######## block 1 ########
===== src/rtl/alien_bomb_move_collision.sv =====
// alien_bomb_move_collision
//   Downward alien bomb generator. After a frame-counted cooldown it picks a
//   random living alien column, looks up the lowest live row in that column,
//   spawns a bomb underneath it and moves the bomb down once per frame in
//   x64 fixed point until it collides or reaches the screen bottom.
//
//   Optional build macro: ALIEN_BOMB_ACCEL_EN
//     defined   - bomb speed grows by 8 per frame, saturating at MAX_Y_SPEED
//     undefined - bomb speed is constant at INITIAL_Y_SPEED
//
// Ports:
//   clk, reset       clock, asynchronous active-high reset
//   startOfFrame     one-cycle pulse per video frame
//   playGame         game running; low forces idle
//   bombCollision    bomb hit player/shield (only honoured while flying)
//   alienBaseX/Y     signed top-left pixel of the alien matrix
//   aliveColumns     bit c set = column c has a live alien
//   colRowIdx        lowest live row of colReq (valid one cycle after colReq)
//   colReq           column being queried
//   topLeftX/Y       bomb top-left pixel position
//   alive            bomb is flying and must be drawn
//   newBomb          one-cycle pulse on spawn
module alien_bomb_move_collision #(
    parameter int INITIAL_Y_SPEED = 192,
    parameter int MAX_Y_SPEED     = 448,
    parameter int COOLDOWN_FRAMES = 45,
    parameter int BOTTOM_Y        = 470,
    parameter int BOMB_X_OFFSET   = 28,
    parameter int BOMB_Y_OFFSET   = 40
) (
    input  logic               clk,
    input  logic               reset,
    input  logic               startOfFrame,
    input  logic               playGame,
    input  logic               bombCollision,
    input  logic signed [10:0] alienBaseX,
    input  logic signed [10:0] alienBaseY,
    input  logic        [7:0]  aliveColumns,
    input  logic        [2:0]  colRowIdx,
    output logic        [2:0]  colReq,
    output logic signed [10:0] topLeftX,
    output logic signed [10:0] topLeftY,
    output logic               alive,
    output logic               newBomb
);

    typedef enum logic [2:0] {
        S_IDLE,
        S_COOLDOWN,
        S_SELECT,
        S_LOOKUP,
        S_FLYING
    } state_t;

    localparam logic [15:0] CD_LAST   = 16'(COOLDOWN_FRAMES - 1);
    localparam logic [7:0]  LFSR_SEED = 8'hA5;

    if (COOLDOWN_FRAMES < 1 || MAX_Y_SPEED < INITIAL_Y_SPEED) begin : g_param_check
        $error("alien_bomb_move_collision: bad COOLDOWN_FRAMES or MAX_Y_SPEED");
    end

    state_t             state_q, state_d;
    logic        [7:0]  lfsr_q, lfsr_d;
    logic        [15:0] cnt_q, cnt_d;
    logic        [2:0]  cand_q, cand_d;
    logic        [2:0]  miss_q, miss_d;
    logic               wait_q, wait_d;
    logic        [2:0]  col_req_q, col_req_d;
    logic signed [31:0] pos_x_q, pos_x_d;
    logic signed [31:0] pos_y_q, pos_y_d;
    logic signed [31:0] speed_q, speed_d;
    logic               alive_q, alive_d;
    logic               new_bomb_q, new_bomb_d;

    logic               lfsr_fb;
    logic signed [31:0] base_x, base_y, col_off, row_off;
    logic signed [31:0] spawn_x, spawn_y, next_y;
`ifdef ALIEN_BOMB_ACCEL_EN
    logic signed [31:0] speed_sum;
`endif

    always_comb begin
        state_d    = state_q;
        cnt_d      = cnt_q;
        cand_d     = cand_q;
        miss_d     = miss_q;
        wait_d     = wait_q;
        col_req_d  = col_req_q;
        pos_x_d    = pos_x_q;
        pos_y_d    = pos_y_q;
        speed_d    = speed_q;
        alive_d    = alive_q;
        new_bomb_d = 1'b0;

        // Fibonacci LFSR for x^8+x^6+x^5+x^4+1; free-running in every state
        lfsr_fb = lfsr_q[7] ^ lfsr_q[5] ^ lfsr_q[4] ^ lfsr_q[3];
        lfsr_d  = {lfsr_q[6:0], lfsr_fb};

        base_x  = {{21{alienBaseX[10]}}, alienBaseX};
        base_y  = {{21{alienBaseY[10]}}, alienBaseY};
        col_off = {23'd0, col_req_q, 6'd0};                            // col * 64
        row_off = {24'd0, colRowIdx, 5'd0} + {25'd0, colRowIdx, 4'd0}; // row * 48
        spawn_x = base_x + col_off + BOMB_X_OFFSET;
        spawn_y = base_y + row_off + BOMB_Y_OFFSET;
        next_y  = pos_y_q + speed_q;
`ifdef ALIEN_BOMB_ACCEL_EN
        speed_sum = speed_q + 32'sd8;
`endif

        if (!playGame) begin
            state_d = S_IDLE;
            alive_d = 1'b0;
            cnt_d   = '0;
        end else begin
            unique case (state_q)
                S_IDLE: state_d = S_COOLDOWN;

                S_COOLDOWN: begin
                    if (startOfFrame) begin
                        if (cnt_q == CD_LAST) begin
                            cnt_d   = '0;
                            cand_d  = lfsr_q[2:0];
                            miss_d  = '0;
                            state_d = S_SELECT;
                        end else begin
                            cnt_d = cnt_q + 16'd1;
                        end
                    end
                end

                // Linear probe from the random start column; eight misses
                // means no column is alive, so give up for this cooldown.
                S_SELECT: begin
                    if (aliveColumns[cand_q]) begin
                        col_req_d = cand_q;
                        wait_d    = 1'b1;
                        state_d   = S_LOOKUP;
                    end else begin
                        cand_d = cand_q + 3'd1;
                        miss_d = miss_q + 3'd1;
                        if (miss_q == 3'd7) begin
                            state_d = S_COOLDOWN;
                        end
                    end
                end

                // First cycle lets the matrix answer colReq; spawn on the second.
                S_LOOKUP: begin
                    if (wait_q) begin
                        wait_d = 1'b0;
                    end else begin
                        pos_x_d    = spawn_x <<< 6;
                        pos_y_d    = spawn_y <<< 6;
                        speed_d    = INITIAL_Y_SPEED;
                        alive_d    = 1'b1;
                        new_bomb_d = 1'b1;
                        state_d    = S_FLYING;
                    end
                end

                S_FLYING: begin
                    if (bombCollision) begin
                        alive_d = 1'b0;
                        state_d = S_COOLDOWN;
                    end else if (startOfFrame) begin
                        pos_y_d = next_y;
`ifdef ALIEN_BOMB_ACCEL_EN
                        speed_d = (speed_sum > MAX_Y_SPEED) ? MAX_Y_SPEED : speed_sum;
`endif
                        if ((next_y >>> 6) >= BOTTOM_Y) begin
                            alive_d = 1'b0;
                            state_d = S_COOLDOWN;
                        end
                    end
                end

                default: state_d = S_IDLE;
            endcase
        end
    end

    always_ff @(posedge clk or posedge reset) begin
        if (reset) begin
            state_q    <= S_IDLE;
            lfsr_q     <= LFSR_SEED;
            cnt_q      <= '0;
            cand_q     <= '0;
            miss_q     <= '0;
            wait_q     <= 1'b0;
            col_req_q  <= '0;
            pos_x_q    <= '0;
            pos_y_q    <= '0;
            speed_q    <= INITIAL_Y_SPEED;
            alive_q    <= 1'b0;
            new_bomb_q <= 1'b0;
        end else begin
            state_q    <= state_d;
            lfsr_q     <= lfsr_d;
            cnt_q      <= cnt_d;
            cand_q     <= cand_d;
            miss_q     <= miss_d;
            wait_q     <= wait_d;
            col_req_q  <= col_req_d;
            pos_x_q    <= pos_x_d;
            pos_y_q    <= pos_y_d;
            speed_q    <= speed_d;
            alive_q    <= alive_d;
            new_bomb_q <= new_bomb_d;
        end
    end

    // X never moves, so only its pixel bits are visible
    logic unused_x_bits;
    assign unused_x_bits = ^{pos_x_q[31:17], pos_x_q[5:0]};

    assign colReq   = col_req_q;
    assign topLeftX = pos_x_q[16:6];
    assign topLeftY = pos_y_q[16:6];
    assign alive    = alive_q;
    assign newBomb  = new_bomb_q;

endmodule

===== config.mk =====
export PLATFORM = sky130hd
export DESIGN_NAME = alien_bomb_move_collision
export DESIGN_NICKNAME = d
export VERILOG_FILES = /design/src/rtl/alien_bomb_move_collision.sv
export SDC_FILE = /design/constraint.sdc
export NUM_CORES = 1
export LEC_CHECK = 0
export CORE_MARGIN = 2
export CORE_UTILIZATION = 49
export DETAILED_ROUTE_END_ITERATION = 10
export PLACE_DENSITY = 0.73
export SYNTH_ARGS = -nofsm -noshare
export SYNTH_HDL_FRONTEND = slang
export SYNTH_SLANG_ARGS = --single-unit

===== constraint.sdc =====
create_clock -name clk -period 4.76 [get_ports clk]
set_input_delay 0.952 -clock clk [delete_from_list [all_inputs] [get_ports clk]]
set_output_delay 0.952 -clock clk [all_outputs]
set_load 0.05 [all_outputs]

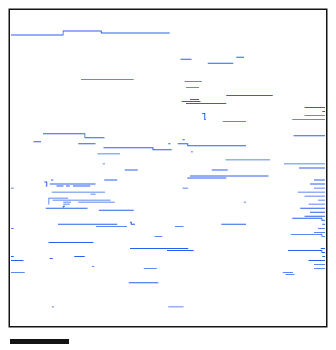
block_1/layer_met3.png
The bar under the picture is 20 um long.
- nets with wire on the layer: 74
- share of all routed wire: 5.8%
- longest straight run: 26.2 um
- wire length on this layer: 709 um
- main direction: horizontal

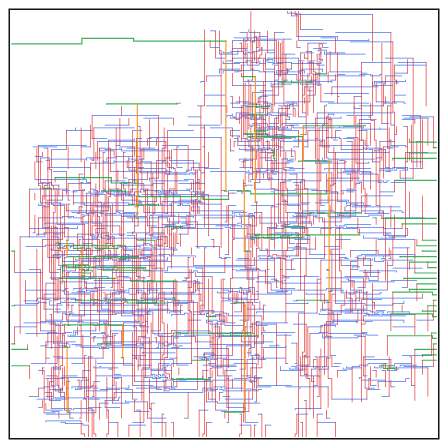
block_1/wires.png
- metal 1: blue (wire length 5490 um)
- metal 4: orange (wire length 220 um)
- metal 3: green (wire length 709 um)
- metal 2: red (wire length 5830 um)
GRT Util Overall: 22.50%
routed length per placed instance: 16.20 um
routed wire length: 12250 um
overall via count from detail_route: 4484

## sequential cells by signal (all words and copies together) (netlist names), 3 cells and up
name,cells
cand_q,3
cnt_q,16
colReq,3
lfsr_q,8
miss_q,3
pos_x_q,11
pos_y_q,26
state_q,3
## per-layer routing
layer	up-vias	part of all wire (%)	GRT usage (%)
met4	0	1.8	7.607
met1	2159	45	29.30
li1	2157	-	-
met2	142	48	37.22
met3	26	5.8	4.863
met5	-	0	0
==> impl_metrics.tcl <==
# implementation run metrics
set metrics [dict create \
    comb_cell_power_uw 1460 \
    crit_cells 12 \
    dominant_synthesized_flop_cell "sky130_fd_sc_hd__dfrtp_1" \
    post_route_cells_drive_above_1_share_pct 8.548 \
    muxShareOfSynthArea_pct 2.323 \
    n_all_inverters 29 \
    critical-path-top-cell-by-count "sky130_fd_sc_hd__ha_1" \
    cap_viol_max_count 0 \
    core_utilization_of_the_finished_layout_pct 58.12 \
    ys_async_rst_share_pct 100.0 \
    finalNetCount 679 \
    multi_input_comb_area_sq_um 2914 \
    gp_routability_congestion 0.9006 \
    design.die.area_sq_um 11390 \
    clock_tree_buffer_depth 2 \
    post_synth_instance_area_sq_um 5170 \
    detail_route.vias_per_cell 5.931 \
    worst_ep_arrival_time_ps 4430 \
    run_status "finished, final reports clean" \
    grt_setup_unrepaired "no" \
    simple_gate_share_pct 22.34 \
    synth.most_common_cell "sky130_fd_sc_hd__dfrtp_1" \
    crit-reg2reg-capture "pos_y_q[24]$_DFFE_PP0P_" \
]

######## block 2 ########
File: config.mk
export PLATFORM = sky130hd
export DESIGN_NAME = if_fetch_unit
export DESIGN_NICKNAME = d
export VERILOG_FILES = /design/src/rtl/if_fetch_unit_pkg.sv /design/src/rtl/if_skid_buf.sv /design/src/rtl/if_fetch_unit.sv
export SDC_FILE = /design/constraint.sdc
export NUM_CORES = 1
export LEC_CHECK = 0
export ABC_AREA = 1
export CELL_PAD_IN_SITES_DETAIL_PLACEMENT = 0
export CELL_PAD_IN_SITES_GLOBAL_PLACEMENT = 1
export CORE_MARGIN = 8
export CORE_UTILIZATION = 42
export CTS_CLUSTER_DIAMETER = 60
export DETAILED_ROUTE_END_ITERATION = 8
export PLACE_DENSITY_LB_ADDON = 0.1
export SLEW_MARGIN = 20
export SYNTH_ARGS = -nofsm -noshare
export SYNTH_HDL_FRONTEND = slang
export SYNTH_HIERARCHICAL = 1
export SYNTH_SLANG_ARGS = --single-unit
File: constraint.sdc
create_clock -name clk_i -period 12.8 [get_ports clk_i]
set_clock_uncertainty 0.15 [all_clocks]
set_input_delay 1.92 -clock clk_i [delete_from_list [all_inputs] [get_ports clk_i]]
set_output_delay 1.92 -clock clk_i [all_outputs]
set_load 0.05 [all_outputs]
File: src/rtl/if_fetch_unit_pkg.sv
// Shared definitions for the instruction-fetch stage: FSM states, NOP encoding,
// instruction size and address alignment helper.
package if_fetch_unit_pkg;

  typedef enum logic [1:0] {
    ST_IDLE  = 2'd0,
    ST_FETCH = 2'd1,
    ST_HOLD  = 2'd2,
    ST_DRAIN = 2'd3
  } fetch_state_e;

  localparam logic [31:0] NOP_ENCODING = 32'h0000_0000;
  localparam logic [31:0] INSTR_BYTES  = 32'd4;

  function automatic logic [31:0] word_align(input logic [31:0] addr);
    return {addr[31:2], 2'b00};
  endfunction

endpackage

File: src/rtl/if_skid_buf.sv
// Single-entry {pc, instr} holding buffer used while the IF/ID register is stalled.
module if_skid_buf
  import if_fetch_unit_pkg::*;
#(
  parameter logic [31:0] NOP_INSTR = NOP_ENCODING
) (
  input  logic        clk_i,
  input  logic        rst_i,
  input  logic        load_i,
  input  logic        unload_i,
  input  logic        clear_i,
  input  logic [31:0] pc_i,
  input  logic [31:0] instr_i,
  output logic        full_o,
  output logic [31:0] pc_o,
  output logic [31:0] instr_o
);

  logic        full_q, full_d;
  logic [31:0] pc_q, pc_d;
  logic [31:0] instr_q, instr_d;

  // Clear/unload win over load so a flush can never leave a stale entry behind.
  always_comb begin
    full_d  = full_q;
    pc_d    = pc_q;
    instr_d = instr_q;
    if (clear_i || unload_i) begin
      full_d  = 1'b0;
      instr_d = NOP_INSTR;
    end else if (load_i) begin
      full_d  = 1'b1;
      pc_d    = pc_i;
      instr_d = instr_i;
    end else begin
      full_d  = full_q;
    end
  end

  // Entry storage.
  always_ff @(posedge clk_i or posedge rst_i) begin
    if (rst_i) begin
      full_q  <= 1'b0;
      pc_q    <= 32'h0000_0000;
      instr_q <= NOP_INSTR;
    end else begin
      full_q  <= full_d;
      pc_q    <= pc_d;
      instr_q <= instr_d;
    end
  end

  assign full_o  = full_q;
  assign pc_o    = pc_q;
  assign instr_o = instr_q;

endmodule

File: src/rtl/if_fetch_unit.sv
// Instruction-fetch stage: owns the PC, drives a req/ack instruction memory port,
// buffers one response under IF/ID stall and kills in-flight fetches on redirect.
module if_fetch_unit
  import if_fetch_unit_pkg::*;
#(
  parameter logic [31:0] RESET_PC  = 32'h0000_0000,
  parameter logic [31:0] NOP_INSTR = NOP_ENCODING
) (
  input  logic        clk_i,
  input  logic        rst_i,
  output logic        imem_req_o,
  output logic [31:0] imem_addr_o,
  input  logic        imem_ack_i,
  input  logic [31:0] imem_rdata_i,
  input  logic        stall_i,
  input  logic        redirect_i,
  input  logic [31:0] redirect_pc_i,
  output logic [31:0] pc_o,
  output logic [31:0] instr_o,
  output logic        valid_o
);

  fetch_state_e state_q, state_d;
  logic [31:0]  pc_q, pc_d;
  logic [31:0]  addr_q, addr_d;
  logic [31:0]  out_pc_q, out_pc_d;
  logic [31:0]  out_instr_q, out_instr_d;
  logic         valid_q, valid_d;

  logic         req_s;
  logic         skid_load_s, skid_unload_s, skid_clear_s, skid_full_s;
  logic [31:0]  skid_pc_s, skid_instr_s;

  // The port is busy in FETCH and DRAIN; derived from registered state only.
  assign req_s = (state_q == ST_FETCH) || (state_q == ST_DRAIN);

  if_skid_buf #(
    .NOP_INSTR (NOP_INSTR)
  ) u_skid (
    .clk_i    (clk_i),
    .rst_i    (rst_i),
    .load_i   (skid_load_s),
    .unload_i (skid_unload_s),
    .clear_i  (skid_clear_s),
    .pc_i     (addr_q),
    .instr_i  (imem_rdata_i),
    .full_o   (skid_full_s),
    .pc_o     (skid_pc_s),
    .instr_o  (skid_instr_s)
  );

  // Next-state, PC and output-pair computation; redirect overrides stall and ack.
  always_comb begin
    state_d       = state_q;
    pc_d          = pc_q;
    out_pc_d      = out_pc_q;
    out_instr_d   = out_instr_q;
    valid_d       = valid_q;
    skid_load_s   = 1'b0;
    skid_unload_s = 1'b0;
    skid_clear_s  = 1'b0;

    if (redirect_i) begin
      pc_d         = word_align(redirect_pc_i);
      valid_d      = 1'b0;
      out_instr_d  = NOP_INSTR;
      skid_clear_s = 1'b1;
      if (req_s && !imem_ack_i) begin
        state_d = ST_DRAIN;
      end else begin
        state_d = ST_FETCH;
      end
    end else begin
      case (state_q)
        ST_IDLE: begin
          state_d = ST_FETCH;
        end
        ST_FETCH: begin
          if (imem_ack_i) begin
            pc_d = pc_q + INSTR_BYTES;
            if (!valid_q || !stall_i) begin
              out_pc_d    = addr_q;
              out_instr_d = imem_rdata_i;
              valid_d     = 1'b1;
            end else begin
              skid_load_s = 1'b1;
              state_d     = ST_HOLD;
            end
          end else if (valid_q && !stall_i) begin
            valid_d     = 1'b0;
            out_instr_d = NOP_INSTR;
          end else begin
            valid_d = valid_q;
          end
        end
        ST_HOLD: begin
          if (!stall_i) begin
            out_pc_d      = skid_pc_s;
            out_instr_d   = skid_instr_s;
            valid_d       = skid_full_s;
            skid_unload_s = 1'b1;
            state_d       = ST_FETCH;
          end else begin
            state_d = ST_HOLD;
          end
        end
        ST_DRAIN: begin
          // pc_q already holds the target; the returning data is dropped.
          if (imem_ack_i) begin
            state_d = ST_FETCH;
          end else begin
            state_d = ST_DRAIN;
          end
        end
        default: begin
          state_d = ST_IDLE;
        end
      endcase
    end

    if (state_d == ST_DRAIN) begin
      addr_d = addr_q;
    end else begin
      addr_d = pc_d;
    end
  end

  // State, PC and output-pair registers.
  always_ff @(posedge clk_i or posedge rst_i) begin
    if (rst_i) begin
      state_q     <= ST_IDLE;
      pc_q        <= RESET_PC;
      addr_q      <= RESET_PC;
      out_pc_q    <= 32'h0000_0000;
      out_instr_q <= NOP_INSTR;
      valid_q     <= 1'b0;
    end else begin
      state_q     <= state_d;
      pc_q        <= pc_d;
      addr_q      <= addr_d;
      out_pc_q    <= out_pc_d;
      out_instr_q <= out_instr_d;
      valid_q     <= valid_d;
    end
  end

  assign imem_req_o  = req_s;
  assign imem_addr_o = addr_q;
  assign pc_o        = out_pc_q;
  assign instr_o     = out_instr_q;
  assign valid_o     = valid_q;

endmodule

==> impl_metrics.tcl <==
# implementation run metrics
set metrics [dict create \
    comb_area_share_pct 32.89 \
    share_seq_of_total_power_pct 42.1 \
    worst_setup_path_startpoint "imem_ack_i" \
    synth-seq-area-share_pct 52.48 \
    cts.reportedPaths.clkPinSlew_ps 70 \
    synth.cells.most_frequent "sky130_fd_sc_hd__nand2_1, sky130_fd_sc_hd__dfrtp_1, sky130_fd_sc_hd__nand3_1" \
    cts_hold_buffers 0 \
    cp.buffers_inverters 3 \
    syn_area_per_cell_sq_um 7.994 \
    crit-reg2reg-capture "imem_addr_o[18]$_DFFE_PP0P_" \
    muxShareOfSynthArea_pct 0 \
    crit_path_max_incr_delay_ps 710 \
    tritonroute_pass_1_iters 5 \
    taps 280 \
    initial_core_util_pct 42.82 \
    run_status "finished, final reports clean" \
    slew_violations 0 \
]
## per-stage QoR
step                utilization, %  instances  hold slack, ps  area, sq um
floorplan                        -       1169           292.2         9345
global placement             50.90       1555           303.5        11110
detailed placement           50.90       1555           308.3        11110
CTS                          53.49       1586           326.0        11670
global route                 53.49       1586           342.4        11670
finish                       53.49       1586           320.5        11670
## flip-flops by register name, indices dropped and copies added (netlist names)
signal	cells
state_q	2
pc_o	32
u_skid/full_o	1
u_skid/instr_o	32
u_skid/pc_o	32
valid_o	1
instr_o	32
pc_q	32
imem_addr_o	32
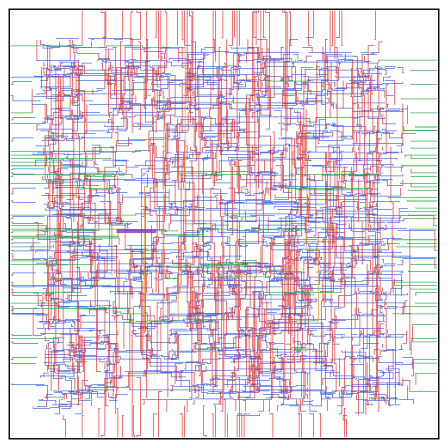
block_2/wires.png
- metal 2: red (wire length 12600 um)
- metal 1: blue (wire length 11800 um)
- metal 5: purple (wire length 13.8 um)
- metal 3: green (wire length 1830 um)
- metal 4: orange (wire length 369 um)

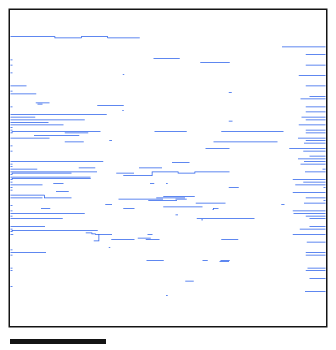
block_2/layer_met3.png
The bar under the picture is 50 um long.
- wire length on this layer: 1830 um
- main direction: horizontal


######## block 3 ########
## src/rtl/alu_seq_pkg.sv

```systemverilog
// rtl/alu_seq_pkg.sv - shared opcode, state and flag definitions for the sequential ALU
package alu_pkg;

    localparam logic [2:0] OP_ADD = 3'b000;
    localparam logic [2:0] OP_SUB = 3'b001;
    localparam logic [2:0] OP_MUL = 3'b010;
    localparam logic [2:0] OP_DIV = 3'b011;
    localparam logic [2:0] OP_NOT = 3'b100;
    localparam logic [2:0] OP_XOR = 3'b101;
    localparam logic [2:0] OP_OR  = 3'b110;
    localparam logic [2:0] OP_AND = 3'b111;

    localparam logic [1:0] IDLE = 2'd0;
    localparam logic [1:0] BUSY = 2'd1;
    localparam logic [1:0] DONE = 2'd2;

    typedef struct packed {
        logic z;
        logic c;
        logic v;
        logic dz;
    } alu_flags_t;

    // Multiply and divide are the only ops handed to the iterative unit
    function automatic logic is_iter_op(input logic [2:0] oc);
        return (oc == OP_MUL) || (oc == OP_DIV);
    endfunction

endpackage

```

## src/rtl/alu_seq_if.sv

```systemverilog
// rtl/alu_seq_if.sv - request/result handshake bundle between sequencer, ALU and register file
interface alu_seq_if #(
    parameter int DATA_WIDTH = 16
) ();
    logic                  in_valid;
    logic                  in_ready;
    logic [2:0]            oc;
    logic [DATA_WIDTH-1:0] a;
    logic [DATA_WIDTH-1:0] b;
    logic                  out_valid;
    logic                  out_ready;
    logic [DATA_WIDTH-1:0] f;
    logic [DATA_WIDTH-1:0] f_hi;
    logic                  flag_z;
    logic                  flag_c;
    logic                  flag_v;
    logic                  flag_dz;

    modport master (
        output in_valid, oc, a, b, out_ready,
        input  in_ready, out_valid, f, f_hi, flag_z, flag_c, flag_v, flag_dz
    );

    modport slave (
        input  in_valid, oc, a, b, out_ready,
        output in_ready, out_valid, f, f_hi, flag_z, flag_c, flag_v, flag_dz
    );
endinterface

```

## src/rtl/alu_seq_iter.sv

```systemverilog
// rtl/alu_seq_iter.sv - iterative unsigned shift-add multiplier / restoring divider
module alu_iter #(
    parameter int DATA_WIDTH = 16
) (
    input  logic                  clk,
    input  logic                  rst,
    input  logic                  i_start,
    input  logic                  i_div,
    input  logic [DATA_WIDTH-1:0] i_a,
    input  logic [DATA_WIDTH-1:0] i_b,
    output logic                  o_done,
    output logic [DATA_WIDTH-1:0] o_hi,
    output logic [DATA_WIDTH-1:0] o_lo
);
    localparam int CW = $clog2(DATA_WIDTH);

    logic                  r_busy;
    logic [CW-1:0]         r_cnt;
    logic [DATA_WIDTH-1:0] r_hi;
    logic [DATA_WIDTH-1:0] r_lo;

    logic                  w_first;
    logic [DATA_WIDTH-1:0] w_hi_cur;
    logic [DATA_WIDTH-1:0] w_lo_cur;
    logic [DATA_WIDTH:0]   w_sum;
    logic [DATA_WIDTH:0]   w_rem_sh;
    logic [DATA_WIDTH:0]   w_trial;
    logic [DATA_WIDTH-1:0] w_hi_nxt;
    logic [DATA_WIDTH-1:0] w_lo_nxt;

    // One iteration step; operands arrive registered one cycle after start, so the
    // first step seeds the working pair straight from them instead of a load cycle
    always_comb begin
        w_first  = (r_cnt == CW'(DATA_WIDTH - 1));
        w_hi_cur = w_first ? '0  : r_hi;
        w_lo_cur = w_first ? i_a : r_lo;
        w_sum    = {1'b0, w_hi_cur} + (w_lo_cur[0] ? {1'b0, i_b} : '0);
        w_rem_sh = {w_hi_cur, w_lo_cur[DATA_WIDTH-1]};
        w_trial  = w_rem_sh - {1'b0, i_b};
        w_hi_nxt = w_sum[DATA_WIDTH:1];
        w_lo_nxt = {w_sum[0], w_lo_cur[DATA_WIDTH-1:1]};
        if (i_div) begin
            if (!w_trial[DATA_WIDTH]) begin
                w_hi_nxt = w_trial[DATA_WIDTH-1:0];
                w_lo_nxt = {w_lo_cur[DATA_WIDTH-2:0], 1'b1};
            end else begin
                w_hi_nxt = w_rem_sh[DATA_WIDTH-1:0];
                w_lo_nxt = {w_lo_cur[DATA_WIDTH-2:0], 1'b0};
            end
        end
    end

    // Done is flagged during the last step so the caller captures the final values directly
    assign o_done = r_busy && (r_cnt == '0);
    assign o_hi   = w_hi_nxt;
    assign o_lo   = w_lo_nxt;

    // Counter and working registers, one step per cycle while busy
    always_ff @(posedge clk or posedge rst) begin
        if (rst) begin
            r_busy <= 1'b0;
            r_cnt  <= '0;
            r_hi   <= '0;
            r_lo   <= '0;
        end else if (i_start) begin
            r_busy <= 1'b1;
            r_cnt  <= CW'(DATA_WIDTH - 1);
        end else if (r_busy) begin
            r_hi <= w_hi_nxt;
            r_lo <= w_lo_nxt;
            if (r_cnt == '0) begin
                r_busy <= 1'b0;
            end else begin
                r_cnt <= r_cnt - CW'(1);
            end
        end
    end
endmodule

```

## src/rtl/alu_seq.sv

```systemverilog
// rtl/alu_seq.sv - handshaked ALU with single-cycle logic ops and iterative mul/div
module alu_seq
    import alu_pkg::*;
#(
    parameter int DATA_WIDTH = 16,
    parameter int HIGH       = DATA_WIDTH - 1
) (
    input logic      clk,
    input logic      rst,
    alu_seq_if.slave bus
);
    logic [1:0]            r_state;
    logic [2:0]            r_oc;
    logic [DATA_WIDTH-1:0] r_a;
    logic [DATA_WIDTH-1:0] r_b;
    logic [DATA_WIDTH-1:0] r_f;
    logic [DATA_WIDTH-1:0] r_f_hi;
    alu_flags_t            r_flags;

    logic                  w_accept;
    logic                  w_start;
    logic [DATA_WIDTH:0]   w_sum;
    logic [DATA_WIDTH:0]   w_diff;
    logic [DATA_WIDTH-1:0] w_res;
    logic [DATA_WIDTH-1:0] w_res_hi;
    alu_flags_t            w_flags;
    alu_flags_t            w_iter_flags;
    logic                  w_iter_done;
    logic [DATA_WIDTH-1:0] w_iter_hi;
    logic [DATA_WIDTH-1:0] w_iter_lo;

    assign w_accept = bus.in_valid && (r_state == IDLE);
    // Divide by zero is resolved immediately and never starts the iterative unit
    assign w_start  = w_accept && is_iter_op(bus.oc) && !((bus.oc == OP_DIV) && (bus.b == '0));

    // Single-cycle results and flags from the operands being accepted
    always_comb begin
        w_sum    = {1'b0, bus.a} + {1'b0, bus.b};
        w_diff   = {1'b0, bus.a} - {1'b0, bus.b};
        w_res    = '0;
        w_res_hi = '0;
        w_flags  = '0;
        case (bus.oc)
            OP_ADD: begin
                w_res     = w_sum[DATA_WIDTH-1:0];
                w_flags.c = w_sum[DATA_WIDTH];
                w_flags.v = (bus.a[HIGH] == bus.b[HIGH]) && (w_res[HIGH] != bus.a[HIGH]);
            end
            OP_SUB: begin
                w_res     = w_diff[DATA_WIDTH-1:0];
                w_flags.c = w_diff[DATA_WIDTH];
                w_flags.v = (bus.a[HIGH] != bus.b[HIGH]) && (w_res[HIGH] != bus.a[HIGH]);
            end
            OP_DIV: begin
                w_res      = '1;
                w_res_hi   = bus.a;
                w_flags.dz = 1'b1;
            end
            OP_NOT:  w_res = ~bus.a;
            OP_XOR:  w_res = bus.a ^ bus.b;
            OP_OR:   w_res = bus.a | bus.b;
            OP_AND:  w_res = bus.a & bus.b;
            default: w_res = '0;
        endcase
        w_flags.z = (w_res == '0);
    end

    // Flags for a finished multiply/divide
    always_comb begin
        w_iter_flags   = '0;
        w_iter_flags.z = (w_iter_lo == '0);
        w_iter_flags.c = (r_oc == OP_MUL) && (w_iter_hi != '0);
    end

    alu_iter #(
        .DATA_WIDTH (DATA_WIDTH)
    ) u_iter (
        .clk     (clk),
        .rst     (rst),
        .i_start (w_start),
        .i_div   (r_oc == OP_DIV),
        .i_a     (r_a),
        .i_b     (r_b),
        .o_done  (w_iter_done),
        .o_hi    (w_iter_hi),
        .o_lo    (w_iter_lo)
    );

    // Control FSM; result registers load only on entry to DONE and hold through backpressure
    always_ff @(posedge clk or posedge rst) begin
        if (rst) begin
            r_state <= IDLE;
            r_oc    <= '0;
            r_a     <= '0;
            r_b     <= '0;
            r_f     <= '0;
            r_f_hi  <= '0;
            r_flags <= '0;
        end else begin
            case (r_state)
                IDLE: begin
                    if (w_accept) begin
                        r_oc <= bus.oc;
                        r_a  <= bus.a;
                        r_b  <= bus.b;
                        if (w_start) begin
                            r_state <= BUSY;
                        end else begin
                            r_state <= DONE;
                            r_f     <= w_res;
                            r_f_hi  <= w_res_hi;
                            r_flags <= w_flags;
                        end
                    end
                end
                BUSY: begin
                    if (w_iter_done) begin
                        r_state <= DONE;
                        r_f     <= w_iter_lo;
                        r_f_hi  <= w_iter_hi;
                        r_flags <= w_iter_flags;
                    end
                end
                DONE: begin
                    if (bus.out_ready) begin
                        r_state <= IDLE;
                    end
                end
                default: r_state <= IDLE;
            endcase
        end
    end

    assign bus.in_ready  = (r_state == IDLE);
    assign bus.out_valid = (r_state == DONE);
    assign bus.f         = r_f;
    assign bus.f_hi      = r_f_hi;
    assign bus.flag_z    = r_flags.z;
    assign bus.flag_c    = r_flags.c;
    assign bus.flag_v    = r_flags.v;
    assign bus.flag_dz   = r_flags.dz;
endmodule
```

## src/flat_wrapper.sv

```systemverilog
// flat-port wrapper written by rule: the top's interface ports become plain ports
module alu_seq_flat import alu_pkg::*;
#(
    parameter int DATA_WIDTH = 16,
    parameter int HIGH       = DATA_WIDTH - 1
)
  (clk, rst, bus_in_valid, bus_oc, bus_a, bus_b, bus_out_ready, bus_in_ready, bus_out_valid, bus_f, bus_f_hi, bus_flag_z, bus_flag_c, bus_flag_v, bus_flag_dz);
  alu_seq_if #(.DATA_WIDTH(DATA_WIDTH)) bus_i ();
  input logic clk;
  input logic rst;
  input wire logic [$bits(bus_i.in_valid)-1:0] bus_in_valid;
  input wire logic [$bits(bus_i.oc)-1:0] bus_oc;
  input wire logic [$bits(bus_i.a)-1:0] bus_a;
  input wire logic [$bits(bus_i.b)-1:0] bus_b;
  input wire logic [$bits(bus_i.out_ready)-1:0] bus_out_ready;
  output wire logic [$bits(bus_i.in_ready)-1:0] bus_in_ready;
  output wire logic [$bits(bus_i.out_valid)-1:0] bus_out_valid;
  output wire logic [$bits(bus_i.f)-1:0] bus_f;
  output wire logic [$bits(bus_i.f_hi)-1:0] bus_f_hi;
  output wire logic [$bits(bus_i.flag_z)-1:0] bus_flag_z;
  output wire logic [$bits(bus_i.flag_c)-1:0] bus_flag_c;
  output wire logic [$bits(bus_i.flag_v)-1:0] bus_flag_v;
  output wire logic [$bits(bus_i.flag_dz)-1:0] bus_flag_dz;
  assign bus_i.in_valid = bus_in_valid;
  assign bus_i.oc = bus_oc;
  assign bus_i.a = bus_a;
  assign bus_i.b = bus_b;
  assign bus_i.out_ready = bus_out_ready;
  assign bus_in_ready = bus_i.in_ready;
  assign bus_out_valid = bus_i.out_valid;
  assign bus_f = bus_i.f;
  assign bus_f_hi = bus_i.f_hi;
  assign bus_flag_z = bus_i.flag_z;
  assign bus_flag_c = bus_i.flag_c;
  assign bus_flag_v = bus_i.flag_v;
  assign bus_flag_dz = bus_i.flag_dz;
  alu_seq #(.DATA_WIDTH(DATA_WIDTH), .HIGH(HIGH)) u_core (.clk(clk), .rst(rst), .bus(bus_i));
endmodule
```

## config.mk

```make
export PLATFORM = sky130hd
export DESIGN_NAME = alu_seq_flat
export DESIGN_NICKNAME = d
export VERILOG_FILES = /design/src/rtl/alu_seq_pkg.sv /design/src/rtl/alu_seq_if.sv /design/src/rtl/alu_seq_iter.sv /design/src/rtl/alu_seq.sv /design/src/flat_wrapper.sv
export SDC_FILE = /design/constraint.sdc
export NUM_CORES = 1
export LEC_CHECK = 0
export CELL_PAD_IN_SITES_DETAIL_PLACEMENT = 1
export CELL_PAD_IN_SITES_GLOBAL_PLACEMENT = 1
export CORE_ASPECT_RATIO = 0.7
export CORE_MARGIN = 4
export CORE_UTILIZATION = 40
export CTS_BUF_LIST = sky130_fd_sc_hd__clkbuf_8
export DETAILED_ROUTE_END_ITERATION = 8
export GPL_TIMING_DRIVEN = 0
export HOLD_SLACK_MARGIN = 0.1
export PLACE_DENSITY_LB_ADDON = 0.1
export SYNTH_ARGS = -nofsm -noshare
export SYNTH_HDL_FRONTEND = slang
export SYNTH_SLANG_ARGS = --single-unit
```

## constraint.sdc

```tcl
create_clock -name clk -period 12.6 [get_ports clk]
set_input_delay 1.26 -clock clk [delete_from_list [all_inputs] [get_ports clk]]
set_output_delay 1.26 -clock clk [all_outputs]
set_load 0.005 [all_outputs]
```

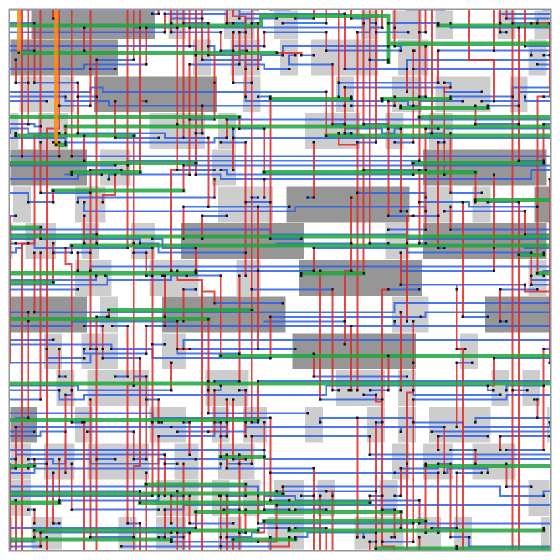
block_3/detail.png
Region (78, 22) to (118, 62) um. Cells in grey, sequential cells in the stronger grey; small squares are vias.
- metal 3: green
- metal 4: orange
- metal 1: blue
- metal 2: red
- netlist names of flops here include: u_core.bus.f (5), u_core.u_iter.r_lo (5), u_core.bus.f_hi (2)
- most frequent: nand2_1 (20), dfrtp_1 (13), clkbuf_1 (8)
- sequential cells in the window: 13
- cells with their middle in the window: 98

==> impl_metrics.tcl <==
# implementation run metrics
set metrics [dict create \
    run_status "finished, final reports clean" \
    postSynthRegisterBits 110 \
    synth_cells 1254 \
    cts.reportedPaths.clkPinSlew_ps 110 \
    slowest_cp_cell "sky130_fd_sc_hd__o21ai_0" \
    dominant_combinational_cell_family_by_area_after_synthesis "AND-OR/OR-AND gates" \
    signal_buffer_area_fraction_pct 9.842 \
    cts_buffers 9 \
    met1_usage_pct 46.51 \
    clockNetworkPower_uw 255 \
    portbufs 74 \
    design.die.area_sq_um 27430 \
    vdd.ir_drop.worst_v 0.0001532 \
    layout.clock.cell_area_share_pct 2.032 \
    yosysUniqueCellTypes 78 \
    slew_violations 0 \
]
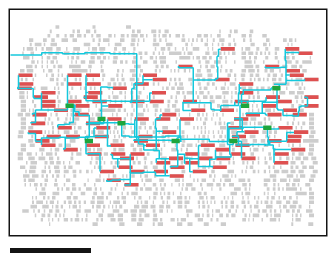
block_3/clk_routes.png
The bar under the picture is 50 um long.
- clock drivers: green (count 9)
- flip-flops: red (count 110)
- clock wires: cyan (length 1570 um)
- routed clock nets: 10

cells in the final DEF, fill, tap and decap left out, drive strengths merged, types with 17 or more instances in the layout:
master         count
nand2            176
dfrtp            110
o21ai             98
nor2              87
inv               84
ha                76
a21oi             75
clkbuf            75
clkdlybuf4s50     74
mux2              44
a31oi             35
xnor2             35
nand3             25
a21o              21
and3              19
nor3              19
and2              17
buf               17
tightest hold or removal path: cells and delay by family (launching register included):
kind / cells / cell delay (ps)
AOI/OAI and AO/OA: 1 / 60
DFF: 1 / 360
and+or+nand+nor: 1 / 50

######## block 4 ########
block_4/wires.png
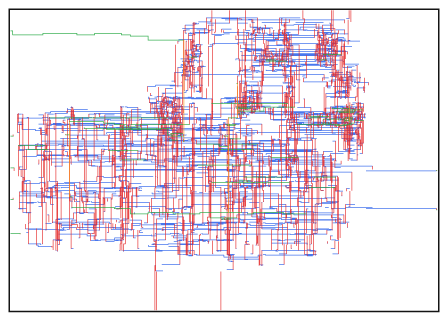
block_4/detail.png
Region (90, 27) to (130, 67) um. Cells in grey, sequential cells in the stronger grey; small squares are vias.
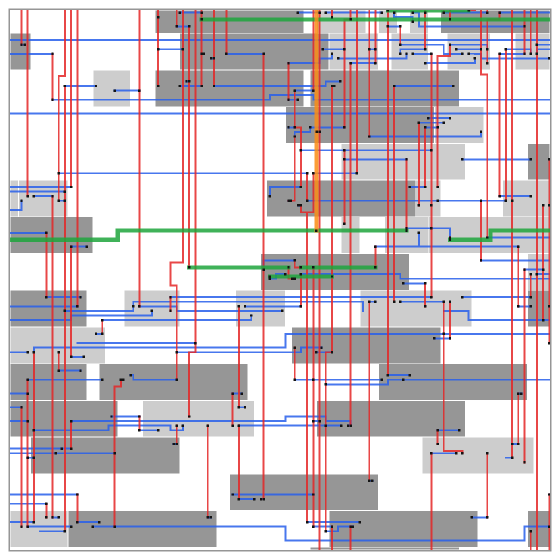
block_4/layer_met3.png
The bar under the picture is 50 um long.
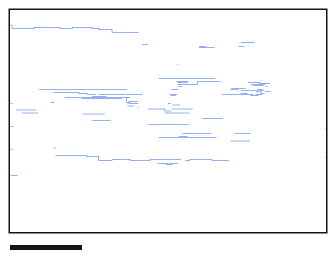
## config.mk

```make
export PLATFORM = sky130hd
export DESIGN_NAME = tx_8b10b_kchar_flat
export DESIGN_NICKNAME = d
export VERILOG_FILES = /design/src/rtl/tx_8b10b_kchar_if.sv /design/src/rtl/tx_8b10b_kchar.sv /design/src/flat_wrapper.sv
export SDC_FILE = /design/constraint.sdc
export NUM_CORES = 1
export LEC_CHECK = 0
export CORE_ASPECT_RATIO = 0.7
export CORE_UTILIZATION = 25
export DETAILED_ROUTE_END_ITERATION = 8
export GPL_TIMING_DRIVEN = 0
export PLACE_DENSITY = 0.48
export SLEW_MARGIN = 25
export SYNTH_ARGS = -nofsm -noshare
export SYNTH_HDL_FRONTEND = slang
export SYNTH_SLANG_ARGS = --single-unit
```

## constraint.sdc

```tcl
create_clock -name clk -period 11.65 [get_ports clk]
set_input_delay 2.33 -clock clk [delete_from_list [all_inputs] [get_ports clk]]
set_output_delay 2.33 -clock clk [all_outputs]
set_load 0.05 [all_outputs]
```

## src/rtl/tx_8b10b_kchar_if.sv

```systemverilog
// Byte-side and serial-side signals of the 8b/10b K-capable transmitter.
// The master drives writes and bit strobes; the slave (transmitter) drives status and tx.
interface tx_8b10b_kchar_if;
    logic       en;
    logic [7:0] dataIn;
    logic       isK;
    logic       writeStrobe;
    logic       dataPresent;
    logic       halfFull;
    logic       full;
    logic       kError;
    logic       tx;

    modport master (
        output en, dataIn, isK, writeStrobe,
        input  dataPresent, halfFull, full, kError, tx
    );

    modport slave (
        input  en, dataIn, isK, writeStrobe,
        output dataPresent, halfFull, full, kError, tx
    );
endinterface

```

## src/rtl/tx_8b10b_kchar.sv

```systemverilog
// 8b/10b serial transmitter with K-character support and a first-word-fall-through TX FIFO.
// Symbols leave MSB (bit a) first, one bit per en strobe; fill words go out whenever the FIFO is idle.
module tx_8b10b_kchar #(
    parameter logic [9:0] FILL_WORD_RD0  = 10'b0011111010,
    parameter logic [9:0] FILL_WORD_RD1  = 10'b1100000101,
    parameter logic       FILL_WORD_FLIP = 1'b1,
    parameter int         LOG2_DEPTH     = 4
) (
    input logic             clk,
    input logic             rst,
    tx_8b10b_kchar_if.slave bus
);

    localparam int DEPTH = 1 << LOG2_DEPTH;
    localparam logic [LOG2_DEPTH:0] C_DEPTH = {1'b1, {LOG2_DEPTH{1'b0}}};
    localparam logic [LOG2_DEPTH:0] C_HALF  = {2'b01, {(LOG2_DEPTH-1){1'b0}}};

    logic [8:0]            r_mem [DEPTH];
    logic [LOG2_DEPTH-1:0] r_wr_ptr;
    logic [LOG2_DEPTH-1:0] r_rd_ptr;
    logic [LOG2_DEPTH:0]   r_count;
    logic                  r_data_present;
    logic                  r_half_full;
    logic                  r_full;
    logic                  r_k_error;
    logic [9:0]            r_shift;
    logic [3:0]            r_bit_cnt;
    logic                  r_rd;

    logic                  w_load;
    logic                  w_pop;
    logic                  w_push;
    logic [LOG2_DEPTH:0]   w_count_next;
    logic [8:0]            w_head;
    logic [4:0]            w_x;
    logic [2:0]            w_y;
    logic                  w_is_k;
    logic                  w_k_valid;
    logic [5:0]            w_6b_neg;
    logic                  w_6b_flip;
    logic [5:0]            w_6b;
    logic                  w_rd_mid;
    logic                  w_alt7;
    logic [3:0]            w_4b_neg;
    logic                  w_4b_flip;
    logic [3:0]            w_4b;
    logic                  w_rd_end;
    logic [9:0]            w_sym;

    // 5b/6b codes as seen at RD-; the RD+ code is the complement for unbalanced entries and D.7
    function automatic logic [5:0] f_enc6_neg(input logic [4:0] x);
        logic [5:0] c;
        case (x)
            5'd0:    c = 6'b100111;
            5'd1:    c = 6'b011101;
            5'd2:    c = 6'b101101;
            5'd3:    c = 6'b110001;
            5'd4:    c = 6'b110101;
            5'd5:    c = 6'b101001;
            5'd6:    c = 6'b011001;
            5'd7:    c = 6'b111000;
            5'd8:    c = 6'b111001;
            5'd9:    c = 6'b100101;
            5'd10:   c = 6'b010101;
            5'd11:   c = 6'b110100;
            5'd12:   c = 6'b001101;
            5'd13:   c = 6'b101100;
            5'd14:   c = 6'b011100;
            5'd15:   c = 6'b010111;
            5'd16:   c = 6'b011011;
            5'd17:   c = 6'b100011;
            5'd18:   c = 6'b010011;
            5'd19:   c = 6'b110010;
            5'd20:   c = 6'b001011;
            5'd21:   c = 6'b101010;
            5'd22:   c = 6'b011010;
            5'd23:   c = 6'b111010;
            5'd24:   c = 6'b110011;
            5'd25:   c = 6'b100110;
            5'd26:   c = 6'b010110;
            5'd27:   c = 6'b110110;
            5'd28:   c = 6'b001110;
            5'd29:   c = 6'b101110;
            5'd30:   c = 6'b011110;
            default: c = 6'b101011;
        endcase
        return c;
    endfunction

    function automatic logic [3:0] f_d4_neg(input logic [2:0] y);
        logic [3:0] c;
        case (y)
            3'd0:    c = 4'b1011;
            3'd1:    c = 4'b1001;
            3'd2:    c = 4'b0101;
            3'd3:    c = 4'b1100;
            3'd4:    c = 4'b1101;
            3'd5:    c = 4'b1010;
            3'd6:    c = 4'b0110;
            default: c = 4'b1110;
        endcase
        return c;
    endfunction

    function automatic logic [3:0] f_k4_neg(input logic [2:0] y);
        logic [3:0] c;
        case (y)
            3'd0:    c = 4'b1011;
            3'd1:    c = 4'b0110;
            3'd2:    c = 4'b1010;
            3'd3:    c = 4'b1100;
            3'd4:    c = 4'b1101;
            3'd5:    c = 4'b0101;
            3'd6:    c = 4'b1001;
            default: c = 4'b0111;
        endcase
        return c;
    endfunction

    function automatic logic [2:0] f_ones6(input logic [5:0] v);
        logic [2:0] n;
        n = 3'd0;
        for (int i = 0; i < 6; i++) n = n + {2'b00, v[i]};
        return n;
    endfunction

    function automatic logic [2:0] f_ones4(input logic [3:0] v);
        logic [2:0] n;
        n = 3'd0;
        for (int i = 0; i < 4; i++) n = n + {2'b00, v[i]};
        return n;
    endfunction

    assign w_load = bus.en && (r_bit_cnt == 4'd9);
    assign w_pop  = w_load && r_data_present;
    assign w_push = bus.writeStrobe && (!r_full || w_pop);

    always_comb begin
        w_count_next = r_count;
        case ({w_push, w_pop})
            2'b10:   w_count_next = r_count + 1'b1;
            2'b01:   w_count_next = r_count - 1'b1;
            default: w_count_next = r_count;
        endcase
    end

    always_ff @(posedge clk) begin
        if (w_push) r_mem[r_wr_ptr] <= {bus.isK, bus.dataIn};
    end

    always_ff @(posedge clk or negedge rst) begin
        if (!rst) begin
            r_wr_ptr       <= '0;
            r_rd_ptr       <= '0;
            r_count        <= '0;
            r_data_present <= 1'b0;
            r_half_full    <= 1'b0;
            r_full         <= 1'b0;
        end else begin
            if (w_push) r_wr_ptr <= r_wr_ptr + 1'b1;
            if (w_pop)  r_rd_ptr <= r_rd_ptr + 1'b1;
            r_count        <= w_count_next;
            r_data_present <= (w_count_next != '0);
            r_half_full    <= (w_count_next >= C_HALF);
            r_full         <= (w_count_next == C_DEPTH);
        end
    end

    // Encoder works sub-block-wise: the 4b choice depends on the RD left behind by the 6b code
    always_comb begin
        w_head    = r_mem[r_rd_ptr];
        w_x       = w_head[4:0];
        w_y       = w_head[7:5];
        w_is_k    = w_head[8];
        w_k_valid = (w_x == 5'd28) ||
                    ((w_y == 3'd7) && ((w_x == 5'd23) || (w_x == 5'd27) ||
                                       (w_x == 5'd29) || (w_x == 5'd30)));

        w_6b_neg  = (w_is_k && (w_x == 5'd28)) ? 6'b001111 : f_enc6_neg(w_x);
        w_6b_flip = (f_ones6(w_6b_neg) != 3'd3) || (w_x == 5'd7);
        w_6b      = (r_rd && w_6b_flip) ? ~w_6b_neg : w_6b_neg;
        w_rd_mid  = r_rd ^ (f_ones6(w_6b) != 3'd3);

        // D.x.A7 avoids a run of five equal bits across the sub-block boundary
        w_alt7 = (w_y == 3'd7) &&
                 ((!w_rd_mid && ((w_x == 5'd17) || (w_x == 5'd18) || (w_x == 5'd20))) ||
                  ( w_rd_mid && ((w_x == 5'd11) || (w_x == 5'd13) || (w_x == 5'd14))));

        if (w_is_k) begin
            w_4b_neg  = f_k4_neg(w_y);
            w_4b_flip = 1'b1;
        end else begin
            w_4b_neg  = w_alt7 ? 4'b0111 : f_d4_neg(w_y);
            w_4b_flip = (w_y == 3'd0) || (w_y == 3'd3) || (w_y == 3'd4) || (w_y == 3'd7);
        end
        w_4b     = (w_rd_mid && w_4b_flip) ? ~w_4b_neg : w_4b_neg;
        w_rd_end = w_rd_mid ^ (f_ones4(w_4b) != 3'd2);
        w_sym    = {w_6b, w_4b};
    end

    // Invalid K entries are consumed but replaced on the line by the fill word
    always_ff @(posedge clk or negedge rst) begin
        if (!rst) begin
            r_shift   <= '0;
            r_bit_cnt <= 4'd9;
            r_rd      <= 1'b0;
            r_k_error <= 1'b0;
        end else begin
            r_k_error <= 1'b0;
            if (w_load) begin
                r_bit_cnt <= 4'd0;
                if (w_pop && (!w_is_k || w_k_valid)) begin
                    r_shift <= w_sym;
                    r_rd    <= w_rd_end;
                end else begin
                    r_shift   <= r_rd ? FILL_WORD_RD1 : FILL_WORD_RD0;
                    r_rd      <= r_rd ^ FILL_WORD_FLIP;
                    r_k_error <= w_pop;
                end
            end else if (bus.en) begin
                r_shift   <= {r_shift[8:0], 1'b0};
                r_bit_cnt <= r_bit_cnt + 1'b1;
            end
        end
    end

    assign bus.tx          = r_shift[9];
    assign bus.dataPresent = r_data_present;
    assign bus.halfFull    = r_half_full;
    assign bus.full        = r_full;
    assign bus.kError      = r_k_error;

endmodule

```

## src/flat_wrapper.sv

```systemverilog
// flat-port wrapper written by rule: the top's interface ports become plain ports
module tx_8b10b_kchar_flat 
#(
    parameter logic [9:0] FILL_WORD_RD0  = 10'b0011111010,
    parameter logic [9:0] FILL_WORD_RD1  = 10'b1100000101,
    parameter logic       FILL_WORD_FLIP = 1'b1,
    parameter int         LOG2_DEPTH     = 4
)
  (clk, rst, bus_en, bus_dataIn, bus_isK, bus_writeStrobe, bus_dataPresent, bus_halfFull, bus_full, bus_kError, bus_tx);
  tx_8b10b_kchar_if bus_i ();
  input logic clk;
  input logic rst;
  input wire logic [$bits(bus_i.en)-1:0] bus_en;
  input wire logic [$bits(bus_i.dataIn)-1:0] bus_dataIn;
  input wire logic [$bits(bus_i.isK)-1:0] bus_isK;
  input wire logic [$bits(bus_i.writeStrobe)-1:0] bus_writeStrobe;
  output wire logic [$bits(bus_i.dataPresent)-1:0] bus_dataPresent;
  output wire logic [$bits(bus_i.halfFull)-1:0] bus_halfFull;
  output wire logic [$bits(bus_i.full)-1:0] bus_full;
  output wire logic [$bits(bus_i.kError)-1:0] bus_kError;
  output wire logic [$bits(bus_i.tx)-1:0] bus_tx;
  assign bus_i.en = bus_en;
  assign bus_i.dataIn = bus_dataIn;
  assign bus_i.isK = bus_isK;
  assign bus_i.writeStrobe = bus_writeStrobe;
  assign bus_dataPresent = bus_i.dataPresent;
  assign bus_halfFull = bus_i.halfFull;
  assign bus_full = bus_i.full;
  assign bus_kError = bus_i.kError;
  assign bus_tx = bus_i.tx;
  tx_8b10b_kchar #(.FILL_WORD_RD0(FILL_WORD_RD0), .FILL_WORD_RD1(FILL_WORD_RD1), .FILL_WORD_FLIP(FILL_WORD_FLIP), .LOG2_DEPTH(LOG2_DEPTH)) u_core (.clk(clk), .rst(rst), .bus(bus_i));
endmodule
```

==> impl_metrics.tcl <==
# implementation run metrics
set metrics [dict create \
    finalNetCount 656 \
    synth-seq-area-share_pct 61.14 \
    worst_setup_path_startpoint "u_core.r_rd_ptr[1]$_DFFE_PN0P_" \
    gp_routability_congestion 0.8111 \
    cts.sinks 176 \
    placed_cells_incl_taps 1017 \
    worstHoldEndpoint "u_core.r_shift[7]$_DFFE_PN0P_" \
    critical-path-top-cell-by-count "sky130_fd_sc_hd__fa_1" \
    core_utilization_of_the_finished_layout_pct 29.85 \
    route.top_layer_used "met4" \
    grt_setup_unrepaired "no" \
    final_cell_area_sq_um 9756 \
    setup-violations-final 0 \
    grt_most_used_layer "met2" \
    stage_log_warnings 40 \
    portbufs 17 \
    antenna_cells_inserted 0 \
    run_status "finished, final reports clean" \
    worst_pin_slew_ps 904.9 \
    synthXorXnorAreaFrac_pct 2.715 \
    r2r-start "u_core.r_rd_ptr[1]$_DFFE_PN0P_" \
    cts_root_buffer "sky130_fd_sc_hd__clkbuf_16" \
    worstSetupStartpointType "flip-flop" \
    route.detailed.drc 0 \
    detail_route.iter0.violations 387 \
    clock-skew-final_ps 7.777 \
    first_global_vias 4951 \
]
Notes on block_4/wires.png above:
- metal 1: blue (wire length 9430 um)
- metal 2: red (wire length 8930 um)
- metal 3: green (wire length 971 um)
- metal 4: orange (wire length 166 um)
routed wire length: 19500 um
routed length per placed instance: 18.59 um
overall via count from detail_route: 4870
GRT Util Overall: 11.94%

Notes on block_4/detail.png above:
- metal 3: green
- metal 1: blue
- metal 2: red
- metal 4: orange
- cells with their middle in the window: 43
- most frequent: edfxtp_1 (20), mux2i_1 (5), mux4_2 (5)
- netlist names of flops here include: u_core.r_mem (20)
- sequential cells in the window: 20

Notes on block_4/layer_met3.png above:
- share of all routed wire: 5.0%
- nets with wire on the layer: 58
- wire length on this layer: 971 um
global routing met3 resource utilization: 2.871%

## layout make-up
type                       instances  area (sq um)  area share, %
clock buffer                      18         429.2          4.399
inverter                          39         146.4          1.501
multi-input combinational        321          2979          30.54
sequential                       176          5127          52.56
timing repair buffer              26         235.2          2.411
tap                              427         534.3          5.476
clock inverter                    14         135.1          1.385
buffer                            28         168.9          1.731

######## block 5 ########
block_5/placement.png
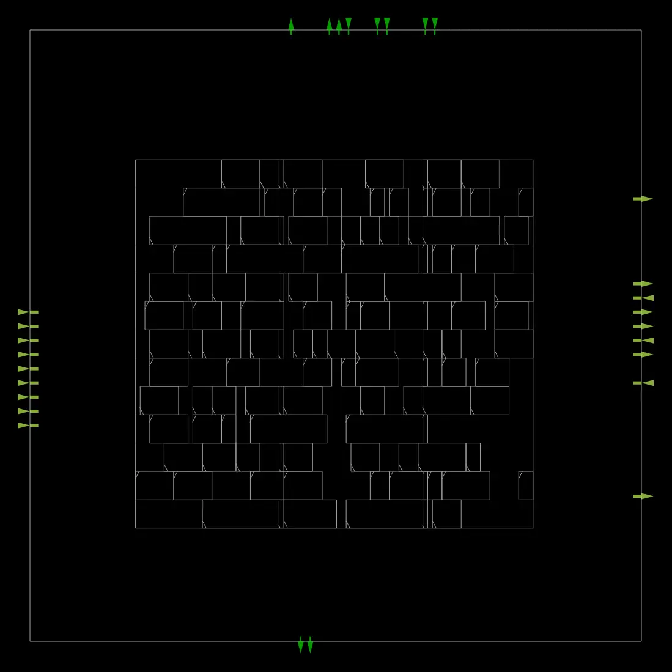
block_5/flops_by_reg.png
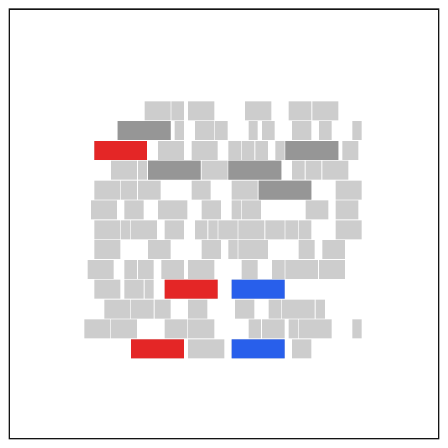
## src/rtl/execute_pkg.sv

```systemverilog
// Shared types and constants for the execute-stage controller.
// Holds the FSM state enum, ALU function codes, ALUOp and funct encodings.
package execute_pkg;

    typedef enum logic [1:0] {
        IDLE = 2'd0,
        EXEC = 2'd1,
`ifdef EXECUTE_CTRL_MDU_EN
        MDU  = 2'd2,
`endif
        DONE = 2'd3
    } state_t;

    localparam logic [3:0] FC_AND = 4'b0000;
    localparam logic [3:0] FC_OR  = 4'b0001;
    localparam logic [3:0] FC_ADD = 4'b0010;
    localparam logic [3:0] FC_SUB = 4'b0110;
    localparam logic [3:0] FC_SLT = 4'b0111;

    localparam logic [1:0] OP_ADD = 2'b00;
    localparam logic [1:0] OP_BR  = 2'b01;
    localparam logic [1:0] OP_RT  = 2'b10;
    localparam logic [1:0] OP_OR  = 2'b11;

    localparam logic [5:0] FN_ADD = 6'b100000;
    localparam logic [5:0] FN_SUB = 6'b100010;
    localparam logic [5:0] FN_AND = 6'b100100;
    localparam logic [5:0] FN_OR  = 6'b100101;
    localparam logic [5:0] FN_SLT = 6'b101010;

endpackage

```

## src/rtl/alu_ctrl_decode.sv

```systemverilog
// Combinational ALU control decode: alu_op/funct -> 4-bit function code.
// Ports: alu_op, funct in; funct_c, illegal out (unknown R-type funct).
module alu_ctrl_decode
    import execute_pkg::*;
(
    input  logic [1:0] alu_op,
    input  logic [5:0] funct,
    output logic [3:0] funct_c,
    output logic       illegal
);

    always_comb begin
        funct_c = FC_ADD;
        illegal = 1'b0;
        unique case (alu_op)
            OP_ADD: funct_c = FC_ADD;
            OP_BR:  funct_c = FC_SUB;
            OP_OR:  funct_c = FC_OR;
            OP_RT: begin
                unique case (1'b1)
                    (funct == FN_ADD): funct_c = FC_ADD;
                    (funct == FN_SUB): funct_c = FC_SUB;
                    (funct == FN_AND): funct_c = FC_AND;
                    (funct == FN_OR):  funct_c = FC_OR;
                    (funct == FN_SLT): funct_c = FC_SLT;
                    default:           illegal = 1'b1;
                endcase
            end
            default: funct_c = FC_ADD;
        endcase
    end

endmodule

```

## src/rtl/execute_ctrl.sv

```systemverilog
// Execute-stage controller: handshake FSM, ALU control, branch, MDU timing.
// Ports: clk, rst (sync, high); id_valid/id_ready from decode;
// alu_op, funct, alu_src_in, is_branch, br_ne, is_muldiv, alu_zero in;
// funct_c, alu_src, mdu_start, ex_valid, branch_taken, flush, illegal_op
// out; ex_ready from memory stage.
// Build option EXECUTE_CTRL_MDU_EN enables the multiply/divide path.
module execute_ctrl
    import execute_pkg::*;
#(
    parameter int MDU_LAT = 32
) (
    input  logic       clk,
    input  logic       rst,
    input  logic       id_valid,
    output logic       id_ready,
    input  logic [1:0] alu_op,
    input  logic [5:0] funct,
    input  logic       alu_src_in,
    input  logic       is_branch,
    input  logic       br_ne,
    input  logic       is_muldiv,
    input  logic       alu_zero,
    output logic [3:0] funct_c,
    output logic       alu_src,
    output logic       mdu_start,
    output logic       ex_valid,
    input  logic       ex_ready,
    output logic       branch_taken,
    output logic       flush,
    output logic       illegal_op
);

    state_t     state_q;
    state_t     state_d;
    logic       accept;
    logic [3:0] dec_fc;
    logic       dec_ill;
    logic [3:0] sel_fc;
    logic       sel_ill;
    logic       is_br_q;
    logic       br_ne_q;

    alu_ctrl_decode u_dec (
        .alu_op  (alu_op),
        .funct   (funct),
        .funct_c (dec_fc),
        .illegal (dec_ill)
    );

`ifdef EXECUTE_CTRL_MDU_EN
    localparam int CW = $clog2(MDU_LAT);
    logic [CW-1:0] cnt_q;

    assign sel_fc  = dec_fc;
    assign sel_ill = dec_ill;
`else
    logic [6:0] lat_unused;
    assign lat_unused = 7'(MDU_LAT);

    // Without a multiply/divide unit such ops fall through as illegal adds.
    assign sel_fc    = is_muldiv ? FC_ADD : dec_fc;
    assign sel_ill   = is_muldiv | dec_ill;
    assign mdu_start = 1'b0;
`endif

    assign accept = id_valid & id_ready;

    always_ff @(posedge clk) begin
        if (rst) state_q <= IDLE;
        else     state_q <= state_d;
    end

    always_comb begin
        state_d  = state_q;
        id_ready = 1'b0;
        ex_valid = 1'b0;
        flush    = 1'b0;
        unique case (state_q)
            IDLE: id_ready = !rst;
            EXEC: state_d = DONE;
`ifdef EXECUTE_CTRL_MDU_EN
            MDU: begin
                if (cnt_q == '0) state_d = DONE;
            end
`endif
            DONE: begin
                ex_valid = !rst;
                if (ex_ready) begin
                    id_ready = !rst;
                    flush    = branch_taken & !rst;
                    state_d  = IDLE;
                end
            end
            default: state_d = IDLE;
        endcase
        if (accept) begin
`ifdef EXECUTE_CTRL_MDU_EN
            state_d = is_muldiv ? MDU : EXEC;
`else
            state_d = EXEC;
`endif
        end
    end

    always_ff @(posedge clk) begin
        if (rst) begin
            funct_c      <= FC_ADD;
            alu_src      <= 1'b0;
            is_br_q      <= 1'b0;
            br_ne_q      <= 1'b0;
            illegal_op   <= 1'b0;
            branch_taken <= 1'b0;
`ifdef EXECUTE_CTRL_MDU_EN
            mdu_start    <= 1'b0;
            cnt_q        <= '0;
`endif
        end else begin
`ifdef EXECUTE_CTRL_MDU_EN
            mdu_start <= 1'b0;
`endif
            if (accept) begin
                funct_c      <= sel_fc;
                alu_src      <= alu_src_in;
                is_br_q      <= is_branch;
                br_ne_q      <= br_ne;
                illegal_op   <= sel_ill;
                branch_taken <= 1'b0;
`ifdef EXECUTE_CTRL_MDU_EN
                if (is_muldiv) begin
                    mdu_start <= 1'b1;
                    cnt_q     <= CW'(MDU_LAT - 1);
                end
`endif
            end else if (state_q == EXEC) begin
                // Zero flag is valid during the single EXEC cycle.
                branch_taken <= is_br_q & (alu_zero ^ br_ne_q);
            end
`ifdef EXECUTE_CTRL_MDU_EN
            else if (state_q == MDU && cnt_q != '0) begin
                cnt_q <= cnt_q - 1'b1;
            end
`endif
        end
    end

endmodule
```

## config.mk

```make
export PLATFORM = sky130hd
export DESIGN_NAME = execute_ctrl
export DESIGN_NICKNAME = d
export VERILOG_FILES = /design/src/rtl/execute_pkg.sv /design/src/rtl/alu_ctrl_decode.sv /design/src/rtl/execute_ctrl.sv
export SDC_FILE = /design/constraint.sdc
export NUM_CORES = 1
export LEC_CHECK = 0
export CORE_MARGIN = 10
export CORE_UTILIZATION = 39
export DETAILED_ROUTE_END_ITERATION = 7
export PLACE_DENSITY = 0.77
export SLEW_MARGIN = 15
export SYNTH_ARGS = -nofsm -noshare
export SYNTH_HDL_FRONTEND = slang
export SYNTH_SLANG_ARGS = --single-unit
export TNS_END_PERCENT = 50
```

## constraint.sdc

```tcl
create_clock -name clk -period 2.25 [get_ports clk]
set_input_delay 0.45 -clock clk [delete_from_list [all_inputs] [get_ports clk]]
set_output_delay 0.45 -clock clk [all_outputs]
set_load 0.01 [all_outputs]
```

==> impl_metrics.tcl <==
# implementation run metrics
set metrics [dict create \
    run_status "finished, final reports clean" \
    min_delay_path_depth 2 \
    setup-violations-final 0 \
    die.size.y_um 58.71 \
    edf_count 0 \
    clock-skew-final_ps 7.466 \
    share_clk_of_total_power_pct 32.8 \
    grt.met2_usage_pct 18.97 \
    netSwitchingFraction_pct 26.81 \
    register_with_the_highest_flop_count "funct_c" \
    first_global_vias 705 \
    num_vias 635 \
    met1_length_um 692 \
    yosysUniqueCellTypes 32 \
    power-top-group "sequential cells" \
    power_switching_uw 133.6 \
    post_cts_resize_count 2 \
    p_int_uw 364.6 \
    detail_route.wl_per_cell_um 14.78 \
    cts_setup_buffers 0 \
    route.top_layer_used "met4" \
    area_growth_syn_to_layout_pct 56.32 \
    placed_cells_incl_taps 112 \
    critical_path_required_ps 1800 \
    final.min_clock_period_ps 2097 \
    worst_hold_slack_ps 463.3 \
    design.die.area_sq_um 3446 \
]
About block_5/placement.png:
number of filler instances in the final layout: 121
cell row count: 13
core utilization of the finished layout: 67.66%

About block_5/flops_by_reg.png:
- funct_c: red (placed flops 3)
- state_q: blue (placed flops 2)
flip-flop and latch share of the layout cell area: 21.92%
Power Sequential: 198 uW

cells by family after synthesis:
kind of cell	Yosys count	share of synthesized area, %
flip-flops	10	34.26
AND-OR/OR-AND	21	24.20
AND/OR/NAND/NOR	24	25.48
other	1	0.6418
multiplexers	1	1.713
buffers and inverters	7	5.781
adder cells (fa/ha/maj)	3	6.425
XOR/XNOR	1	1.499
layout make-up:
type	instances	area, sq um	area share [%]
repair buffers	30	285.3	31.23
flip-flops and latches	10	200.2	21.92
multi-input cells	52	354.1	38.77
inverters	5	18.77	2.055
well taps	15	18.77	2.055
clock buffers	4	36.28	3.973

######## block 6 ########
$ cat src/rtl/ir_fetch_ctrl.sv
// ir_fetch_ctrl: program-load sequencer and instruction fetch pointer controller
module ir_fetch_ctrl #(
  parameter int DATA_WIDTH    = 16,
  parameter int IR_ADDR_WIDTH = 8
) (
  input  logic                     clk,
  input  logic                     rst,
  input  logic                     init_req,
  input  logic [IR_ADDR_WIDTH-1:0] load_len,
  input  logic [DATA_WIDTH-1:0]    load_data,
  input  logic                     load_valid,
  output logic                     load_ready,
  output logic                     mem_we,
  output logic [IR_ADDR_WIDTH-1:0] mem_waddr,
  output logic [DATA_WIDTH-1:0]    mem_wdata,
  output logic                     load_done,
  input  logic                     run_en,
  input  logic [IR_ADDR_WIDTH-1:0] start_addr,
  input  logic                     stall,
  input  logic                     br_valid,
  input  logic [IR_ADDR_WIDTH-1:0] br_target,
  output logic [IR_ADDR_WIDTH-1:0] irp,
  output logic                     fetch_valid,
  output logic                     busy
);
  typedef enum logic [1:0] {IDLE, LOAD, RUN} state_t;
  state_t state, state_nxt;
  logic [IR_ADDR_WIDTH-1:0] cnt, len;
  logic hs, last;
  assign load_ready  = ~rst & (state == LOAD);
  assign busy        = ~rst & (state != IDLE);
  assign fetch_valid = ~rst & (state == RUN) & run_en & (~stall | br_valid);
  assign hs          = load_valid & load_ready;
  assign last        = cnt == len - IR_ADDR_WIDTH'(1);
  always_comb begin
    state_nxt = state;
    state_nxt = state == IDLE ? (init_req ? (load_len != '0 ? LOAD : IDLE) : (run_en ? RUN : IDLE))
              : state == LOAD ? (hs && last ? IDLE : LOAD)
              : (run_en ? RUN : IDLE);
  end
  always_ff @(posedge clk)
    if (rst) state <= IDLE;
    else     state <= state_nxt;
  always_ff @(posedge clk) begin
    if (rst) begin
      irp       <= '0;
      mem_we    <= 1'b0;
      mem_waddr <= '0;
      mem_wdata <= '0;
      load_done <= 1'b0;
      cnt       <= '0;
      len       <= '0;
    end else begin
      mem_we    <= hs;
      load_done <= 1'b0;
      if (hs) begin
        mem_waddr <= cnt;
        mem_wdata <= load_data;
        cnt       <= cnt + IR_ADDR_WIDTH'(1);
        load_done <= last;
      end
      if (state == IDLE && init_req) begin
        len       <= load_len;
        cnt       <= '0;
        load_done <= load_len == '0;
      end
      if (state == IDLE && !init_req && run_en) irp <= start_addr;
      if (state == RUN && run_en) irp <= br_valid ? br_target : (stall ? irp : irp + IR_ADDR_WIDTH'(1));
    end
  end
endmodule

$ cat config.mk
export PLATFORM = sky130hd
export DESIGN_NAME = ir_fetch_ctrl
export DESIGN_NICKNAME = d
export VERILOG_FILES = /design/src/rtl/ir_fetch_ctrl.sv
export SDC_FILE = /design/constraint.sdc
export NUM_CORES = 1
export LEC_CHECK = 0
export CAP_MARGIN = 5
export CORE_MARGIN = 10
export CORE_UTILIZATION = 41
export DETAILED_ROUTE_END_ITERATION = 6
export GPL_TIMING_DRIVEN = 0
export PLACE_DENSITY = 0.84
export SYNTH_ARGS = -nofsm -noshare
export SYNTH_HDL_FRONTEND = slang
export SYNTH_SLANG_ARGS = --single-unit
export TNS_END_PERCENT = 1
$ cat constraint.sdc
create_clock -name clk -period 1.76 [get_ports clk]
set_input_delay 0.176 -clock clk [delete_from_list [all_inputs] [get_ports clk]]
set_output_delay 0.176 -clock clk [all_outputs]
set_load 0.03 [all_outputs]
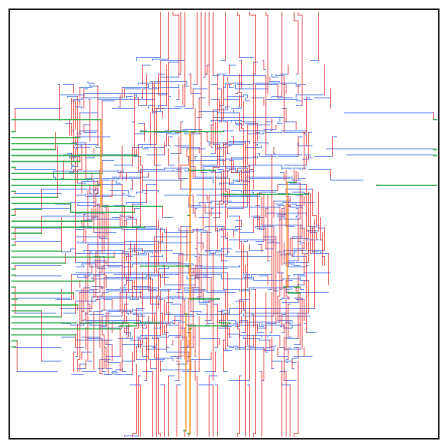
block_6/wires.png
- metal 3: green (wire length 572 um)
- metal 2: red (wire length 3380 um)
- metal 4: orange (wire length 132 um)
- metal 1: blue (wire length 2720 um)

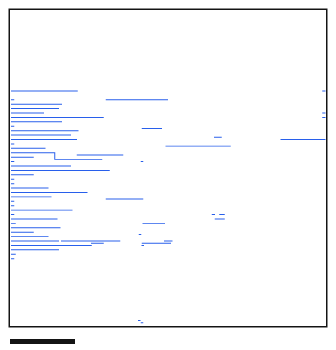
block_6/layer_met3.png
The bar under the picture is 20 um long.
- main direction: horizontal
- nets with wire on the layer: 54
- share of all routed wire: 8.4%
- wire length on this layer: 572 um
- longest straight run: 30.1 um

==> impl_metrics.tcl <==
# implementation run metrics
set metrics [dict create \
    post_cts_resize_count 18 \
    postSynthRegisterBits 52 \
    logic_gates 235 \
    synth.cells.most_frequent "sky130_fd_sc_hd__nand2_1, sky130_fd_sc_hd__dfxtp_1, sky130_fd_sc_hd__a21oi_1" \
    final_cell_area_sq_um 3532 \
    topCellsByArea "sky130_fd_sc_hd__dfxtp_1, sky130_fd_sc_hd__nand2_1, sky130_fd_sc_hd__a21oi_1, sky130_fd_sc_hd__xor2_1, sky130_fd_sc_hd__nor2_1" \
    share_seq_of_total_power_pct 50.9 \
    detail_route.iter0.violations 80 \
    grt.met2_usage_pct 24.43 \
    global_route.usage.total_pct 13.81 \
    run_status "finished, final reports clean" \
    combinationalPowerShare_pct 21.0 \
    worst_hold_slack_ps 408.6 \
    final_critical_path_setup_slack_ps 28.54 \
    grt_max_degree 16 \
    synth_top_cell_by_area "sky130_fd_sc_hd__dfxtp_1" \
    share_clk_of_total_power_pct 28.1 \
    global_route_wire_length_before_repair_um 11330 \
    critical_path.max_fanout 5 \
    grt_setup_unrepaired "yes" \
    placedInstanceArea_sq_um 3368 \
]
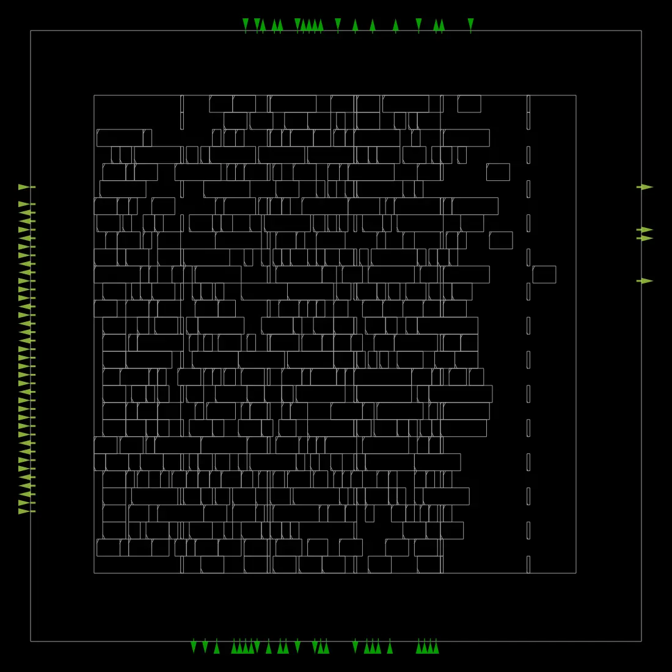
block_6/placement.png
core utilization of the finished layout: 60.37%
area inside the core boundary: 5851 sq um
flip-flop and latch share of the layout cell area: 29.65%

==> cell families (layout without fill, tap and decap cells) <==
logic type | Yosys count | after routing | synth area share, %
AOI/OAI and AO/OA | 58 | 58 | 14.38
xor gates and xnor gates | 22 | 22 | 7.853
adders and majority gates | 3 | 3 | 1.530
buffers and inverters | 25 | 115 | 4.232
DFF | 52 | 52 | 42.43
muxes | 7 | 7 | 2.856
and+or+nand+nor | 145 | 145 | 26.72

######## block 7 ########
block_7/layer_met3.png
The bar under the picture is 100 um long.
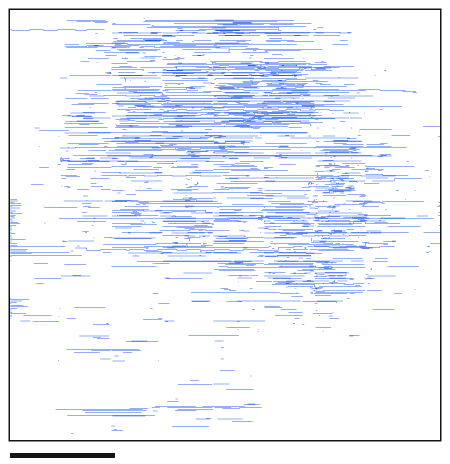
block_7/placement.png
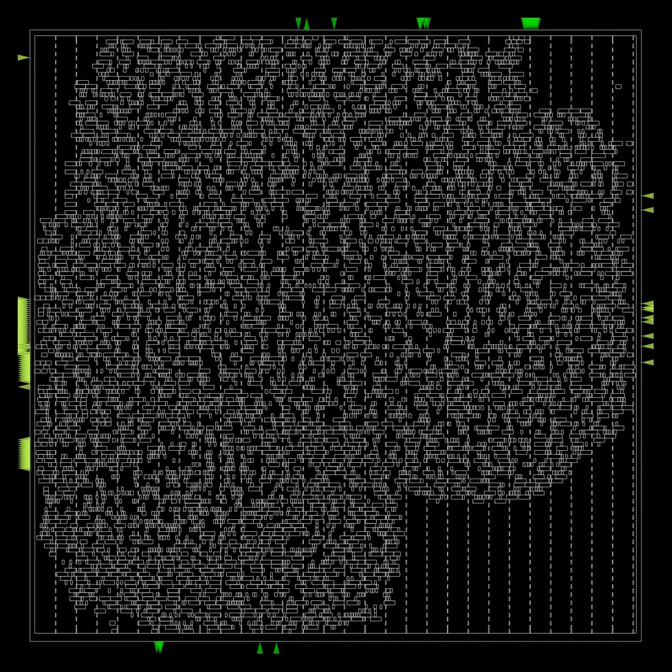
$ cat config.mk
export PLATFORM = sky130hd
export DESIGN_NAME = fir_multichannel_flat
export DESIGN_NICKNAME = d
export VERILOG_FILES = /design/src/rtl/fir_multichannel_if.sv /design/src/rtl/fir_multichannel.sv /design/src/flat_wrapper.sv
export SDC_FILE = /design/constraint.sdc
export NUM_CORES = 2
export LEC_CHECK = 0
export ABC_AREA = 1
export CELL_PAD_IN_SITES_DETAIL_PLACEMENT = 0
export CELL_PAD_IN_SITES_GLOBAL_PLACEMENT = 1
export CORE_MARGIN = 3
export CORE_UTILIZATION = 30
export DETAILED_ROUTE_END_ITERATION = 7
export GPL_TIMING_DRIVEN = 0
export PLACE_DENSITY_LB_ADDON = 0.2
export SLEW_MARGIN = 20
export SYNTH_ARGS = -nofsm -noshare
export SYNTH_HDL_FRONTEND = slang
export SYNTH_SLANG_ARGS = --single-unit
$ cat constraint.sdc
create_clock -name ck -period 16.4 [get_ports ck]
set_input_delay 3.28 -clock ck [delete_from_list [all_inputs] [get_ports ck]]
set_output_delay 3.28 -clock ck [all_outputs]
set_load 0.02 [all_outputs]
$ cat src/rtl/fir_multichannel_if.sv
// Frame, handshake and coefficient-load signals of the multichannel FIR.
// master drives frames and coefficients; slave is the filter.
interface fir_multichannel_if #(
   parameter int unsigned CHANNELS   = 2,
   parameter int unsigned WIDTH      = 16,
   parameter int unsigned TAPS       = 16,
   parameter int unsigned COEF_WIDTH = 16
);
   logic [CHANNELS*WIDTH-1:0] in;
   logic                      input_ready;
   logic [CHANNELS*WIDTH-1:0] out;
   logic                      output_ready;
   logic                      busy;
   logic                      overrun;
   logic                      coef_we;
   logic [$clog2(TAPS)-1:0]   coef_addr;
   logic [COEF_WIDTH-1:0]     coef_data;

   modport master (
      output in, input_ready, coef_we, coef_addr, coef_data,
      input  out, output_ready, busy, overrun
   );

   modport slave (
      input  in, input_ready, coef_we, coef_addr, coef_data,
      output out, output_ready, busy, overrun
   );
endinterface

$ cat src/rtl/fir_multichannel.sv
// Multichannel FIR: one time-multiplexed MAC filters every channel with shared, loadable taps.
// Define FIR_ROUND_EN for round-half-up before saturation; otherwise results are floored.
module fir_multichannel #(
   parameter int unsigned CHANNELS   = 2,
   parameter int unsigned WIDTH      = 16,
   parameter int unsigned TAPS       = 16,
   parameter int unsigned COEF_WIDTH = 16,
   parameter int unsigned COEF_FRAC  = 14
) (
   input  logic                ck,
   input  logic                rst,
   fir_multichannel_if.slave   fir_bus
);
   localparam int unsigned TapW = $clog2(TAPS);
   localparam int unsigned ChW  = (CHANNELS > 1) ? $clog2(CHANNELS) : 1;
   localparam int unsigned AccW = WIDTH + COEF_WIDTH + TapW;

   typedef logic signed [WIDTH-1:0]      sample_t;
   typedef logic signed [COEF_WIDTH-1:0] coef_t;
   typedef enum logic [0:0] {StIdle, StMac} state_e;

`ifdef FIR_ROUND_EN
   localparam bit RoundEn = 1'b1;
`else
   localparam bit RoundEn = 1'b0;
`endif

   localparam logic signed [AccW:0] RndConst =
      (RoundEn && COEF_FRAC > 0) ? (AccW+1)'(1 << (COEF_FRAC - 1)) : '0;
   localparam logic signed [AccW:0] SatMax = (AccW+1)'((1 << (WIDTH - 1)) - 1);
   localparam logic signed [AccW:0] SatMin = -SatMax - 1;
   localparam coef_t               CoefOne = coef_t'(1 << COEF_FRAC);
   localparam logic [TapW-1:0]     TapLast = TapW'(TAPS - 1);
   localparam logic [ChW-1:0]      ChLast  = ChW'(CHANNELS - 1);

   state_e                    state_q, state_d;
   sample_t                   dly_q   [CHANNELS][TAPS];
   sample_t                   dly_d   [CHANNELS][TAPS];
   coef_t                     coef_q  [TAPS];
   coef_t                     coef_d  [TAPS];
   sample_t                   stage_q [CHANNELS];
   sample_t                   stage_d [CHANNELS];
   logic signed [AccW-1:0]    acc_q, acc_d;
   logic [ChW-1:0]            ch_q, ch_d;
   logic [TapW-1:0]           tap_q, tap_d;
   logic [CHANNELS*WIDTH-1:0] out_q, out_d;
   logic                      out_rdy_q, out_rdy_d;
   logic                      busy_q, busy_d;
   logic                      overrun_q, overrun_d;

   sample_t                   mac_smp;
   coef_t                     mac_coef;
   logic signed [AccW-1:0]    mac_prod, mac_sum;
   logic signed [AccW:0]      rnd_sum, shifted;
   sample_t                   sat_res;

   // Datapath: current product, running sum and the scaled, saturated channel result.
   always_comb begin
      mac_smp  = dly_q[ch_q][tap_q];
      mac_coef = coef_q[tap_q];
      mac_prod = AccW'(mac_smp) * AccW'(mac_coef);
      mac_sum  = acc_q + mac_prod;
      rnd_sum  = {mac_sum[AccW-1], mac_sum} + RndConst;
      shifted  = rnd_sum >>> COEF_FRAC;
      if (shifted > SatMax) begin
         sat_res = SatMax[WIDTH-1:0];
      end else if (shifted < SatMin) begin
         sat_res = SatMin[WIDTH-1:0];
      end else begin
         sat_res = shifted[WIDTH-1:0];
      end
   end

   always_comb begin
      state_d   = state_q;
      dly_d     = dly_q;
      coef_d    = coef_q;
      stage_d   = stage_q;
      acc_d     = acc_q;
      ch_d      = ch_q;
      tap_d     = tap_q;
      out_d     = out_q;
      out_rdy_d = 1'b0;
      busy_d    = busy_q;
      overrun_d = 1'b0;

      // Coefficients only change between sequences, so a frame never sees a mixed set.
      if (fir_bus.coef_we && state_q == StIdle && 32'(fir_bus.coef_addr) < TAPS) begin
         coef_d[fir_bus.coef_addr] = coef_t'(fir_bus.coef_data);
      end

      unique case (state_q)
         StIdle: begin
            if (fir_bus.input_ready) begin
               for (int c = 0; c < CHANNELS; c++) begin
                  for (int k = TAPS - 1; k > 0; k--) begin
                     dly_d[c][k] = dly_q[c][k-1];
                  end
                  dly_d[c][0] = sample_t'(fir_bus.in[c*WIDTH +: WIDTH]);
               end
               acc_d   = '0;
               ch_d    = '0;
               tap_d   = '0;
               busy_d  = 1'b1;
               state_d = StMac;
            end
         end
         StMac: begin
            overrun_d = fir_bus.input_ready;
            acc_d     = mac_sum;
            tap_d     = tap_q + TapW'(1);
            if (tap_q == TapLast) begin
               stage_d[ch_q] = sat_res;
               acc_d         = '0;
               tap_d         = '0;
               ch_d          = ch_q + ChW'(1);
               if (ch_q == ChLast) begin
                  for (int c = 0; c < CHANNELS; c++) begin
                     out_d[c*WIDTH +: WIDTH] = stage_d[c];
                  end
                  ch_d      = '0;
                  out_rdy_d = 1'b1;
                  busy_d    = 1'b0;
                  state_d   = StIdle;
               end
            end
         end
         default: state_d = StIdle;
      endcase
   end

   always_ff @(posedge ck) begin
      if (rst) begin
         state_q   <= StIdle;
         dly_q     <= '{default: '0};
         coef_q    <= '{default: '0};
         coef_q[0] <= CoefOne;
         stage_q   <= '{default: '0};
         acc_q     <= '0;
         ch_q      <= '0;
         tap_q     <= '0;
         out_q     <= '0;
         out_rdy_q <= 1'b0;
         busy_q    <= 1'b0;
         overrun_q <= 1'b0;
      end else begin
         state_q   <= state_d;
         dly_q     <= dly_d;
         coef_q    <= coef_d;
         stage_q   <= stage_d;
         acc_q     <= acc_d;
         ch_q      <= ch_d;
         tap_q     <= tap_d;
         out_q     <= out_d;
         out_rdy_q <= out_rdy_d;
         busy_q    <= busy_d;
         overrun_q <= overrun_d;
      end
   end

   assign fir_bus.out          = out_q;
   assign fir_bus.output_ready = out_rdy_q;
   assign fir_bus.busy         = busy_q;
   assign fir_bus.overrun      = overrun_q;
endmodule

$ cat src/flat_wrapper.sv
// flat-port wrapper written by rule: the top's interface ports become plain ports
module fir_multichannel_flat 
#(
   parameter int unsigned CHANNELS   = 2,
   parameter int unsigned WIDTH      = 16,
   parameter int unsigned TAPS       = 16,
   parameter int unsigned COEF_WIDTH = 16,
   parameter int unsigned COEF_FRAC  = 14
)
  (ck, rst, fir_bus_in, fir_bus_input_ready, fir_bus_coef_we, fir_bus_coef_addr, fir_bus_coef_data, fir_bus_out, fir_bus_output_ready, fir_bus_busy, fir_bus_overrun);
  fir_multichannel_if #(.CHANNELS(CHANNELS), .WIDTH(WIDTH), .TAPS(TAPS), .COEF_WIDTH(COEF_WIDTH)) fir_bus_i ();
  input  logic ck;
  input  logic rst;
  input wire logic [$bits(fir_bus_i.in)-1:0] fir_bus_in;
  input wire logic [$bits(fir_bus_i.input_ready)-1:0] fir_bus_input_ready;
  input wire logic [$bits(fir_bus_i.coef_we)-1:0] fir_bus_coef_we;
  input wire logic [$bits(fir_bus_i.coef_addr)-1:0] fir_bus_coef_addr;
  input wire logic [$bits(fir_bus_i.coef_data)-1:0] fir_bus_coef_data;
  output wire logic [$bits(fir_bus_i.out)-1:0] fir_bus_out;
  output wire logic [$bits(fir_bus_i.output_ready)-1:0] fir_bus_output_ready;
  output wire logic [$bits(fir_bus_i.busy)-1:0] fir_bus_busy;
  output wire logic [$bits(fir_bus_i.overrun)-1:0] fir_bus_overrun;
  assign fir_bus_i.in = fir_bus_in;
  assign fir_bus_i.input_ready = fir_bus_input_ready;
  assign fir_bus_i.coef_we = fir_bus_coef_we;
  assign fir_bus_i.coef_addr = fir_bus_coef_addr;
  assign fir_bus_i.coef_data = fir_bus_coef_data;
  assign fir_bus_out = fir_bus_i.out;
  assign fir_bus_output_ready = fir_bus_i.output_ready;
  assign fir_bus_busy = fir_bus_i.busy;
  assign fir_bus_overrun = fir_bus_i.overrun;
  fir_multichannel #(.CHANNELS(CHANNELS), .WIDTH(WIDTH), .TAPS(TAPS), .COEF_WIDTH(COEF_WIDTH), .COEF_FRAC(COEF_FRAC)) u_core (.ck(ck), .rst(rst), .fir_bus(fir_bus_i));
endmodule
==> impl_metrics.tcl <==
# implementation run metrics
set metrics [dict create \
    hold_viol_final 0 \
    crit-reg2reg-capture "u_core.fir_bus.out[23]$_SDFFE_PP0P_" \
    hp-start "u_core.coef_q[231]$_SDFFE_PP0P_" \
    dominant_synthesized_flop_cell "sky130_fd_sc_hd__dfxtp_1" \
    synth_cells 6717 \
    achievable-frequency_mhz 96.63 \
    portbufs 89 \
    detail_route.vias_per_cell 5.417 \
    critical_path.max_fanout 10 \
    ys_area_sq_um 48750 \
    r2r.worst_path.cells 41 \
    antenna_cells_inserted 17 \
    hold_path_class "flip-flop to flip-flop" \
    layout_top_registers "u_core.dly_q (512), u_core.coef_q (256), u_core.acc_q (36)" \
    crit_path_max_incr_delay_ps 880 \
    worstHoldEndpoint "u_core.coef_q[231]$_SDFFE_PP0P_" \
    area_growth_syn_to_layout_pct 14.45 \
    seq_area_share_pct 30.89 \
    cts_root_buffer "sky130_fd_sc_hd__clkbuf_16" \
    grt_most_used_layer "met1" \
    grt_max_degree 21 \
    max_slew_margin_pct 10.34 \
    run_status "finished, final reports clean" \
    layout_top_cells "sky130_fd_sc_hd__nor2_1, sky130_fd_sc_hd__o21ai_0, sky130_fd_sc_hd__dfxtp_1, sky130_fd_sc_hd__inv_1, sky130_fd_sc_hd__nand2_1" \
]
About block_7/layer_met3.png:
- share of all routed wire: 11%
- nets with wire on the layer: 789
- longest straight run: 285 um
- main direction: horizontal
- wire length on this layer: 29.3 mm
global routing met3 resource utilization: 8.647%
routed wire length: 260700 um
overall via count from detail_route: 49659

About block_7/placement.png:
tapcell count: 2160
cell row count: 147
area inside the core boundary: 160900 sq um
post-route insts no fill: 9168
core utilization of the finished layout: 34.67%

## per-stage QoR
step | total power (uW) | setup slack, ps | area, sq um
finish | 7571 | 6052 | 55800
global route | 8010 | 5585 | 55760
CTS | 7587 | 6220 | 55750
detailed placement | 5264 | 6258 | 52470
global placement | 5268 | 6094 | 52350
floorplan | 4208 | 9063 | 48750
## worst max-delay path, delay by kind of cell, from the launching register on
kind	cells	cell delay (ps)
buffers and inverters	15	3220
DFF	1	340
AOI/OAI and AO/OA	4	830
and+or+nand+nor	15	1860
adders and majority gates	7	3860

######## block 8 ########
## src/rtl/gen_stream_collector.sv

```systemverilog
// Consumer for a start/ready/valid/done generator core: launches a run, buffers every yield in a
// small FWFT FIFO and replays it on a valid/ready stream, then reports the yield count.
module gen_stream_collector #(
  parameter int unsigned WIDTH = 32,
  parameter int unsigned DEPTH = 4,
  parameter int unsigned CNT_W = 16
) (
  input  logic                    __clock,
  input  logic                    __reset,
  input  logic                    cmd_valid,
  output logic                    cmd_ready,
  input  logic signed [WIDTH-1:0] cmd_arg,
  output logic                    gen_start,
  output logic signed [WIDTH-1:0] gen_arg,
  output logic                    gen_ready,
  input  logic                    gen_valid,
  input  logic                    gen_done,
  input  logic signed [WIDTH-1:0] gen_data,
  output logic                    out_valid,
  input  logic                    out_ready,
  output logic signed [WIDTH-1:0] out_data,
  output logic                    run_done,
  output logic [CNT_W-1:0]        run_count
);

  localparam int unsigned AW = (DEPTH > 1) ? $clog2(DEPTH) : 1;
  localparam logic [AW:0] FullCount = (AW + 1)'(DEPTH);

  typedef enum logic [1:0] {StIdle, StStart, StRun, StFlush} state_e;

  state_e                  state_q, state_d;
  logic signed [WIDTH-1:0] mem_q [DEPTH];
  logic [AW-1:0]           wr_ptr_q, rd_ptr_q;
  logic [AW:0]             count_q;
  logic [CNT_W-1:0]        yield_q;
  logic signed [WIDTH-1:0] arg_q;

  logic accept, push, pop, gen_fin;

  assign accept  = cmd_valid && cmd_ready;
  assign push    = gen_valid && gen_ready;
  assign gen_fin = gen_done && gen_ready;
  assign pop     = out_valid && out_ready;

  // State register
  always_ff @(posedge __clock) begin
    if (__reset) begin
      state_q <= StIdle;
    end else begin
      state_q <= state_d;
    end
  end

  // Next-state logic
  always_comb begin
    state_d = state_q;
    unique case (state_q)
      StIdle:  if (cmd_valid) state_d = StStart;
      StStart: state_d = StRun;
      StRun:   if (gen_fin) state_d = StFlush;
      StFlush: if (run_done) state_d = StIdle;
      default: state_d = StIdle;
    endcase
  end

  // Output logic; gen_ready comes from the registered count so a pop at full reopens next cycle
  always_comb begin
    cmd_ready = 1'b0;
    gen_start = 1'b0;
    gen_ready = 1'b0;
    run_done  = 1'b0;
    unique case (state_q)
      StIdle:  cmd_ready = 1'b1;
      StStart: gen_start = 1'b1;
      StRun:   gen_ready = (count_q < FullCount);
      StFlush: run_done  = (count_q == '0) || ((count_q == (AW + 1)'(1)) && pop);
      default: ;
    endcase
    run_count = run_done ? yield_q : '0;
  end

  assign gen_arg   = arg_q;
  assign out_valid = (count_q != '0);
  assign out_data  = out_valid ? mem_q[rd_ptr_q] : '0;

  // Run bookkeeping: argument latch and saturating yield counter
  always_ff @(posedge __clock) begin
    if (__reset) begin
      arg_q   <= '0;
      yield_q <= '0;
    end else if (accept) begin
      arg_q   <= cmd_arg;
      yield_q <= '0;
    end else if (push && (yield_q != '1)) begin
      yield_q <= yield_q + CNT_W'(1);
    end
  end

  // FIFO pointers and occupancy; pointers wrap naturally since DEPTH is a power of two
  always_ff @(posedge __clock) begin
    if (__reset) begin
      wr_ptr_q <= '0;
      rd_ptr_q <= '0;
      count_q  <= '0;
    end else begin
      if (push) wr_ptr_q <= wr_ptr_q + AW'(1);
      if (pop)  rd_ptr_q <= rd_ptr_q + AW'(1);
      case ({push, pop})
        2'b10:   count_q <= count_q + (AW + 1)'(1);
        2'b01:   count_q <= count_q - (AW + 1)'(1);
        default: count_q <= count_q;
      endcase
    end
  end

  always_ff @(posedge __clock) begin
    if (push) mem_q[wr_ptr_q] <= gen_data;
  end

endmodule

```

## config.mk

```make
export PLATFORM = sky130hd
export DESIGN_NAME = gen_stream_collector
export DESIGN_NICKNAME = d
export VERILOG_FILES = /design/src/rtl/gen_stream_collector.sv
export SDC_FILE = /design/constraint.sdc
export NUM_CORES = 1
export LEC_CHECK = 0
export ABC_AREA = 1
export CORE_ASPECT_RATIO = 1.75
export CORE_MARGIN = 4
export CORE_UTILIZATION = 30
export CTS_BUF_LIST = sky130_fd_sc_hd__clkbuf_8
export CTS_CLUSTER_DIAMETER = 30
export CTS_CLUSTER_SIZE = 8
export DETAILED_ROUTE_END_ITERATION = 10
export PLACE_DENSITY = 0.6
export SETUP_SLACK_MARGIN = 0.4
export SYNTH_ARGS = -nofsm -noshare
export SYNTH_HDL_FRONTEND = slang
export SYNTH_SLANG_ARGS = --single-unit
```

## constraint.sdc

```tcl
create_clock -name __clock -period 3.11 [get_ports __clock]
set_input_delay 0.622 -clock __clock [delete_from_list [all_inputs] [get_ports __clock]]
set_output_delay 0.622 -clock __clock [all_outputs]
set_load 0.03 [all_outputs]
```

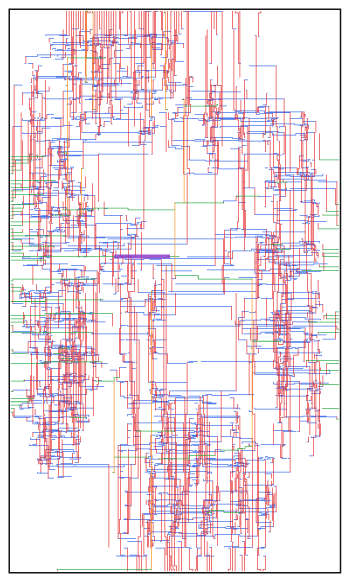
block_8/wires.png
- metal 3: green (wire length 927 um)
- metal 2: red (wire length 10700 um)
- metal 4: orange (wire length 492 um)
- metal 1: blue (wire length 7270 um)
- metal 5: purple (wire length 20.2 um)
GRT Util Overall: 13.93%
routed wire length: 19370 um
routed length per placed instance: 15.22 um
overall via count from detail_route: 5778

==> impl_metrics.tcl <==
# implementation run metrics
set metrics [dict create \
    edf_count 128 \
    synthAoiAreaFrac_pct 10.98 \
    run_status "finished, final reports clean" \
    met3_usage_pct 3.982 \
    crit_family "buffers and inverters" \
    grt.met2_usage_pct 25.84 \
    route.detailed.drc 0 \
    syn_area_per_cell_sq_um 9.930 \
    synth.cells.most_frequent "sky130_fd_sc_hd__nor2_1, sky130_fd_sc_hd__edfxtp_1, sky130_fd_sc_hd__o21ai_0" \
    finalNetCount 1027 \
    post_detailed_route_count_of_antenna_violating_nets 0 \
    grt_antenna_before_repair 2 \
    simple_gate_share_pct 16.81 \
    dominant_synthesized_flop_cell "sky130_fd_sc_hd__edfxtp_1" \
    grt_most_used_layer "met2" \
]
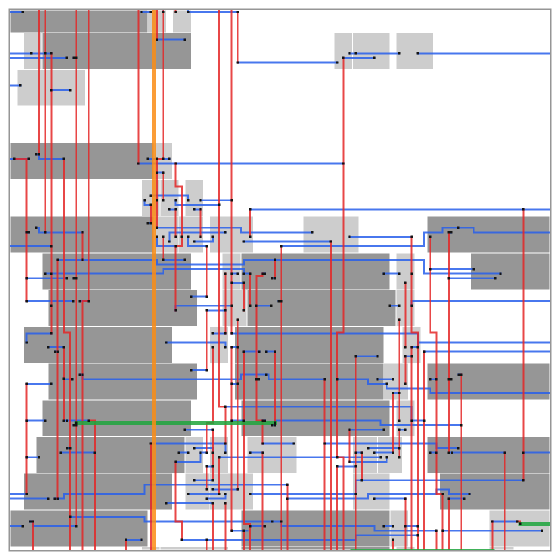
block_8/detail.png
Region (45, 46) to (85, 86) um. Cells in grey, sequential cells in the stronger grey; small squares are vias.
- metal 4: orange
- metal 2: red
- metal 1: blue
- metal 3: green
- netlist names of flops here include: mem_q (23)
- sequential cells in the window: 23
- most frequent: edfxtp_1 (23), nor2_1 (15), o21ai_0 (5)
- cells with their middle in the window: 56

[sequential cells by signal (all words and copies together) (netlist names), named ones only]
signal	flops
mem_q	128
rd_ptr_q	2
yield_q	16
gen_arg	32
wr_ptr_q	2
count_q	3
state_q	2
[metrics by stage]
stage                     power, uW  cells
after CTS                      8114   1271
after global routing           8513   1272
final                          8010   1272
after detailed placement       6322   1233
after global placement         6289   1233
after floorplan                4953    784
[layer usage]
| metal | share of wire (%) | vias up |
|---|---|---|
| met3 | 4.8 | 30 |
| met4 | 2.5 | 2 |
| met1 | 38 | 2684 |
| li1 | - | 2933 |
| met5 | 0.10 | - |
| met2 | 55 | 129 |

######## block 9 ########
block_9/wires.png
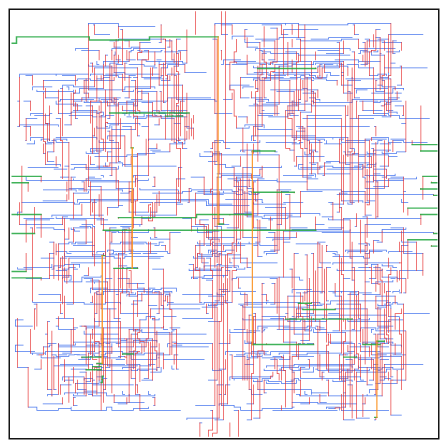
block_9/clk_routes.png
The bar under the picture is 20 um long.
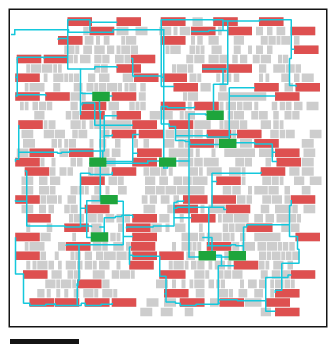
===== src/rtl/debounce_switch_toggle_if.sv =====
// Switch/LED bundle for debounce_switch_toggle.
// The slave side is the debouncer: it takes the raw switch levels and drives
// the clean levels, release pulses, LED toggles and the release counter.
interface debounce_switch_toggle_if;
    logic       i_Switch_1;
    logic       i_Switch_2;
    logic       i_Switch_3;
    logic       i_Switch_4;
    logic [3:0] o_Switch_Clean;
    logic [3:0] o_Release;
    logic       o_LED_1;
    logic       o_LED_2;
    logic       o_LED_3;
    logic       o_LED_4;
    logic [7:0] o_Release_Count;

    modport master (
        output i_Switch_1, i_Switch_2, i_Switch_3, i_Switch_4,
        input  o_Switch_Clean, o_Release,
        input  o_LED_1, o_LED_2, o_LED_3, o_LED_4,
        input  o_Release_Count
    );

    modport slave (
        input  i_Switch_1, i_Switch_2, i_Switch_3, i_Switch_4,
        output o_Switch_Clean, o_Release,
        output o_LED_1, o_LED_2, o_LED_3, o_LED_4,
        output o_Release_Count
    );
endinterface


===== src/rtl/debounce_switch_toggle.sv =====
// Four-channel switch debouncer with release-driven LED toggles and a
// saturating release counter.
// A change is accepted only after DEBOUNCE_LIMIT consecutive samples differ
// from the current clean level; any reversion restarts the count.
// Optional macro SWITCH_SYNC_EN inserts a two-flop synchronizer on every raw
// switch input (two extra cycles of latency). Without it the raw levels feed
// the debounce counters directly. Every output is a flop.
module debounce_switch_toggle #(
    parameter int DEBOUNCE_LIMIT = 250000
) (
    input  logic                    i_Clk,
    input  logic                    i_Reset,
    debounce_switch_toggle_if.slave sw_if
);

    localparam int                CNT_W    = $clog2(DEBOUNCE_LIMIT);
    localparam logic [CNT_W-1:0]  CNT_LAST = CNT_W'(DEBOUNCE_LIMIT - 1);

    logic [3:0] sw_raw;
    logic [3:0] sw_smp;

    assign sw_raw = {sw_if.i_Switch_4, sw_if.i_Switch_3,
                     sw_if.i_Switch_2, sw_if.i_Switch_1};

`ifdef SWITCH_SYNC_EN
    logic [3:0] sync_q1;
    logic [3:0] sync_q2;

    // Two-flop synchronizer; cleared by reset so no stale level survives it.
    always_ff @(posedge i_Clk) begin
        if (i_Reset) begin
            sync_q1 <= '0;
            sync_q2 <= '0;
        end else begin
            sync_q1 <= sw_raw;
            sync_q2 <= sync_q1;
        end
    end

    assign sw_smp = sync_q2;
`else
    assign sw_smp = sw_raw;
`endif

    logic [CNT_W-1:0] cnt_q [4];
    logic [CNT_W-1:0] cnt_d [4];
    logic [3:0]       clean_q;
    logic [3:0]       clean_d;
    logic [3:0]       rel_q;
    logic [3:0]       rel_d;
    logic [3:0]       led_q;
    logic [3:0]       led_d;
    logic [7:0]       count_q;
    logic [7:0]       count_d;
    logic [2:0]       rel_num;
    logic [8:0]       count_sum;

    // Next-state: per-channel stability counters, release detect, LED toggle
    // and saturating accumulation of the number of releases this edge.
    always_comb begin
        clean_d = clean_q;
        rel_num = '0;
        for (int i = 0; i < 4; i++) begin
            cnt_d[i] = '0;
            if (sw_smp[i] != clean_q[i]) begin
                if (cnt_q[i] == CNT_LAST) begin
                    clean_d[i] = sw_smp[i];
                end else begin
                    cnt_d[i] = cnt_q[i] + 1'b1;
                end
            end
        end
        rel_d = clean_q & ~clean_d;
        led_d = led_q ^ rel_d;
        for (int i = 0; i < 4; i++) begin
            rel_num = rel_num + {2'b00, rel_d[i]};
        end
        count_sum = {1'b0, count_q} + {6'd0, rel_num};
        count_d   = count_sum[8] ? 8'hFF : count_sum[7:0];
    end

    // State registers; reset drops partial counts without producing a pulse.
    always_ff @(posedge i_Clk) begin
        if (i_Reset) begin
            for (int i = 0; i < 4; i++) begin
                cnt_q[i] <= '0;
            end
            clean_q <= '0;
            rel_q   <= '0;
            led_q   <= '0;
            count_q <= '0;
        end else begin
            for (int i = 0; i < 4; i++) begin
                cnt_q[i] <= cnt_d[i];
            end
            clean_q <= clean_d;
            rel_q   <= rel_d;
            led_q   <= led_d;
            count_q <= count_d;
        end
    end

    assign sw_if.o_Switch_Clean  = clean_q;
    assign sw_if.o_Release       = rel_q;
    assign sw_if.o_LED_1         = led_q[0];
    assign sw_if.o_LED_2         = led_q[1];
    assign sw_if.o_LED_3         = led_q[2];
    assign sw_if.o_LED_4         = led_q[3];
    assign sw_if.o_Release_Count = count_q;

endmodule


===== src/flat_wrapper.sv =====
// flat-port wrapper written by rule: the top's interface ports become plain ports
module debounce_switch_toggle_flat 
#(
    parameter int DEBOUNCE_LIMIT = 250000
)
  (i_Clk, i_Reset, sw_if_i_Switch_1, sw_if_i_Switch_2, sw_if_i_Switch_3, sw_if_i_Switch_4, sw_if_o_Switch_Clean, sw_if_o_Release, sw_if_o_LED_1, sw_if_o_LED_2, sw_if_o_LED_3, sw_if_o_LED_4, sw_if_o_Release_Count);
  debounce_switch_toggle_if sw_if_i ();
  input  logic i_Clk;
  input  logic i_Reset;
  input wire logic [$bits(sw_if_i.i_Switch_1)-1:0] sw_if_i_Switch_1;
  input wire logic [$bits(sw_if_i.i_Switch_2)-1:0] sw_if_i_Switch_2;
  input wire logic [$bits(sw_if_i.i_Switch_3)-1:0] sw_if_i_Switch_3;
  input wire logic [$bits(sw_if_i.i_Switch_4)-1:0] sw_if_i_Switch_4;
  output wire logic [$bits(sw_if_i.o_Switch_Clean)-1:0] sw_if_o_Switch_Clean;
  output wire logic [$bits(sw_if_i.o_Release)-1:0] sw_if_o_Release;
  output wire logic [$bits(sw_if_i.o_LED_1)-1:0] sw_if_o_LED_1;
  output wire logic [$bits(sw_if_i.o_LED_2)-1:0] sw_if_o_LED_2;
  output wire logic [$bits(sw_if_i.o_LED_3)-1:0] sw_if_o_LED_3;
  output wire logic [$bits(sw_if_i.o_LED_4)-1:0] sw_if_o_LED_4;
  output wire logic [$bits(sw_if_i.o_Release_Count)-1:0] sw_if_o_Release_Count;
  assign sw_if_i.i_Switch_1 = sw_if_i_Switch_1;
  assign sw_if_i.i_Switch_2 = sw_if_i_Switch_2;
  assign sw_if_i.i_Switch_3 = sw_if_i_Switch_3;
  assign sw_if_i.i_Switch_4 = sw_if_i_Switch_4;
  assign sw_if_o_Switch_Clean = sw_if_i.o_Switch_Clean;
  assign sw_if_o_Release = sw_if_i.o_Release;
  assign sw_if_o_LED_1 = sw_if_i.o_LED_1;
  assign sw_if_o_LED_2 = sw_if_i.o_LED_2;
  assign sw_if_o_LED_3 = sw_if_i.o_LED_3;
  assign sw_if_o_LED_4 = sw_if_i.o_LED_4;
  assign sw_if_o_Release_Count = sw_if_i.o_Release_Count;
  debounce_switch_toggle #(.DEBOUNCE_LIMIT(DEBOUNCE_LIMIT)) u_core (.i_Clk(i_Clk), .i_Reset(i_Reset), .sw_if(sw_if_i));
endmodule

===== config.mk =====
export PLATFORM = sky130hd
export DESIGN_NAME = debounce_switch_toggle_flat
export DESIGN_NICKNAME = d
export VERILOG_FILES = /design/src/rtl/debounce_switch_toggle_if.sv /design/src/rtl/debounce_switch_toggle.sv /design/src/flat_wrapper.sv
export SDC_FILE = /design/constraint.sdc
export NUM_CORES = 1
export LEC_CHECK = 0
export ABC_AREA = 0
export CORE_UTILIZATION = 53
export CTS_CLUSTER_DIAMETER = 150
export CTS_CLUSTER_SIZE = 10
export DETAILED_ROUTE_END_ITERATION = 8
export PLACE_DENSITY_LB_ADDON = 0.05
export RECOVER_POWER = 100
export SYNTH_ARGS = -nofsm -noshare
export SYNTH_HDL_FRONTEND = slang
export SYNTH_SLANG_ARGS = --single-unit

===== constraint.sdc =====
create_clock -name i_Clk -period 3.5 [get_ports i_Clk]
set_input_delay 0.875 -clock i_Clk [delete_from_list [all_inputs] [get_ports i_Clk]]
set_output_delay 0.875 -clock i_Clk [all_outputs]
set_load 0.005 [all_outputs]

==> impl_metrics.tcl <==
# implementation run metrics
set metrics [dict create \
    run_status "finished, final reports clean" \
    yosysTopAreaCellShare_pct 43.12 \
    logic_gates 360 \
    comb_area_share_pct 45.73 \
    crit_path_max_incr_delay_ps 560 \
    topCellsByArea "sky130_fd_sc_hd__dfxtp_1, sky130_fd_sc_hd__xnor2_1, sky130_fd_sc_hd__nor2_1, sky130_fd_sc_hd__a21oi_1, sky130_fd_sc_hd__nand3_1" \
    design.core.area_sq_um 7767 \
    worstHoldEndpoint "u_core.cnt_q[2][0]$_SDFF_PP0_" \
    worst_hold_slack_ps 465.8 \
    area.sequential_sq_um 1844 \
    stage_log_warnings 27 \
    route.met3.wl_um 299 \
    final_cell_area_sq_um 5144 \
    grt_most_used_layer "met2" \
    first_global_vias 3365 \
    setup-violations-final 0 \
]
About block_9/wires.png:
- metal 3: green (wire length 300 um)
- metal 2: red (wire length 4060 um)
- metal 4: orange (wire length 147 um)
- metal 1: blue (wire length 4210 um)
routed wire length: 8716 um
overall via count from detail_route: 3592
routed length per placed instance: 13.31 um
GRT Util Overall: 21.79%

About block_9/clk_routes.png:
- clock drivers: green (count 9)
- flip-flops: red (count 92)
- clock wires: cyan (length 1170 um)
- routed clock nets: 10
clock latency at the later pin of the worst-skew pair: 360 ps
Worst Clk Skew: 15.30 ps

-- cells by family after synthesis --
family,share of synthesized area (%)
and+or+nand+nor,28.82
AOI/OAI and AO/OA,9.901
xor gates and xnor gates,11.07
adders and majority gates,3.574
buffers and inverters,3.515
DFF,43.12
-- registers in the layout, indices dropped and copies added (netlist names) --
signal	count
u_core.sw_if.o_Release_Count	8
u_core.cnt_q	72
u_core.led_q	4
u_core.sw_if.o_Switch_Clean	4
u_core.sw_if.o_Release	4

######## block 10 ########
--- src/rtl/ascii_pkg.sv ---
// rtl/ascii_pkg.sv - shared ASCII constants, status codes and parser state encoding
package ascii_pkg;

    localparam logic [7:0] ASCII_CR = 8'h0D;
    localparam logic [7:0] ASCII_LF = 8'h0A;
    localparam logic [7:0] ASCII_SP = 8'h20;

    localparam logic [1:0] ERR_NONE = 2'b00;
    localparam logic [1:0] ERR_CHAR = 2'b01;
    localparam logic [1:0] ERR_OVF  = 2'b10;

    localparam logic [1:0] IDLE  = 2'd0;
    localparam logic [1:0] ACCUM = 2'd1;
    localparam logic [1:0] DRAIN = 2'd2;
    localparam logic [1:0] EMIT  = 2'd3;

endpackage

--- src/rtl/ascii_to_hex.sv ---
// rtl/ascii_to_hex.sv - combinational ASCII character classifier and hex digit decoder
module ascii_to_hex
    import ascii_pkg::*;
(
    input  logic [7:0] ascii,
    output logic [3:0] nibble,
    output logic       is_digit,
    output logic       is_term
);

    always_comb begin
        nibble   = 4'h0;
        is_digit = 1'b0;
        is_term  = 1'b0;
        if (ascii >= 8'h30 && ascii <= 8'h39) begin
            nibble   = ascii[3:0];
            is_digit = 1'b1;
        end else if ((ascii >= 8'h41 && ascii <= 8'h46) ||
                     (ascii >= 8'h61 && ascii <= 8'h66)) begin
            // 'A'/'a' have low nibble 1, so +9 maps them onto 10..15
            nibble   = ascii[3:0] + 4'd9;
            is_digit = 1'b1;
        end else if (ascii == ASCII_CR || ascii == ASCII_LF || ascii == ASCII_SP) begin
            is_term  = 1'b1;
        end
    end

endmodule

--- src/rtl/ascii_hex_parser.sv ---
// rtl/ascii_hex_parser.sv - streaming ASCII hex token parser producing binary words with status
module ascii_hex_parser
    import ascii_pkg::*;
#(
    parameter int DIGITS = 4
) (
    input  logic                         i_clk,
    input  logic                         i_rst_n,
    input  logic                         i_valid,
    input  logic [7:0]                   i_ASCII,
    output logic                         o_ready,
    output logic                         o_valid,
    input  logic                         i_ready,
    output logic [4*DIGITS-1:0]          o_value,
    output logic [$clog2(DIGITS+1)-1:0]  o_digits,
    output logic [1:0]                   o_error
);

    localparam int W  = 4 * DIGITS;
    localparam int CW = $clog2(DIGITS + 1);

    logic [1:0]    state;
    logic [W-1:0]  acc;
    logic [CW-1:0] cnt;
    logic [1:0]    err;

    logic [3:0]    nibble;
    logic          is_digit;
    logic          is_term;
    logic          accept;
    logic          ok_result;

    ascii_to_hex u_ascii_to_hex (
        .ascii    (i_ASCII),
        .nibble   (nibble),
        .is_digit (is_digit),
        .is_term  (is_term)
    );

    assign o_ready = (state != EMIT);
    assign accept  = i_valid && o_ready;

    always_ff @(posedge i_clk or negedge i_rst_n) begin
        if (!i_rst_n) begin
            state <= IDLE;
            acc   <= '0;
            cnt   <= '0;
            err   <= ERR_NONE;
        end else begin
            case (state)
                IDLE: begin
                    if (accept) begin
                        if (is_digit) begin
                            acc   <= W'(nibble);
                            cnt   <= CW'(1);
                            state <= ACCUM;
                        end else if (!is_term) begin
                            err   <= ERR_CHAR;
                            state <= DRAIN;
                        end
                    end
                end
                ACCUM: begin
                    if (accept) begin
                        if (is_digit) begin
                            if (cnt == CW'(DIGITS)) begin
                                err   <= ERR_OVF;
                                state <= DRAIN;
                            end else begin
                                acc <= (acc << 4) | W'(nibble);
                                cnt <= cnt + CW'(1);
                            end
                        end else if (is_term) begin
                            state <= EMIT;
                        end else begin
                            err   <= ERR_CHAR;
                            state <= DRAIN;
                        end
                    end
                end
                DRAIN: begin
                    // err already holds the first fault; later bytes never overwrite it
                    if (accept && is_term) begin
                        state <= EMIT;
                    end
                end
                default: begin
                    if (i_ready) begin
                        state <= IDLE;
                        acc   <= '0;
                        cnt   <= '0;
                        err   <= ERR_NONE;
                    end
                end
            endcase
        end
    end

    assign o_valid   = (state == EMIT);
    assign ok_result = o_valid && (err == ERR_NONE);
    assign o_value   = ok_result ? acc : '0;
    assign o_digits  = ok_result ? cnt : '0;
    assign o_error   = o_valid ? err : ERR_NONE;

endmodule

--- config.mk ---
export PLATFORM = sky130hd
export DESIGN_NAME = ascii_hex_parser
export DESIGN_NICKNAME = d
export VERILOG_FILES = /design/src/rtl/ascii_pkg.sv /design/src/rtl/ascii_to_hex.sv /design/src/rtl/ascii_hex_parser.sv
export SDC_FILE = /design/constraint.sdc
export NUM_CORES = 1
export LEC_CHECK = 0
export CORE_ASPECT_RATIO = 1.2
export CORE_UTILIZATION = 45
export DETAILED_ROUTE_END_ITERATION = 10
export PLACE_DENSITY = 0.76
export SLEW_MARGIN = 40
export SYNTH_ARGS = -nofsm -noshare
export SYNTH_HDL_FRONTEND = slang
export SYNTH_SLANG_ARGS = --single-unit
--- constraint.sdc ---
create_clock -name i_clk -period 2.1 [get_ports i_clk]
set_clock_uncertainty 0.2 [all_clocks]
set_input_delay 0.315 -clock i_clk [delete_from_list [all_inputs] [get_ports i_clk]]
set_output_delay 0.315 -clock i_clk [all_outputs]
set_load 0.1 [all_outputs]
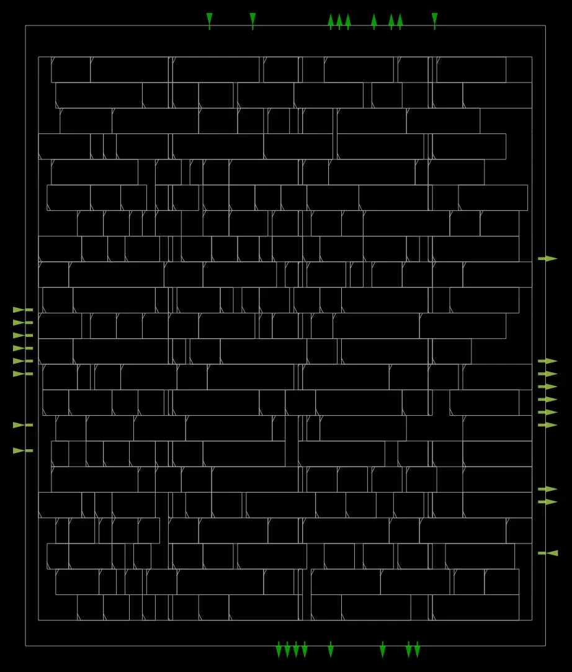
block_10/placement.png
core utilization of the finished layout: 87.64%
FF+latch count: 23
area inside the core boundary: 3138 sq um
cell row count: 22
tapcell count: 36

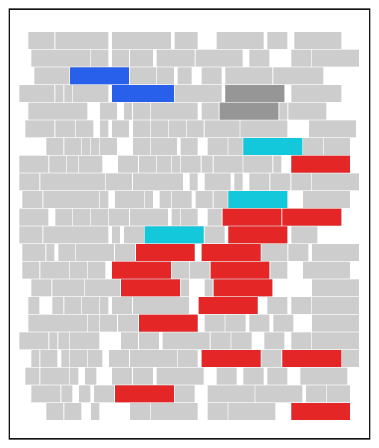
block_10/flops_by_reg.png
- state: blue (placed flops 2)
- cnt: cyan (placed flops 3)
- acc: red (placed flops 16)
- not coloured: 2

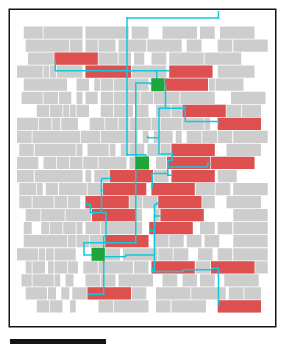
block_10/clk_routes.png
The bar under the picture is 20 um long.
- flip-flops: red (count 23)
- clock wires: cyan (length 289 um)
- clock drivers: green (count 3)
- routed clock nets: 4

==> cells in the mapped netlist, drive strengths merged, types with 2 or more instances <==
library cell   n  share of area (%)
o221ai         2                1.1
a21oi          2               0.65
dfrtp         23                 38
and2          21                8.6
nor2           6                2.0
nand3          2               0.65
nand2         11                2.7
a31oi          2               0.82
buf            4                1.9
nand2b         4                1.6
ha            11                9.0
nor3           2               0.65
a22o          18                 10
nor4           3                1.2
mux2           2                1.5
a21o           2               0.98
o21ai          7                2.5
inv            8                2.0
nor4b          2                2.5
==> impl_metrics.tcl <==
# implementation run metrics
set metrics [dict create \
    ys_area_sq_um 1531 \
    failed_checks "setup timing" \
    cts_tree "yes" \
    comb_cell_power_uw 1740 \
    cts_buffers 3 \
    achievable-frequency_mhz 428.5 \
    yosysWarnings 0 \
    finalNetCount 247 \
    clock_latency_at_the_later_pin_of_the_worst_skew_pair_ps 320 \
    synth-seq-area-share_pct 37.58 \
    max_slew_margin_pct 71.20 \
    register_with_the_highest_flop_count "acc" \
    final_critical_path_setup_slack_ps -233.5 \
    dominant_synthesized_flop_cell "sky130_fd_sc_hd__dfrtp_1" \
    max_ffs_per_register 16 \
    detail_route.wl_per_cell_um 19.74 \
    dominant_combinational_cell_family_by_area_after_synthesis "AND-OR/OR-AND gates" \
    setup-violations-final 41 \
    comb_area_share_pct 42.45 \
    synth_cells 153 \
    met3_usage_pct 3.718 \
    run_status "finished with violations" \
    global_route.usage.total_pct 28.49 \
]

######## block 11 ########
`src/rtl/vga_sync_rx.sv`:
```
`default_nettype none
// +--------------------------------------------------------------------------+
// | vga_sync_rx : recovers VGA raster timing from h/v sync, locks, and       |
// |               emits active-area pixels with coordinates.  Rev 1.0        |
// +--------------------------------------------------------------------------+
module vga_sync_rx #(
   parameter int PIXEL_BITS  = 4,
   parameter int H_COUNT_MAX = 800,
   parameter int V_COUNT_MAX = 525,
   parameter int H_ACT_START = 144,
   parameter int H_ACT_END   = 784,
   parameter int V_ACT_START = 35,
   parameter int V_ACT_END   = 515,
   parameter int LOCK_FRAMES = 2,
   parameter int H_BITS      = $clog2(H_COUNT_MAX),
   parameter int V_BITS      = $clog2(V_COUNT_MAX)
) (
   input  logic                  clk,
   input  logic                  rst,
   input  logic                  pix_en,
   input  logic                  h_sync,
   input  logic                  v_sync,
   input  logic [PIXEL_BITS-1:0] vga_r,
   input  logic [PIXEL_BITS-1:0] vga_g,
   input  logic [PIXEL_BITS-1:0] vga_b,
   output logic                  rx_valid,
   output logic [H_BITS-1:0]     rx_x,
   output logic [V_BITS-1:0]     rx_y,
   output logic [PIXEL_BITS-1:0] rx_r,
   output logic [PIXEL_BITS-1:0] rx_g,
   output logic [PIXEL_BITS-1:0] rx_b,
   output logic                  frame_start,
   output logic                  locked,
   output logic                  sync_err
);

   localparam int G_BITS = $clog2(LOCK_FRAMES + 1);

   localparam logic [H_BITS-1:0] c_h_last      = H_BITS'(H_COUNT_MAX - 1);
   localparam logic [V_BITS-1:0] c_v_last      = V_BITS'(V_COUNT_MAX - 1);
   localparam logic [H_BITS-1:0] c_h_act_start = H_BITS'(H_ACT_START);
   localparam logic [V_BITS-1:0] c_v_act_start = V_BITS'(V_ACT_START);
   localparam logic [H_BITS:0]   c_h_act_end   = (H_BITS+1)'(H_ACT_END);
   localparam logic [V_BITS:0]   c_v_act_end   = (V_BITS+1)'(V_ACT_END);
   localparam logic [G_BITS-1:0] c_lock_frames = G_BITS'(LOCK_FRAMES);

   localparam logic [1:0] S_SEARCH = 2'd0;
   localparam logic [1:0] S_TRACK  = 2'd1;
   localparam logic [1:0] S_LOCKED = 2'd2;

   logic [H_BITS-1:0] r_h_count, w_h_next;
   logic [V_BITS-1:0] r_v_count, w_v_next;
   logic              r_prev_h, r_prev_v;
   logic [1:0]        r_state, w_state_next;
   logic [G_BITS-1:0] r_good_cnt, w_good_next, w_good_inc;
   logic              w_h_edge, w_v_edge, w_line_err, w_frame_err, w_err;
   logic              w_fs, w_serr, w_active, w_valid;

   always_comb begin
      w_h_edge    = r_prev_h & ~h_sync;
      w_v_edge    = r_prev_v & ~v_sync;

      w_h_next    = (w_h_edge || (r_h_count == c_h_last)) ? '0 : r_h_count + 1'b1;
      if (w_v_edge)
         w_v_next = '0;
      else if (w_h_edge && (r_v_count != c_v_last))
         w_v_next = r_v_count + 1'b1;
      else
         w_v_next = r_v_count;

      // An edge off the last column, or reaching the last column without an edge.
      w_line_err  = w_h_edge ? (r_h_count != c_h_last) : (r_h_count == c_h_last);
      w_frame_err = w_v_edge & (r_v_count != c_v_last);
      w_err       = w_line_err | w_frame_err;

      w_state_next = r_state;
      w_good_next  = r_good_cnt;
      w_good_inc   = r_good_cnt + 1'b1;
      w_fs         = 1'b0;
      w_serr       = 1'b0;
      case (r_state)
         S_SEARCH: begin
            if (w_v_edge) begin
               w_state_next = S_TRACK;
               w_good_next  = '0;
            end
         end
         S_TRACK: begin
            if (w_err) begin
               w_state_next = S_SEARCH;
               w_serr       = 1'b1;
            end else if (w_v_edge) begin
               w_good_next = w_good_inc;
               if (w_good_inc == c_lock_frames) begin
                  w_state_next = S_LOCKED;
                  w_fs         = 1'b1;
               end
            end
         end
         S_LOCKED: begin
            if (w_err) begin
               w_state_next = S_SEARCH;
               w_serr       = 1'b1;
            end else if (w_v_edge) begin
               w_fs = 1'b1;
            end
         end
         default: w_state_next = S_SEARCH;
      endcase

      w_active = (w_h_next >= c_h_act_start) && ({1'b0, w_h_next} < c_h_act_end) &&
                 (w_v_next >= c_v_act_start) && ({1'b0, w_v_next} < c_v_act_end);
      w_valid  = w_active && (w_state_next == S_LOCKED);
   end

   always_ff @(posedge clk) begin
      if (rst) begin
         r_h_count   <= '0;
         r_v_count   <= '0;
         r_good_cnt  <= '0;
         r_prev_h    <= 1'b1;
         r_prev_v    <= 1'b1;
         r_state     <= S_SEARCH;
         rx_valid    <= 1'b0;
         rx_x        <= '0;
         rx_y        <= '0;
         rx_r        <= '0;
         rx_g        <= '0;
         rx_b        <= '0;
         frame_start <= 1'b0;
         locked      <= 1'b0;
         sync_err    <= 1'b0;
      end else begin
         rx_valid    <= 1'b0;
         frame_start <= 1'b0;
         sync_err    <= 1'b0;
         if (pix_en) begin
            r_prev_h    <= h_sync;
            r_prev_v    <= v_sync;
            r_h_count   <= w_h_next;
            r_v_count   <= w_v_next;
            r_good_cnt  <= w_good_next;
            r_state     <= w_state_next;
            locked      <= (w_state_next == S_LOCKED);
            frame_start <= w_fs;
            sync_err    <= w_serr;
            rx_valid    <= w_valid;
            if (w_valid) begin
               rx_x <= w_h_next - c_h_act_start;
               rx_y <= w_v_next - c_v_act_start;
               rx_r <= vga_r;
               rx_g <= vga_g;
               rx_b <= vga_b;
            end
         end
      end
   end

endmodule
`default_nettype wire
```
`config.mk`:
```
export PLATFORM = sky130hd
export DESIGN_NAME = vga_sync_rx
export DESIGN_NICKNAME = d
export VERILOG_FILES = /design/src/rtl/vga_sync_rx.sv
export SDC_FILE = /design/constraint.sdc
export NUM_CORES = 1
export LEC_CHECK = 0
export ABC_AREA = 1
export CAP_MARGIN = 20
export CORE_MARGIN = 5
export CORE_UTILIZATION = 50
export CTS_CLUSTER_DIAMETER = 120
export DETAILED_ROUTE_END_ITERATION = 7
export MAX_ROUTING_LAYER = met4
export PLACE_DENSITY = 0.77
export SYNTH_ARGS = -nofsm -noshare
export SYNTH_HDL_FRONTEND = slang
export SYNTH_SLANG_ARGS = --single-unit
```
`constraint.sdc`:
```
create_clock -name clk -period 2.9 [get_ports clk]
set_clock_uncertainty 0.2 [all_clocks]
set_input_delay 0.435 -clock clk [delete_from_list [all_inputs] [get_ports clk]]
set_output_delay 0.435 -clock clk [all_outputs]
set_load 0.01 [all_outputs]
```
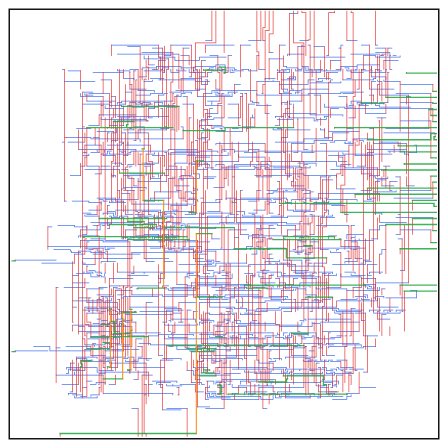
block_11/wires.png
- metal 4: orange (wire length 129 um)
- metal 2: red (wire length 4590 um)
- metal 3: green (wire length 705 um)
- metal 1: blue (wire length 4300 um)

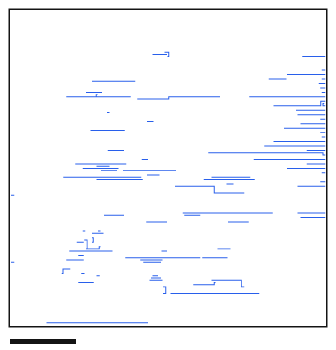
block_11/layer_met3.png
The bar under the picture is 20 um long.
- share of all routed wire: 7.2%
- longest straight run: 34.7 um
global routing met3 resource utilization: 4.457%
overall via count from detail_route: 3897
routed wire length: 9726 um

==> state kept, by name (all words and copies together) (netlist names), 2 cells and up <==
register	cells
rx_b	4
r_good_cnt	2
r_state	2
rx_r	4
rx_y	10
r_v_count	10
rx_g	4
rx_x	10
r_h_count	10
==> metal layers <==
| layer | share of wire, % | global-route usage [%] |
|---|---|---|
| met3 | 7.2 | 4.457 |
| met2 | 47 | 34.22 |
| met5 | 0 | - |
| met1 | 44 | 25.79 |
| met4 | 1.3 | 6.398 |
==> impl_metrics.tcl <==
# implementation run metrics
set metrics [dict create \
    placed_cells_incl_taps 753 \
    muxShareOfSynthArea_pct 0 \
    power-top-group "sequential cells" \
    htreeDepth 3 \
    detailedPlacementHpwl_um 6821 \
    die_x_um 96.12 \
    share_clk_of_total_power_pct 38.7 \
    synth_top_cell_by_area "sky130_fd_sc_hd__dfxtp_1" \
    fp_nets 610 \
    clock_tree_buffer_depth 2 \
    core_utilization_of_the_finished_layout_pct 68.66 \
    postSynthRegisterBits 62 \
    run_status "finished, final reports clean" \
    p_int_uw 1457 \
    cts.reportedPaths.clkPinSlew_ps 70 \
    worstHoldEndpoint "rx_x[8]$_SDFFE_PP0P_" \
]

######## block 12 ########
**src/rtl/telemetry_if.sv**
```systemverilog
// telemetry_if: sensor snapshot inputs and UART transmit handshake of the telemetry scheduler.
interface telemetry_if;
   logic        en;
   logic [11:0] batt;
   logic [11:0] curr;
   logic [11:0] torque;
   logic        tx_done;
   logic        trmt;
   logic [7:0]  tx_data;
   logic        busy;
   logic        pkt_done;
   logic        missed;
   modport master (input en, batt, curr, torque, tx_done,
                   output trmt, tx_data, busy, pkt_done, missed);
   modport slave  (output en, batt, curr, torque, tx_done,
                   input trmt, tx_data, busy, pkt_done, missed);
endinterface

```
**src/rtl/telemetry_sched.sv**
```systemverilog
// telemetry_sched: sends a periodic 8-byte framed battery/current/torque packet through UART_tx.
module telemetry_sched #(
   parameter bit         FAST_SIM = 1'b1,
   parameter logic [7:0] DELIM1   = 8'hAA,
   parameter logic [7:0] DELIM2   = 8'h55
) (
   input  logic         clk,
   input  logic         rst_n,
   telemetry_if.master  bus
);
   localparam int W = FAST_SIM ? 12 : 20;
   typedef enum logic [1:0] {IDLE, SEND, WAIT} state_t;
   state_t      state_q, state_d;
   logic [W-1:0] cnt_q;
   logic [11:0] batt_s_q, batt_s_d, curr_s_q, curr_s_d, torque_s_q, torque_s_d;
   logic [2:0]  idx_q, idx_d;
   logic [7:0]  tx_data_q, tx_data_d;
   logic [7:0]  pkt [8];
   logic        tick, pkt_done;
   assign tick = &cnt_q;
   assign pkt = '{DELIM1, DELIM2,
                  {4'h0, batt_s_q[11:8]}, batt_s_q[7:0],
                  {4'h0, curr_s_q[11:8]}, curr_s_q[7:0],
                  {4'h0, torque_s_q[11:8]}, torque_s_q[7:0]};
   always_comb begin
      state_d    = state_q;
      idx_d      = idx_q;
      batt_s_d   = batt_s_q;
      curr_s_d   = curr_s_q;
      torque_s_d = torque_s_q;
      tx_data_d  = tx_data_q;
      pkt_done   = 1'b0;
      case (state_q)
         IDLE: if (tick && bus.en) begin
            batt_s_d   = bus.batt;
            curr_s_d   = bus.curr;
            torque_s_d = bus.torque;
            idx_d      = 3'd0;
            tx_data_d  = DELIM1;
            state_d    = SEND;
         end
         SEND: state_d = WAIT;
         WAIT: if (bus.tx_done) begin
            pkt_done  = idx_q == 3'd7;
            idx_d     = pkt_done ? idx_q : idx_q + 3'd1;
            tx_data_d = pkt_done ? tx_data_q : pkt[idx_q + 3'd1];
            state_d   = pkt_done ? IDLE : SEND;
         end
         default: state_d = IDLE;
      endcase
   end
   always_ff @(posedge clk or negedge rst_n) begin
      if (!rst_n) begin
         cnt_q      <= '0;
         state_q    <= IDLE;
         idx_q      <= '0;
         batt_s_q   <= '0;
         curr_s_q   <= '0;
         torque_s_q <= '0;
         tx_data_q  <= '0;
      end else begin
         cnt_q      <= cnt_q + W'(1);
         state_q    <= state_d;
         idx_q      <= idx_d;
         batt_s_q   <= batt_s_d;
         curr_s_q   <= curr_s_d;
         torque_s_q <= torque_s_d;
         tx_data_q  <= tx_data_d;
      end
   end
   // A tick that lands while a packet is in flight is dropped, not queued.
   assign bus.trmt     = state_q == SEND;
   assign bus.busy     = state_q != IDLE;
   assign bus.missed   = tick && state_q != IDLE;
   assign bus.pkt_done = pkt_done;
   assign bus.tx_data  = tx_data_q;
endmodule

```
**src/flat_wrapper.sv**
```systemverilog
// flat-port wrapper written by rule: the top's interface ports become plain ports
module telemetry_sched_flat 
#(
   parameter bit         FAST_SIM = 1'b1,
   parameter logic [7:0] DELIM1   = 8'hAA,
   parameter logic [7:0] DELIM2   = 8'h55
)
  (clk, rst_n, bus_en, bus_batt, bus_curr, bus_torque, bus_tx_done, bus_trmt, bus_tx_data, bus_busy, bus_pkt_done, bus_missed);
  telemetry_if bus_i ();
  input  logic clk;
  input  logic rst_n;
  input wire logic [$bits(bus_i.en)-1:0] bus_en;
  input wire logic [$bits(bus_i.batt)-1:0] bus_batt;
  input wire logic [$bits(bus_i.curr)-1:0] bus_curr;
  input wire logic [$bits(bus_i.torque)-1:0] bus_torque;
  input wire logic [$bits(bus_i.tx_done)-1:0] bus_tx_done;
  output wire logic [$bits(bus_i.trmt)-1:0] bus_trmt;
  output wire logic [$bits(bus_i.tx_data)-1:0] bus_tx_data;
  output wire logic [$bits(bus_i.busy)-1:0] bus_busy;
  output wire logic [$bits(bus_i.pkt_done)-1:0] bus_pkt_done;
  output wire logic [$bits(bus_i.missed)-1:0] bus_missed;
  assign bus_i.en = bus_en;
  assign bus_i.batt = bus_batt;
  assign bus_i.curr = bus_curr;
  assign bus_i.torque = bus_torque;
  assign bus_i.tx_done = bus_tx_done;
  assign bus_trmt = bus_i.trmt;
  assign bus_tx_data = bus_i.tx_data;
  assign bus_busy = bus_i.busy;
  assign bus_pkt_done = bus_i.pkt_done;
  assign bus_missed = bus_i.missed;
  telemetry_sched #(.FAST_SIM(FAST_SIM), .DELIM1(DELIM1), .DELIM2(DELIM2)) u_core (.clk(clk), .rst_n(rst_n), .bus(bus_i));
endmodule
```
**config.mk**
```make
export PLATFORM = sky130hd
export DESIGN_NAME = telemetry_sched_flat
export DESIGN_NICKNAME = d
export VERILOG_FILES = /design/src/rtl/telemetry_if.sv /design/src/rtl/telemetry_sched.sv /design/src/flat_wrapper.sv
export SDC_FILE = /design/constraint.sdc
export NUM_CORES = 1
export LEC_CHECK = 0
export CAP_MARGIN = 15
export CORE_MARGIN = 2
export CORE_UTILIZATION = 49
export CTS_BUF_LIST = sky130_fd_sc_hd__clkbuf_2 sky130_fd_sc_hd__clkbuf_4 sky130_fd_sc_hd__clkbuf_8
export DETAILED_ROUTE_END_ITERATION = 8
export MAX_ROUTING_LAYER = met4
export PLACE_DENSITY = 0.77
export SLEW_MARGIN = 30
export SYNTH_ARGS = -nofsm -noshare
export SYNTH_HDL_FRONTEND = slang
export SYNTH_SLANG_ARGS = --single-unit
```
**constraint.sdc**
```tcl
create_clock -name clk -period 1.95 [get_ports clk]
set_clock_uncertainty 0.15 [all_clocks]
set_input_delay 0.4875 -clock clk [delete_from_list [all_inputs] [get_ports clk]]
set_output_delay 0.4875 -clock clk [all_outputs]
set_load 0.005 [all_outputs]
```
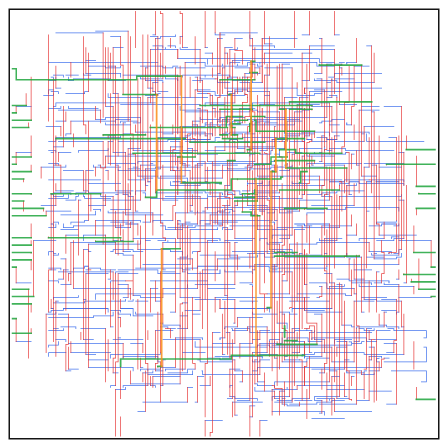
block_12/wires.png
- metal 4: orange (wire length 158 um)
- metal 2: red (wire length 4130 um)
- metal 1: blue (wire length 3190 um)
- metal 3: green (wire length 559 um)

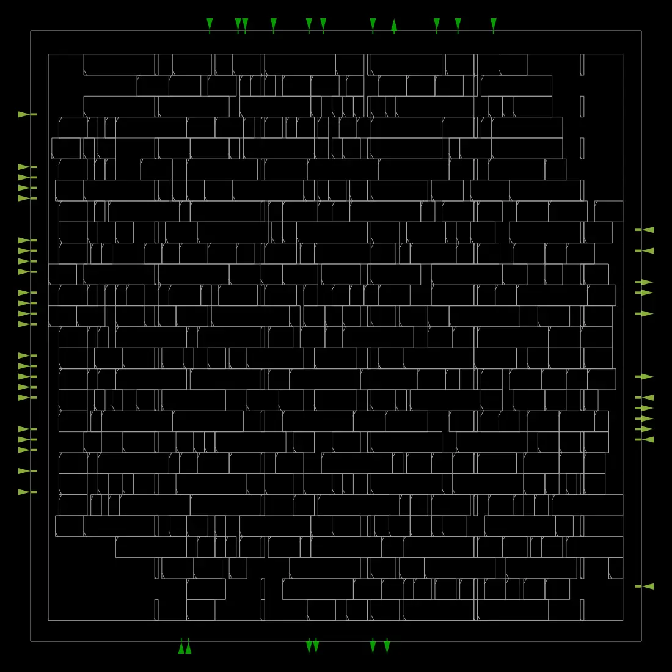
block_12/placement.png
area inside the core boundary: 5473 sq um
cell row count: 27
tapcell count: 72
flip-flop and latch share of the layout cell area: 35.40%
number of filler instances in the final layout: 348

-- sequential cells by signal, indices dropped and copies added (netlist names) --
signal              count
u_core.torque_s_q      12
u_core.state_q          2
u_core.curr_s_q        12
u_core.idx_q            3
u_core.cnt_q           12
u_core.bus.tx_data      8
u_core.batt_s_q        12
-- critical path: stages (launching register included) --
cell and delay, ps:
sky130_fd_sc_hd__dfrtp_1 400, sky130_fd_sc_hd__or3b_4 400, sky130_fd_sc_hd__or4_4 590, sky130_fd_sc_hd__and2_4 190, sky130_fd_sc_hd__clkinv_4 60, sky130_fd_sc_hd__mux2_4 290
==> impl_metrics.tcl <==
# implementation run metrics
set metrics [dict create \
    worst_hold_slack_ps -12.06 \
    run_status "finished with violations" \
    antenna_cells_inserted 0 \
    failed_checks "hold timing, setup timing" \
    yosysUniqueCellTypes 37 \
    met1_length_um 3194 \
    final_cell_area_sq_um 4312 \
    post_synth_instance_area_sq_um 2773 \
    met3_usage_pct 7.273 \
    synth_adder_area_share_pct 1.354 \
    fp_nets 327 \
    final_critical_path_setup_slack_ps -255.3 \
    r2r-start "u_core.state_q[0]$_DFFE_PN0P_" \
    setup-violations-final 44 \
    hold_viol_final 9 \
    initial_core_util_pct 50.66 \
    global_route.usage.total_pct 25.02 \
    p_int_uw 2595 \
    postSynthRegisterBits 61 \
    stage_log_warnings 29 \
    crit_path_end_kind "flip-flop" \
    grt_max_degree 62 \
    clockNetworkPower_uw 1020 \
    crit-reg2reg-capture "u_core.bus.tx_data[6]$_DFFE_PN0P_" \
    global_route_wire_length_before_repair_um 11460 \
    die.size.y_um 79.22 \
    powerSeq_uw 1500 \
    cts_root_buffer "sky130_fd_sc_hd__clkbuf_8" \
]

######## block 13 ########
block_13/clk_routes.png
The bar under the picture is 50 um long.
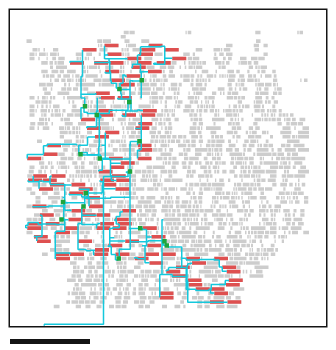
block_13/detail.png
Region (79, 39) to (119, 79) um. Cells in grey, sequential cells in the stronger grey; small squares are vias.
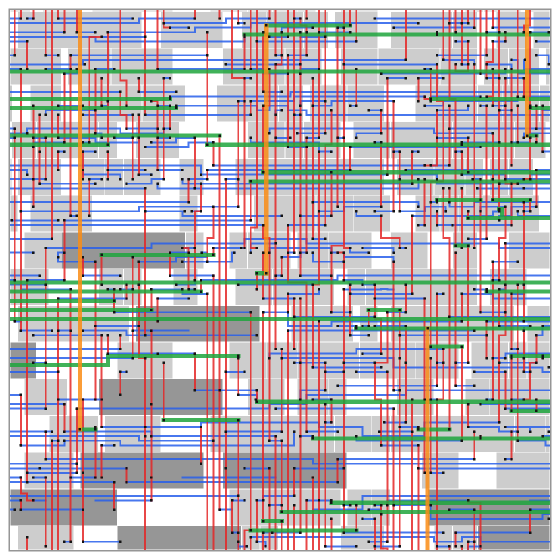
**config.mk**
```make
export PLATFORM = sky130hd
export DESIGN_NAME = gadget_drop
export DESIGN_NICKNAME = d
export VERILOG_FILES = /design/src/rtl/gadget_pkg.sv /design/src/rtl/gadget_box_hit.sv /design/src/rtl/gadget_drop.sv
export SDC_FILE = /design/constraint.sdc
export NUM_CORES = 1
export LEC_CHECK = 0
export CAP_MARGIN = 10
export CORE_MARGIN = 10
export CORE_UTILIZATION = 44
export CTS_BUF_LIST = sky130_fd_sc_hd__clkbuf_4
export DETAILED_ROUTE_END_ITERATION = 8
export GPL_TIMING_DRIVEN = 0
export PLACE_DENSITY = 0.66
export SYNTH_ARGS = -nofsm -noshare
export SYNTH_HDL_FRONTEND = slang
export SYNTH_SLANG_ARGS = --single-unit
export TNS_END_PERCENT = 5
```
**constraint.sdc**
```tcl
create_clock -name Clk -period 4.8 [get_ports Clk]
set_input_delay 0.96 -clock Clk [delete_from_list [all_inputs] [get_ports Clk]]
set_output_delay 0.96 -clock Clk [all_outputs]
set_load 0.1 [all_outputs]
```
**src/rtl/gadget_pkg.sv**
```systemverilog
// Shared types for the falling power-up gadget block: gadget kinds, slot record, scan FSM states.
package gadget_pkg;

    typedef enum logic [3:0] {
        NONE       = 4'd0,
        BIG        = 4'd1,
        SHRINK     = 4'd2,
        GRAB       = 4'd3,
        FASTER     = 4'd4,
        SLOWER     = 4'd5,
        FIRE       = 4'd6,
        BIG_BALL   = 4'd7,
        SMALL_BALL = 4'd8
    } gadget_t;

    localparam int unsigned GADGET_SPRITE_W = 32;

    typedef struct packed {
        logic       active;
        logic [9:0] x;
        logic [9:0] y;
        logic [3:0] kind;
    } gadget_slot_t;

    typedef enum logic [0:0] {
        StIdle,
        StScan
    } scan_state_t;

endpackage

```
**src/rtl/gadget_box_hit.sv**
```systemverilog
// Combinational point-in-box test for one gadget sprite; also returns the offset into the sprite.
module gadget_box_hit #(
    parameter int unsigned SIZE = 32
) (
    input  logic       enable,
    input  logic [9:0] px,
    input  logic [9:0] py,
    input  logic [9:0] bx,
    input  logic [9:0] by,
    output logic       hit,
    output logic [9:0] dx,
    output logic [9:0] dy
);

    logic [10:0] x_end;
    logic [10:0] y_end;

    // 11-bit box edges so sprites near the right/bottom edge do not wrap
    assign x_end = {1'b0, bx} + 11'(SIZE);
    assign y_end = {1'b0, by} + 11'(SIZE);

    assign hit = enable && (px >= bx) && ({1'b0, px} < x_end)
                        && (py >= by) && ({1'b0, py} < y_end);
    assign dx  = px - bx;
    assign dy  = py - by;

endmodule

```
**src/rtl/gadget_drop.sv**
```systemverilog
// Falling gadget manager: spawn, per-frame fall/catch/loss scan, sprite ROM pixel path.
// Optional macro GADGET_BLINK_EN blinks gadgets near the bottom of the screen before loss.
module gadget_drop
    import gadget_pkg::*;
#(
    parameter int unsigned NUM_SLOTS  = 4,
    parameter int unsigned SPRITE_W   = GADGET_SPRITE_W,
    parameter int unsigned FALL_SPEED = 2,
    parameter int unsigned SCREEN_H   = 480
) (
    input  logic        Clk,
    input  logic        Reset_n,
    input  logic        frame_tick,
    input  logic        spawn_valid,
    output logic        spawn_ready,
    input  logic [9:0]  spawn_x,
    input  logic [9:0]  spawn_y,
    input  logic [3:0]  spawn_type,
    input  logic [9:0]  plat_x,
    input  logic [9:0]  plat_y,
    input  logic [9:0]  plat_w,
    input  logic [9:0]  DrawX,
    input  logic [9:0]  DrawY,
    output logic [18:0] rom_addr,
    output logic [3:0]  rom_type,
    input  logic [3:0]  rom_data,
    output logic        pixel_valid,
    output logic [3:0]  pixel_color,
    output logic        catch_valid,
    output logic [3:0]  catch_type
);

    localparam int unsigned IDX_W = (NUM_SLOTS > 1) ? $clog2(NUM_SLOTS) : 1;
    localparam logic [IDX_W-1:0] LAST_IDX = IDX_W'(NUM_SLOTS - 1);

    gadget_slot_t      slots_q [NUM_SLOTS];
    gadget_slot_t      slots_d [NUM_SLOTS];
    scan_state_t       state_q, state_d;
    logic [IDX_W-1:0]  idx_q, idx_d;
    logic              pending_q, pending_d;
    logic              catch_valid_q, catch_valid_d;
    logic [3:0]        catch_type_q, catch_type_d;
    logic              pixel_valid_q;
    logic [3:0]        pixel_color_q;

    logic              any_free;
    logic [IDX_W-1:0]  free_idx;
    gadget_slot_t      cur;
    logic [10:0]       ny;
    logic              caught;

    always_comb begin
        any_free = 1'b0;
        free_idx = '0;
        for (int i = NUM_SLOTS - 1; i >= 0; i--) begin
            if (!slots_q[i].active) begin
                any_free = 1'b1;
                free_idx = IDX_W'(i);
            end
        end
    end

    assign spawn_ready = (state_q == StIdle) && any_free && !frame_tick;

    assign cur    = slots_q[idx_q];
    assign ny     = {1'b0, cur.y} + 11'(FALL_SPEED);
    assign caught = (ny + 11'(SPRITE_W) >= {1'b0, plat_y}) && (ny <= {1'b0, plat_y})
                    && ({1'b0, cur.x} + 11'(SPRITE_W) > {1'b0, plat_x})
                    && ({1'b0, cur.x} < {1'b0, plat_x} + {1'b0, plat_w});

    always_comb begin
        slots_d       = slots_q;
        state_d       = state_q;
        idx_d         = idx_q;
        pending_d     = pending_q;
        catch_valid_d = 1'b0;
        catch_type_d  = 4'd0;
        unique case (state_q)
            StIdle: begin
                // type 0 handshakes normally but never occupies a slot
                if (spawn_valid && spawn_ready && (spawn_type != 4'd0)) begin
                    slots_d[free_idx] = '{active: 1'b1, x: spawn_x, y: spawn_y,
                                          kind: spawn_type};
                end
                if (frame_tick || pending_q) begin
                    state_d   = StScan;
                    idx_d     = '0;
                    pending_d = 1'b0;
                end
            end
            StScan: begin
                if (frame_tick) begin
                    pending_d = 1'b1;
                end
                if (cur.active) begin
                    if (caught) begin
                        slots_d[idx_q].active = 1'b0;
                        catch_valid_d         = 1'b1;
                        catch_type_d          = cur.kind;
                    end else if (ny >= 11'(SCREEN_H)) begin
                        slots_d[idx_q].active = 1'b0;
                    end else begin
                        slots_d[idx_q].y = ny[9:0];
                    end
                end
                if (idx_q == LAST_IDX) begin
                    state_d = StIdle;
                end else begin
                    idx_d = idx_q + 1'b1;
                end
            end
            default: state_d = StIdle;
        endcase
    end

    // Pixel path
    logic [NUM_SLOTS-1:0] draw_en;
    logic [NUM_SLOTS-1:0] hit;
    logic [9:0]           hit_dx [NUM_SLOTS];
    logic [9:0]           hit_dy [NUM_SLOTS];
    logic                 any_hit;

`ifdef GADGET_BLINK_EN
    logic [3:0] frame_cnt_q;

    always_ff @(posedge Clk or negedge Reset_n) begin
        if (!Reset_n) begin
            frame_cnt_q <= 4'd0;
        end else if (frame_tick) begin
            frame_cnt_q <= frame_cnt_q + 4'd1;
        end
    end

    always_comb begin
        for (int i = 0; i < NUM_SLOTS; i++) begin
            draw_en[i] = slots_q[i].active
                         && !(frame_cnt_q[3] && (slots_q[i].y >= 10'(SCREEN_H - 80)));
        end
    end
`else
    always_comb begin
        for (int i = 0; i < NUM_SLOTS; i++) begin
            draw_en[i] = slots_q[i].active;
        end
    end
`endif

    for (genvar g = 0; g < NUM_SLOTS; g++) begin : g_hit
        gadget_box_hit #(
            .SIZE(SPRITE_W)
        ) u_box_hit (
            .enable(draw_en[g]),
            .px    (DrawX),
            .py    (DrawY),
            .bx    (slots_q[g].x),
            .by    (slots_q[g].y),
            .hit   (hit[g]),
            .dx    (hit_dx[g]),
            .dy    (hit_dy[g])
        );
    end

    // Walk downwards so the lowest-index hit is the one left standing
    always_comb begin
        any_hit  = 1'b0;
        rom_type = 4'd0;
        rom_addr = '0;
        for (int i = NUM_SLOTS - 1; i >= 0; i--) begin
            if (hit[i]) begin
                any_hit  = 1'b1;
                rom_type = slots_q[i].kind;
                rom_addr = 19'(hit_dy[i]) * 19'(SPRITE_W) + 19'(hit_dx[i]);
            end
        end
    end

    always_ff @(posedge Clk or negedge Reset_n) begin
        if (!Reset_n) begin
            slots_q       <= '{default: '0};
            state_q       <= StIdle;
            idx_q         <= '0;
            pending_q     <= 1'b0;
            catch_valid_q <= 1'b0;
            catch_type_q  <= 4'd0;
            pixel_valid_q <= 1'b0;
            pixel_color_q <= 4'd0;
        end else begin
            slots_q       <= slots_d;
            state_q       <= state_d;
            idx_q         <= idx_d;
            pending_q     <= pending_d;
            catch_valid_q <= catch_valid_d;
            catch_type_q  <= catch_type_d;
            pixel_valid_q <= any_hit && (rom_data != 4'd0);
            pixel_color_q <= any_hit ? rom_data : 4'd0;
        end
    end

    assign catch_valid = catch_valid_q;
    assign catch_type  = catch_type_q;
    assign pixel_valid = pixel_valid_q;
    assign pixel_color = pixel_color_q;

endmodule

```
==> impl_metrics.tcl <==
# implementation run metrics
set metrics [dict create \
    run_status "finished with violations" \
    failed_checks "setup timing" \
    antenna_cells_inserted 2 \
    worst_ep_arrival_time_ps 4530 \
    post_route_cells_drive_above_1_share_pct 20.01 \
    synth_adder_area_share_pct 19.88 \
    drt-total-wl_um 43480 \
    crit_cells 19 \
    signal_buffer_area_fraction_pct 10.35 \
    edf_count 0 \
    worst_setup_path_startpoint "DrawX[1]" \
    synthXorXnorAreaFrac_pct 7.418 \
    layout_worst_path_cycle_share_pct 114.5 \
    core_utilization_of_the_finished_layout_pct 54.78 \
    cts_buffers 17 \
    area_growth_syn_to_layout_pct 21.65 \
    setup-violations-final 60 \
    final_critical_path_setup_slack_ps -694.9 \
    initial_core_util_pct 45.03 \
]
Notes on block_13/clk_routes.png above:
- clock wires: cyan (length 1630 um)
- clock drivers: green (count 17)
- flip-flops: red (count 114)
- routed clock nets: 18

Notes on block_13/detail.png above:
- metal 3: green
- metal 4: orange
- metal 2: red
- metal 1: blue
- sequential cells in the window: 9
- cells with their middle in the window: 124
- netlist names of flops here include: slots_q (9)
- most frequent: ha_1 (16), buf_4 (11), dfrtp_1 (9)

-- sequential cells by signal, summed over array words and instances (netlist names) --
signal and flops:
idx_q 2, slots_q 96, catch_valid 1, state_q 1, pending_q 1, catch_type 4
pixel_valid 1, pixel_color 4, draw_en 4
-- metrics by stage --
step           setup slack (ps)  hold slack [ps]
2_1_floorplan            -739.4            453.4
3_3_place_gp              -2615            463.6
3_5_place_dp              -2508            474.5
4_1_cts                  -715.8            198.7
5_1_grt                  -878.4            189.8
6_report                 -694.9            222.5

######## block 14 ########
<file path="src/rtl/change_pkg.sv">
// Shared encodings for the change dispenser: FSM states, hopper coin codes
// and the rupee value of each denomination.
package change_pkg;

    typedef enum logic [2:0] {
        S_IDLE   = 3'd0,
        S_SELECT = 3'd1,
        S_ISSUE  = 3'd2,
        S_DONE   = 3'd3,
        S_FAULT  = 3'd4
    } state_t;

    localparam logic [1:0] COIN_10 = 2'b00;
    localparam logic [1:0] COIN_5  = 2'b01;
    localparam logic [1:0] COIN_2  = 2'b10;
    localparam logic [1:0] COIN_1  = 2'b11;

    localparam int DENOM_10 = 10;
    localparam int DENOM_5  = 5;
    localparam int DENOM_2  = 2;
    localparam int DENOM_1  = 1;

endpackage

</file>
<file path="src/rtl/change_denom_sel.sv">
// Picks the largest coin not exceeding the amount owed. Purely combinational so
// the vending controller can reuse it for change-feasibility checks.
module change_denom_sel
    import change_pkg::*;
#(
    parameter int AMT_W = 5
) (
    input  logic [AMT_W-1:0] remaining,
    output logic [1:0]       coin_sel,
    output logic [AMT_W-1:0] denom
);

    // A zero amount falls through to Rs.1; callers never issue a coin for it.
    always_comb begin
        coin_sel = COIN_1;
        denom    = AMT_W'(DENOM_1);
        if (remaining >= AMT_W'(DENOM_10)) begin
            coin_sel = COIN_10;
            denom    = AMT_W'(DENOM_10);
        end else if (remaining >= AMT_W'(DENOM_5)) begin
            coin_sel = COIN_5;
            denom    = AMT_W'(DENOM_5);
        end else if (remaining >= AMT_W'(DENOM_2)) begin
            coin_sel = COIN_2;
            denom    = AMT_W'(DENOM_2);
        end
    end

endmodule

</file>
<file path="src/rtl/change_dispenser.sv">
// Pays out a requested change amount to the coin hopper one coin at a time,
// largest denomination first, with a latched fault on hopper ack timeout.
//
// state  | meaning
// IDLE   | ready for a change request
// SELECT | register the next coin for the amount still owed
// ISSUE  | coin_valid high, waiting for coin_ack or timeout
// DONE   | one-cycle change_done pulse
// FAULT  | hopper timed out; owed amount frozen until fault_clear
module change_dispenser
    import change_pkg::*;
#(
    parameter int AMT_W       = 5,
    parameter int ACK_TIMEOUT = 16,
    parameter int TO_W        = 5
) (
    input  logic             clock,
    input  logic             reset,
    input  logic             change_valid,
    input  logic [AMT_W-1:0] change_amount,
    output logic             change_ready,
    output logic             coin_valid,
    output logic [1:0]       coin_sel,
    input  logic             coin_ack,
    output logic             change_done,
    output logic [2:0]       coin_count,
    output logic [AMT_W-1:0] remaining,
    output logic             fault,
    input  logic             fault_clear
);

    state_t           state, state_nx;
    logic [AMT_W-1:0] remaining_nx;
    logic [AMT_W-1:0] cur_denom, cur_denom_nx;
    logic [AMT_W-1:0] pick_denom;
    logic [1:0]       coin_sel_nx, pick_sel;
    logic [2:0]       count_nx;
    logic [TO_W-1:0]  to_cnt, to_cnt_nx;

    change_denom_sel #(.AMT_W(AMT_W)) u_denom_sel (
        .remaining (remaining),
        .coin_sel  (pick_sel),
        .denom     (pick_denom)
    );

    always_ff @(posedge clock or posedge reset) begin
        if (reset) begin
            state      <= S_IDLE;
            remaining  <= '0;
            cur_denom  <= '0;
            coin_sel   <= COIN_10;
            coin_count <= '0;
            to_cnt     <= '0;
        end else begin
            state      <= state_nx;
            remaining  <= remaining_nx;
            cur_denom  <= cur_denom_nx;
            coin_sel   <= coin_sel_nx;
            coin_count <= count_nx;
            to_cnt     <= to_cnt_nx;
        end
    end

    always_comb begin
        state_nx     = state;
        remaining_nx = remaining;
        cur_denom_nx = cur_denom;
        coin_sel_nx  = coin_sel;
        count_nx     = coin_count;
        to_cnt_nx    = to_cnt;
        case (state)
            S_IDLE: begin
                if (change_valid) begin
                    remaining_nx = change_amount;
                    count_nx     = '0;
                    state_nx     = (change_amount == '0) ? S_DONE : S_SELECT;
                end
            end
            S_SELECT: begin
                coin_sel_nx  = pick_sel;
                cur_denom_nx = pick_denom;
                to_cnt_nx    = '0;
                state_nx     = S_ISSUE;
            end
            S_ISSUE: begin
                // An ack on the last allowed cycle takes priority over the timeout.
                if (coin_ack) begin
                    remaining_nx = remaining - cur_denom;
                    count_nx     = coin_count + 3'd1;
                    state_nx     = (remaining_nx == '0) ? S_DONE : S_SELECT;
                end else if (to_cnt == TO_W'(ACK_TIMEOUT - 1)) begin
                    state_nx = S_FAULT;
                end else begin
                    to_cnt_nx = to_cnt + TO_W'(1);
                end
            end
            S_DONE: state_nx = S_IDLE;
            S_FAULT: begin
                if (fault_clear) begin
                    remaining_nx = '0;
                    state_nx     = S_IDLE;
                end
            end
            default: state_nx = S_IDLE;
        endcase
    end

    assign change_ready = (state == S_IDLE);
    assign coin_valid   = (state == S_ISSUE);
    assign change_done  = (state == S_DONE);
    assign fault        = (state == S_FAULT);

endmodule

</file>
<file path="config.mk">
export PLATFORM = sky130hd
export DESIGN_NAME = change_dispenser
export DESIGN_NICKNAME = d
export VERILOG_FILES = /design/src/rtl/change_pkg.sv /design/src/rtl/change_denom_sel.sv /design/src/rtl/change_dispenser.sv
export SDC_FILE = /design/constraint.sdc
export NUM_CORES = 1
export LEC_CHECK = 0
export ABC_AREA = 1
export ABC_CLOCK_PERIOD_IN_PS = 3100
export CORE_MARGIN = 3
export CORE_UTILIZATION = 35
export DETAILED_ROUTE_END_ITERATION = 12
export PLACE_DENSITY_LB_ADDON = 0.2
export RECOVER_POWER = 100
export SLEW_MARGIN = 20
export SYNTH_ARGS = -nofsm -noshare
export SYNTH_HDL_FRONTEND = slang
export SYNTH_HIERARCHICAL = 1
export SYNTH_SLANG_ARGS = --single-unit
export TNS_END_PERCENT = 100
</file>
<file path="constraint.sdc">
create_clock -name clock -period 3.1 [get_ports clock]
set_clock_uncertainty 0.15 [all_clocks]
set_input_delay 0.775 -clock clock [delete_from_list [all_inputs] [get_ports clock]]
set_output_delay 0.775 -clock clock [all_outputs]
set_load 0.02 [all_outputs]
</file>
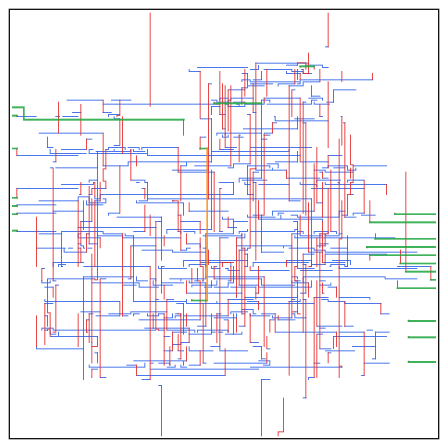
block_14/wires.png
- metal 2: red (wire length 1390 um)
- metal 3: green (wire length 128 um)
- metal 1: blue (wire length 1570 um)
- metal 4: orange (wire length 25.2 um)
routed wire length: 3118 um
GRT Util Overall: 13.63%
routed length per placed instance: 11.63 um
overall via count from detail_route: 1240

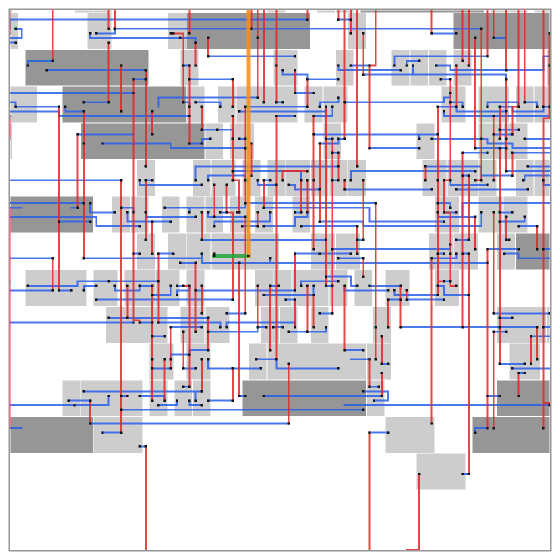
block_14/detail.png
Region (15, 1) to (55, 41) um. Cells in grey, sequential cells in the stronger grey; small squares are vias.
- metal 4: orange
- metal 3: green
- metal 1: blue
- metal 2: red
- most frequent: nand2_1 (27), nand3_1 (14), inv_1 (12)
- cells with their middle in the window: 103
- netlist names of flops here include: remaining (5), cur_denom (2)
- sequential cells in the window: 9

[critical path: cells and delay by family (launching register included)]
family                 cells  cell delay, ps
buffers and inverters      2             850
DFF                        1             460
and+or+nand+nor            2             300
[logic make-up after synthesis]
group | count (synthesis)
xor+xnor | 1
flops | 23
other cells | 1
buf+inv | 36
compound gates | 25
fa+ha+maj | 8
mux | 1
simple gates | 101
[registers in the layout (all words and copies together) (netlist names)]
| signal | count |
|---|---|
| cur_denom | 5 |
| remaining | 5 |
| to_cnt | 5 |
| coin_count | 3 |
| state | 3 |
| coin_sel | 2 |
==> impl_metrics.tcl <==
# implementation run metrics
set metrics [dict create \
    post_cts_resize_count 0 \
    achievable-frequency_mhz 359.1 \
    stage_log_warnings 26 \
    run_status "finished, final reports clean" \
    synth_stat.cells 196 \
    combinationalPowerShare_pct 59.4 \
    multi_input_comb_area_sq_um 720.7 \
    synth-seq-area-share_pct 39.08 \
    tritonroute_pass_1_iters 4 \
    met3_usage_pct 2.273 \
    slew_violations 0 \
    detailedPlacementHpwl_um 2402 \
    mostFrequentLayoutCell "sky130_fd_sc_hd__nand2_1" \
    worst_setup_path_startpoint "state[0]$_DFFE_PP0P_" \
    worst_pin_slew_ps 1263 \
    final_critical_path_setup_slack_ps 315.4 \
    cts.sinks 23 \
]

######## block 15 ########
<file path="src/rtl/nq_decode_stage.sv">
// nq_decode_stage: instruction decode stage for a 16-bit NQ core.
// Holds the 8 x 16 register file with write-through bypass. It decodes
// instr_in combinationally and captures the decode into a single pipeline
// register that can be flushed (bubble) or stalled (hold).
module nq_decode_stage (
    input  logic        clk,
    input  logic        rst,
    input  logic [15:0] instr_in,
    input  logic        instr_valid,
    input  logic [31:0] PC_in,
    input  logic        stall,
    input  logic        flush,
    input  logic        wb_en,
    input  logic [2:0]  wb_addr,
    input  logic [15:0] wb_data,
    output logic [15:0] reg1data_out,
    output logic [15:0] reg2data_out,
    output logic [7:0]  imm_out,
    output logic [5:0]  memaddr_out,
    output logic [4:0]  boffset_out,
    output logic [2:0]  funct_out,
    output logic [1:0]  op_out,
    output logic [1:0]  shamt_out,
    output logic [2:0]  dest_out,
    output logic        bne_out,
    output logic        jr_out,
    output logic        jmp_out,
    output logic        memread_out,
    output logic        memwrite_out,
    output logic        regwrite_out,
    output logic [31:0] PC_out,
    output logic        valid_out
);

    // Major opcodes, instr[15:14]
    localparam logic [1:0] OP_R = 2'b00;
    localparam logic [1:0] OP_I = 2'b01;
    localparam logic [1:0] OP_J = 2'b10;
    localparam logic [1:0] OP_B = 2'b11;

    // I-type function codes
    localparam logic [2:0] I_LUI = 3'b000;
    localparam logic [2:0] I_LBI = 3'b001;
    localparam logic [2:0] I_LW  = 3'b100;
    localparam logic [2:0] I_LB  = 3'b101;
    localparam logic [2:0] I_SW  = 3'b110;
    localparam logic [2:0] I_SB  = 3'b111;

    // J-type function codes
    localparam logic [2:0] J_JMP = 3'b000;
    localparam logic [2:0] J_JR  = 3'b001;

    // Branch function code that requests a not-equal compare
    localparam logic [2:0] B_BNE = 3'b000;

    // Everything the stage presents to execute, captured as one word so
    // that flush and reset can clear it in a single assignment.
    typedef struct packed {
        logic [15:0] reg1;
        logic [15:0] reg2;
        logic [7:0]  imm;
        logic [5:0]  memaddr;
        logic [4:0]  boffset;
        logic [2:0]  funct;
        logic [1:0]  op;
        logic [1:0]  shamt;
        logic [2:0]  dest;
        logic        bne;
        logic        jr;
        logic        jmp;
        logic        memread;
        logic        memwrite;
        logic        regwrite;
        logic [31:0] pc;
        logic        valid;
    } stage_t;

    // ------------------------------------------------------------------
    // Register file
    // ------------------------------------------------------------------
    // Each word is its own register because reset must clear all eight
    // at once; the flat array only exists for indexed reads.
    logic [15:0] rf_word [8];

    genvar gi;
    generate
        for (gi = 0; gi < 8; gi = gi + 1) begin : g_rf
            logic [15:0] word_reg;

            // Writeback port: writes whenever enabled, independent of stall/flush
            always_ff @(posedge clk or posedge rst) begin
                if (rst) begin
                    word_reg <= '0;
                end else if (wb_en && (wb_addr == 3'(gi))) begin
                    word_reg <= wb_data;
                end
            end

            assign rf_word[gi] = word_reg;
        end
    endgenerate

    // ------------------------------------------------------------------
    // Field decode
    // ------------------------------------------------------------------
    logic [1:0]  op_dec;
    logic [2:0]  funct_dec;
    logic [2:0]  dest_dec;
    logic [2:0]  src1_idx;
    logic [2:0]  src2_idx;
    logic [1:0]  shamt_dec;
    logic        jr_dec;
    logic        jmp_dec;
    logic        memread_dec;
    logic        memwrite_dec;
    logic        regwrite_dec;
    logic        is_branch;

    assign op_dec = instr_in[15:14];

    // Split the instruction into register indices, function code and
    // static control flags; unused source indices fall back to r0.
    always_comb begin
        funct_dec    = 3'b000;
        dest_dec     = 3'b000;
        src1_idx     = 3'b000;
        src2_idx     = 3'b000;
        shamt_dec    = 2'b00;
        jr_dec       = 1'b0;
        jmp_dec      = 1'b0;
        memread_dec  = 1'b0;
        memwrite_dec = 1'b0;
        regwrite_dec = 1'b0;
        is_branch    = 1'b0;

        case (op_dec)
            OP_R: begin
                dest_dec     = instr_in[13:11];
                src1_idx     = instr_in[10:8];
                src2_idx     = instr_in[7:5];
                funct_dec    = instr_in[2:0];
                shamt_dec    = instr_in[4:3];
                regwrite_dec = 1'b1;
            end
            OP_I: begin
                funct_dec = instr_in[13:11];
                dest_dec  = instr_in[10:8];
                src1_idx  = instr_in[10:8];
                shamt_dec = instr_in[1:0];
                case (instr_in[13:11])
                    I_LUI, I_LBI: regwrite_dec = 1'b1;
                    I_LW, I_LB: begin
                        regwrite_dec = 1'b1;
                        memread_dec  = 1'b1;
                    end
                    I_SW, I_SB: memwrite_dec = 1'b1;
                    default: ;
                endcase
            end
            OP_J: begin
                funct_dec = instr_in[13:11];
                src1_idx  = instr_in[10:8];
                case (instr_in[13:11])
                    J_JMP: jmp_dec = 1'b1;
                    J_JR: begin
                        jmp_dec = 1'b1;
                        jr_dec  = 1'b1;
                    end
                    default: ;
                endcase
            end
            OP_B: begin
                src1_idx  = instr_in[13:11];
                src2_idx  = instr_in[10:8];
                funct_dec = instr_in[2:0];
                is_branch = 1'b1;
            end
            default: ;
        endcase
    end

    // ------------------------------------------------------------------
    // Operand read with write-through bypass
    // ------------------------------------------------------------------
    // A write landing on this same edge must be seen by the instruction
    // being captured, so the writeback data overrides the stored word.
    logic [15:0] rd1_data;
    logic [15:0] rd2_data;

    assign rd1_data = (wb_en && (wb_addr == src1_idx)) ? wb_data : rf_word[src1_idx];
    assign rd2_data = (wb_en && (wb_addr == src2_idx)) ? wb_data : rf_word[src2_idx];

    // ------------------------------------------------------------------
    // Pipeline register
    // ------------------------------------------------------------------
    stage_t pipe_reg;
    stage_t pipe_next;
    stage_t load_word;

    // Assemble the word a load would capture; flags only for valid slots
    always_comb begin
        load_word          = '0;
        load_word.reg1     = rd1_data;
        load_word.reg2     = rd2_data;
        load_word.imm      = instr_in[7:0];
        load_word.memaddr  = instr_in[7:2];
        load_word.boffset  = instr_in[7:3];
        load_word.funct    = funct_dec;
        load_word.op       = op_dec;
        load_word.shamt    = shamt_dec;
        load_word.dest     = dest_dec;
        load_word.pc       = PC_in;
        load_word.valid    = instr_valid;
        // bne resolves here on the full 16-bit bypassed operands
        load_word.bne      = instr_valid && is_branch && (funct_dec == B_BNE)
                             && (rd1_data != rd2_data);
        load_word.jr       = instr_valid && jr_dec;
        load_word.jmp      = instr_valid && jmp_dec;
        load_word.memread  = instr_valid && memread_dec;
        load_word.memwrite = instr_valid && memwrite_dec;
        load_word.regwrite = instr_valid && regwrite_dec;
    end

    // Edge priority: flush inserts a zero bubble, else stall holds, else load
    always_comb begin
        pipe_next = load_word;
        if (flush) begin
            pipe_next = '0;
        end else if (stall) begin
            pipe_next = pipe_reg;
        end
    end

    // Stage register; reset clears it immediately
    always_ff @(posedge clk or posedge rst) begin
        if (rst) begin
            pipe_reg <= '0;
        end else begin
            pipe_reg <= pipe_next;
        end
    end

    assign reg1data_out = pipe_reg.reg1;
    assign reg2data_out = pipe_reg.reg2;
    assign imm_out      = pipe_reg.imm;
    assign memaddr_out  = pipe_reg.memaddr;
    assign boffset_out  = pipe_reg.boffset;
    assign funct_out    = pipe_reg.funct;
    assign op_out       = pipe_reg.op;
    assign shamt_out    = pipe_reg.shamt;
    assign dest_out     = pipe_reg.dest;
    assign bne_out      = pipe_reg.bne;
    assign jr_out       = pipe_reg.jr;
    assign jmp_out      = pipe_reg.jmp;
    assign memread_out  = pipe_reg.memread;
    assign memwrite_out = pipe_reg.memwrite;
    assign regwrite_out = pipe_reg.regwrite;
    assign PC_out       = pipe_reg.pc;
    assign valid_out    = pipe_reg.valid;

endmodule

</file>
<file path="config.mk">
export PLATFORM = sky130hd
export DESIGN_NAME = nq_decode_stage
export DESIGN_NICKNAME = d
export VERILOG_FILES = /design/src/rtl/nq_decode_stage.sv
export SDC_FILE = /design/constraint.sdc
export NUM_CORES = 1
export LEC_CHECK = 0
export CAP_MARGIN = 20
export CORE_MARGIN = 2
export CORE_UTILIZATION = 25
export DETAILED_ROUTE_END_ITERATION = 10
export PLACE_DENSITY_LB_ADDON = 0.1
export SYNTH_ARGS = -nofsm -noshare
export SYNTH_HDL_FRONTEND = slang
export SYNTH_SLANG_ARGS = --single-unit
</file>
<file path="constraint.sdc">
create_clock -name clk -period 12.1 [get_ports clk]
set_clock_uncertainty 0.05 [all_clocks]
set_input_delay 2.42 -clock clk [delete_from_list [all_inputs] [get_ports clk]]
set_output_delay 2.42 -clock clk [all_outputs]
set_load 0.02 [all_outputs]
</file>
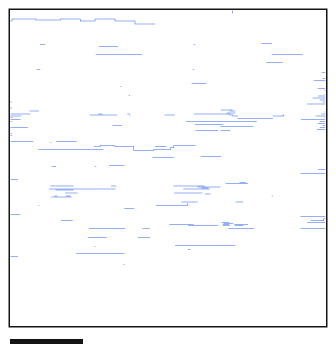
block_15/layer_met3.png
The bar under the picture is 50 um long.
- nets with wire on the layer: 85
- wire length on this layer: 1350 um
- share of all routed wire: 3.4%
- longest straight run: 48.3 um
- main direction: horizontal
routed wire length: 39990 um
overall via count from detail_route: 8466
global routing met3 resource utilization: 2.334%

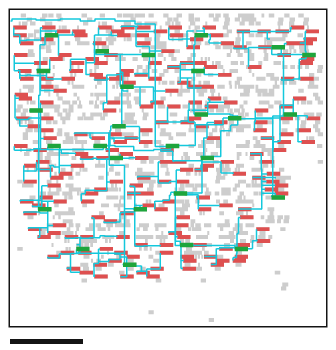
block_15/clk_routes.png
The bar under the picture is 50 um long.
- clock wires: cyan (length 3560 um)
- flip-flops: red (count 217)
- clock drivers: green (count 27)
- routed clock nets: 28

==> impl_metrics.tcl <==
# implementation run metrics
set metrics [dict create \
    route.met3.wl_um 1351 \
    placedInstanceArea_sq_um 13530 \
    grt_antenna_before_repair 0 \
    final_critical_path_setup_slack_ps 5713 \
    top_level_ports 173 \
    r2r.worst_path.cells 8 \
    vdd.ir_drop.worst_v 0.00009249 \
    core_utilization_of_the_finished_layout_pct 32.02 \
    post_route_cells_drive_above_1_share_pct 17.15 \
    muxShareOfSynthArea_pct 23.18 \
    synth_cells 1018 \
    synth.most_common_cell "sky130_fd_sc_hd__dfrtp_1" \
    netSwitchingFraction_pct 30.41 \
    synth_adder_area_share_pct 0.4399 \
    synth_stat.cells 1018 \
    design.die.area_sq_um 47230 \
    finalNetCount 1222 \
    crit_cells 14 \
    run_status "finished, final reports clean" \
    detailedPlacementHpwl_um 25350 \
    cts_buffers 27 \
    antenna_cells_inserted 0 \
]
-- worst max-delay path by stage --
stage,to
4_1_cts,bne_out$_DFFE_PP0P_
3_5_place_dp,bne_out$_DFFE_PP0P_
5_1_grt,bne_out$_DFFE_PP0P_
3_3_place_gp,bne_out$_DFFE_PP0P_
2_1_floorplan,PC_out[0]$_DFFE_PP0P_
6_report,bne_out$_DFFE_PP0P_
-- final cells by class --
cell class	count	area share (%)
Tap cell	600	5.189
Clock buffer	35	5.154
Timing Repair Buffer	195	13.18
Multi-Input combinational cell	685	37.24
Clock inverter	15	1.167
Sequential cell	217	37.53
Inverter	19	0.5448

######## block 16 ########
===== config.mk =====
export PLATFORM = sky130hd
export DESIGN_NAME = tree_accumulator_flat
export DESIGN_NICKNAME = d
export VERILOG_FILES = /design/src/rtl/tree_accumulator_if.sv /design/src/rtl/tree_accumulator.sv /design/src/flat_wrapper.sv
export SDC_FILE = /design/constraint.sdc
export NUM_CORES = 1
export LEC_CHECK = 0
export CORE_MARGIN = 8
export CORE_UTILIZATION = 55
export CTS_CLUSTER_DIAMETER = 50
export DETAILED_ROUTE_END_ITERATION = 10
export PLACE_DENSITY = 0.87
export RECOVER_POWER = 25
export SLEW_MARGIN = 10
export SYNTH_ARGS = -nofsm -noshare
export SYNTH_HDL_FRONTEND = slang
export SYNTH_SLANG_ARGS = --single-unit

===== constraint.sdc =====
create_clock -name clk_i -period 3.4 [get_ports clk_i]
set_input_delay 0.51 -clock clk_i [delete_from_list [all_inputs] [get_ports clk_i]]
set_output_delay 0.51 -clock clk_i [all_outputs]
set_load 0.03 [all_outputs]

===== src/rtl/tree_accumulator_if.sv =====
// Job/beat/result handshake bundle for tree_accumulator.
// master drives jobs and beats; slave is the accumulator.
interface tree_accumulator_if #(
  parameter int IN_DATAW  = 10,
  parameter int ACC_DATAW = 32,
  parameter int CNT_W     = 8
);
  logic                 start_i;
  logic [CNT_W-1:0]     len_i;
  logic                 signed_i;
  logic [IN_DATAW-1:0]  in_data_i;
  logic                 in_valid_i;
  logic                 in_ready_o;
  logic [ACC_DATAW-1:0] out_data_o;
  logic                 out_valid_o;
  logic                 out_ready_i;
  logic                 busy_o;

  modport master (
    output start_i,
    output len_i,
    output signed_i,
    output in_data_i,
    output in_valid_i,
    output out_ready_i,
    input  in_ready_o,
    input  out_data_o,
    input  out_valid_o,
    input  busy_o
  );

  modport slave (
    input  start_i,
    input  len_i,
    input  signed_i,
    input  in_data_i,
    input  in_valid_i,
    input  out_ready_i,
    output in_ready_o,
    output out_data_o,
    output out_valid_o,
    output busy_o
  );
endinterface


===== src/rtl/tree_accumulator.sv =====
// Sums len beats of adder-tree partial sums into one
// wrapping ACC_DATAW result, then holds it for handshake.
module tree_accumulator #(
  parameter int IN_DATAW  = 10,
  parameter int ACC_DATAW = 32,
  parameter int CNT_W     = 8
) (
  input logic clk_i,
  input logic rst_ni,
  tree_accumulator_if.slave bus
);

  typedef enum logic [1:0] {
    IDLE,
    ACC,
    OUT
  } state_t;

  state_t state_q, state_d;

  logic [ACC_DATAW-1:0] acc_q;
  logic [CNT_W-1:0]     cnt_q;
  logic [CNT_W-1:0]     len_q;
  logic                 sgn_q;

  logic [IN_DATAW-1:0]  din;
  logic [ACC_DATAW-1:0] ext;
  logic                 take;
  logic                 last;
  logic                 go;

  assign din  = bus.in_data_i;
  assign take = bus.in_valid_i && (state_q == ACC);
  assign last = (cnt_q == len_q - CNT_W'(1));
  assign go   = bus.start_i && (state_q == IDLE);

  // size cast keeps signedness, so $signed() sign-extends
  always_comb begin
    ext = ACC_DATAW'(din);
    if (sgn_q) ext = ACC_DATAW'($signed(din));
  end

  always_comb begin
    state_d = state_q;
    unique case (state_q)
      IDLE: begin
        if (bus.start_i) begin
          if (bus.len_i == '0) state_d = OUT;
          else                 state_d = ACC;
        end
      end
      ACC: begin
        if (take && last) state_d = OUT;
      end
      OUT: begin
        if (bus.out_ready_i) state_d = IDLE;
      end
      default: state_d = IDLE;
    endcase
  end

  always_ff @(posedge clk_i) begin
    if (!rst_ni) begin
      state_q <= IDLE;
      acc_q   <= '0;
      cnt_q   <= '0;
      len_q   <= '0;
      sgn_q   <= 1'b0;
    end else begin
      state_q <= state_d;
      if (go) begin
        acc_q <= '0;
        cnt_q <= '0;
        len_q <= bus.len_i;
        sgn_q <= bus.signed_i;
      end else if (take) begin
        acc_q <= acc_q + ext;
        cnt_q <= cnt_q + CNT_W'(1);
      end
    end
  end

  assign bus.in_ready_o  = (state_q == ACC);
  assign bus.out_valid_o = (state_q == OUT);
  assign bus.busy_o      = (state_q != IDLE);
  assign bus.out_data_o  = acc_q;

endmodule

===== src/flat_wrapper.sv =====
// flat-port wrapper written by rule: the top's interface ports become plain ports
module tree_accumulator_flat 
#(
  parameter int IN_DATAW  = 10,
  parameter int ACC_DATAW = 32,
  parameter int CNT_W     = 8
)
  (clk_i, rst_ni, bus_start_i, bus_len_i, bus_signed_i, bus_in_data_i, bus_in_valid_i, bus_out_ready_i, bus_in_ready_o, bus_out_data_o, bus_out_valid_o, bus_busy_o);
  tree_accumulator_if #(.IN_DATAW(IN_DATAW), .ACC_DATAW(ACC_DATAW), .CNT_W(CNT_W)) bus_i ();
  input logic clk_i;
  input logic rst_ni;
  input wire logic [$bits(bus_i.start_i)-1:0] bus_start_i;
  input wire logic [$bits(bus_i.len_i)-1:0] bus_len_i;
  input wire logic [$bits(bus_i.signed_i)-1:0] bus_signed_i;
  input wire logic [$bits(bus_i.in_data_i)-1:0] bus_in_data_i;
  input wire logic [$bits(bus_i.in_valid_i)-1:0] bus_in_valid_i;
  input wire logic [$bits(bus_i.out_ready_i)-1:0] bus_out_ready_i;
  output wire logic [$bits(bus_i.in_ready_o)-1:0] bus_in_ready_o;
  output wire logic [$bits(bus_i.out_data_o)-1:0] bus_out_data_o;
  output wire logic [$bits(bus_i.out_valid_o)-1:0] bus_out_valid_o;
  output wire logic [$bits(bus_i.busy_o)-1:0] bus_busy_o;
  assign bus_i.start_i = bus_start_i;
  assign bus_i.len_i = bus_len_i;
  assign bus_i.signed_i = bus_signed_i;
  assign bus_i.in_data_i = bus_in_data_i;
  assign bus_i.in_valid_i = bus_in_valid_i;
  assign bus_i.out_ready_i = bus_out_ready_i;
  assign bus_in_ready_o = bus_i.in_ready_o;
  assign bus_out_data_o = bus_i.out_data_o;
  assign bus_out_valid_o = bus_i.out_valid_o;
  assign bus_busy_o = bus_i.busy_o;
  tree_accumulator #(.IN_DATAW(IN_DATAW), .ACC_DATAW(ACC_DATAW), .CNT_W(CNT_W)) u_core (.clk_i(clk_i), .rst_ni(rst_ni), .bus(bus_i));
endmodule

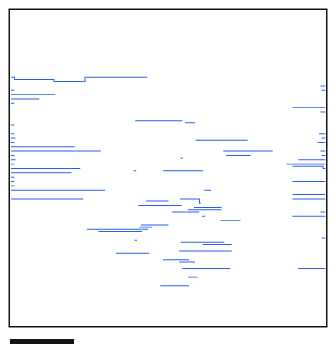
block_16/layer_met3.png
The bar under the picture is 20 um long.
- share of all routed wire: 5.9%
- longest straight run: 29.2 um
- main direction: horizontal

==> impl_metrics.tcl <==
# implementation run metrics
set metrics [dict create \
    syn_area_per_cell_sq_um 7.891 \
    layout.clock_buffers 6 \
    worstSetupStartpointType "input port" \
    multi_input_comb_area_sq_um 2651 \
    synth_top_cell_by_area "sky130_fd_sc_hd__dfxtp_1" \
    cts_hold_buffers 0 \
    r2r-start "u_core.sgn_q$_SDFFE_PN0P_" \
    crit_path_max_incr_delay_ps 500 \
    hp-start "u_core.bus.out_data_o[5]$_SDFFE_PP0P_" \
    nFlopsAndLatches 51 \
    hold_path_class "flip-flop to flip-flop" \
    portbufs 58 \
    cts_root_buffer "sky130_fd_sc_hd__clkbuf_8" \
    layout.cells.largest_class "multi-input combinational cells" \
    synthXorXnorAreaFrac_pct 9.732 \
    finalNetCount 607 \
    route.detailed.drc 0 \
    global_route.usage.total_pct 20.14 \
    fp_nets 537 \
    grt_setup_unrepaired "no" \
    critical_path_required_ps 3640 \
    critical-path-top-cell-by-count "sky130_fd_sc_hd__a21oi_1" \
    run_status "finished, final reports clean" \
    edf_count 0 \
    crit_family "AND-OR/OR-AND gates" \
    design.core.area_sq_um 6719 \
    synth.most_common_cell "sky130_fd_sc_hd__nand2_1" \
    ys_area_sq_um 3780 \
    worst-setup-path-type "input port to flip-flop" \
    cap_viol_max_count 0 \
]
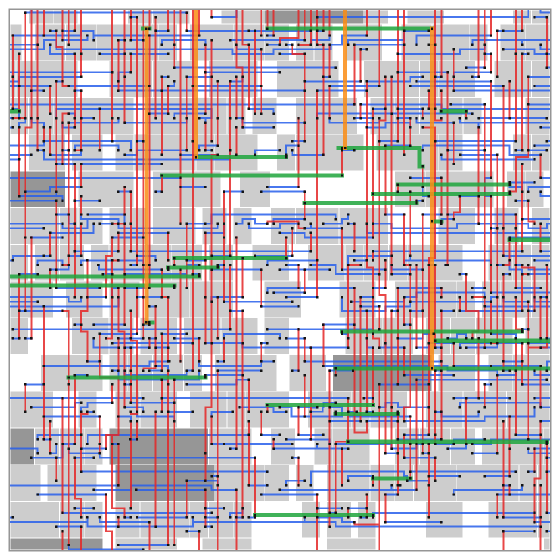
block_16/detail.png
Region (29, 10) to (69, 50) um. Cells in grey, sequential cells in the stronger grey; small squares are vias.
- metal 3: green
- metal 4: orange
- metal 2: red
- metal 1: blue
- most frequent: nand2_1 (22), a21oi_1 (20), nor2_1 (15)
- sequential cells in the window: 4
- cells with their middle in the window: 174
- netlist names of flops here include: u_core.bus.out_data_o (4)

==> power by group <==
group          internal [uW]  leakage, uW  total, uW  switching, uW
clock                    167    0.0000474        390            223
sequential               612     0.000414        629           16.4
combinational            124      0.00144        273            149
==> routing by layer <==
metal  track usage [%]  wire, um  vias to the layer above
met1             24.74      4439                     1707
met2             33.68      4616                       95
met4             5.903       110                        0
li1                  -         -                     1855
met5                 0         0                        -
met3             5.074       577                       10

######## block 17 ########
File: config.mk
export PLATFORM = sky130hd
export DESIGN_NAME = booth_seq_ctrl
export DESIGN_NICKNAME = d
export VERILOG_FILES = /design/src/rtl/booth_seq_ctrl.sv
export SDC_FILE = /design/constraint.sdc
export NUM_CORES = 1
export LEC_CHECK = 0
export ABC_CLOCK_PERIOD_IN_PS = 2700
export CAP_MARGIN = 25
export CORE_ASPECT_RATIO = 1.75
export CORE_MARGIN = 5
export CORE_UTILIZATION = 48
export CTS_CLUSTER_SIZE = 12
export DETAILED_ROUTE_END_ITERATION = 6
export GPL_ROUTABILITY_DRIVEN = 0
export GPL_TIMING_DRIVEN = 1
export PLACE_DENSITY = 0.76
export SETUP_SLACK_MARGIN = 0.02
export SYNTH_ARGS = -nofsm -noshare
export SYNTH_HDL_FRONTEND = slang
export SYNTH_SLANG_ARGS = --single-unit
File: constraint.sdc
create_clock -name clk -period 2.7 [get_ports clk]
set_input_delay 0.54 -clock clk [delete_from_list [all_inputs] [get_ports clk]]
set_output_delay 0.54 -clock clk [all_outputs]
set_load 0.01 [all_outputs]
File: src/rtl/booth_seq_ctrl.sv
// Sequential radix-2 Booth multiplier controller: accepts a signed operand pair, runs one
// Booth step per clock for WIDTH clocks, then holds the 2*WIDTH-bit product until it is taken.
module booth_seq_ctrl #(
  parameter int WIDTH = 8
) (
  input  logic                           clk,
  input  logic                           rst_n,
  input  logic                           in_valid,
  output logic                           in_ready,
  input  logic [WIDTH-1:0]               a,
  input  logic [WIDTH-1:0]               b,
  output logic                           out_valid,
  input  logic                           out_ready,
  output logic [2*WIDTH-1:0]             y,
  output logic [$clog2(WIDTH+1)-1:0]     step
);

  localparam int SW = $clog2(WIDTH+1);
  localparam logic [SW-1:0] STEP_LAST = SW'(WIDTH-1);

  typedef enum logic [1:0] {
    S_IDLE = 2'd0,
    S_RUN  = 2'd1,
    S_DONE = 2'd2
  } state_t;

  state_t r_state;
  state_t w_next;

  // A carries one guard bit so that subtracting M = -2^(WIDTH-1) never wraps.
  logic [WIDTH:0]        r_a;
  logic [WIDTH:0]        r_m;
  logic [WIDTH-1:0]      r_q;
  logic                  r_q0;
  logic [SW-1:0]         r_step;
  logic [2*WIDTH-1:0]    r_y;

  logic                  w_accept;
  logic                  w_last;
  logic [1:0]            w_sel;
  logic [WIDTH:0]        w_sum;
  logic [WIDTH:0]        w_a_sh;
  logic [WIDTH-1:0]      w_q_sh;
  logic                  w_q0_sh;

  assign w_accept = in_valid && (r_state == S_IDLE);
  assign w_last   = (r_step == STEP_LAST);
  assign w_sel    = {r_q[0], r_q0};

  // NOTE: every signal driven here gets a default first, otherwise the uncovered
  // paths would infer latches.
  always_comb begin
    w_sum = r_a;
    case (w_sel)
      2'b01:   w_sum = r_a + r_m;
      2'b10:   w_sum = r_a - r_m;
      default: w_sum = r_a;
    endcase
  end

  assign w_a_sh  = {w_sum[WIDTH], w_sum[WIDTH:1]};
  assign w_q_sh  = {w_sum[0], r_q[WIDTH-1:1]};
  assign w_q0_sh = r_q[0];

  always_comb begin
    w_next = r_state;
    case (r_state)
      S_IDLE:  if (in_valid)  w_next = S_RUN;
      S_RUN:   if (w_last)    w_next = S_DONE;
      S_DONE:  if (out_ready) w_next = S_IDLE;
      default:                w_next = S_IDLE;
    endcase
  end

  // NOTE: sequential state uses non-blocking assignments so every register samples
  // the pre-edge values, independent of statement order.
  always_ff @(posedge clk or negedge rst_n) begin
    if (!rst_n) begin
      r_state <= S_IDLE;
    end else begin
      r_state <= w_next;
    end
  end

  always_ff @(posedge clk or negedge rst_n) begin
    if (!rst_n) begin
      r_a    <= '0;
      r_m    <= '0;
      r_q    <= '0;
      r_q0   <= 1'b0;
      r_step <= '0;
      r_y    <= '0;
    end else begin
      case (r_state)
        S_IDLE: begin
          if (w_accept) begin
            r_m    <= {a[WIDTH-1], a};
            r_q    <= b;
            r_a    <= '0;
            r_q0   <= 1'b0;
            r_step <= '0;
          end
        end
        S_RUN: begin
          r_a    <= w_a_sh;
          r_q    <= w_q_sh;
          r_q0   <= w_q0_sh;
          r_step <= r_step + SW'(1);
          // The product fits in 2*WIDTH bits, so the guard bit of A is dropped.
          if (w_last) begin
            r_y <= {w_a_sh[WIDTH-1:0], w_q_sh};
          end
        end
        S_DONE: begin
          if (out_ready) begin
            r_step <= '0;
          end
        end
        default: begin
          r_step <= '0;
        end
      endcase
    end
  end

  assign in_ready  = (r_state == S_IDLE);
  assign out_valid = (r_state == S_DONE);
  assign y         = r_y;
  assign step      = r_step;

endmodule
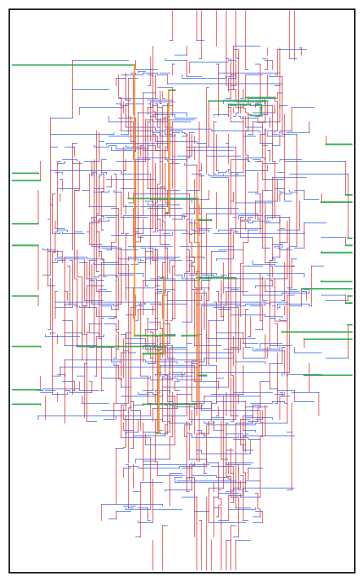
block_17/wires.png
- metal 3: green (wire length 226 um)
- metal 4: orange (wire length 143 um)
- metal 1: blue (wire length 2340 um)
- metal 2: red (wire length 3220 um)
routed length per placed instance: 14.97 um
overall via count from detail_route: 2193
routed wire length: 5928 um

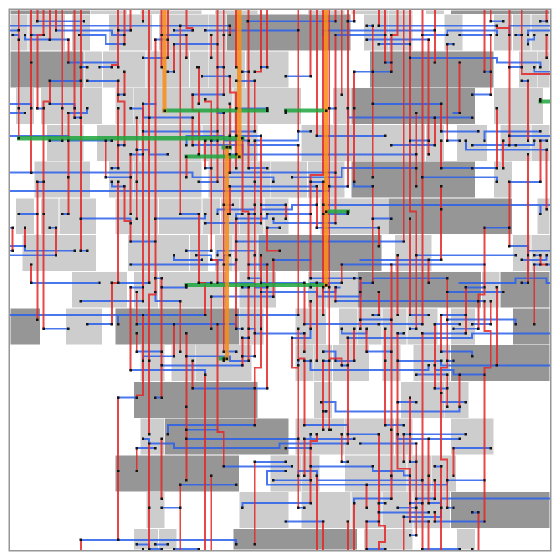
block_17/detail.png
Region (12, 12) to (52, 52) um. Cells in grey, sequential cells in the stronger grey; small squares are vias.
- metal 4: orange
- metal 3: green
- metal 1: blue
- metal 2: red
- sequential cells in the window: 15
- cells with their middle in the window: 124
- most frequent: nand2_1 (20), dfrtp_1 (15), nor2_1 (11)
- netlist names of flops here include: step (4), r_a (3), y (3)

==> impl_metrics.tcl <==
# implementation run metrics
set metrics [dict create \
    hold_viol_final 0 \
    seq_area_share_pct 36.06 \
    topCellsByArea "sky130_fd_sc_hd__dfrtp_1, sky130_fd_sc_hd__nand2_1, sky130_fd_sc_hd__ha_1, sky130_fd_sc_hd__nor2_1, sky130_fd_sc_hd__o21ai_0" \
    run_status "finished with violations" \
    detail_route.vias_per_cell 5.538 \
    synth_top_cell_by_area "sky130_fd_sc_hd__dfrtp_1" \
    portbufs 41 \
    tritonroute_pass_1_iters 4 \
    logic_gates 219 \
    postSynthRegisterBits 47 \
    worst_ep_arrival_time_ps 2890 \
    nFlopsAndLatches 47 \
    clock_latency_at_the_later_pin_of_the_worst_skew_pair_ps 300 \
    nFillCells 429 \
    area.sequential_sq_um 1176 \
    placement_rows 35 \
    failed_checks "setup timing" \
    final_critical_path_setup_slack_ps -15.89 \
    yosysWarnings 0 \
    hold_path_class "input port to asynchronous set/reset pin" \
    setup-violations-final 1 \
    route.detailed.drc 0 \
    comb_area_share_pct 40.77 \
    worst_pin_slew_ps 653.5 \
]
registers in the layout (all words and copies together) (netlist names):
signal / flops
step: 4
r_q: 8
r_m: 8
r_state: 2
y: 16
r_q0: 1
r_a: 8
kinds of logic (layout without fill, tap and decap cells):
group	Yosys count	in the layout	synth area share, %
multiplexers	8	8	3.274
buffers and inverters	21	75	3.522
AND-OR/OR-AND	53	53	12.45
AND/OR/NAND/NOR	131	131	22.67
XOR/XNOR	15	15	5.208
flip-flops	47	47	46.63
adder cells (fa/ha/maj)	12	12	6.250

######## block 18 ########
==> config.mk <==
export PLATFORM = sky130hd
export DESIGN_NAME = multiplier_sequencer
export DESIGN_NICKNAME = d
export VERILOG_FILES = /design/src/rtl/multiplier_sequencer.sv
export SDC_FILE = /design/constraint.sdc
export NUM_CORES = 1
export LEC_CHECK = 0
export ABC_AREA = 1
export ABC_CLOCK_PERIOD_IN_PS = 4000
export CAP_MARGIN = 20
export CORE_MARGIN = 2
export CORE_UTILIZATION = 58
export DETAILED_ROUTE_END_ITERATION = 6
export PLACE_DENSITY = 0.91
export SETUP_SLACK_MARGIN = 0.02
export SLEW_MARGIN = 20
export SYNTH_ARGS = -nofsm -noshare
export SYNTH_HDL_FRONTEND = slang
export SYNTH_SLANG_ARGS = --single-unit
==> constraint.sdc <==
create_clock -name clk -period 4 [get_ports clk]
set_clock_uncertainty 0.15 [all_clocks]
set_input_delay 0.8 -clock clk [delete_from_list [all_inputs] [get_ports clk]]
set_output_delay 0.8 -clock clk [all_outputs]
set_load 0.05 [all_outputs]
==> src/rtl/multiplier_sequencer.sv <==
// Multiplier digit-test sequencer for V/N orders.
// Frames minor cycles from d0 and drives dx / accumulator gates.
module multiplier_sequencer #(
  parameter int WORD_WIDTH = 36,
  parameter int MPIER_BITS = 36
) (
  input  logic       clk,
  input  logic       rst,
  input  logic       start,
  input  logic       negate,
  input  logic       d0,
  input  logic       dx_m,
  output logic       dx,
  output logic       add_gate,
  output logic       sub_gate,
  output logic       shift_gate,
  output logic       busy,
  output logic       ep,
  output logic [5:0] digit_idx
);

  typedef enum logic [1:0] {
    IDLE,
    ARM,
    TEST,
    OP
  } state_t;

  state_t     state_q;
  logic [5:0] pos_q;
  logic [5:0] pos_d;
  logic [5:0] cur;
  logic [5:0] k_q;
  logic       synced_q;
  logic       hit_q;
  logic       neg_q;
  logic       ep_q;
  logic       last;
  logic       resync;
  logic       sign;

  // Bit-time framing: d0 forces position 0, out-of-phase d0 resyncs
  always_comb begin
    cur    = d0 ? 6'd0 : pos_q;
    last   = (cur == 6'(WORD_WIDTH - 1));
    pos_d  = last ? 6'd0 : cur + 6'd1;
    resync = d0 && (pos_q != 6'd0);
    sign   = (k_q == 6'(MPIER_BITS - 1));
  end

  // Digit test and accumulator gates decoded from state
  always_comb begin
    busy       = (state_q != IDLE);
    dx         = (state_q == TEST) && (cur == k_q);
    add_gate   = (state_q == OP) && hit_q && (sign ? neg_q : !neg_q);
    sub_gate   = (state_q == OP) && hit_q && (sign ? !neg_q : neg_q);
    shift_gate = (state_q == OP) && !sign;
    digit_idx  = busy ? k_q : 6'd0;
    ep         = ep_q;
  end

  // Sequencer FSM; state moves only at minor-cycle boundaries
  always_ff @(posedge clk or posedge rst) begin
    if (rst) begin
      state_q  <= IDLE;
      pos_q    <= 6'd0;
      synced_q <= 1'b0;
      k_q      <= 6'd0;
      hit_q    <= 1'b0;
      neg_q    <= 1'b0;
      ep_q     <= 1'b0;
    end else begin
      pos_q <= pos_d;
      ep_q  <= 1'b0;
      if (d0) begin
        synced_q <= 1'b1;
      end
      if (resync) begin
        state_q <= IDLE;
        k_q     <= 6'd0;
        hit_q   <= 1'b0;
      end else begin
        unique case (state_q)
          IDLE: begin
            if (start) begin
              state_q <= ARM;
              neg_q   <= negate;
              k_q     <= 6'd0;
            end
          end
          ARM: begin
            if (last && synced_q) begin
              state_q <= TEST;
              hit_q   <= 1'b0;
            end
          end
          TEST: begin
            if (dx) begin
              hit_q <= dx_m;
            end
            if (last) begin
              state_q <= OP;
            end
          end
          OP: begin
            if (last) begin
              if (sign) begin
                state_q <= IDLE;
                ep_q    <= 1'b1;
                k_q     <= 6'd0;
              end else begin
                state_q <= TEST;
                k_q     <= k_q + 6'd1;
                hit_q   <= 1'b0;
              end
            end
          end
        endcase
      end
    end
  end

endmodule

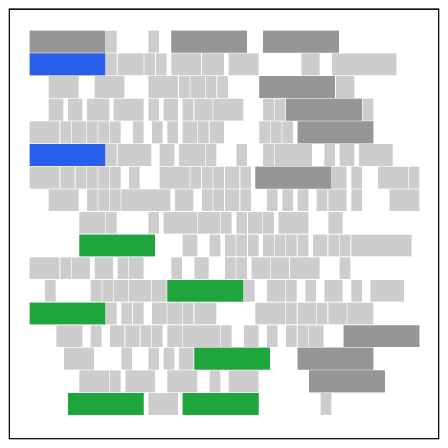
block_18/flops_by_reg.png
- state_q: blue (placed flops 2)
- k_q: green (placed flops 6)

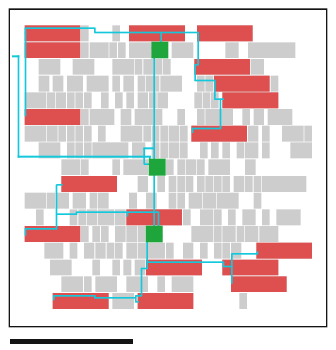
block_18/clk_routes.png
The bar under the picture is 20 um long.
- flip-flops: red (count 18)
- clock drivers: green (count 3)
- clock wires: cyan (length 240 um)
- flops lie: all over the die

==> impl_metrics.tcl <==
# implementation run metrics
set metrics [dict create \
    gp_routability_congestion 1.074 \
    design.core.area_sq_um 2170 \
    tritonroute_pass_1_iters 4 \
    hp-start "synced_q$_DFFE_PP0P_" \
    grt_most_used_layer "met2" \
    layout_top_cells "sky130_fd_sc_hd__nand2_1, sky130_fd_sc_hd__nor2_1, sky130_fd_sc_hd__inv_1, sky130_fd_sc_hd__dfrtp_1, sky130_fd_sc_hd__clkdlybuf4s50_1" \
    worst_ep_arrival_time_ps 2690 \
    synth_adder_area_share_pct 1.919 \
    detailedPlacementHpwl_um 2373 \
    ys_area_sq_um 1304 \
    critical_path.max_fanout 11 \
    route.detailed.drc 0 \
    final_cell_area_sq_um 1519 \
    area_growth_syn_to_layout_pct 16.51 \
    hold_path_class "flip-flop to flip-flop" \
    post_route_cells_drive_above_1_share_pct 15.00 \
    met1_length_um 1279 \
    place_ws_ps 394.4 \
    worstHoldEndpoint "synced_q$_DFFE_PP0P_" \
    yosysUniqueCellTypes 26 \
    clock_tree_buffer_depth 2 \
    run_status "finished, final reports clean" \
    power-top-group "combinational logic" \
    finalNetCount 210 \
    cts_hold_buffers 0 \
]
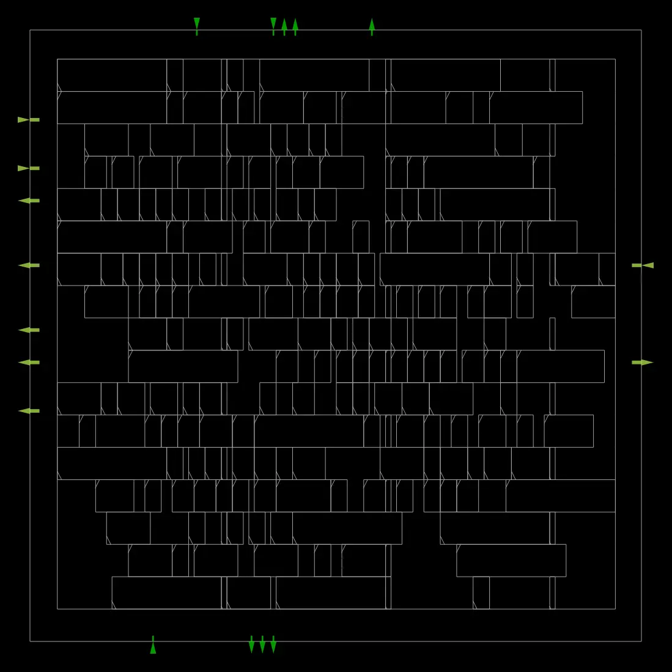
block_18/placement.png
core utilization of the finished layout: 70.01%
FF+latch count: 18
flip-flop and latch share of the layout cell area: 29.65%

## final cells by class
cell class                      instances  area (sq um)
Clock buffer                            3         22.52
Sequential cell                        18         450.4
Timing Repair Buffer                   17         180.2
Inverter                               27         101.3
Multi-Input combinational cell        135         729.5
Fill cell                             199         650.6
Tap cell                               28         35.03
## critical path, delay by kind of cell
| kind | cells | cell delay [ps] |
|---|---|---|
| and+or+nand+nor | 6 | 880 |
| buffers and inverters | 3 | 1010 |
## cell families after synthesis
family / Yosys count
fa+ha+maj: 2
compound gates: 16
buf+inv: 29
flops: 18
xor+xnor: 4
simple gates: 113

######## block 19 ########
[config.mk]
export PLATFORM = sky130hd
export DESIGN_NAME = johnson_decoder
export DESIGN_NICKNAME = d
export VERILOG_FILES = /design/src/rtl/johnson_decoder.sv
export SDC_FILE = /design/constraint.sdc
export NUM_CORES = 1
export LEC_CHECK = 0
export CAP_MARGIN = 25
export CORE_UTILIZATION = 35
export CTS_BUF_LIST = sky130_fd_sc_hd__clkbuf_16
export DETAILED_ROUTE_END_ITERATION = 8
export SLEW_MARGIN = 20
export SYNTH_ARGS = -nofsm -noshare
export SYNTH_HDL_FRONTEND = slang
export SYNTH_SLANG_ARGS = --single-unit
export TNS_END_PERCENT = 30
[constraint.sdc]
create_clock -name clk -period 3.35 [get_ports clk]
set_clock_uncertainty 0.15 [all_clocks]
set_input_delay 0.67 -clock clk [delete_from_list [all_inputs] [get_ports clk]]
set_output_delay 0.67 -clock clk [all_outputs]
set_load 0.02 [all_outputs]
[src/rtl/johnson_decoder.sv]
// Johnson-code receive checker: decodes a WIDTH-bit twisted-ring word to its index, flags illegal words, tracks sequence lock.
// Latency: all outputs are registered and appear 1 cycle after the sampling edge; pulses are 1 cycle wide.
// Backpressure: none; a word is sampled whenever code_vld=1. Optional JDEC_ERR_CNT_EN enables the saturating error counter.
module johnson_decoder #(
    parameter  int WIDTH    = 4,
    parameter  int LOCK_CNT = 2,
    localparam int IW       = $clog2(2 * WIDTH)
) (
    input  logic             clk,
    input  logic             rstn,
    input  logic [WIDTH-1:0] code_in,
    input  logic             code_vld,
    output logic [IW-1:0]    idx_out,
    output logic             idx_vld,
    output logic             illegal,
    output logic             seq_err,
    output logic             locked,
    output logic [7:0]       err_cnt
);

    typedef enum logic [1:0] {
        UNLOCK = 2'd0,
        TRACK  = 2'd1,
        LOCKED = 2'd2
    } state_t;

    localparam logic [IW:0]   SEQ_LEN  = (IW + 1)'(2 * WIDTH);
    localparam logic [IW-1:0] LAST_IDX = IW'(2 * WIDTH - 1);
    localparam logic [3:0]    LOCK_TGT = 4'(LOCK_CNT);

    state_t          state;
    logic [3:0]      run_cnt;
    logic [IW-1:0]   prev_idx;

    logic            is_legal;
    logic [IW-1:0]   ones;
    logic [IW-1:0]   idx_dec;
    logic [IW-1:0]   next_idx;
    logic            is_succ;
    logic [3:0]      run_inc;

    // A Johnson word has at most one change between adjacent bits; count those changes and the ones
    always_comb begin
        int trans;
        trans = 0;
        ones  = '0;
        for (int i = 0; i < WIDTH - 1; i++) begin
            if (code_in[i] != code_in[i+1]) begin
                trans = trans + 1;
            end
        end
        for (int i = 0; i < WIDTH; i++) begin
            ones = ones + IW'(code_in[i]);
        end
        is_legal = (trans <= 1);
    end

    // Filling phase (LSB set, or all zero) maps to popcount; draining phase maps to 2*WIDTH - popcount
    always_comb begin
        idx_dec = '0;
        if (code_in[0] || (code_in == '0)) begin
            idx_dec = ones;
        end else begin
            idx_dec = IW'(SEQ_LEN - {1'b0, ones});
        end
    end

    // Expected successor of the previous legal sample, wrapping at the end of the ring
    always_comb begin
        next_idx = (prev_idx == LAST_IDX) ? '0 : prev_idx + 1'b1;
        is_succ  = (idx_dec == next_idx);
        run_inc  = run_cnt + 4'd1;
    end

    // Lock-tracking FSM with registered index and event pulses
    always_ff @(posedge clk) begin
        if (!rstn) begin
            state    <= UNLOCK;
            run_cnt  <= 4'd0;
            prev_idx <= '0;
            idx_out  <= '0;
            idx_vld  <= 1'b0;
            illegal  <= 1'b0;
            seq_err  <= 1'b0;
        end else begin
            idx_vld <= 1'b0;
            illegal <= 1'b0;
            seq_err <= 1'b0;
            if (code_vld) begin
                if (is_legal) begin
                    idx_vld  <= 1'b1;
                    idx_out  <= idx_dec;
                    prev_idx <= idx_dec;
                end else begin
                    illegal <= 1'b1;
                end
                case (state)
                    UNLOCK: begin
                        if (is_legal) begin
                            state   <= TRACK;
                            run_cnt <= 4'd0;
                        end
                    end
                    TRACK: begin
                        if (!is_legal) begin
                            state   <= UNLOCK;
                            run_cnt <= 4'd0;
                        end else if (is_succ) begin
                            run_cnt <= run_inc;
                            if (run_inc == LOCK_TGT) begin
                                state <= LOCKED;
                            end
                        end else begin
                            run_cnt <= 4'd0;
                        end
                    end
                    LOCKED: begin
                        if (!is_legal) begin
                            state   <= UNLOCK;
                            run_cnt <= 4'd0;
                        end else if (!is_succ) begin
                            seq_err <= 1'b1;
                            state   <= TRACK;
                            run_cnt <= 4'd0;
                        end
                    end
                    default: begin
                        state   <= UNLOCK;
                        run_cnt <= 4'd0;
                    end
                endcase
            end
        end
    end

    // locked is a direct decode of the registered state, so it is glitch-free and one cycle after the event
    assign locked = (state == LOCKED);

`ifdef JDEC_ERR_CNT_EN
    logic err_evt;

    // Illegal and sequence errors are mutually exclusive, so at most one increment per sample
    always_comb begin
        err_evt = code_vld && (!is_legal || ((state == LOCKED) && !is_succ));
    end

    // Saturating error counter, cleared only by reset
    always_ff @(posedge clk) begin
        if (!rstn) begin
            err_cnt <= 8'd0;
        end else if (err_evt && (err_cnt != 8'hFF)) begin
            err_cnt <= err_cnt + 8'd1;
        end
    end
`else
    assign err_cnt = 8'd0;
`endif

endmodule

==> impl_metrics.tcl <==
# implementation run metrics
set metrics [dict create \
    run_status "finished with violations" \
    failed_checks "setup timing" \
    layout.cells.non_filler 165 \
    placedInstanceArea_sq_um 1181 \
    final_critical_path_setup_slack_ps -132.4 \
    finalNetCount 153 \
    worst_pin_slew_ps 673.7 \
    comb_area_share_pct 52.30 \
    cts_root_buffer "sky130_fd_sc_hd__clkbuf_16" \
    signal_buffer_area_fraction_pct 16.51 \
    comb_cell_power_uw 195 \
    max_ffs_per_register 4 \
    drt-total-wl_um 1964 \
    overflow 0 \
    layout_top_registers "run_cnt (4), prev_idx (3), state (2)" \
    routed-wl-met2_um 940 \
    edf_count 0 \
    cts.reportedPaths.clkPinSlew_ps 40 \
    register_with_the_highest_flop_count "run_cnt" \
    worstHoldEndpoint "state[1]$_SDFFE_PN0P_" \
    combinationalPowerShare_pct 34.2 \
    setup-violations-final 5 \
    layout.clock_buffers 3 \
    yosysUniqueCellTypes 40 \
    cap_viol_max_count 0 \
]
-- timing repair --
action	in CTS	in global routing
endpoints found under the setup margin	7	7
hold endpoints to repair	0	0
buffers inserted	1	1
gates resized	20	1
hold buffers	0	0
pin swaps	9	1
-- critical path: cells and delay by family --
kind	cells	cell delay, ps
XOR/XNOR	2	270
multiplexers	1	150
adder cells (fa/ha/maj)	4	1120
AND/OR/NAND/NOR	2	600
AND-OR/OR-AND	2	440
buffers and inverters	4	200
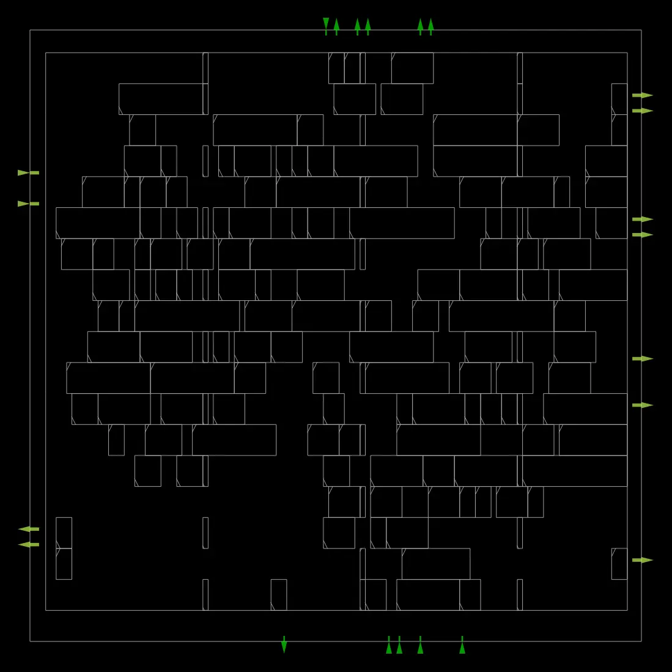
block_19/placement.png
area inside the core boundary: 2500 sq um
flip-flop and latch share of the layout cell area: 18.43%
FF+latch count: 12


######## block 20 ########
block_20/layer_met3.png
The bar under the picture is 100 um long.
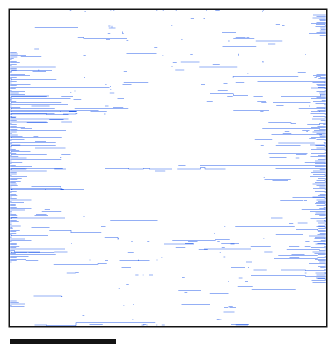
block_20/detail.png
Region (129, 69) to (169, 109) um. Cells in grey, sequential cells in the stronger grey; small squares are vias.
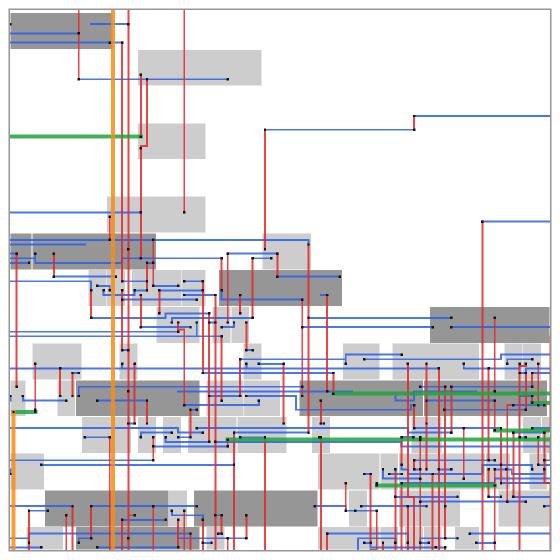
<file path="config.mk">
export PLATFORM = sky130hd
export DESIGN_NAME = wdata_handler
export DESIGN_NICKNAME = d
export VERILOG_FILES = /design/src/rtl/common_pkg.sv /design/src/rtl/result_snapshot.sv /design/src/rtl/wdata_handler.sv
export SDC_FILE = /design/constraint.sdc
export NUM_CORES = 2
export LEC_CHECK = 0
export CORE_MARGIN = 5
export CORE_UTILIZATION = 35
export DETAILED_ROUTE_END_ITERATION = 7
export GPL_ROUTABILITY_DRIVEN = 0
export PLACE_DENSITY = 0.62
export SLEW_MARGIN = 20
export SYNTH_ARGS = -nofsm -noshare
export SYNTH_HDL_FRONTEND = slang
export SYNTH_SLANG_ARGS = --single-unit
</file>
<file path="constraint.sdc">
create_clock -name clk_i -period 30.3 [get_ports clk_i]
set_input_delay 7.575 -clock clk_i [delete_from_list [all_inputs] [get_ports clk_i]]
set_output_delay 7.575 -clock clk_i [all_outputs]
set_load 0.02 [all_outputs]
</file>
<file path="src/rtl/common_pkg.sv">
// Shared parameters and types for the systolic array datapath and its write-back stage.
package common_pkg;

    localparam int unsigned SYS_ARRAY_SIZE = 4;
    localparam int unsigned DATA_WIDTH     = 32;
    localparam int unsigned ADDR_WIDTH     = 16;
    localparam int unsigned ROW_BITS       = SYS_ARRAY_SIZE * DATA_WIDTH;
    localparam int unsigned ROW_BYTES      = ROW_BITS / 8;
    localparam int unsigned ROW_IDX_W      = $clog2(SYS_ARRAY_SIZE);
    localparam int unsigned CNT_W          = $clog2(SYS_ARRAY_SIZE + 1);

    typedef logic [DATA_WIDTH-1:0] data_t;
    typedef logic [ADDR_WIDTH-1:0] addr_t;
    typedef logic [CNT_W-1:0]      countn_t;

    // Element j of a row sits at bits [j*DATA_WIDTH +: DATA_WIDTH].
    typedef data_t [SYS_ARRAY_SIZE-1:0] row_t;
    typedef row_t  [SYS_ARRAY_SIZE-1:0] tile_t;

    typedef enum logic [1:0] {
        WB_IDLE,
        WB_ARMED,
        WB_WRITE,
        WB_DONE
    } wb_state_t;

    // Row stride step; wraps modulo 2^ADDR_WIDTH.
    function automatic addr_t next_row_addr(input addr_t addr);
        return addr + ADDR_WIDTH'(ROW_BYTES);
    endfunction

endpackage

</file>
<file path="src/rtl/result_snapshot.sv">
// N x N result register file: captures the whole array output on one enable,
// then serves one row at a time through a combinational read port.
module result_snapshot
    import common_pkg::*;
(
    input  logic                 clk_i,
    input  logic                 rst_i,
    input  logic                 cap_i,
    input  tile_t                c_i,
    input  logic [ROW_IDX_W-1:0] rd_row_i,
    output row_t                 rd_data_c
);

    tile_t mem_q;

    always_ff @(posedge clk_i or posedge rst_i) begin
        if (rst_i) begin
            mem_q <= '0;
        end else if (cap_i) begin
            mem_q <= c_i;
        end
    end

    assign rd_data_c = mem_q[rd_row_i];

endmodule

</file>
<file path="src/rtl/wdata_handler.sv">
// Write-back stage: snapshots the systolic array result on last_i and streams it
// to memory C one row per cycle, clearing the accumulators on the first row.
module wdata_handler
    import common_pkg::*;
(
    input  logic                  clk_i,
    input  logic                  rst_i,
    input  logic                  start_i,
    input  logic [ADDR_WIDTH-1:0] addr_c_i,
    input  logic                  last_i,
    input  tile_t                 c_i,
    output logic                  acc_clr_o,
    output logic                  busy_o,
    output logic                  done_o,
    output logic                  en_c_o,
    output logic                  we_c_o,
    output logic [ADDR_WIDTH-1:0] addr_c_o,
    output logic [ROW_BITS-1:0]   wdata_c_o
);

    wb_state_t             state_q, state_d;
    countn_t               row_q, row_d;
    addr_t                 addr_q, addr_d;
    logic                  capture;
    logic [ROW_IDX_W-1:0]  rd_row;
    row_t                  snap_row;
    row_t                  row_nxt;

    logic                  acc_clr_d;
    logic                  busy_d;
    logic                  done_d;
    logic                  en_d;
    addr_t                 addr_out_d;
    logic [ROW_BITS-1:0]   wdata_d;

    assign rd_row = ROW_IDX_W'(row_d);

    result_snapshot u_snapshot (
        .clk_i     (clk_i),
        .rst_i     (rst_i),
        .cap_i     (capture),
        .c_i       (c_i),
        .rd_row_i  (rd_row),
        .rd_data_c (snap_row)
    );

    // State register and datapath registers.
    always_ff @(posedge clk_i or posedge rst_i) begin
        if (rst_i) begin
            state_q <= WB_IDLE;
            row_q   <= '0;
            addr_q  <= '0;
        end else begin
            state_q <= state_d;
            row_q   <= row_d;
            addr_q  <= addr_d;
        end
    end

    // Next state, counter/address update, and next-cycle output values.
    always_comb begin
        state_d = state_q;
        row_d   = row_q;
        addr_d  = addr_q;
        capture = 1'b0;

        unique case (state_q)
            WB_IDLE: begin
                if (start_i) begin
                    addr_d  = addr_c_i;
                    state_d = WB_ARMED;
                end
            end
            WB_ARMED: begin
                if (last_i) begin
                    capture = 1'b1;
                    row_d   = '0;
                    state_d = WB_WRITE;
                end
            end
            WB_WRITE: begin
                row_d  = row_q + countn_t'(1);
                addr_d = next_row_addr(addr_q);
                if (row_q == countn_t'(SYS_ARRAY_SIZE - 1)) begin
                    state_d = WB_DONE;
                end
            end
            WB_DONE: begin
                state_d = WB_IDLE;
            end
            default: begin
                state_d = WB_IDLE;
            end
        endcase

        // Row 0 is being captured this very edge, so take it straight from the array.
        row_nxt = capture ? c_i[0] : snap_row;

        en_d       = (state_d == WB_WRITE);
        busy_d     = (state_d != WB_IDLE);
        done_d     = (state_d == WB_DONE);
        acc_clr_d  = en_d && (row_d == '0);
        addr_out_d = en_d ? addr_d : '0;
        wdata_d    = en_d ? ROW_BITS'(row_nxt) : '0;
    end

    // Outputs are registered copies of the values decoded for the next state.
    always_ff @(posedge clk_i or posedge rst_i) begin
        if (rst_i) begin
            acc_clr_o <= 1'b0;
            busy_o    <= 1'b0;
            done_o    <= 1'b0;
            en_c_o    <= 1'b0;
            addr_c_o  <= '0;
            wdata_c_o <= '0;
        end else begin
            acc_clr_o <= acc_clr_d;
            busy_o    <= busy_d;
            done_o    <= done_d;
            en_c_o    <= en_d;
            addr_c_o  <= addr_out_d;
            wdata_c_o <= wdata_d;
        end
    end

    assign we_c_o = en_c_o;

endmodule

</file>
==> impl_metrics.tcl <==
# implementation run metrics
set metrics [dict create \
    cts_hold_buffers 0 \
    final_cell_area_sq_um 38960 \
    placement_rows 105 \
    run_status "finished, final reports clean" \
    cap_viol_max_count 0 \
    slowest_cp_cell "sky130_fd_sc_hd__buf_4" \
    layout_top_cells "sky130_fd_sc_hd__nand2_1, sky130_fd_sc_hd__dfrtp_1, sky130_fd_sc_hd__clkdlybuf4s50_1, sky130_fd_sc_hd__mux2i_1, sky130_fd_sc_hd__a21oi_1" \
    worst_hold_slack_ps 469.8 \
    fp_nets 3590 \
    share_seq_of_total_power_pct 36.3 \
    global_route_wire_length_before_repair_um 142000 \
    area_growth_syn_to_layout_pct 34.63 \
    final.min_clock_period_ps 11130 \
    min_delay_path_depth 2 \
    post_synth_instance_area_sq_um 28940 \
    combinationalPowerShare_pct 42.4 \
    cts_root_buffer "sky130_fd_sc_hd__clkbuf_16" \
    core_utilization_of_the_finished_layout_pct 47.52 \
    synth_adder_area_share_pct 0.3027 \
    synth_top_cell_by_area "sky130_fd_sc_hd__dfrtp_1" \
]
About block_20/layer_met3.png:
- nets with wire on the layer: 410
- longest straight run: 118 um
- share of all routed wire: 7.2%

About block_20/detail.png:
- metal 2: red
- metal 1: blue
- metal 3: green
- metal 4: orange
- cells with their middle in the window: 57
- most frequent: nand2_1 (16), dfrtp_1 (10)
- netlist names of flops here include: u_snapshot.mem_q (5), row_q (2), state_q (2)
- sequential cells in the window: 10

[cell type report]
| cell class | instances | area (sq um) |
|---|---|---|
| timing repair buffer | 705 | 7048 |
| fill | 7783 | 43020 |
| sequential | 681 | 17040 |
| clock buffer | 115 | 2220 |
| antenna | 21 | 52.55 |
| multi-input combinational | 2170 | 11000 |
| tap | 1070 | 1339 |
| clock inverter | 17 | 219.0 |
| inverter | 8 | 37.54 |

######## block 21 ########
$ cat src/rtl/i2c_target_rw.sv
// I2C target with an 8-bit auto-incrementing register pointer, write strobes and read requests.
// Optional read clock stretching on rd_valid is enabled by defining I2C_STRETCH_EN.
module i2c_target_rw #(
   parameter logic [6:0] I2C_ADDR    = 7'h28,
   parameter int         SYNC_STAGES = 3,
   parameter int         AUTO_INC    = 1
) (
   input  logic       clk,
   input  logic       rst_n,
   input  logic       scl_in,
   input  logic       sda_in,
   output logic       scl_oe,
   output logic       sda_oe,
   output logic       wr_en,
   output logic [7:0] wr_addr,
   output logic [7:0] wr_data,
   output logic       rd_en,
   output logic [7:0] rd_addr,
   input  logic [7:0] rd_data,
   input  logic       rd_valid,
   output logic       bus_active,
   output logic       addressed
);

   typedef enum logic [3:0] {
      S_IDLE,
      S_ADDR,
      S_A_ACK,
      S_WR_DATA,
      S_W_ACK,
      S_RD_LOAD,
      S_RD_DATA,
      S_M_ACK,
      S_IGNORE
   } state_t;

   state_t state, state_d;

   logic [SYNC_STAGES-1:0] scl_sync, sda_sync;
   logic scl_cur, scl_old, sda_cur, sda_old;
   logic scl_rise, scl_fall, start_det, stop_det;

   logic [7:0] shreg, shreg_d;
   logic [7:0] ptr, ptr_d, ptr_inc;
   logic [7:0] new_byte;
   logic [2:0] bit_cnt, bit_cnt_d;
   logic [1:0] ld_cnt, ld_cnt_d;
   logic       first_byte, first_d;
   logic       rw, rw_d;
   logic       phase, phase_d;
   logic       sda_oe_d, wr_en_d, rd_en_d, bus_active_d, addressed_d;
   logic [7:0] wr_addr_d, wr_data_d, rd_addr_d;

   always_ff @(posedge clk or negedge rst_n) begin
      if (!rst_n) begin
         scl_sync <= '1;
         sda_sync <= '1;
      end else begin
         scl_sync <= {scl_sync[SYNC_STAGES-2:0], scl_in};
         sda_sync <= {sda_sync[SYNC_STAGES-2:0], sda_in};
      end
   end

   // Edges are judged on the two oldest stages so SCL and SDA stay aligned.
   assign scl_cur   = scl_sync[SYNC_STAGES-2];
   assign scl_old   = scl_sync[SYNC_STAGES-1];
   assign sda_cur   = sda_sync[SYNC_STAGES-2];
   assign sda_old   = sda_sync[SYNC_STAGES-1];
   assign scl_rise  = scl_cur & ~scl_old;
   assign scl_fall  = ~scl_cur & scl_old;
   assign start_det = scl_cur & scl_old & sda_old & ~sda_cur;
   assign stop_det  = scl_cur & scl_old & ~sda_old & sda_cur;

   assign new_byte = {shreg[6:0], sda_cur};
   assign ptr_inc  = (AUTO_INC != 0) ? ptr + 8'd1 : ptr;

`ifdef I2C_STRETCH_EN
   logic scl_oe_q, scl_oe_d;

   always_ff @(posedge clk or negedge rst_n) begin
      if (!rst_n) scl_oe_q <= 1'b0;
      else        scl_oe_q <= scl_oe_d;
   end

   assign scl_oe = scl_oe_q;
`else
   logic unused_stretch;

   assign unused_stretch = rd_valid;
   assign scl_oe         = 1'b0;
`endif

   always_ff @(posedge clk or negedge rst_n) begin
      if (!rst_n) begin
         state      <= S_IDLE;
         shreg      <= '0;
         ptr        <= '0;
         bit_cnt    <= '0;
         ld_cnt     <= '0;
         first_byte <= 1'b0;
         rw         <= 1'b0;
         phase      <= 1'b0;
         sda_oe     <= 1'b0;
         wr_en      <= 1'b0;
         wr_addr    <= '0;
         wr_data    <= '0;
         rd_en      <= 1'b0;
         rd_addr    <= '0;
         bus_active <= 1'b0;
         addressed  <= 1'b0;
      end else begin
         state      <= state_d;
         shreg      <= shreg_d;
         ptr        <= ptr_d;
         bit_cnt    <= bit_cnt_d;
         ld_cnt     <= ld_cnt_d;
         first_byte <= first_d;
         rw         <= rw_d;
         phase      <= phase_d;
         sda_oe     <= sda_oe_d;
         wr_en      <= wr_en_d;
         wr_addr    <= wr_addr_d;
         wr_data    <= wr_data_d;
         rd_en      <= rd_en_d;
         rd_addr    <= rd_addr_d;
         bus_active <= bus_active_d;
         addressed  <= addressed_d;
      end
   end

   always_comb begin
      state_d      = state;
      shreg_d      = shreg;
      ptr_d        = ptr;
      bit_cnt_d    = bit_cnt;
      ld_cnt_d     = ld_cnt;
      first_d      = first_byte;
      rw_d         = rw;
      phase_d      = phase;
      sda_oe_d     = sda_oe;
      wr_en_d      = 1'b0;
      wr_addr_d    = wr_addr;
      wr_data_d    = wr_data;
      rd_en_d      = 1'b0;
      rd_addr_d    = rd_addr;
      bus_active_d = bus_active;
      addressed_d  = addressed;
`ifdef I2C_STRETCH_EN
      scl_oe_d     = scl_oe_q;
`endif

      if (stop_det) begin
         state_d      = S_IDLE;
         sda_oe_d     = 1'b0;
         bus_active_d = 1'b0;
         addressed_d  = 1'b0;
`ifdef I2C_STRETCH_EN
         scl_oe_d     = 1'b0;
`endif
      end else if (start_det) begin
         state_d      = S_ADDR;
         bit_cnt_d    = 3'd0;
         sda_oe_d     = 1'b0;
         bus_active_d = 1'b1;
         addressed_d  = 1'b0;
`ifdef I2C_STRETCH_EN
         scl_oe_d     = 1'b0;
`endif
      end else begin
         case (state)
            S_ADDR: begin
               if (scl_rise) begin
                  shreg_d   = new_byte;
                  bit_cnt_d = bit_cnt + 3'd1;
                  if (bit_cnt == 3'd7) begin
                     bit_cnt_d = 3'd0;
                     phase_d   = 1'b0;
                     if (new_byte[7:1] == I2C_ADDR) begin
                        rw_d    = new_byte[0];
                        first_d = ~new_byte[0];
                        state_d = S_A_ACK;
                     end else begin
                        state_d = S_IGNORE;
                     end
                  end
               end
            end

            // ACK spans two SCL falls: drive on the first, release on the second.
            S_A_ACK, S_W_ACK: begin
               if (scl_fall) begin
                  if (!phase) begin
                     sda_oe_d = 1'b1;
                     phase_d  = 1'b1;
                     if (state == S_A_ACK) addressed_d = 1'b1;
                  end else begin
                     sda_oe_d  = 1'b0;
                     phase_d   = 1'b0;
                     bit_cnt_d = 3'd0;
                     ld_cnt_d  = 2'd0;
                     state_d   = (state == S_A_ACK && rw) ? S_RD_LOAD : S_WR_DATA;
                  end
               end
            end

            S_WR_DATA: begin
               if (scl_rise) begin
                  shreg_d   = new_byte;
                  bit_cnt_d = bit_cnt + 3'd1;
                  if (bit_cnt == 3'd7) begin
                     bit_cnt_d = 3'd0;
                     phase_d   = 1'b0;
                     state_d   = S_W_ACK;
                     if (first_byte) begin
                        ptr_d   = new_byte;
                        first_d = 1'b0;
                     end else begin
                        wr_en_d   = 1'b1;
                        wr_addr_d = ptr;
                        wr_data_d = new_byte;
                        ptr_d     = ptr_inc;
                     end
                  end
               end
            end

            S_RD_LOAD: begin
               case (ld_cnt)
                  2'd0: begin
                     rd_en_d   = 1'b1;
                     rd_addr_d = ptr;
                     ld_cnt_d  = 2'd1;
                  end
                  2'd1: begin
                     ld_cnt_d = 2'd2;
`ifdef I2C_STRETCH_EN
                     scl_oe_d = 1'b1;
`endif
                  end
                  2'd2: begin
`ifdef I2C_STRETCH_EN
                     if (rd_valid) begin
                        shreg_d  = rd_data;
                        sda_oe_d = ~rd_data[7];
                        ld_cnt_d = 2'd3;
                     end
`else
                     shreg_d   = rd_data;
                     sda_oe_d  = ~rd_data[7];
                     bit_cnt_d = 3'd0;
                     state_d   = S_RD_DATA;
`endif
                  end
                  default: begin
`ifdef I2C_STRETCH_EN
                     scl_oe_d  = 1'b0;
`endif
                     bit_cnt_d = 3'd0;
                     state_d   = S_RD_DATA;
                  end
               endcase
            end

            // Rotating keeps bit 7 the one on the wire.
            S_RD_DATA: begin
               if (scl_fall) begin
                  if (bit_cnt == 3'd7) begin
                     sda_oe_d = 1'b0;
                     ptr_d    = ptr_inc;
                     phase_d  = 1'b0;
                     state_d  = S_M_ACK;
                  end else begin
                     shreg_d   = {shreg[6:0], shreg[7]};
                     sda_oe_d  = ~shreg[6];
                     bit_cnt_d = bit_cnt + 3'd1;
                  end
               end
            end

            // The ACK is sampled on the rise; the next byte loads only once SCL is low again.
            S_M_ACK: begin
               if (!phase) begin
                  if (scl_rise) begin
                     if (sda_cur) state_d = S_IGNORE;
                     else         phase_d = 1'b1;
                  end
               end else if (scl_fall) begin
                  phase_d  = 1'b0;
                  ld_cnt_d = 2'd0;
                  state_d  = S_RD_LOAD;
               end
            end

            default: ;
         endcase
      end
   end

endmodule
$ cat config.mk
export PLATFORM = sky130hd
export DESIGN_NAME = i2c_target_rw
export DESIGN_NICKNAME = d
export VERILOG_FILES = /design/src/rtl/i2c_target_rw.sv
export SDC_FILE = /design/constraint.sdc
export NUM_CORES = 1
export LEC_CHECK = 0
export ABC_AREA = 1
export CAP_MARGIN = 20
export CORE_ASPECT_RATIO = 1.4
export CORE_MARGIN = 2
export CORE_UTILIZATION = 55
export DETAILED_ROUTE_END_ITERATION = 7
export PLACE_DENSITY = 0.84
export SYNTH_ARGS = -nofsm -noshare
export SYNTH_HDL_FRONTEND = slang
export SYNTH_SLANG_ARGS = --single-unit
$ cat constraint.sdc
create_clock -name clk -period 2.1 [get_ports clk]
set_input_delay 0.42 -clock clk [delete_from_list [all_inputs] [get_ports clk]]
set_output_delay 0.42 -clock clk [all_outputs]
set_load 0.03 [all_outputs]
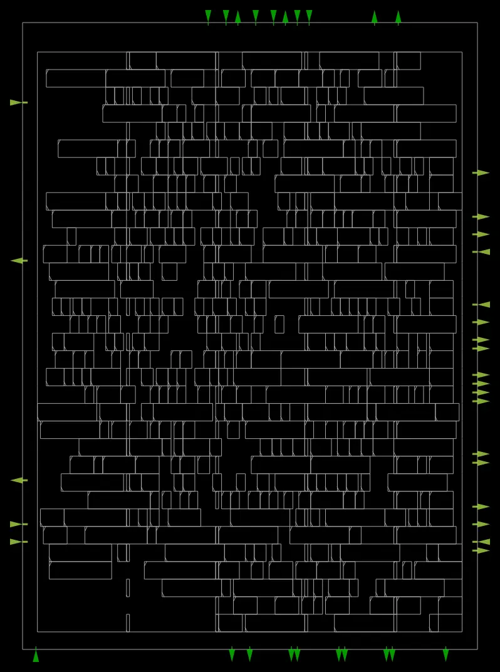
block_21/placement.png
post-route insts no fill: 532
core utilization of the finished layout: 68.32%
number of filler instances in the final layout: 505

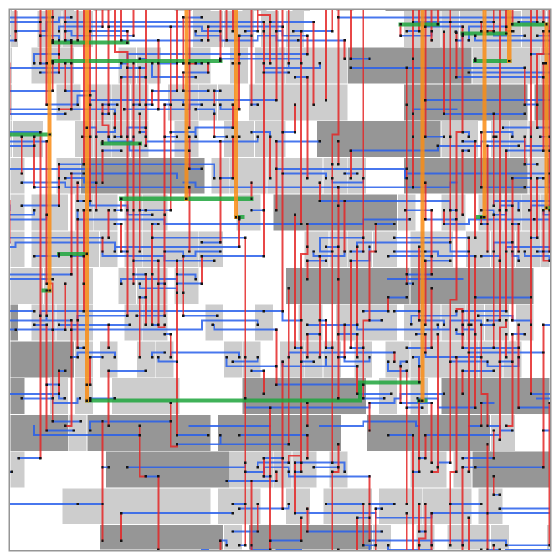
block_21/detail.png
Region (15, 9) to (55, 49) um. Cells in grey, sequential cells in the stronger grey; small squares are vias.
- metal 4: orange
- metal 2: red
- metal 1: blue
- metal 3: green
- sequential cells in the window: 17
- most frequent: nand2_1 (34), dfrtp_1 (17), inv_1 (16)
- cells with their middle in the window: 147
- netlist names of flops here include: ptr (6), wr_addr (4), ld_cnt (2)

==> how the worst min path moves through the flow <==
stage	cells past startpoint	slack (ps)	from	endpoint
2_1_floorplan	0	120	rst_n	addressed$_DFFE_PN0P_
3_3_place_gp	0	350	scl_sync[0]$_DFF_PN1_	scl_sync[1]$_DFF_PN1_
3_5_place_dp	0	350	sda_sync[0]$_DFF_PN1_	sda_sync[1]$_DFF_PN1_
4_1_cts	2	80	rst_n	rd_en$_DFF_PN0_
5_1_grt	2	100	rst_n	rd_en$_DFF_PN0_
6_report	2	60	rst_n	rd_en$_DFF_PN0_
==> impl_metrics.tcl <==
# implementation run metrics
set metrics [dict create \
    r2r_setup_slack_ps 230 \
    hold_viol_final 0 \
    dominant_synthesized_flop_cell "sky130_fd_sc_hd__dfrtp_1" \
    signal_buffer_area_fraction_pct 11.04 \
    htreeDepth 3 \
    num_vias 2864 \
    final_critical_path_setup_slack_ps 229.6 \
    crit_path_max_incr_delay_ps 630 \
    clockNetworkPower_uw 1030 \
    yosysUniqueCellTypes 36 \
    worst-setup-path-type "flip-flop to flip-flop" \
    crit-reg2reg-capture "shreg[3]$_DFFE_PN0P_" \
    mostFrequentLayoutCell "sky130_fd_sc_hd__nand2_1" \
    power_leakage_uw 0.001992 \
    slowest_cp_cell "sky130_fd_sc_hd__dfstp_2" \
    area_growth_syn_to_layout_pct 18.62 \
    layout.cells.largest_class "sequential cells" \
    setup.worst_path.end "shreg[3]$_DFFE_PN0P_" \
    worst_pin_slew_ps 511.5 \
    run_status "finished, final reports clean" \
]

######## block 22 ########
[src/rtl/uart_pkg.sv]
// Shared UART definitions: bit timing, byte width and the TX arbiter
// state encoding used by uart_tx_arbiter.
package uart_pkg;

  localparam int CLK_PER_BIT = 868;  // 100 MHz / 115200 baud
  localparam int DATA_WIDTH  = 8;

  typedef enum logic [1:0] {
    ARB_IDLE      = 2'd0,
    ARB_START     = 2'd1,
    ARB_WAIT_DONE = 2'd2
  } arb_state_t;

  // Index after k, wrapping at n back to 0.
  function automatic int wrap_inc(input int k, input int n);
    return (k + 1 >= n) ? 0 : k + 1;
  endfunction

endpackage

[src/rtl/rr_pick.sv]
// Combinational round-robin search: the first valid requester found
// when scanning ptr, ptr+1, ... modulo N_REQ.
module rr_pick #(
  parameter int N_REQ = 4,
  parameter int IDX_W = 2
) (
  input  logic [N_REQ-1:0] valid,
  input  logic [IDX_W-1:0] ptr,
  output logic             found,
  output logic [IDX_W-1:0] index
);

  // order[i] is the requester visited at search position i
  logic [IDX_W-1:0] order [N_REQ];

  genvar gi;
  for (gi = 0; gi < N_REQ; gi++) begin : g_order
    assign order[gi] = IDX_W'((int'(ptr) + gi) % N_REQ);
  end

  // Scan from the far end so the position closest to ptr wins last
  always_comb begin
    found = 1'b0;
    index = '0;
    for (int i = N_REQ - 1; i >= 0; i--) begin
      if (valid[order[i]]) begin
        found = 1'b1;
        index = order[i];
      end
    end
  end

endmodule

[src/rtl/uart_tx_arbiter.sv]
// Round-robin arbiter that lets N_REQ byte producers share one UART
// transmitter. One byte is in flight at a time; a missing tx_done is
// caught by a watchdog that raises o_err and frees the transmitter.
// N_REQ must be at least 2.
module uart_tx_arbiter #(
  parameter int N_REQ      = 4,
  parameter int DATA_WIDTH = 8,
  parameter int TIMEOUT    = 10000
) (
  input  logic                          i_clk,
  input  logic                          i_rst_n,
  input  logic [N_REQ-1:0]              i_req_valid,
  input  logic [N_REQ*DATA_WIDTH-1:0]   i_req_data,
  output logic [N_REQ-1:0]              o_req_ready,
  output logic                          o_tx_start,
  output logic [DATA_WIDTH-1:0]         o_tx_data,
  input  logic                          i_tx_busy,
  input  logic                          i_tx_done,
  output logic [$clog2(N_REQ)-1:0]      o_grant_id,
  output logic                          o_busy,
  output logic                          o_err
);

  import uart_pkg::arb_state_t;
  import uart_pkg::ARB_IDLE;
  import uart_pkg::ARB_START;
  import uart_pkg::ARB_WAIT_DONE;
  import uart_pkg::wrap_inc;

  localparam int IDX_W = $clog2(N_REQ);
  localparam int CNT_W = (TIMEOUT > 1) ? $clog2(TIMEOUT) : 1;
  localparam logic [CNT_W-1:0] CNT_LAST = CNT_W'(TIMEOUT - 1);

  arb_state_t              state_reg, state_next;
  logic [IDX_W-1:0]        ptr_reg;
  logic [CNT_W-1:0]        cnt_reg;
  logic [DATA_WIDTH-1:0]   data_reg;
  logic [IDX_W-1:0]        gid_reg;
  logic                    err_reg;

  logic                    pick_found;
  logic [IDX_W-1:0]        pick_idx;
  logic                    xfer;
  logic                    timeout_hit;
  logic [DATA_WIDTH-1:0]   req_byte [N_REQ];

  rr_pick #(
    .N_REQ (N_REQ),
    .IDX_W (IDX_W)
  ) u_rr_pick (
    .valid (i_req_valid),
    .ptr   (ptr_reg),
    .found (pick_found),
    .index (pick_idx)
  );

  // A transfer happens in the IDLE cycle where a winner exists and the
  // transmitter is free; reset masks it so ready stays low during reset.
  assign xfer = i_rst_n && (state_reg == ARB_IDLE) && !i_tx_busy && pick_found;

  // Done takes priority over the terminal count.
  assign timeout_hit = (state_reg == ARB_WAIT_DONE) && !i_tx_done && (cnt_reg == CNT_LAST);

  genvar gi;
  for (gi = 0; gi < N_REQ; gi++) begin : g_req
    assign req_byte[gi]    = i_req_data[gi*DATA_WIDTH +: DATA_WIDTH];
    assign o_req_ready[gi] = xfer && (pick_idx == IDX_W'(gi));
  end

  // State register
  always_ff @(posedge i_clk) begin
    if (!i_rst_n) begin
      state_reg <= ARB_IDLE;
    end else begin
      state_reg <= state_next;
    end
  end

  // Next-state logic; unused encodings fall back to IDLE
  always_comb begin
    state_next = ARB_IDLE;
    case (state_reg)
      ARB_IDLE:      state_next = xfer ? ARB_START : ARB_IDLE;
      ARB_START:     state_next = ARB_WAIT_DONE;
      ARB_WAIT_DONE: state_next = (i_tx_done || timeout_hit) ? ARB_IDLE : ARB_WAIT_DONE;
      default:       state_next = ARB_IDLE;
    endcase
  end

  // State-decoded outputs
  always_comb begin
    o_tx_start = (state_reg == ARB_START);
    o_busy     = (state_reg != ARB_IDLE);
  end

  // Datapath: latch the winning byte, advance the pointer, run the watchdog
  always_ff @(posedge i_clk) begin
    if (!i_rst_n) begin
      ptr_reg  <= '0;
      cnt_reg  <= '0;
      data_reg <= '0;
      gid_reg  <= '0;
      err_reg  <= 1'b0;
    end else begin
      err_reg <= timeout_hit;
      if (xfer) begin
        data_reg <= req_byte[pick_idx];
        gid_reg  <= pick_idx;
        ptr_reg  <= IDX_W'(wrap_inc(int'(pick_idx), N_REQ));
      end
      if (state_reg == ARB_START) begin
        cnt_reg <= '0;
      end else if (state_reg == ARB_WAIT_DONE) begin
        cnt_reg <= cnt_reg + 1'b1;
      end
    end
  end

  assign o_tx_data  = data_reg;
  assign o_grant_id = gid_reg;
  assign o_err      = err_reg;

endmodule

[config.mk]
export PLATFORM = sky130hd
export DESIGN_NAME = uart_tx_arbiter
export DESIGN_NICKNAME = d
export VERILOG_FILES = /design/src/rtl/uart_pkg.sv /design/src/rtl/rr_pick.sv /design/src/rtl/uart_tx_arbiter.sv
export SDC_FILE = /design/constraint.sdc
export NUM_CORES = 1
export LEC_CHECK = 0
export CORE_UTILIZATION = 44
export DETAILED_ROUTE_END_ITERATION = 16
export PLACE_DENSITY = 0.86
export SLEW_MARGIN = 25
export SYNTH_ARGS = -nofsm -noshare
export SYNTH_HDL_FRONTEND = slang
export SYNTH_SLANG_ARGS = --single-unit
[constraint.sdc]
create_clock -name i_clk -period 2.5 [get_ports i_clk]
set_input_delay 0.75 -clock i_clk [delete_from_list [all_inputs] [get_ports i_clk]]
set_output_delay 0.75 -clock i_clk [all_outputs]
set_load 0.02 [all_outputs]
==> impl_metrics.tcl <==
# implementation run metrics
set metrics [dict create \
    muxShareOfSynthArea_pct 11.54 \
    setup-violations-final 4 \
    initial_core_util_pct 46.36 \
    failed_checks "setup timing" \
    gp_routability_congestion 0.8147 \
    slowest_cp_cell "sky130_fd_sc_hd__or3_4" \
    r2r-start "ptr_reg[1]$_SDFFE_PN0N_" \
    max_slew_margin_pct 70.62 \
    post_cts_resize_count 67 \
    area_growth_syn_to_layout_pct 59.32 \
    synthAoiAreaFrac_pct 13.85 \
    stage_log_warnings 29 \
    overflow 0 \
    nFillCells 232 \
    hold_viol_final 0 \
    antenna_cells_inserted 0 \
    final_critical_path_setup_slack_ps -127.3 \
    layout_worst_path_cycle_share_pct 105.1 \
    fp_nets 213 \
    global_route_wire_length_before_repair_um 6161 \
    post_route_cells_drive_above_1_share_pct 26.40 \
    run_status "finished with violations" \
    portbufs 56 \
    cts_setup_buffers 8 \
    synth_adder_area_share_pct 1.592 \
    slew_violations 0 \
    design.die.area_sq_um 3814 \
    crit_path_end_kind "output port" \
    layout_top_cells "sky130_fd_sc_hd__clkdlybuf4s50_1, sky130_fd_sc_hd__dfxtp_1, sky130_fd_sc_hd__mux2i_1, sky130_fd_sc_hd__nor2_1, sky130_fd_sc_hd__buf_4" \
    die_x_um 61.76 \
]
final cells by class:
type                            count  area [sq um]  share of cell area [%]
Timing Repair Buffer               80         780.7                   31.18
Inverter                            7         26.28                   1.049
Multi-Input combinational cell    127          1002                   40.03
Sequential cell                    29         581.8                   23.24
Clock buffer                        7         55.05                   2.199
Tap cell                           46         57.56                   2.299
power by group through the flow:
stage               clock (uW)  sequential [uW]  combinational [uW]
finish                     294              498                 344
global route               325              500                 363
detailed placement           0              507                 291
global placement             0              506                 288
CTS                        296              497                 322
floorplan                    0              526                 128
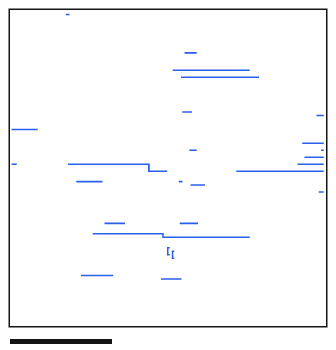
block_22/layer_met3.png
The bar under the picture is 20 um long.
- share of all routed wire: 3.4%
- longest straight run: 16.8 um
- nets with wire on the layer: 20


######## block 23 ########
<file path="config.mk">
export PLATFORM = sky130hd
export DESIGN_NAME = cpu_bus_unit
export DESIGN_NICKNAME = d
export VERILOG_FILES = /design/src/rtl/cpu_bus_pkg.sv /design/src/rtl/cpu_bus_unit_irq_ctrl.sv /design/src/rtl/cpu_bus_unit.sv
export SDC_FILE = /design/constraint.sdc
export NUM_CORES = 1
export LEC_CHECK = 0
export ABC_AREA = 1
export CELL_PAD_IN_SITES_DETAIL_PLACEMENT = 1
export CELL_PAD_IN_SITES_GLOBAL_PLACEMENT = 1
export CORE_MARGIN = 5
export CORE_UTILIZATION = 30
export CTS_CLUSTER_DIAMETER = 60
export DETAILED_ROUTE_END_ITERATION = 12
export GPL_TIMING_DRIVEN = 0
export PLACE_DENSITY_LB_ADDON = 0.1
export REMOVE_ABC_BUFFERS = 1
export SLEW_MARGIN = 20
export SYNTH_ARGS = -nofsm -noshare
export SYNTH_HDL_FRONTEND = slang
export SYNTH_SLANG_ARGS = --single-unit
</file>
<file path="constraint.sdc">
create_clock -name clk -period 3.1 [get_ports clk]
set_clock_uncertainty 0.15 [all_clocks]
set_input_delay 0.465 -clock clk [delete_from_list [all_inputs] [get_ports clk]]
set_output_delay 0.465 -clock clk [all_outputs]
set_load 0.005 [all_outputs]
</file>
<file path="src/rtl/cpu_bus_pkg.sv">
// Shared types for the CPU bus unit: region decode, FSM states and the
// interrupt register offsets.
package cpu_bus_pkg;

    typedef enum logic [1:0] {
        REG_RAM,
        REG_IRQ,
        REG_IO
    } region_e;

    typedef enum logic [1:0] {
        IDLE,
        MEM_RD,
        IO_WAIT,
        DONE
    } state_e;

    localparam int IRQ_PEND_OFS = 0;
    localparam int IRQ_EN_OFS   = 1;

endpackage

</file>
<file path="src/rtl/cpu_bus_unit_irq_ctrl.sv">
// Interrupt controller: rising-edge detect on level sources, W1C pending
// register, read/write enable register, registered irq_out and read mux.
module irq_ctrl
    import cpu_bus_pkg::*;
#(
    parameter int WIDTH   = 16,
    parameter int NUM_IRQ = 4
) (
    input  logic               clk,
    input  logic               reset,
    input  logic [NUM_IRQ-1:0] irq_in,
    input  logic               reg_wr,
    input  logic [WIDTH-1:0]   reg_ofs,
    input  logic [NUM_IRQ-1:0] reg_wdata,
    output logic [WIDTH-1:0]   reg_rdata,
    output logic               irq_out
);

    logic [NUM_IRQ-1:0] prev_q, prev_d;
    logic [NUM_IRQ-1:0] pend_q, pend_d;
    logic [NUM_IRQ-1:0] en_q, en_d;
    logic [NUM_IRQ-1:0] pend_clr;
    logic               irq_out_q, irq_out_d;

    // Next-state for the interrupt registers; a new edge beats a same-cycle clear.
    always_comb begin
        pend_clr = '0;
        en_d     = en_q;
        if (reg_wr && reg_ofs == WIDTH'(IRQ_PEND_OFS)) begin
            pend_clr = reg_wdata;
        end
        if (reg_wr && reg_ofs == WIDTH'(IRQ_EN_OFS)) begin
            en_d = reg_wdata;
        end
        pend_d    = (pend_q & ~pend_clr) | (irq_in & ~prev_q);
        prev_d    = irq_in;
        irq_out_d = |(pend_q & en_q);
    end

    // Register read mux; unimplemented offsets and upper bits read as zero.
    always_comb begin
        reg_rdata = '0;
        if (reg_ofs == WIDTH'(IRQ_PEND_OFS)) begin
            reg_rdata[NUM_IRQ-1:0] = pend_q;
        end else if (reg_ofs == WIDTH'(IRQ_EN_OFS)) begin
            reg_rdata[NUM_IRQ-1:0] = en_q;
        end
    end

    // Interrupt state flops with synchronous reset.
    always_ff @(posedge clk) begin
        if (reset) begin
            prev_q    <= '0;
            pend_q    <= '0;
            en_q      <= '0;
            irq_out_q <= 1'b0;
        end else begin
            prev_q    <= prev_d;
            pend_q    <= pend_d;
            en_q      <= en_d;
            irq_out_q <= irq_out_d;
        end
    end

    assign irq_out = irq_out_q;

endmodule

</file>
<file path="src/rtl/cpu_bus_unit.sv">
// CPU bus unit: decodes each request into RAM, interrupt registers or IO
// and completes it with a one-cycle cpu_ready pulse.
//
// state   | meaning
// IDLE    | waiting for a new request (ignored in the cycle cpu_ready is high)
// MEM_RD  | RAM read issued, counting down the read latency
// IO_WAIT | io_req held, waiting for io_ack or the timeout
// DONE    | access finished; next cycle pulses cpu_ready (and bus_err on timeout)
module cpu_bus_unit
    import cpu_bus_pkg::*;
#(
    parameter int               WIDTH             = 16,
    parameter int               NUM_IRQ           = 4,
    parameter logic [WIDTH-1:0] INTERRUPT_CONTROL = 16'h5FFF,
    parameter logic [WIDTH-1:0] DATA_STACK        = 16'h6FFE,
    parameter logic [WIDTH-1:0] IO_MEM            = 16'hCFFD,
    parameter int               MEM_LAT           = 1,
    parameter int               IO_TIMEOUT        = 15
) (
    input  logic               clk,
    input  logic               reset,
    input  logic               cpu_req,
    input  logic               cpu_we,
    input  logic [WIDTH-1:0]   cpu_adr,
    input  logic [WIDTH-1:0]   cpu_wdata,
    output logic [WIDTH-1:0]   cpu_rdata,
    output logic               cpu_ready,
    output logic               bus_err,
    output logic [WIDTH-1:0]   mem_adr,
    output logic [WIDTH-1:0]   mem_wdata,
    output logic               mem_we,
    input  logic [WIDTH-1:0]   mem_rdata,
    output logic               io_req,
    output logic               io_we,
    output logic [WIDTH-1:0]   io_adr,
    output logic [WIDTH-1:0]   io_wdata,
    input  logic [WIDTH-1:0]   io_rdata,
    input  logic               io_ack,
    input  logic [NUM_IRQ-1:0] irq_in,
    output logic               irq_out
);

    localparam int CNT_MAX = (MEM_LAT > IO_TIMEOUT) ? MEM_LAT : IO_TIMEOUT;
    localparam int CNT_W   = $clog2(CNT_MAX + 1);

    state_e             state_q, state_d;
    logic [CNT_W-1:0]   cnt_q, cnt_d;
    logic               err_q, err_d;
    logic [WIDTH-1:0]   cpu_rdata_q, cpu_rdata_d;
    logic               cpu_ready_q, cpu_ready_d;
    logic               bus_err_q, bus_err_d;
    logic [WIDTH-1:0]   mem_adr_q, mem_adr_d;
    logic [WIDTH-1:0]   mem_wdata_q, mem_wdata_d;
    logic               mem_we_q, mem_we_d;
    logic               io_req_q, io_req_d;
    logic               io_we_q, io_we_d;
    logic [WIDTH-1:0]   io_adr_q, io_adr_d;
    logic [WIDTH-1:0]   io_wdata_q, io_wdata_d;

    region_e            region;
    logic               accept;
    logic               irq_wr;
    logic [WIDTH-1:0]   irq_ofs;
    logic [WIDTH-1:0]   irq_rdata;

    // Address decode; the upper RAM window sits between the interrupt block and IO.
    always_comb begin
        if (cpu_adr < INTERRUPT_CONTROL) begin
            region = REG_RAM;
        end else if (cpu_adr < DATA_STACK) begin
            region = REG_IRQ;
        end else if (cpu_adr < IO_MEM) begin
            region = REG_RAM;
        end else begin
            region = REG_IO;
        end
    end

    assign accept  = (state_q == IDLE) && cpu_req && !cpu_ready_q;
    assign irq_wr  = accept && (region == REG_IRQ) && cpu_we;
    assign irq_ofs = cpu_adr - INTERRUPT_CONTROL;

    irq_ctrl #(
        .WIDTH   (WIDTH),
        .NUM_IRQ (NUM_IRQ)
    ) u_irq_ctrl (
        .clk       (clk),
        .reset     (reset),
        .irq_in    (irq_in),
        .reg_wr    (irq_wr),
        .reg_ofs   (irq_ofs),
        .reg_wdata (cpu_wdata[NUM_IRQ-1:0]),
        .reg_rdata (irq_rdata),
        .irq_out   (irq_out)
    );

    // FSM next-state and next-output logic.
    always_comb begin
        state_d     = state_q;
        cnt_d       = cnt_q;
        err_d       = err_q;
        cpu_rdata_d = cpu_rdata_q;
        cpu_ready_d = 1'b0;
        bus_err_d   = 1'b0;
        mem_adr_d   = mem_adr_q;
        mem_wdata_d = mem_wdata_q;
        mem_we_d    = 1'b0;
        io_req_d    = io_req_q;
        io_we_d     = io_we_q;
        io_adr_d    = io_adr_q;
        io_wdata_d  = io_wdata_q;
        case (state_q)
            IDLE: begin
                if (accept) begin
                    case (region)
                        REG_RAM: begin
                            mem_adr_d = cpu_adr;
                            if (cpu_we) begin
                                mem_wdata_d = cpu_wdata;
                                mem_we_d    = 1'b1;
                                state_d     = DONE;
                            end else begin
                                cnt_d   = CNT_W'(MEM_LAT);
                                state_d = MEM_RD;
                            end
                        end
                        REG_IRQ: begin
                            if (!cpu_we) begin
                                cpu_rdata_d = irq_rdata;
                            end
                            state_d = DONE;
                        end
                        default: begin
                            io_req_d   = 1'b1;
                            io_we_d    = cpu_we;
                            io_adr_d   = cpu_adr - IO_MEM;
                            io_wdata_d = cpu_wdata;
                            cnt_d      = CNT_W'(IO_TIMEOUT);
                            state_d    = IO_WAIT;
                        end
                    endcase
                end
            end
            MEM_RD: begin
                cnt_d = cnt_q - CNT_W'(1);
                if (cnt_q == CNT_W'(1)) begin
                    cpu_rdata_d = mem_rdata;
                    state_d     = DONE;
                end
            end
            IO_WAIT: begin
                if (io_ack) begin
                    if (!io_we_q) begin
                        cpu_rdata_d = io_rdata;
                    end
                    io_req_d = 1'b0;
                    state_d  = DONE;
                end else if (cnt_q == CNT_W'(1)) begin
                    cpu_rdata_d = '1;
                    io_req_d    = 1'b0;
                    err_d       = 1'b1;
                    state_d     = DONE;
                end else begin
                    cnt_d = cnt_q - CNT_W'(1);
                end
            end
            DONE: begin
                cpu_ready_d = 1'b1;
                bus_err_d   = err_q;
                err_d       = 1'b0;
                state_d     = IDLE;
            end
            default: begin
                state_d = IDLE;
            end
        endcase
    end

    // FSM state and registered outputs; reset aborts any access in flight.
    always_ff @(posedge clk) begin
        if (reset) begin
            state_q     <= IDLE;
            cnt_q       <= '0;
            err_q       <= 1'b0;
            cpu_rdata_q <= '0;
            cpu_ready_q <= 1'b0;
            bus_err_q   <= 1'b0;
            mem_adr_q   <= '0;
            mem_wdata_q <= '0;
            mem_we_q    <= 1'b0;
            io_req_q    <= 1'b0;
            io_we_q     <= 1'b0;
            io_adr_q    <= '0;
            io_wdata_q  <= '0;
        end else begin
            state_q     <= state_d;
            cnt_q       <= cnt_d;
            err_q       <= err_d;
            cpu_rdata_q <= cpu_rdata_d;
            cpu_ready_q <= cpu_ready_d;
            bus_err_q   <= bus_err_d;
            mem_adr_q   <= mem_adr_d;
            mem_wdata_q <= mem_wdata_d;
            mem_we_q    <= mem_we_d;
            io_req_q    <= io_req_d;
            io_we_q     <= io_we_d;
            io_adr_q    <= io_adr_d;
            io_wdata_q  <= io_wdata_d;
        end
    end

    assign cpu_rdata = cpu_rdata_q;
    assign cpu_ready = cpu_ready_q;
    assign bus_err   = bus_err_q;
    assign mem_adr   = mem_adr_q;
    assign mem_wdata = mem_wdata_q;
    assign mem_we    = mem_we_q;
    assign io_req    = io_req_q;
    assign io_we     = io_we_q;
    assign io_adr    = io_adr_q;
    assign io_wdata  = io_wdata_q;

endmodule

</file>
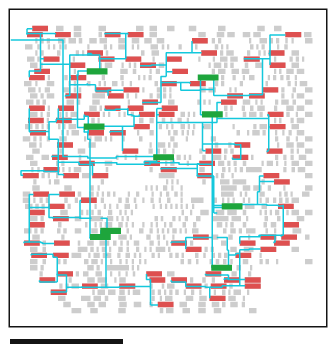
block_23/clk_routes.png
The bar under the picture is 50 um long.
- clock wires: cyan (length 1560 um)
- flip-flops: red (count 105)
- clock drivers: green (count 9)
- flops lie: all over the die
- routed clock nets: 10
clock latency at the later pin of the worst-skew pair: 350 ps
Clock group: 1170 uW
relative contribution of the clock network to total power: 24.6%

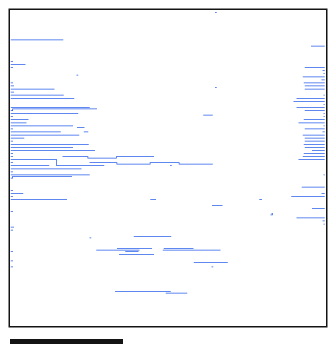
block_23/layer_met3.png
The bar under the picture is 50 um long.
- share of all routed wire: 6.3%
- longest straight run: 37.3 um
- main direction: horizontal
- nets with wire on the layer: 97
- wire length on this layer: 1130 um
global routing met3 resource utilization: 5.215%
overall via count from detail_route: 5235

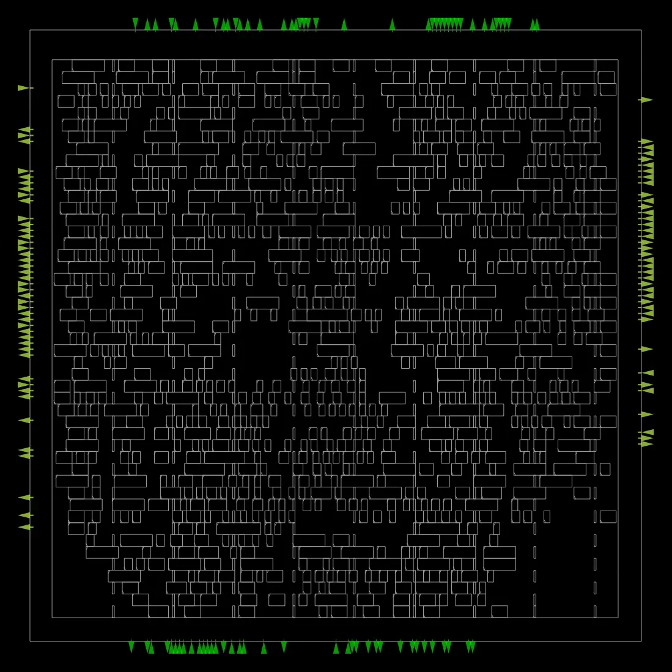
block_23/placement.png
area inside the core boundary: 16580 sq um
flip-flop and latch share of the layout cell area: 29.16%
number of filler instances in the final layout: 2051
tapcell count: 220

==> impl_metrics.tcl <==
# implementation run metrics
set metrics [dict create \
    place_ws_ps -1105 \
    run_status "finished, final reports clean" \
    worst-setup-path-type "flip-flop to flip-flop" \
    post_route_cells_drive_above_1_share_pct 6.969 \
    worst_setup_path_startpoint "state_q[1]$_SDFFE_PP0N_" \
    syn_area_per_cell_sq_um 7.123 \
    layout.clock_buffers 9 \
    post_detailed_route_count_of_antenna_violating_nets 0 \
    grt_antenna_before_repair 0 \
    grt_setup_unrepaired "no" \
    route.detailed.drc 0 \
    area.sequential_sq_um 2102 \
    cap_viol_max_count 0 \
    max_slew_margin_pct 42.75 \
    finalNetCount 940 \
    synthXorXnorAreaFrac_pct 1.897 \
    top_level_ports 159 \
]
-- where the power goes --
part	leakage [uW]	total, uW	switching [uW]	internal [uW]
Combinational	0.00182	1850	1030	814
Clock	0.000145	1170	595	572
Sequential	0.000856	1720	128	1600
Total	0.00282	4740	1760	2980
-- repair_timing --
action,in CTS,in global routing
pin swaps,1,2
hold buffers,0,0
cloned,1,0
endpoints found under the setup margin,49,71
gates resized,8,7
setup buffers,1,6

######## block 24 ########
block_24/wires.png
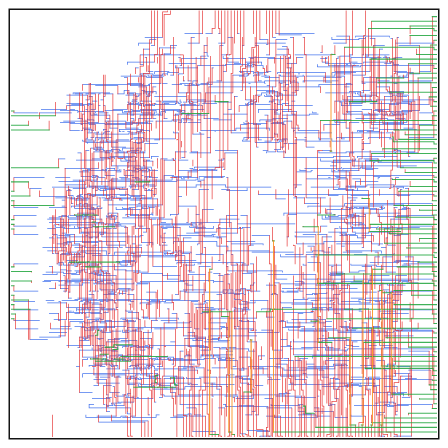
**src/rtl/mau_pkg.sv**
```systemverilog
// mau_pkg: shared encodings for the memory access unit
package mau_pkg;

    localparam logic [1:0] S_IDLE   = 2'd0;
    localparam logic [1:0] S_ACCESS = 2'd1;
    localparam logic [1:0] S_WAIT   = 2'd2;
    localparam logic [1:0] S_RESP   = 2'd3;

    typedef enum logic {
        OP_LOAD  = 1'b0,
        OP_STORE = 1'b1
    } op_e;

    // Error causes are one-hot so both can be reported together
    localparam logic [1:0] ERR_NONE     = 2'b00;
    localparam logic [1:0] ERR_MISALIGN = 2'b01;
    localparam logic [1:0] ERR_RANGE    = 2'b10;

    localparam int CNT_W = 4;

endpackage

```
**src/rtl/mau_addr_check.sv**
```systemverilog
// mau_addr_check: effective-address adder with alignment and range checks
module mau_addr_check
    import mau_pkg::*;
#(
    parameter int MEM_WORDS = 1024
) (
    input  logic [31:0] base,
    input  logic [15:0] offset,
    output logic [31:0] word_addr,
    output logic [1:0]  cause
);

    logic [31:0] ea;

    always_comb begin
        ea        = base + {{16{offset[15]}}, offset};
        word_addr = {2'b00, ea[31:2]};
        cause     = (ea[1:0] != 2'b00 ? ERR_MISALIGN : ERR_NONE)
                  | (word_addr >= 32'(MEM_WORDS) ? ERR_RANGE : ERR_NONE);
    end

endmodule

```
**src/rtl/memory_access_unit.sv**
```systemverilog
// memory_access_unit: single-outstanding load/store controller for the data memory port
module memory_access_unit
    import mau_pkg::*;
#(
    parameter int RD_LAT    = 1,
    parameter int MEM_WORDS = 1024
) (
    input  logic        clk,
    input  logic        rst,
    input  logic        req_valid,
    output logic        req_ready,
    input  logic        req_write,
    input  logic [31:0] req_base,
    input  logic [15:0] req_offset,
    input  logic [31:0] req_wdata,
    output logic        resp_valid,
    output logic        resp_err,
    output logic [31:0] resp_rdata,
    output logic        memread,
    output logic        memwrite,
    output logic [31:0] address,
    output logic [31:0] writedata,
    input  logic [31:0] readdata
);

    logic [1:0]       state;
    op_e              op_q;
    logic             err_q;
    logic [CNT_W-1:0] cnt;
    logic [31:0]      chk_addr;
    logic [1:0]       chk_cause;

    mau_addr_check #(.MEM_WORDS(MEM_WORDS)) u_chk (
        .base      (req_base),
        .offset    (req_offset),
        .word_addr (chk_addr),
        .cause     (chk_cause)
    );

    // Strobes decode from state so an async reset drops them immediately
    always_comb begin
        req_ready  = state == S_IDLE;
        memwrite   = state == S_ACCESS && op_q == OP_STORE && !err_q;
        memread    = state == S_ACCESS && op_q == OP_LOAD && !err_q;
        resp_valid = state == S_RESP;
        resp_err   = resp_valid && err_q;
    end

    always_ff @(posedge clk or negedge rst) begin
        if (!rst) begin
            state      <= S_IDLE;
            op_q       <= OP_LOAD;
            err_q      <= 1'b0;
            cnt        <= '0;
            address    <= '0;
            writedata  <= '0;
            resp_rdata <= '0;
        end else begin
            case (state)
                S_IDLE: begin
                    if (req_valid) begin
                        state      <= S_ACCESS;
                        op_q       <= op_e'(req_write);
                        err_q      <= |chk_cause;
                        address    <= chk_addr;
                        writedata  <= req_wdata;
                        resp_rdata <= '0;
                    end
                end
                S_ACCESS: begin
                    state <= (err_q || op_q == OP_STORE) ? S_RESP : S_WAIT;
                    cnt   <= (err_q || op_q == OP_STORE) ? '0 : CNT_W'(RD_LAT);
                end
                S_WAIT: begin
                    cnt <= cnt - 1'b1;
                    if (cnt <= 1) begin
                        resp_rdata <= readdata;
                        state      <= S_RESP;
                    end
                end
                default: state <= S_IDLE;
            endcase
        end
    end

endmodule
```
**config.mk**
```make
export PLATFORM = sky130hd
export DESIGN_NAME = memory_access_unit
export DESIGN_NICKNAME = d
export VERILOG_FILES = /design/src/rtl/mau_pkg.sv /design/src/rtl/mau_addr_check.sv /design/src/rtl/memory_access_unit.sv
export SDC_FILE = /design/constraint.sdc
export NUM_CORES = 1
export LEC_CHECK = 0
export CORE_MARGIN = 5
export CORE_UTILIZATION = 45
export CTS_CLUSTER_SIZE = 24
export DETAILED_ROUTE_END_ITERATION = 8
export GPL_TIMING_DRIVEN = 0
export PLACE_DENSITY = 0.82
export REMOVE_ABC_BUFFERS = 1
export SYNTH_ARGS = -nofsm -noshare
export SYNTH_HDL_FRONTEND = slang
export SYNTH_SLANG_ARGS = --single-unit
```
**constraint.sdc**
```tcl
create_clock -name clk -period 3.4 [get_ports clk]
set_clock_uncertainty 0.05 [all_clocks]
set_input_delay 0.68 -clock clk [delete_from_list [all_inputs] [get_ports clk]]
set_output_delay 0.68 -clock clk [all_outputs]
set_load 0.005 [all_outputs]
```
==> impl_metrics.tcl <==
# implementation run metrics
set metrics [dict create \
    run_status "finished, final reports clean" \
    yosysWarnings 0 \
    layout_top_cells "sky130_fd_sc_hd__clkdlybuf4s50_1, sky130_fd_sc_hd__dfrtp_1, sky130_fd_sc_hd__nand2_1, sky130_fd_sc_hd__o21ai_0, sky130_fd_sc_hd__mux2_2" \
    hold_path_class "input port to asynchronous set/reset pin" \
    crit_path_cell_trace "clkdlybuf4s50_1 > ha_1 > o21ai_0 > o21ai_1 > a21boi_1 > o41ai_2 > nor3_2 > or3_1 > a31oi_1 > o21ai_0" \
    cts_tree "yes" \
    yosysTopAreaCellShare_pct 44.19 \
    antenna_cells_inserted 0 \
    worst_hold_slack_ps 224.4 \
    topCellsByArea "sky130_fd_sc_hd__dfrtp_1, sky130_fd_sc_hd__ha_1, sky130_fd_sc_hd__mux2_2, sky130_fd_sc_hd__a22o_1, sky130_fd_sc_hd__o21ai_0" \
    detailedPlacementHpwl_um 14080 \
    synth.most_common_cell "sky130_fd_sc_hd__dfrtp_1" \
    worstSetupStartpointType "input port" \
    mostFrequentLayoutCell "sky130_fd_sc_hd__clkdlybuf4s50_1" \
    first_global_vias 5170 \
    powerSeq_uw 2060 \
    initial_core_util_pct 45.77 \
]
Notes on block_24/wires.png above:
- metal 2: red (wire length 9480 um)
- metal 4: orange (wire length 437 um)
- metal 3: green (wire length 1300 um)
- metal 1: blue (wire length 7070 um)
overall via count from detail_route: 5244
routed length per placed instance: 19.38 um
routed wire length: 18280 um

-- area by class of cell --
type | count | area share [%]
multi-input combinational | 414 | 37.68
clock buffer | 12 | 3.089
timing repair buffer | 226 | 26.32
tap | 172 | 2.495
clock inverter | 3 | 0.2175
sequential | 102 | 29.59
inverter | 14 | 0.6091
-- per-layer routing --
layer | global-route usage [%] | vias up | share of wire (%)
met5 | 0 | - | 0
met4 | 9.689 | 0 | 2.4
met3 | 4.712 | 27 | 7.1
met2 | 41.52 | 185 | 52
met1 | 27.07 | 2570 | 39
li1 | - | 2462 | -


==> gallery <==
A small window of the routed layout.
picture 1
Region (42, 17) to (82, 57) um. Cells in grey, sequential cells in the stronger grey; small squares are vias.
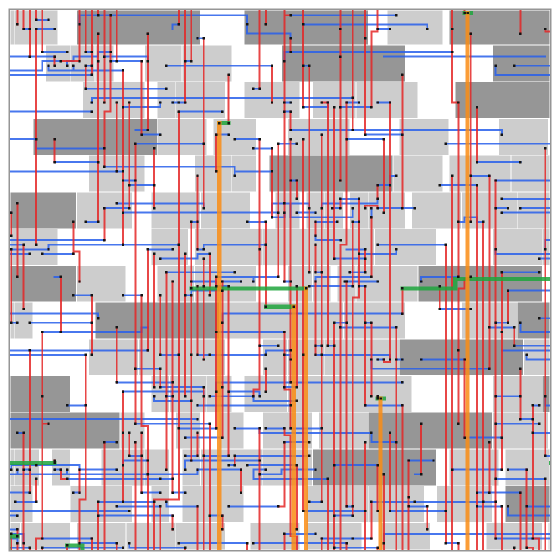
picture 2
Region (28, 9) to (68, 49) um. Cells in grey, sequential cells in the stronger grey; small squares are vias.
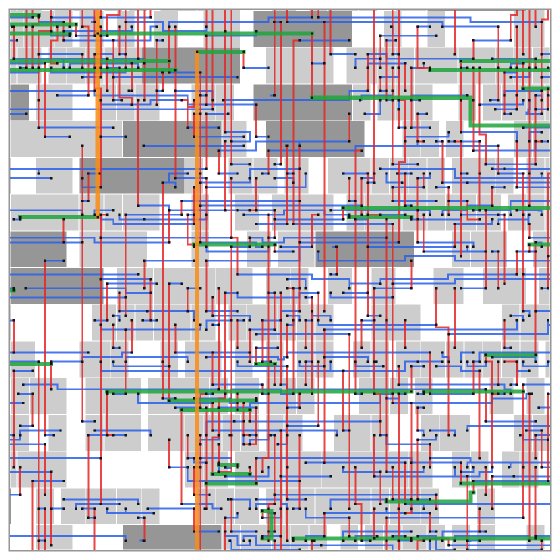
picture 3
Region (63, 30) to (103, 70) um. Cells in grey, sequential cells in the stronger grey; small squares are vias.
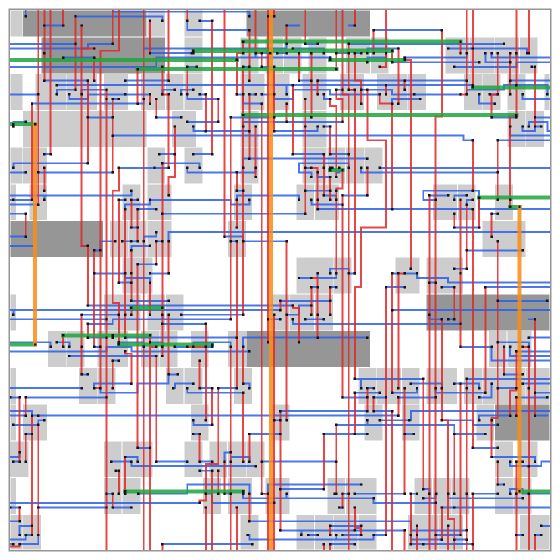
picture 4
Region (33, 12) to (73, 52) um. Cells in grey, sequential cells in the stronger grey; small squares are vias.
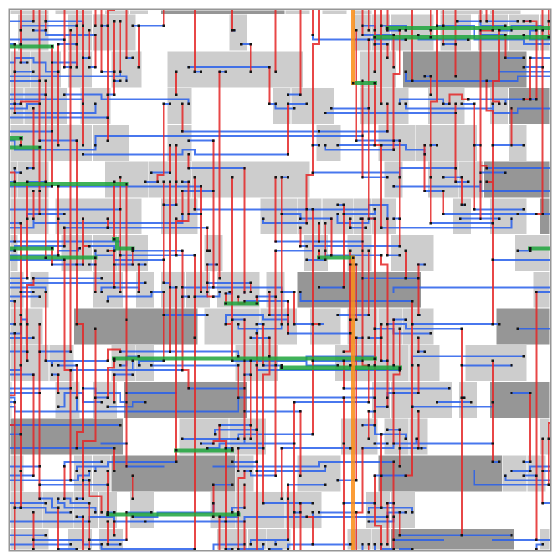
picture 5
Region (185, 103) to (225, 143) um. Cells in grey, sequential cells in the stronger grey; small squares are vias.
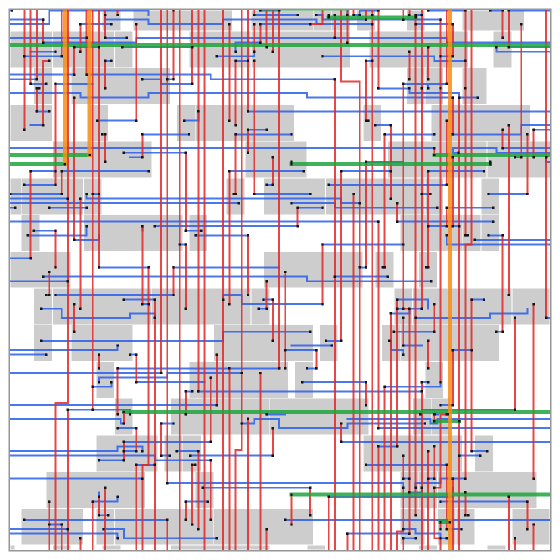
picture 6
Region (26, 8) to (66, 48) um. Cells in grey, sequential cells in the stronger grey; small squares are vias.
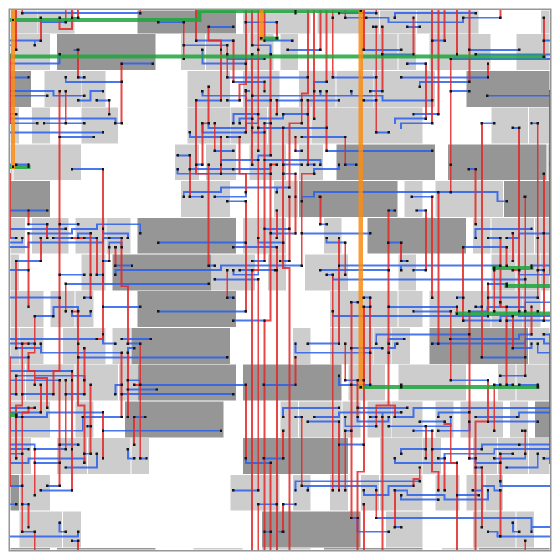
| from | picture |
|---|---|
| block 1 | picture 4 |
| block 2 | picture 3 |
| block 9 | picture 6 |
| block 24 | picture 1 |
| block 11 | picture 2 |
| block 7 | picture 5 |

Key to picture 2:
- metal 4: orange
- metal 3: green
- metal 2: red
- metal 1: blue
- sequential cells in the window: 10
- cells with their middle in the window: 200
- netlist names of flops here include: r_v_count (6), r_h_count (2)
- most frequent: nand2_1 (53), inv_1 (24), nor2_1 (21)


==> layout pictures side by side <==
A small window of the routed layout.
Plate I
Region (11, 0) to (51, 40) um. Cells in grey, sequential cells in the stronger grey; small squares are vias.
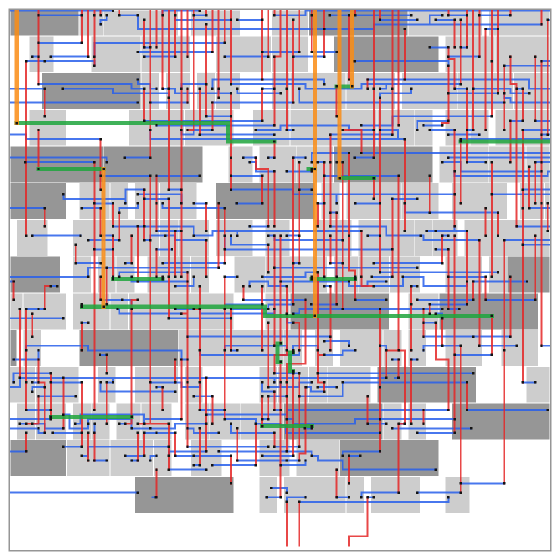
Plate II
Region (29, 9) to (69, 49) um. Cells in grey, sequential cells in the stronger grey; small squares are vias.
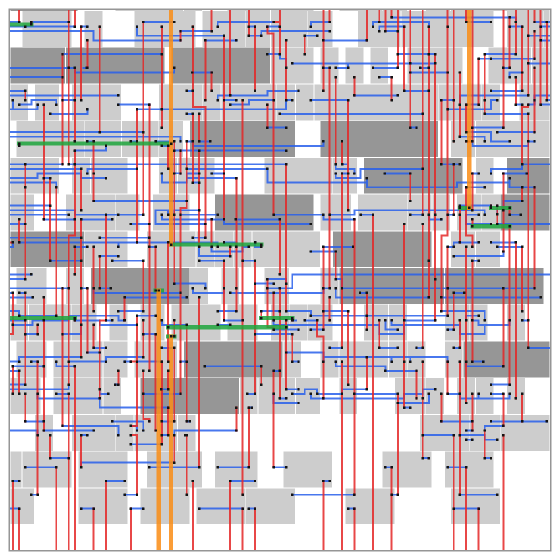
Plate III
Region (20, 4) to (60, 44) um. Cells in grey, sequential cells in the stronger grey; small squares are vias.
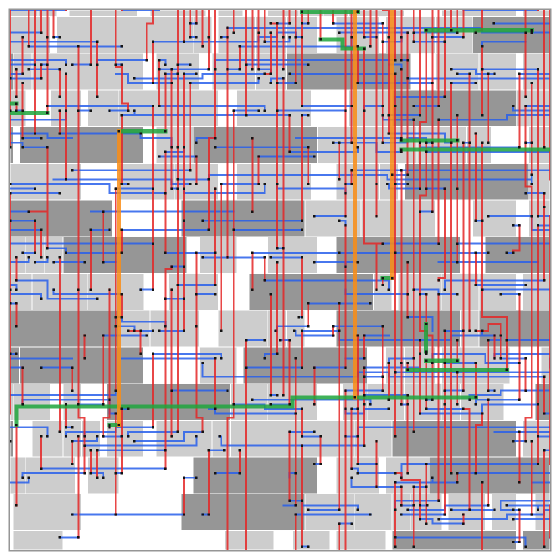
Plate IV
Region (89, 45) to (129, 85) um. Cells in grey, sequential cells in the stronger grey; small squares are vias.
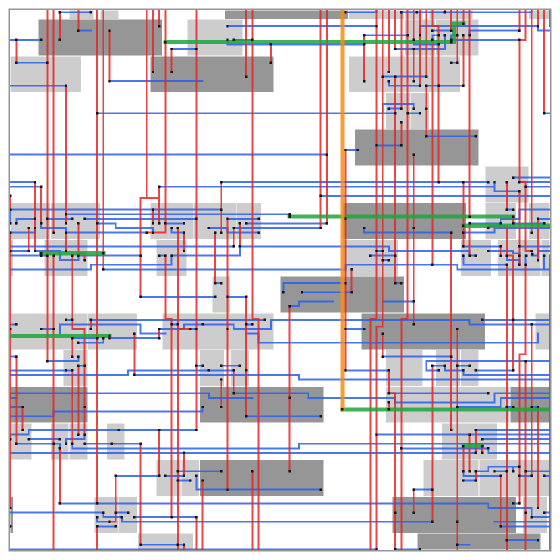
Plate V
Region (50, 22) to (90, 62) um. Cells in grey, sequential cells in the stronger grey; small squares are vias.
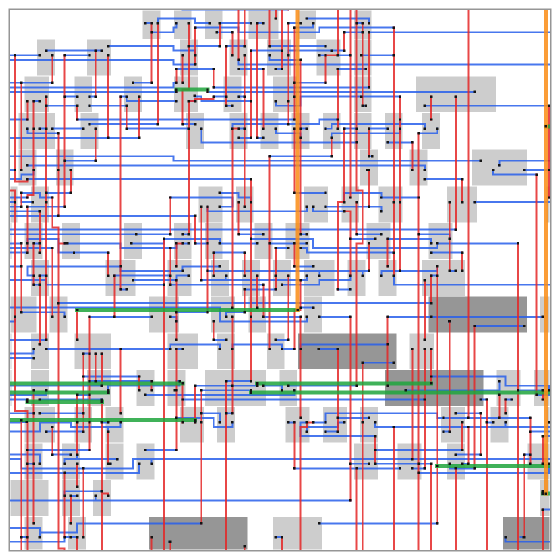
| from | picture |
|---|---|
| block 22 | Plate I |
| block 15 | Plate IV |
| block 6 | Plate II |
| block 23 | Plate V |
| block 12 | Plate III |

Key to Plate I:
- metal 1: blue
- metal 4: orange
- metal 3: green
- metal 2: red
- sequential cells in the window: 19
- netlist names of flops here include: cnt_reg (13), ptr_reg (2), state_reg (2)
- cells with their middle in the window: 138
- most frequent: dfxtp_1 (18), nor2_1 (15), nand2_1 (14)

Power figures rest on the tool's default switching activity, not on a simulated workload.
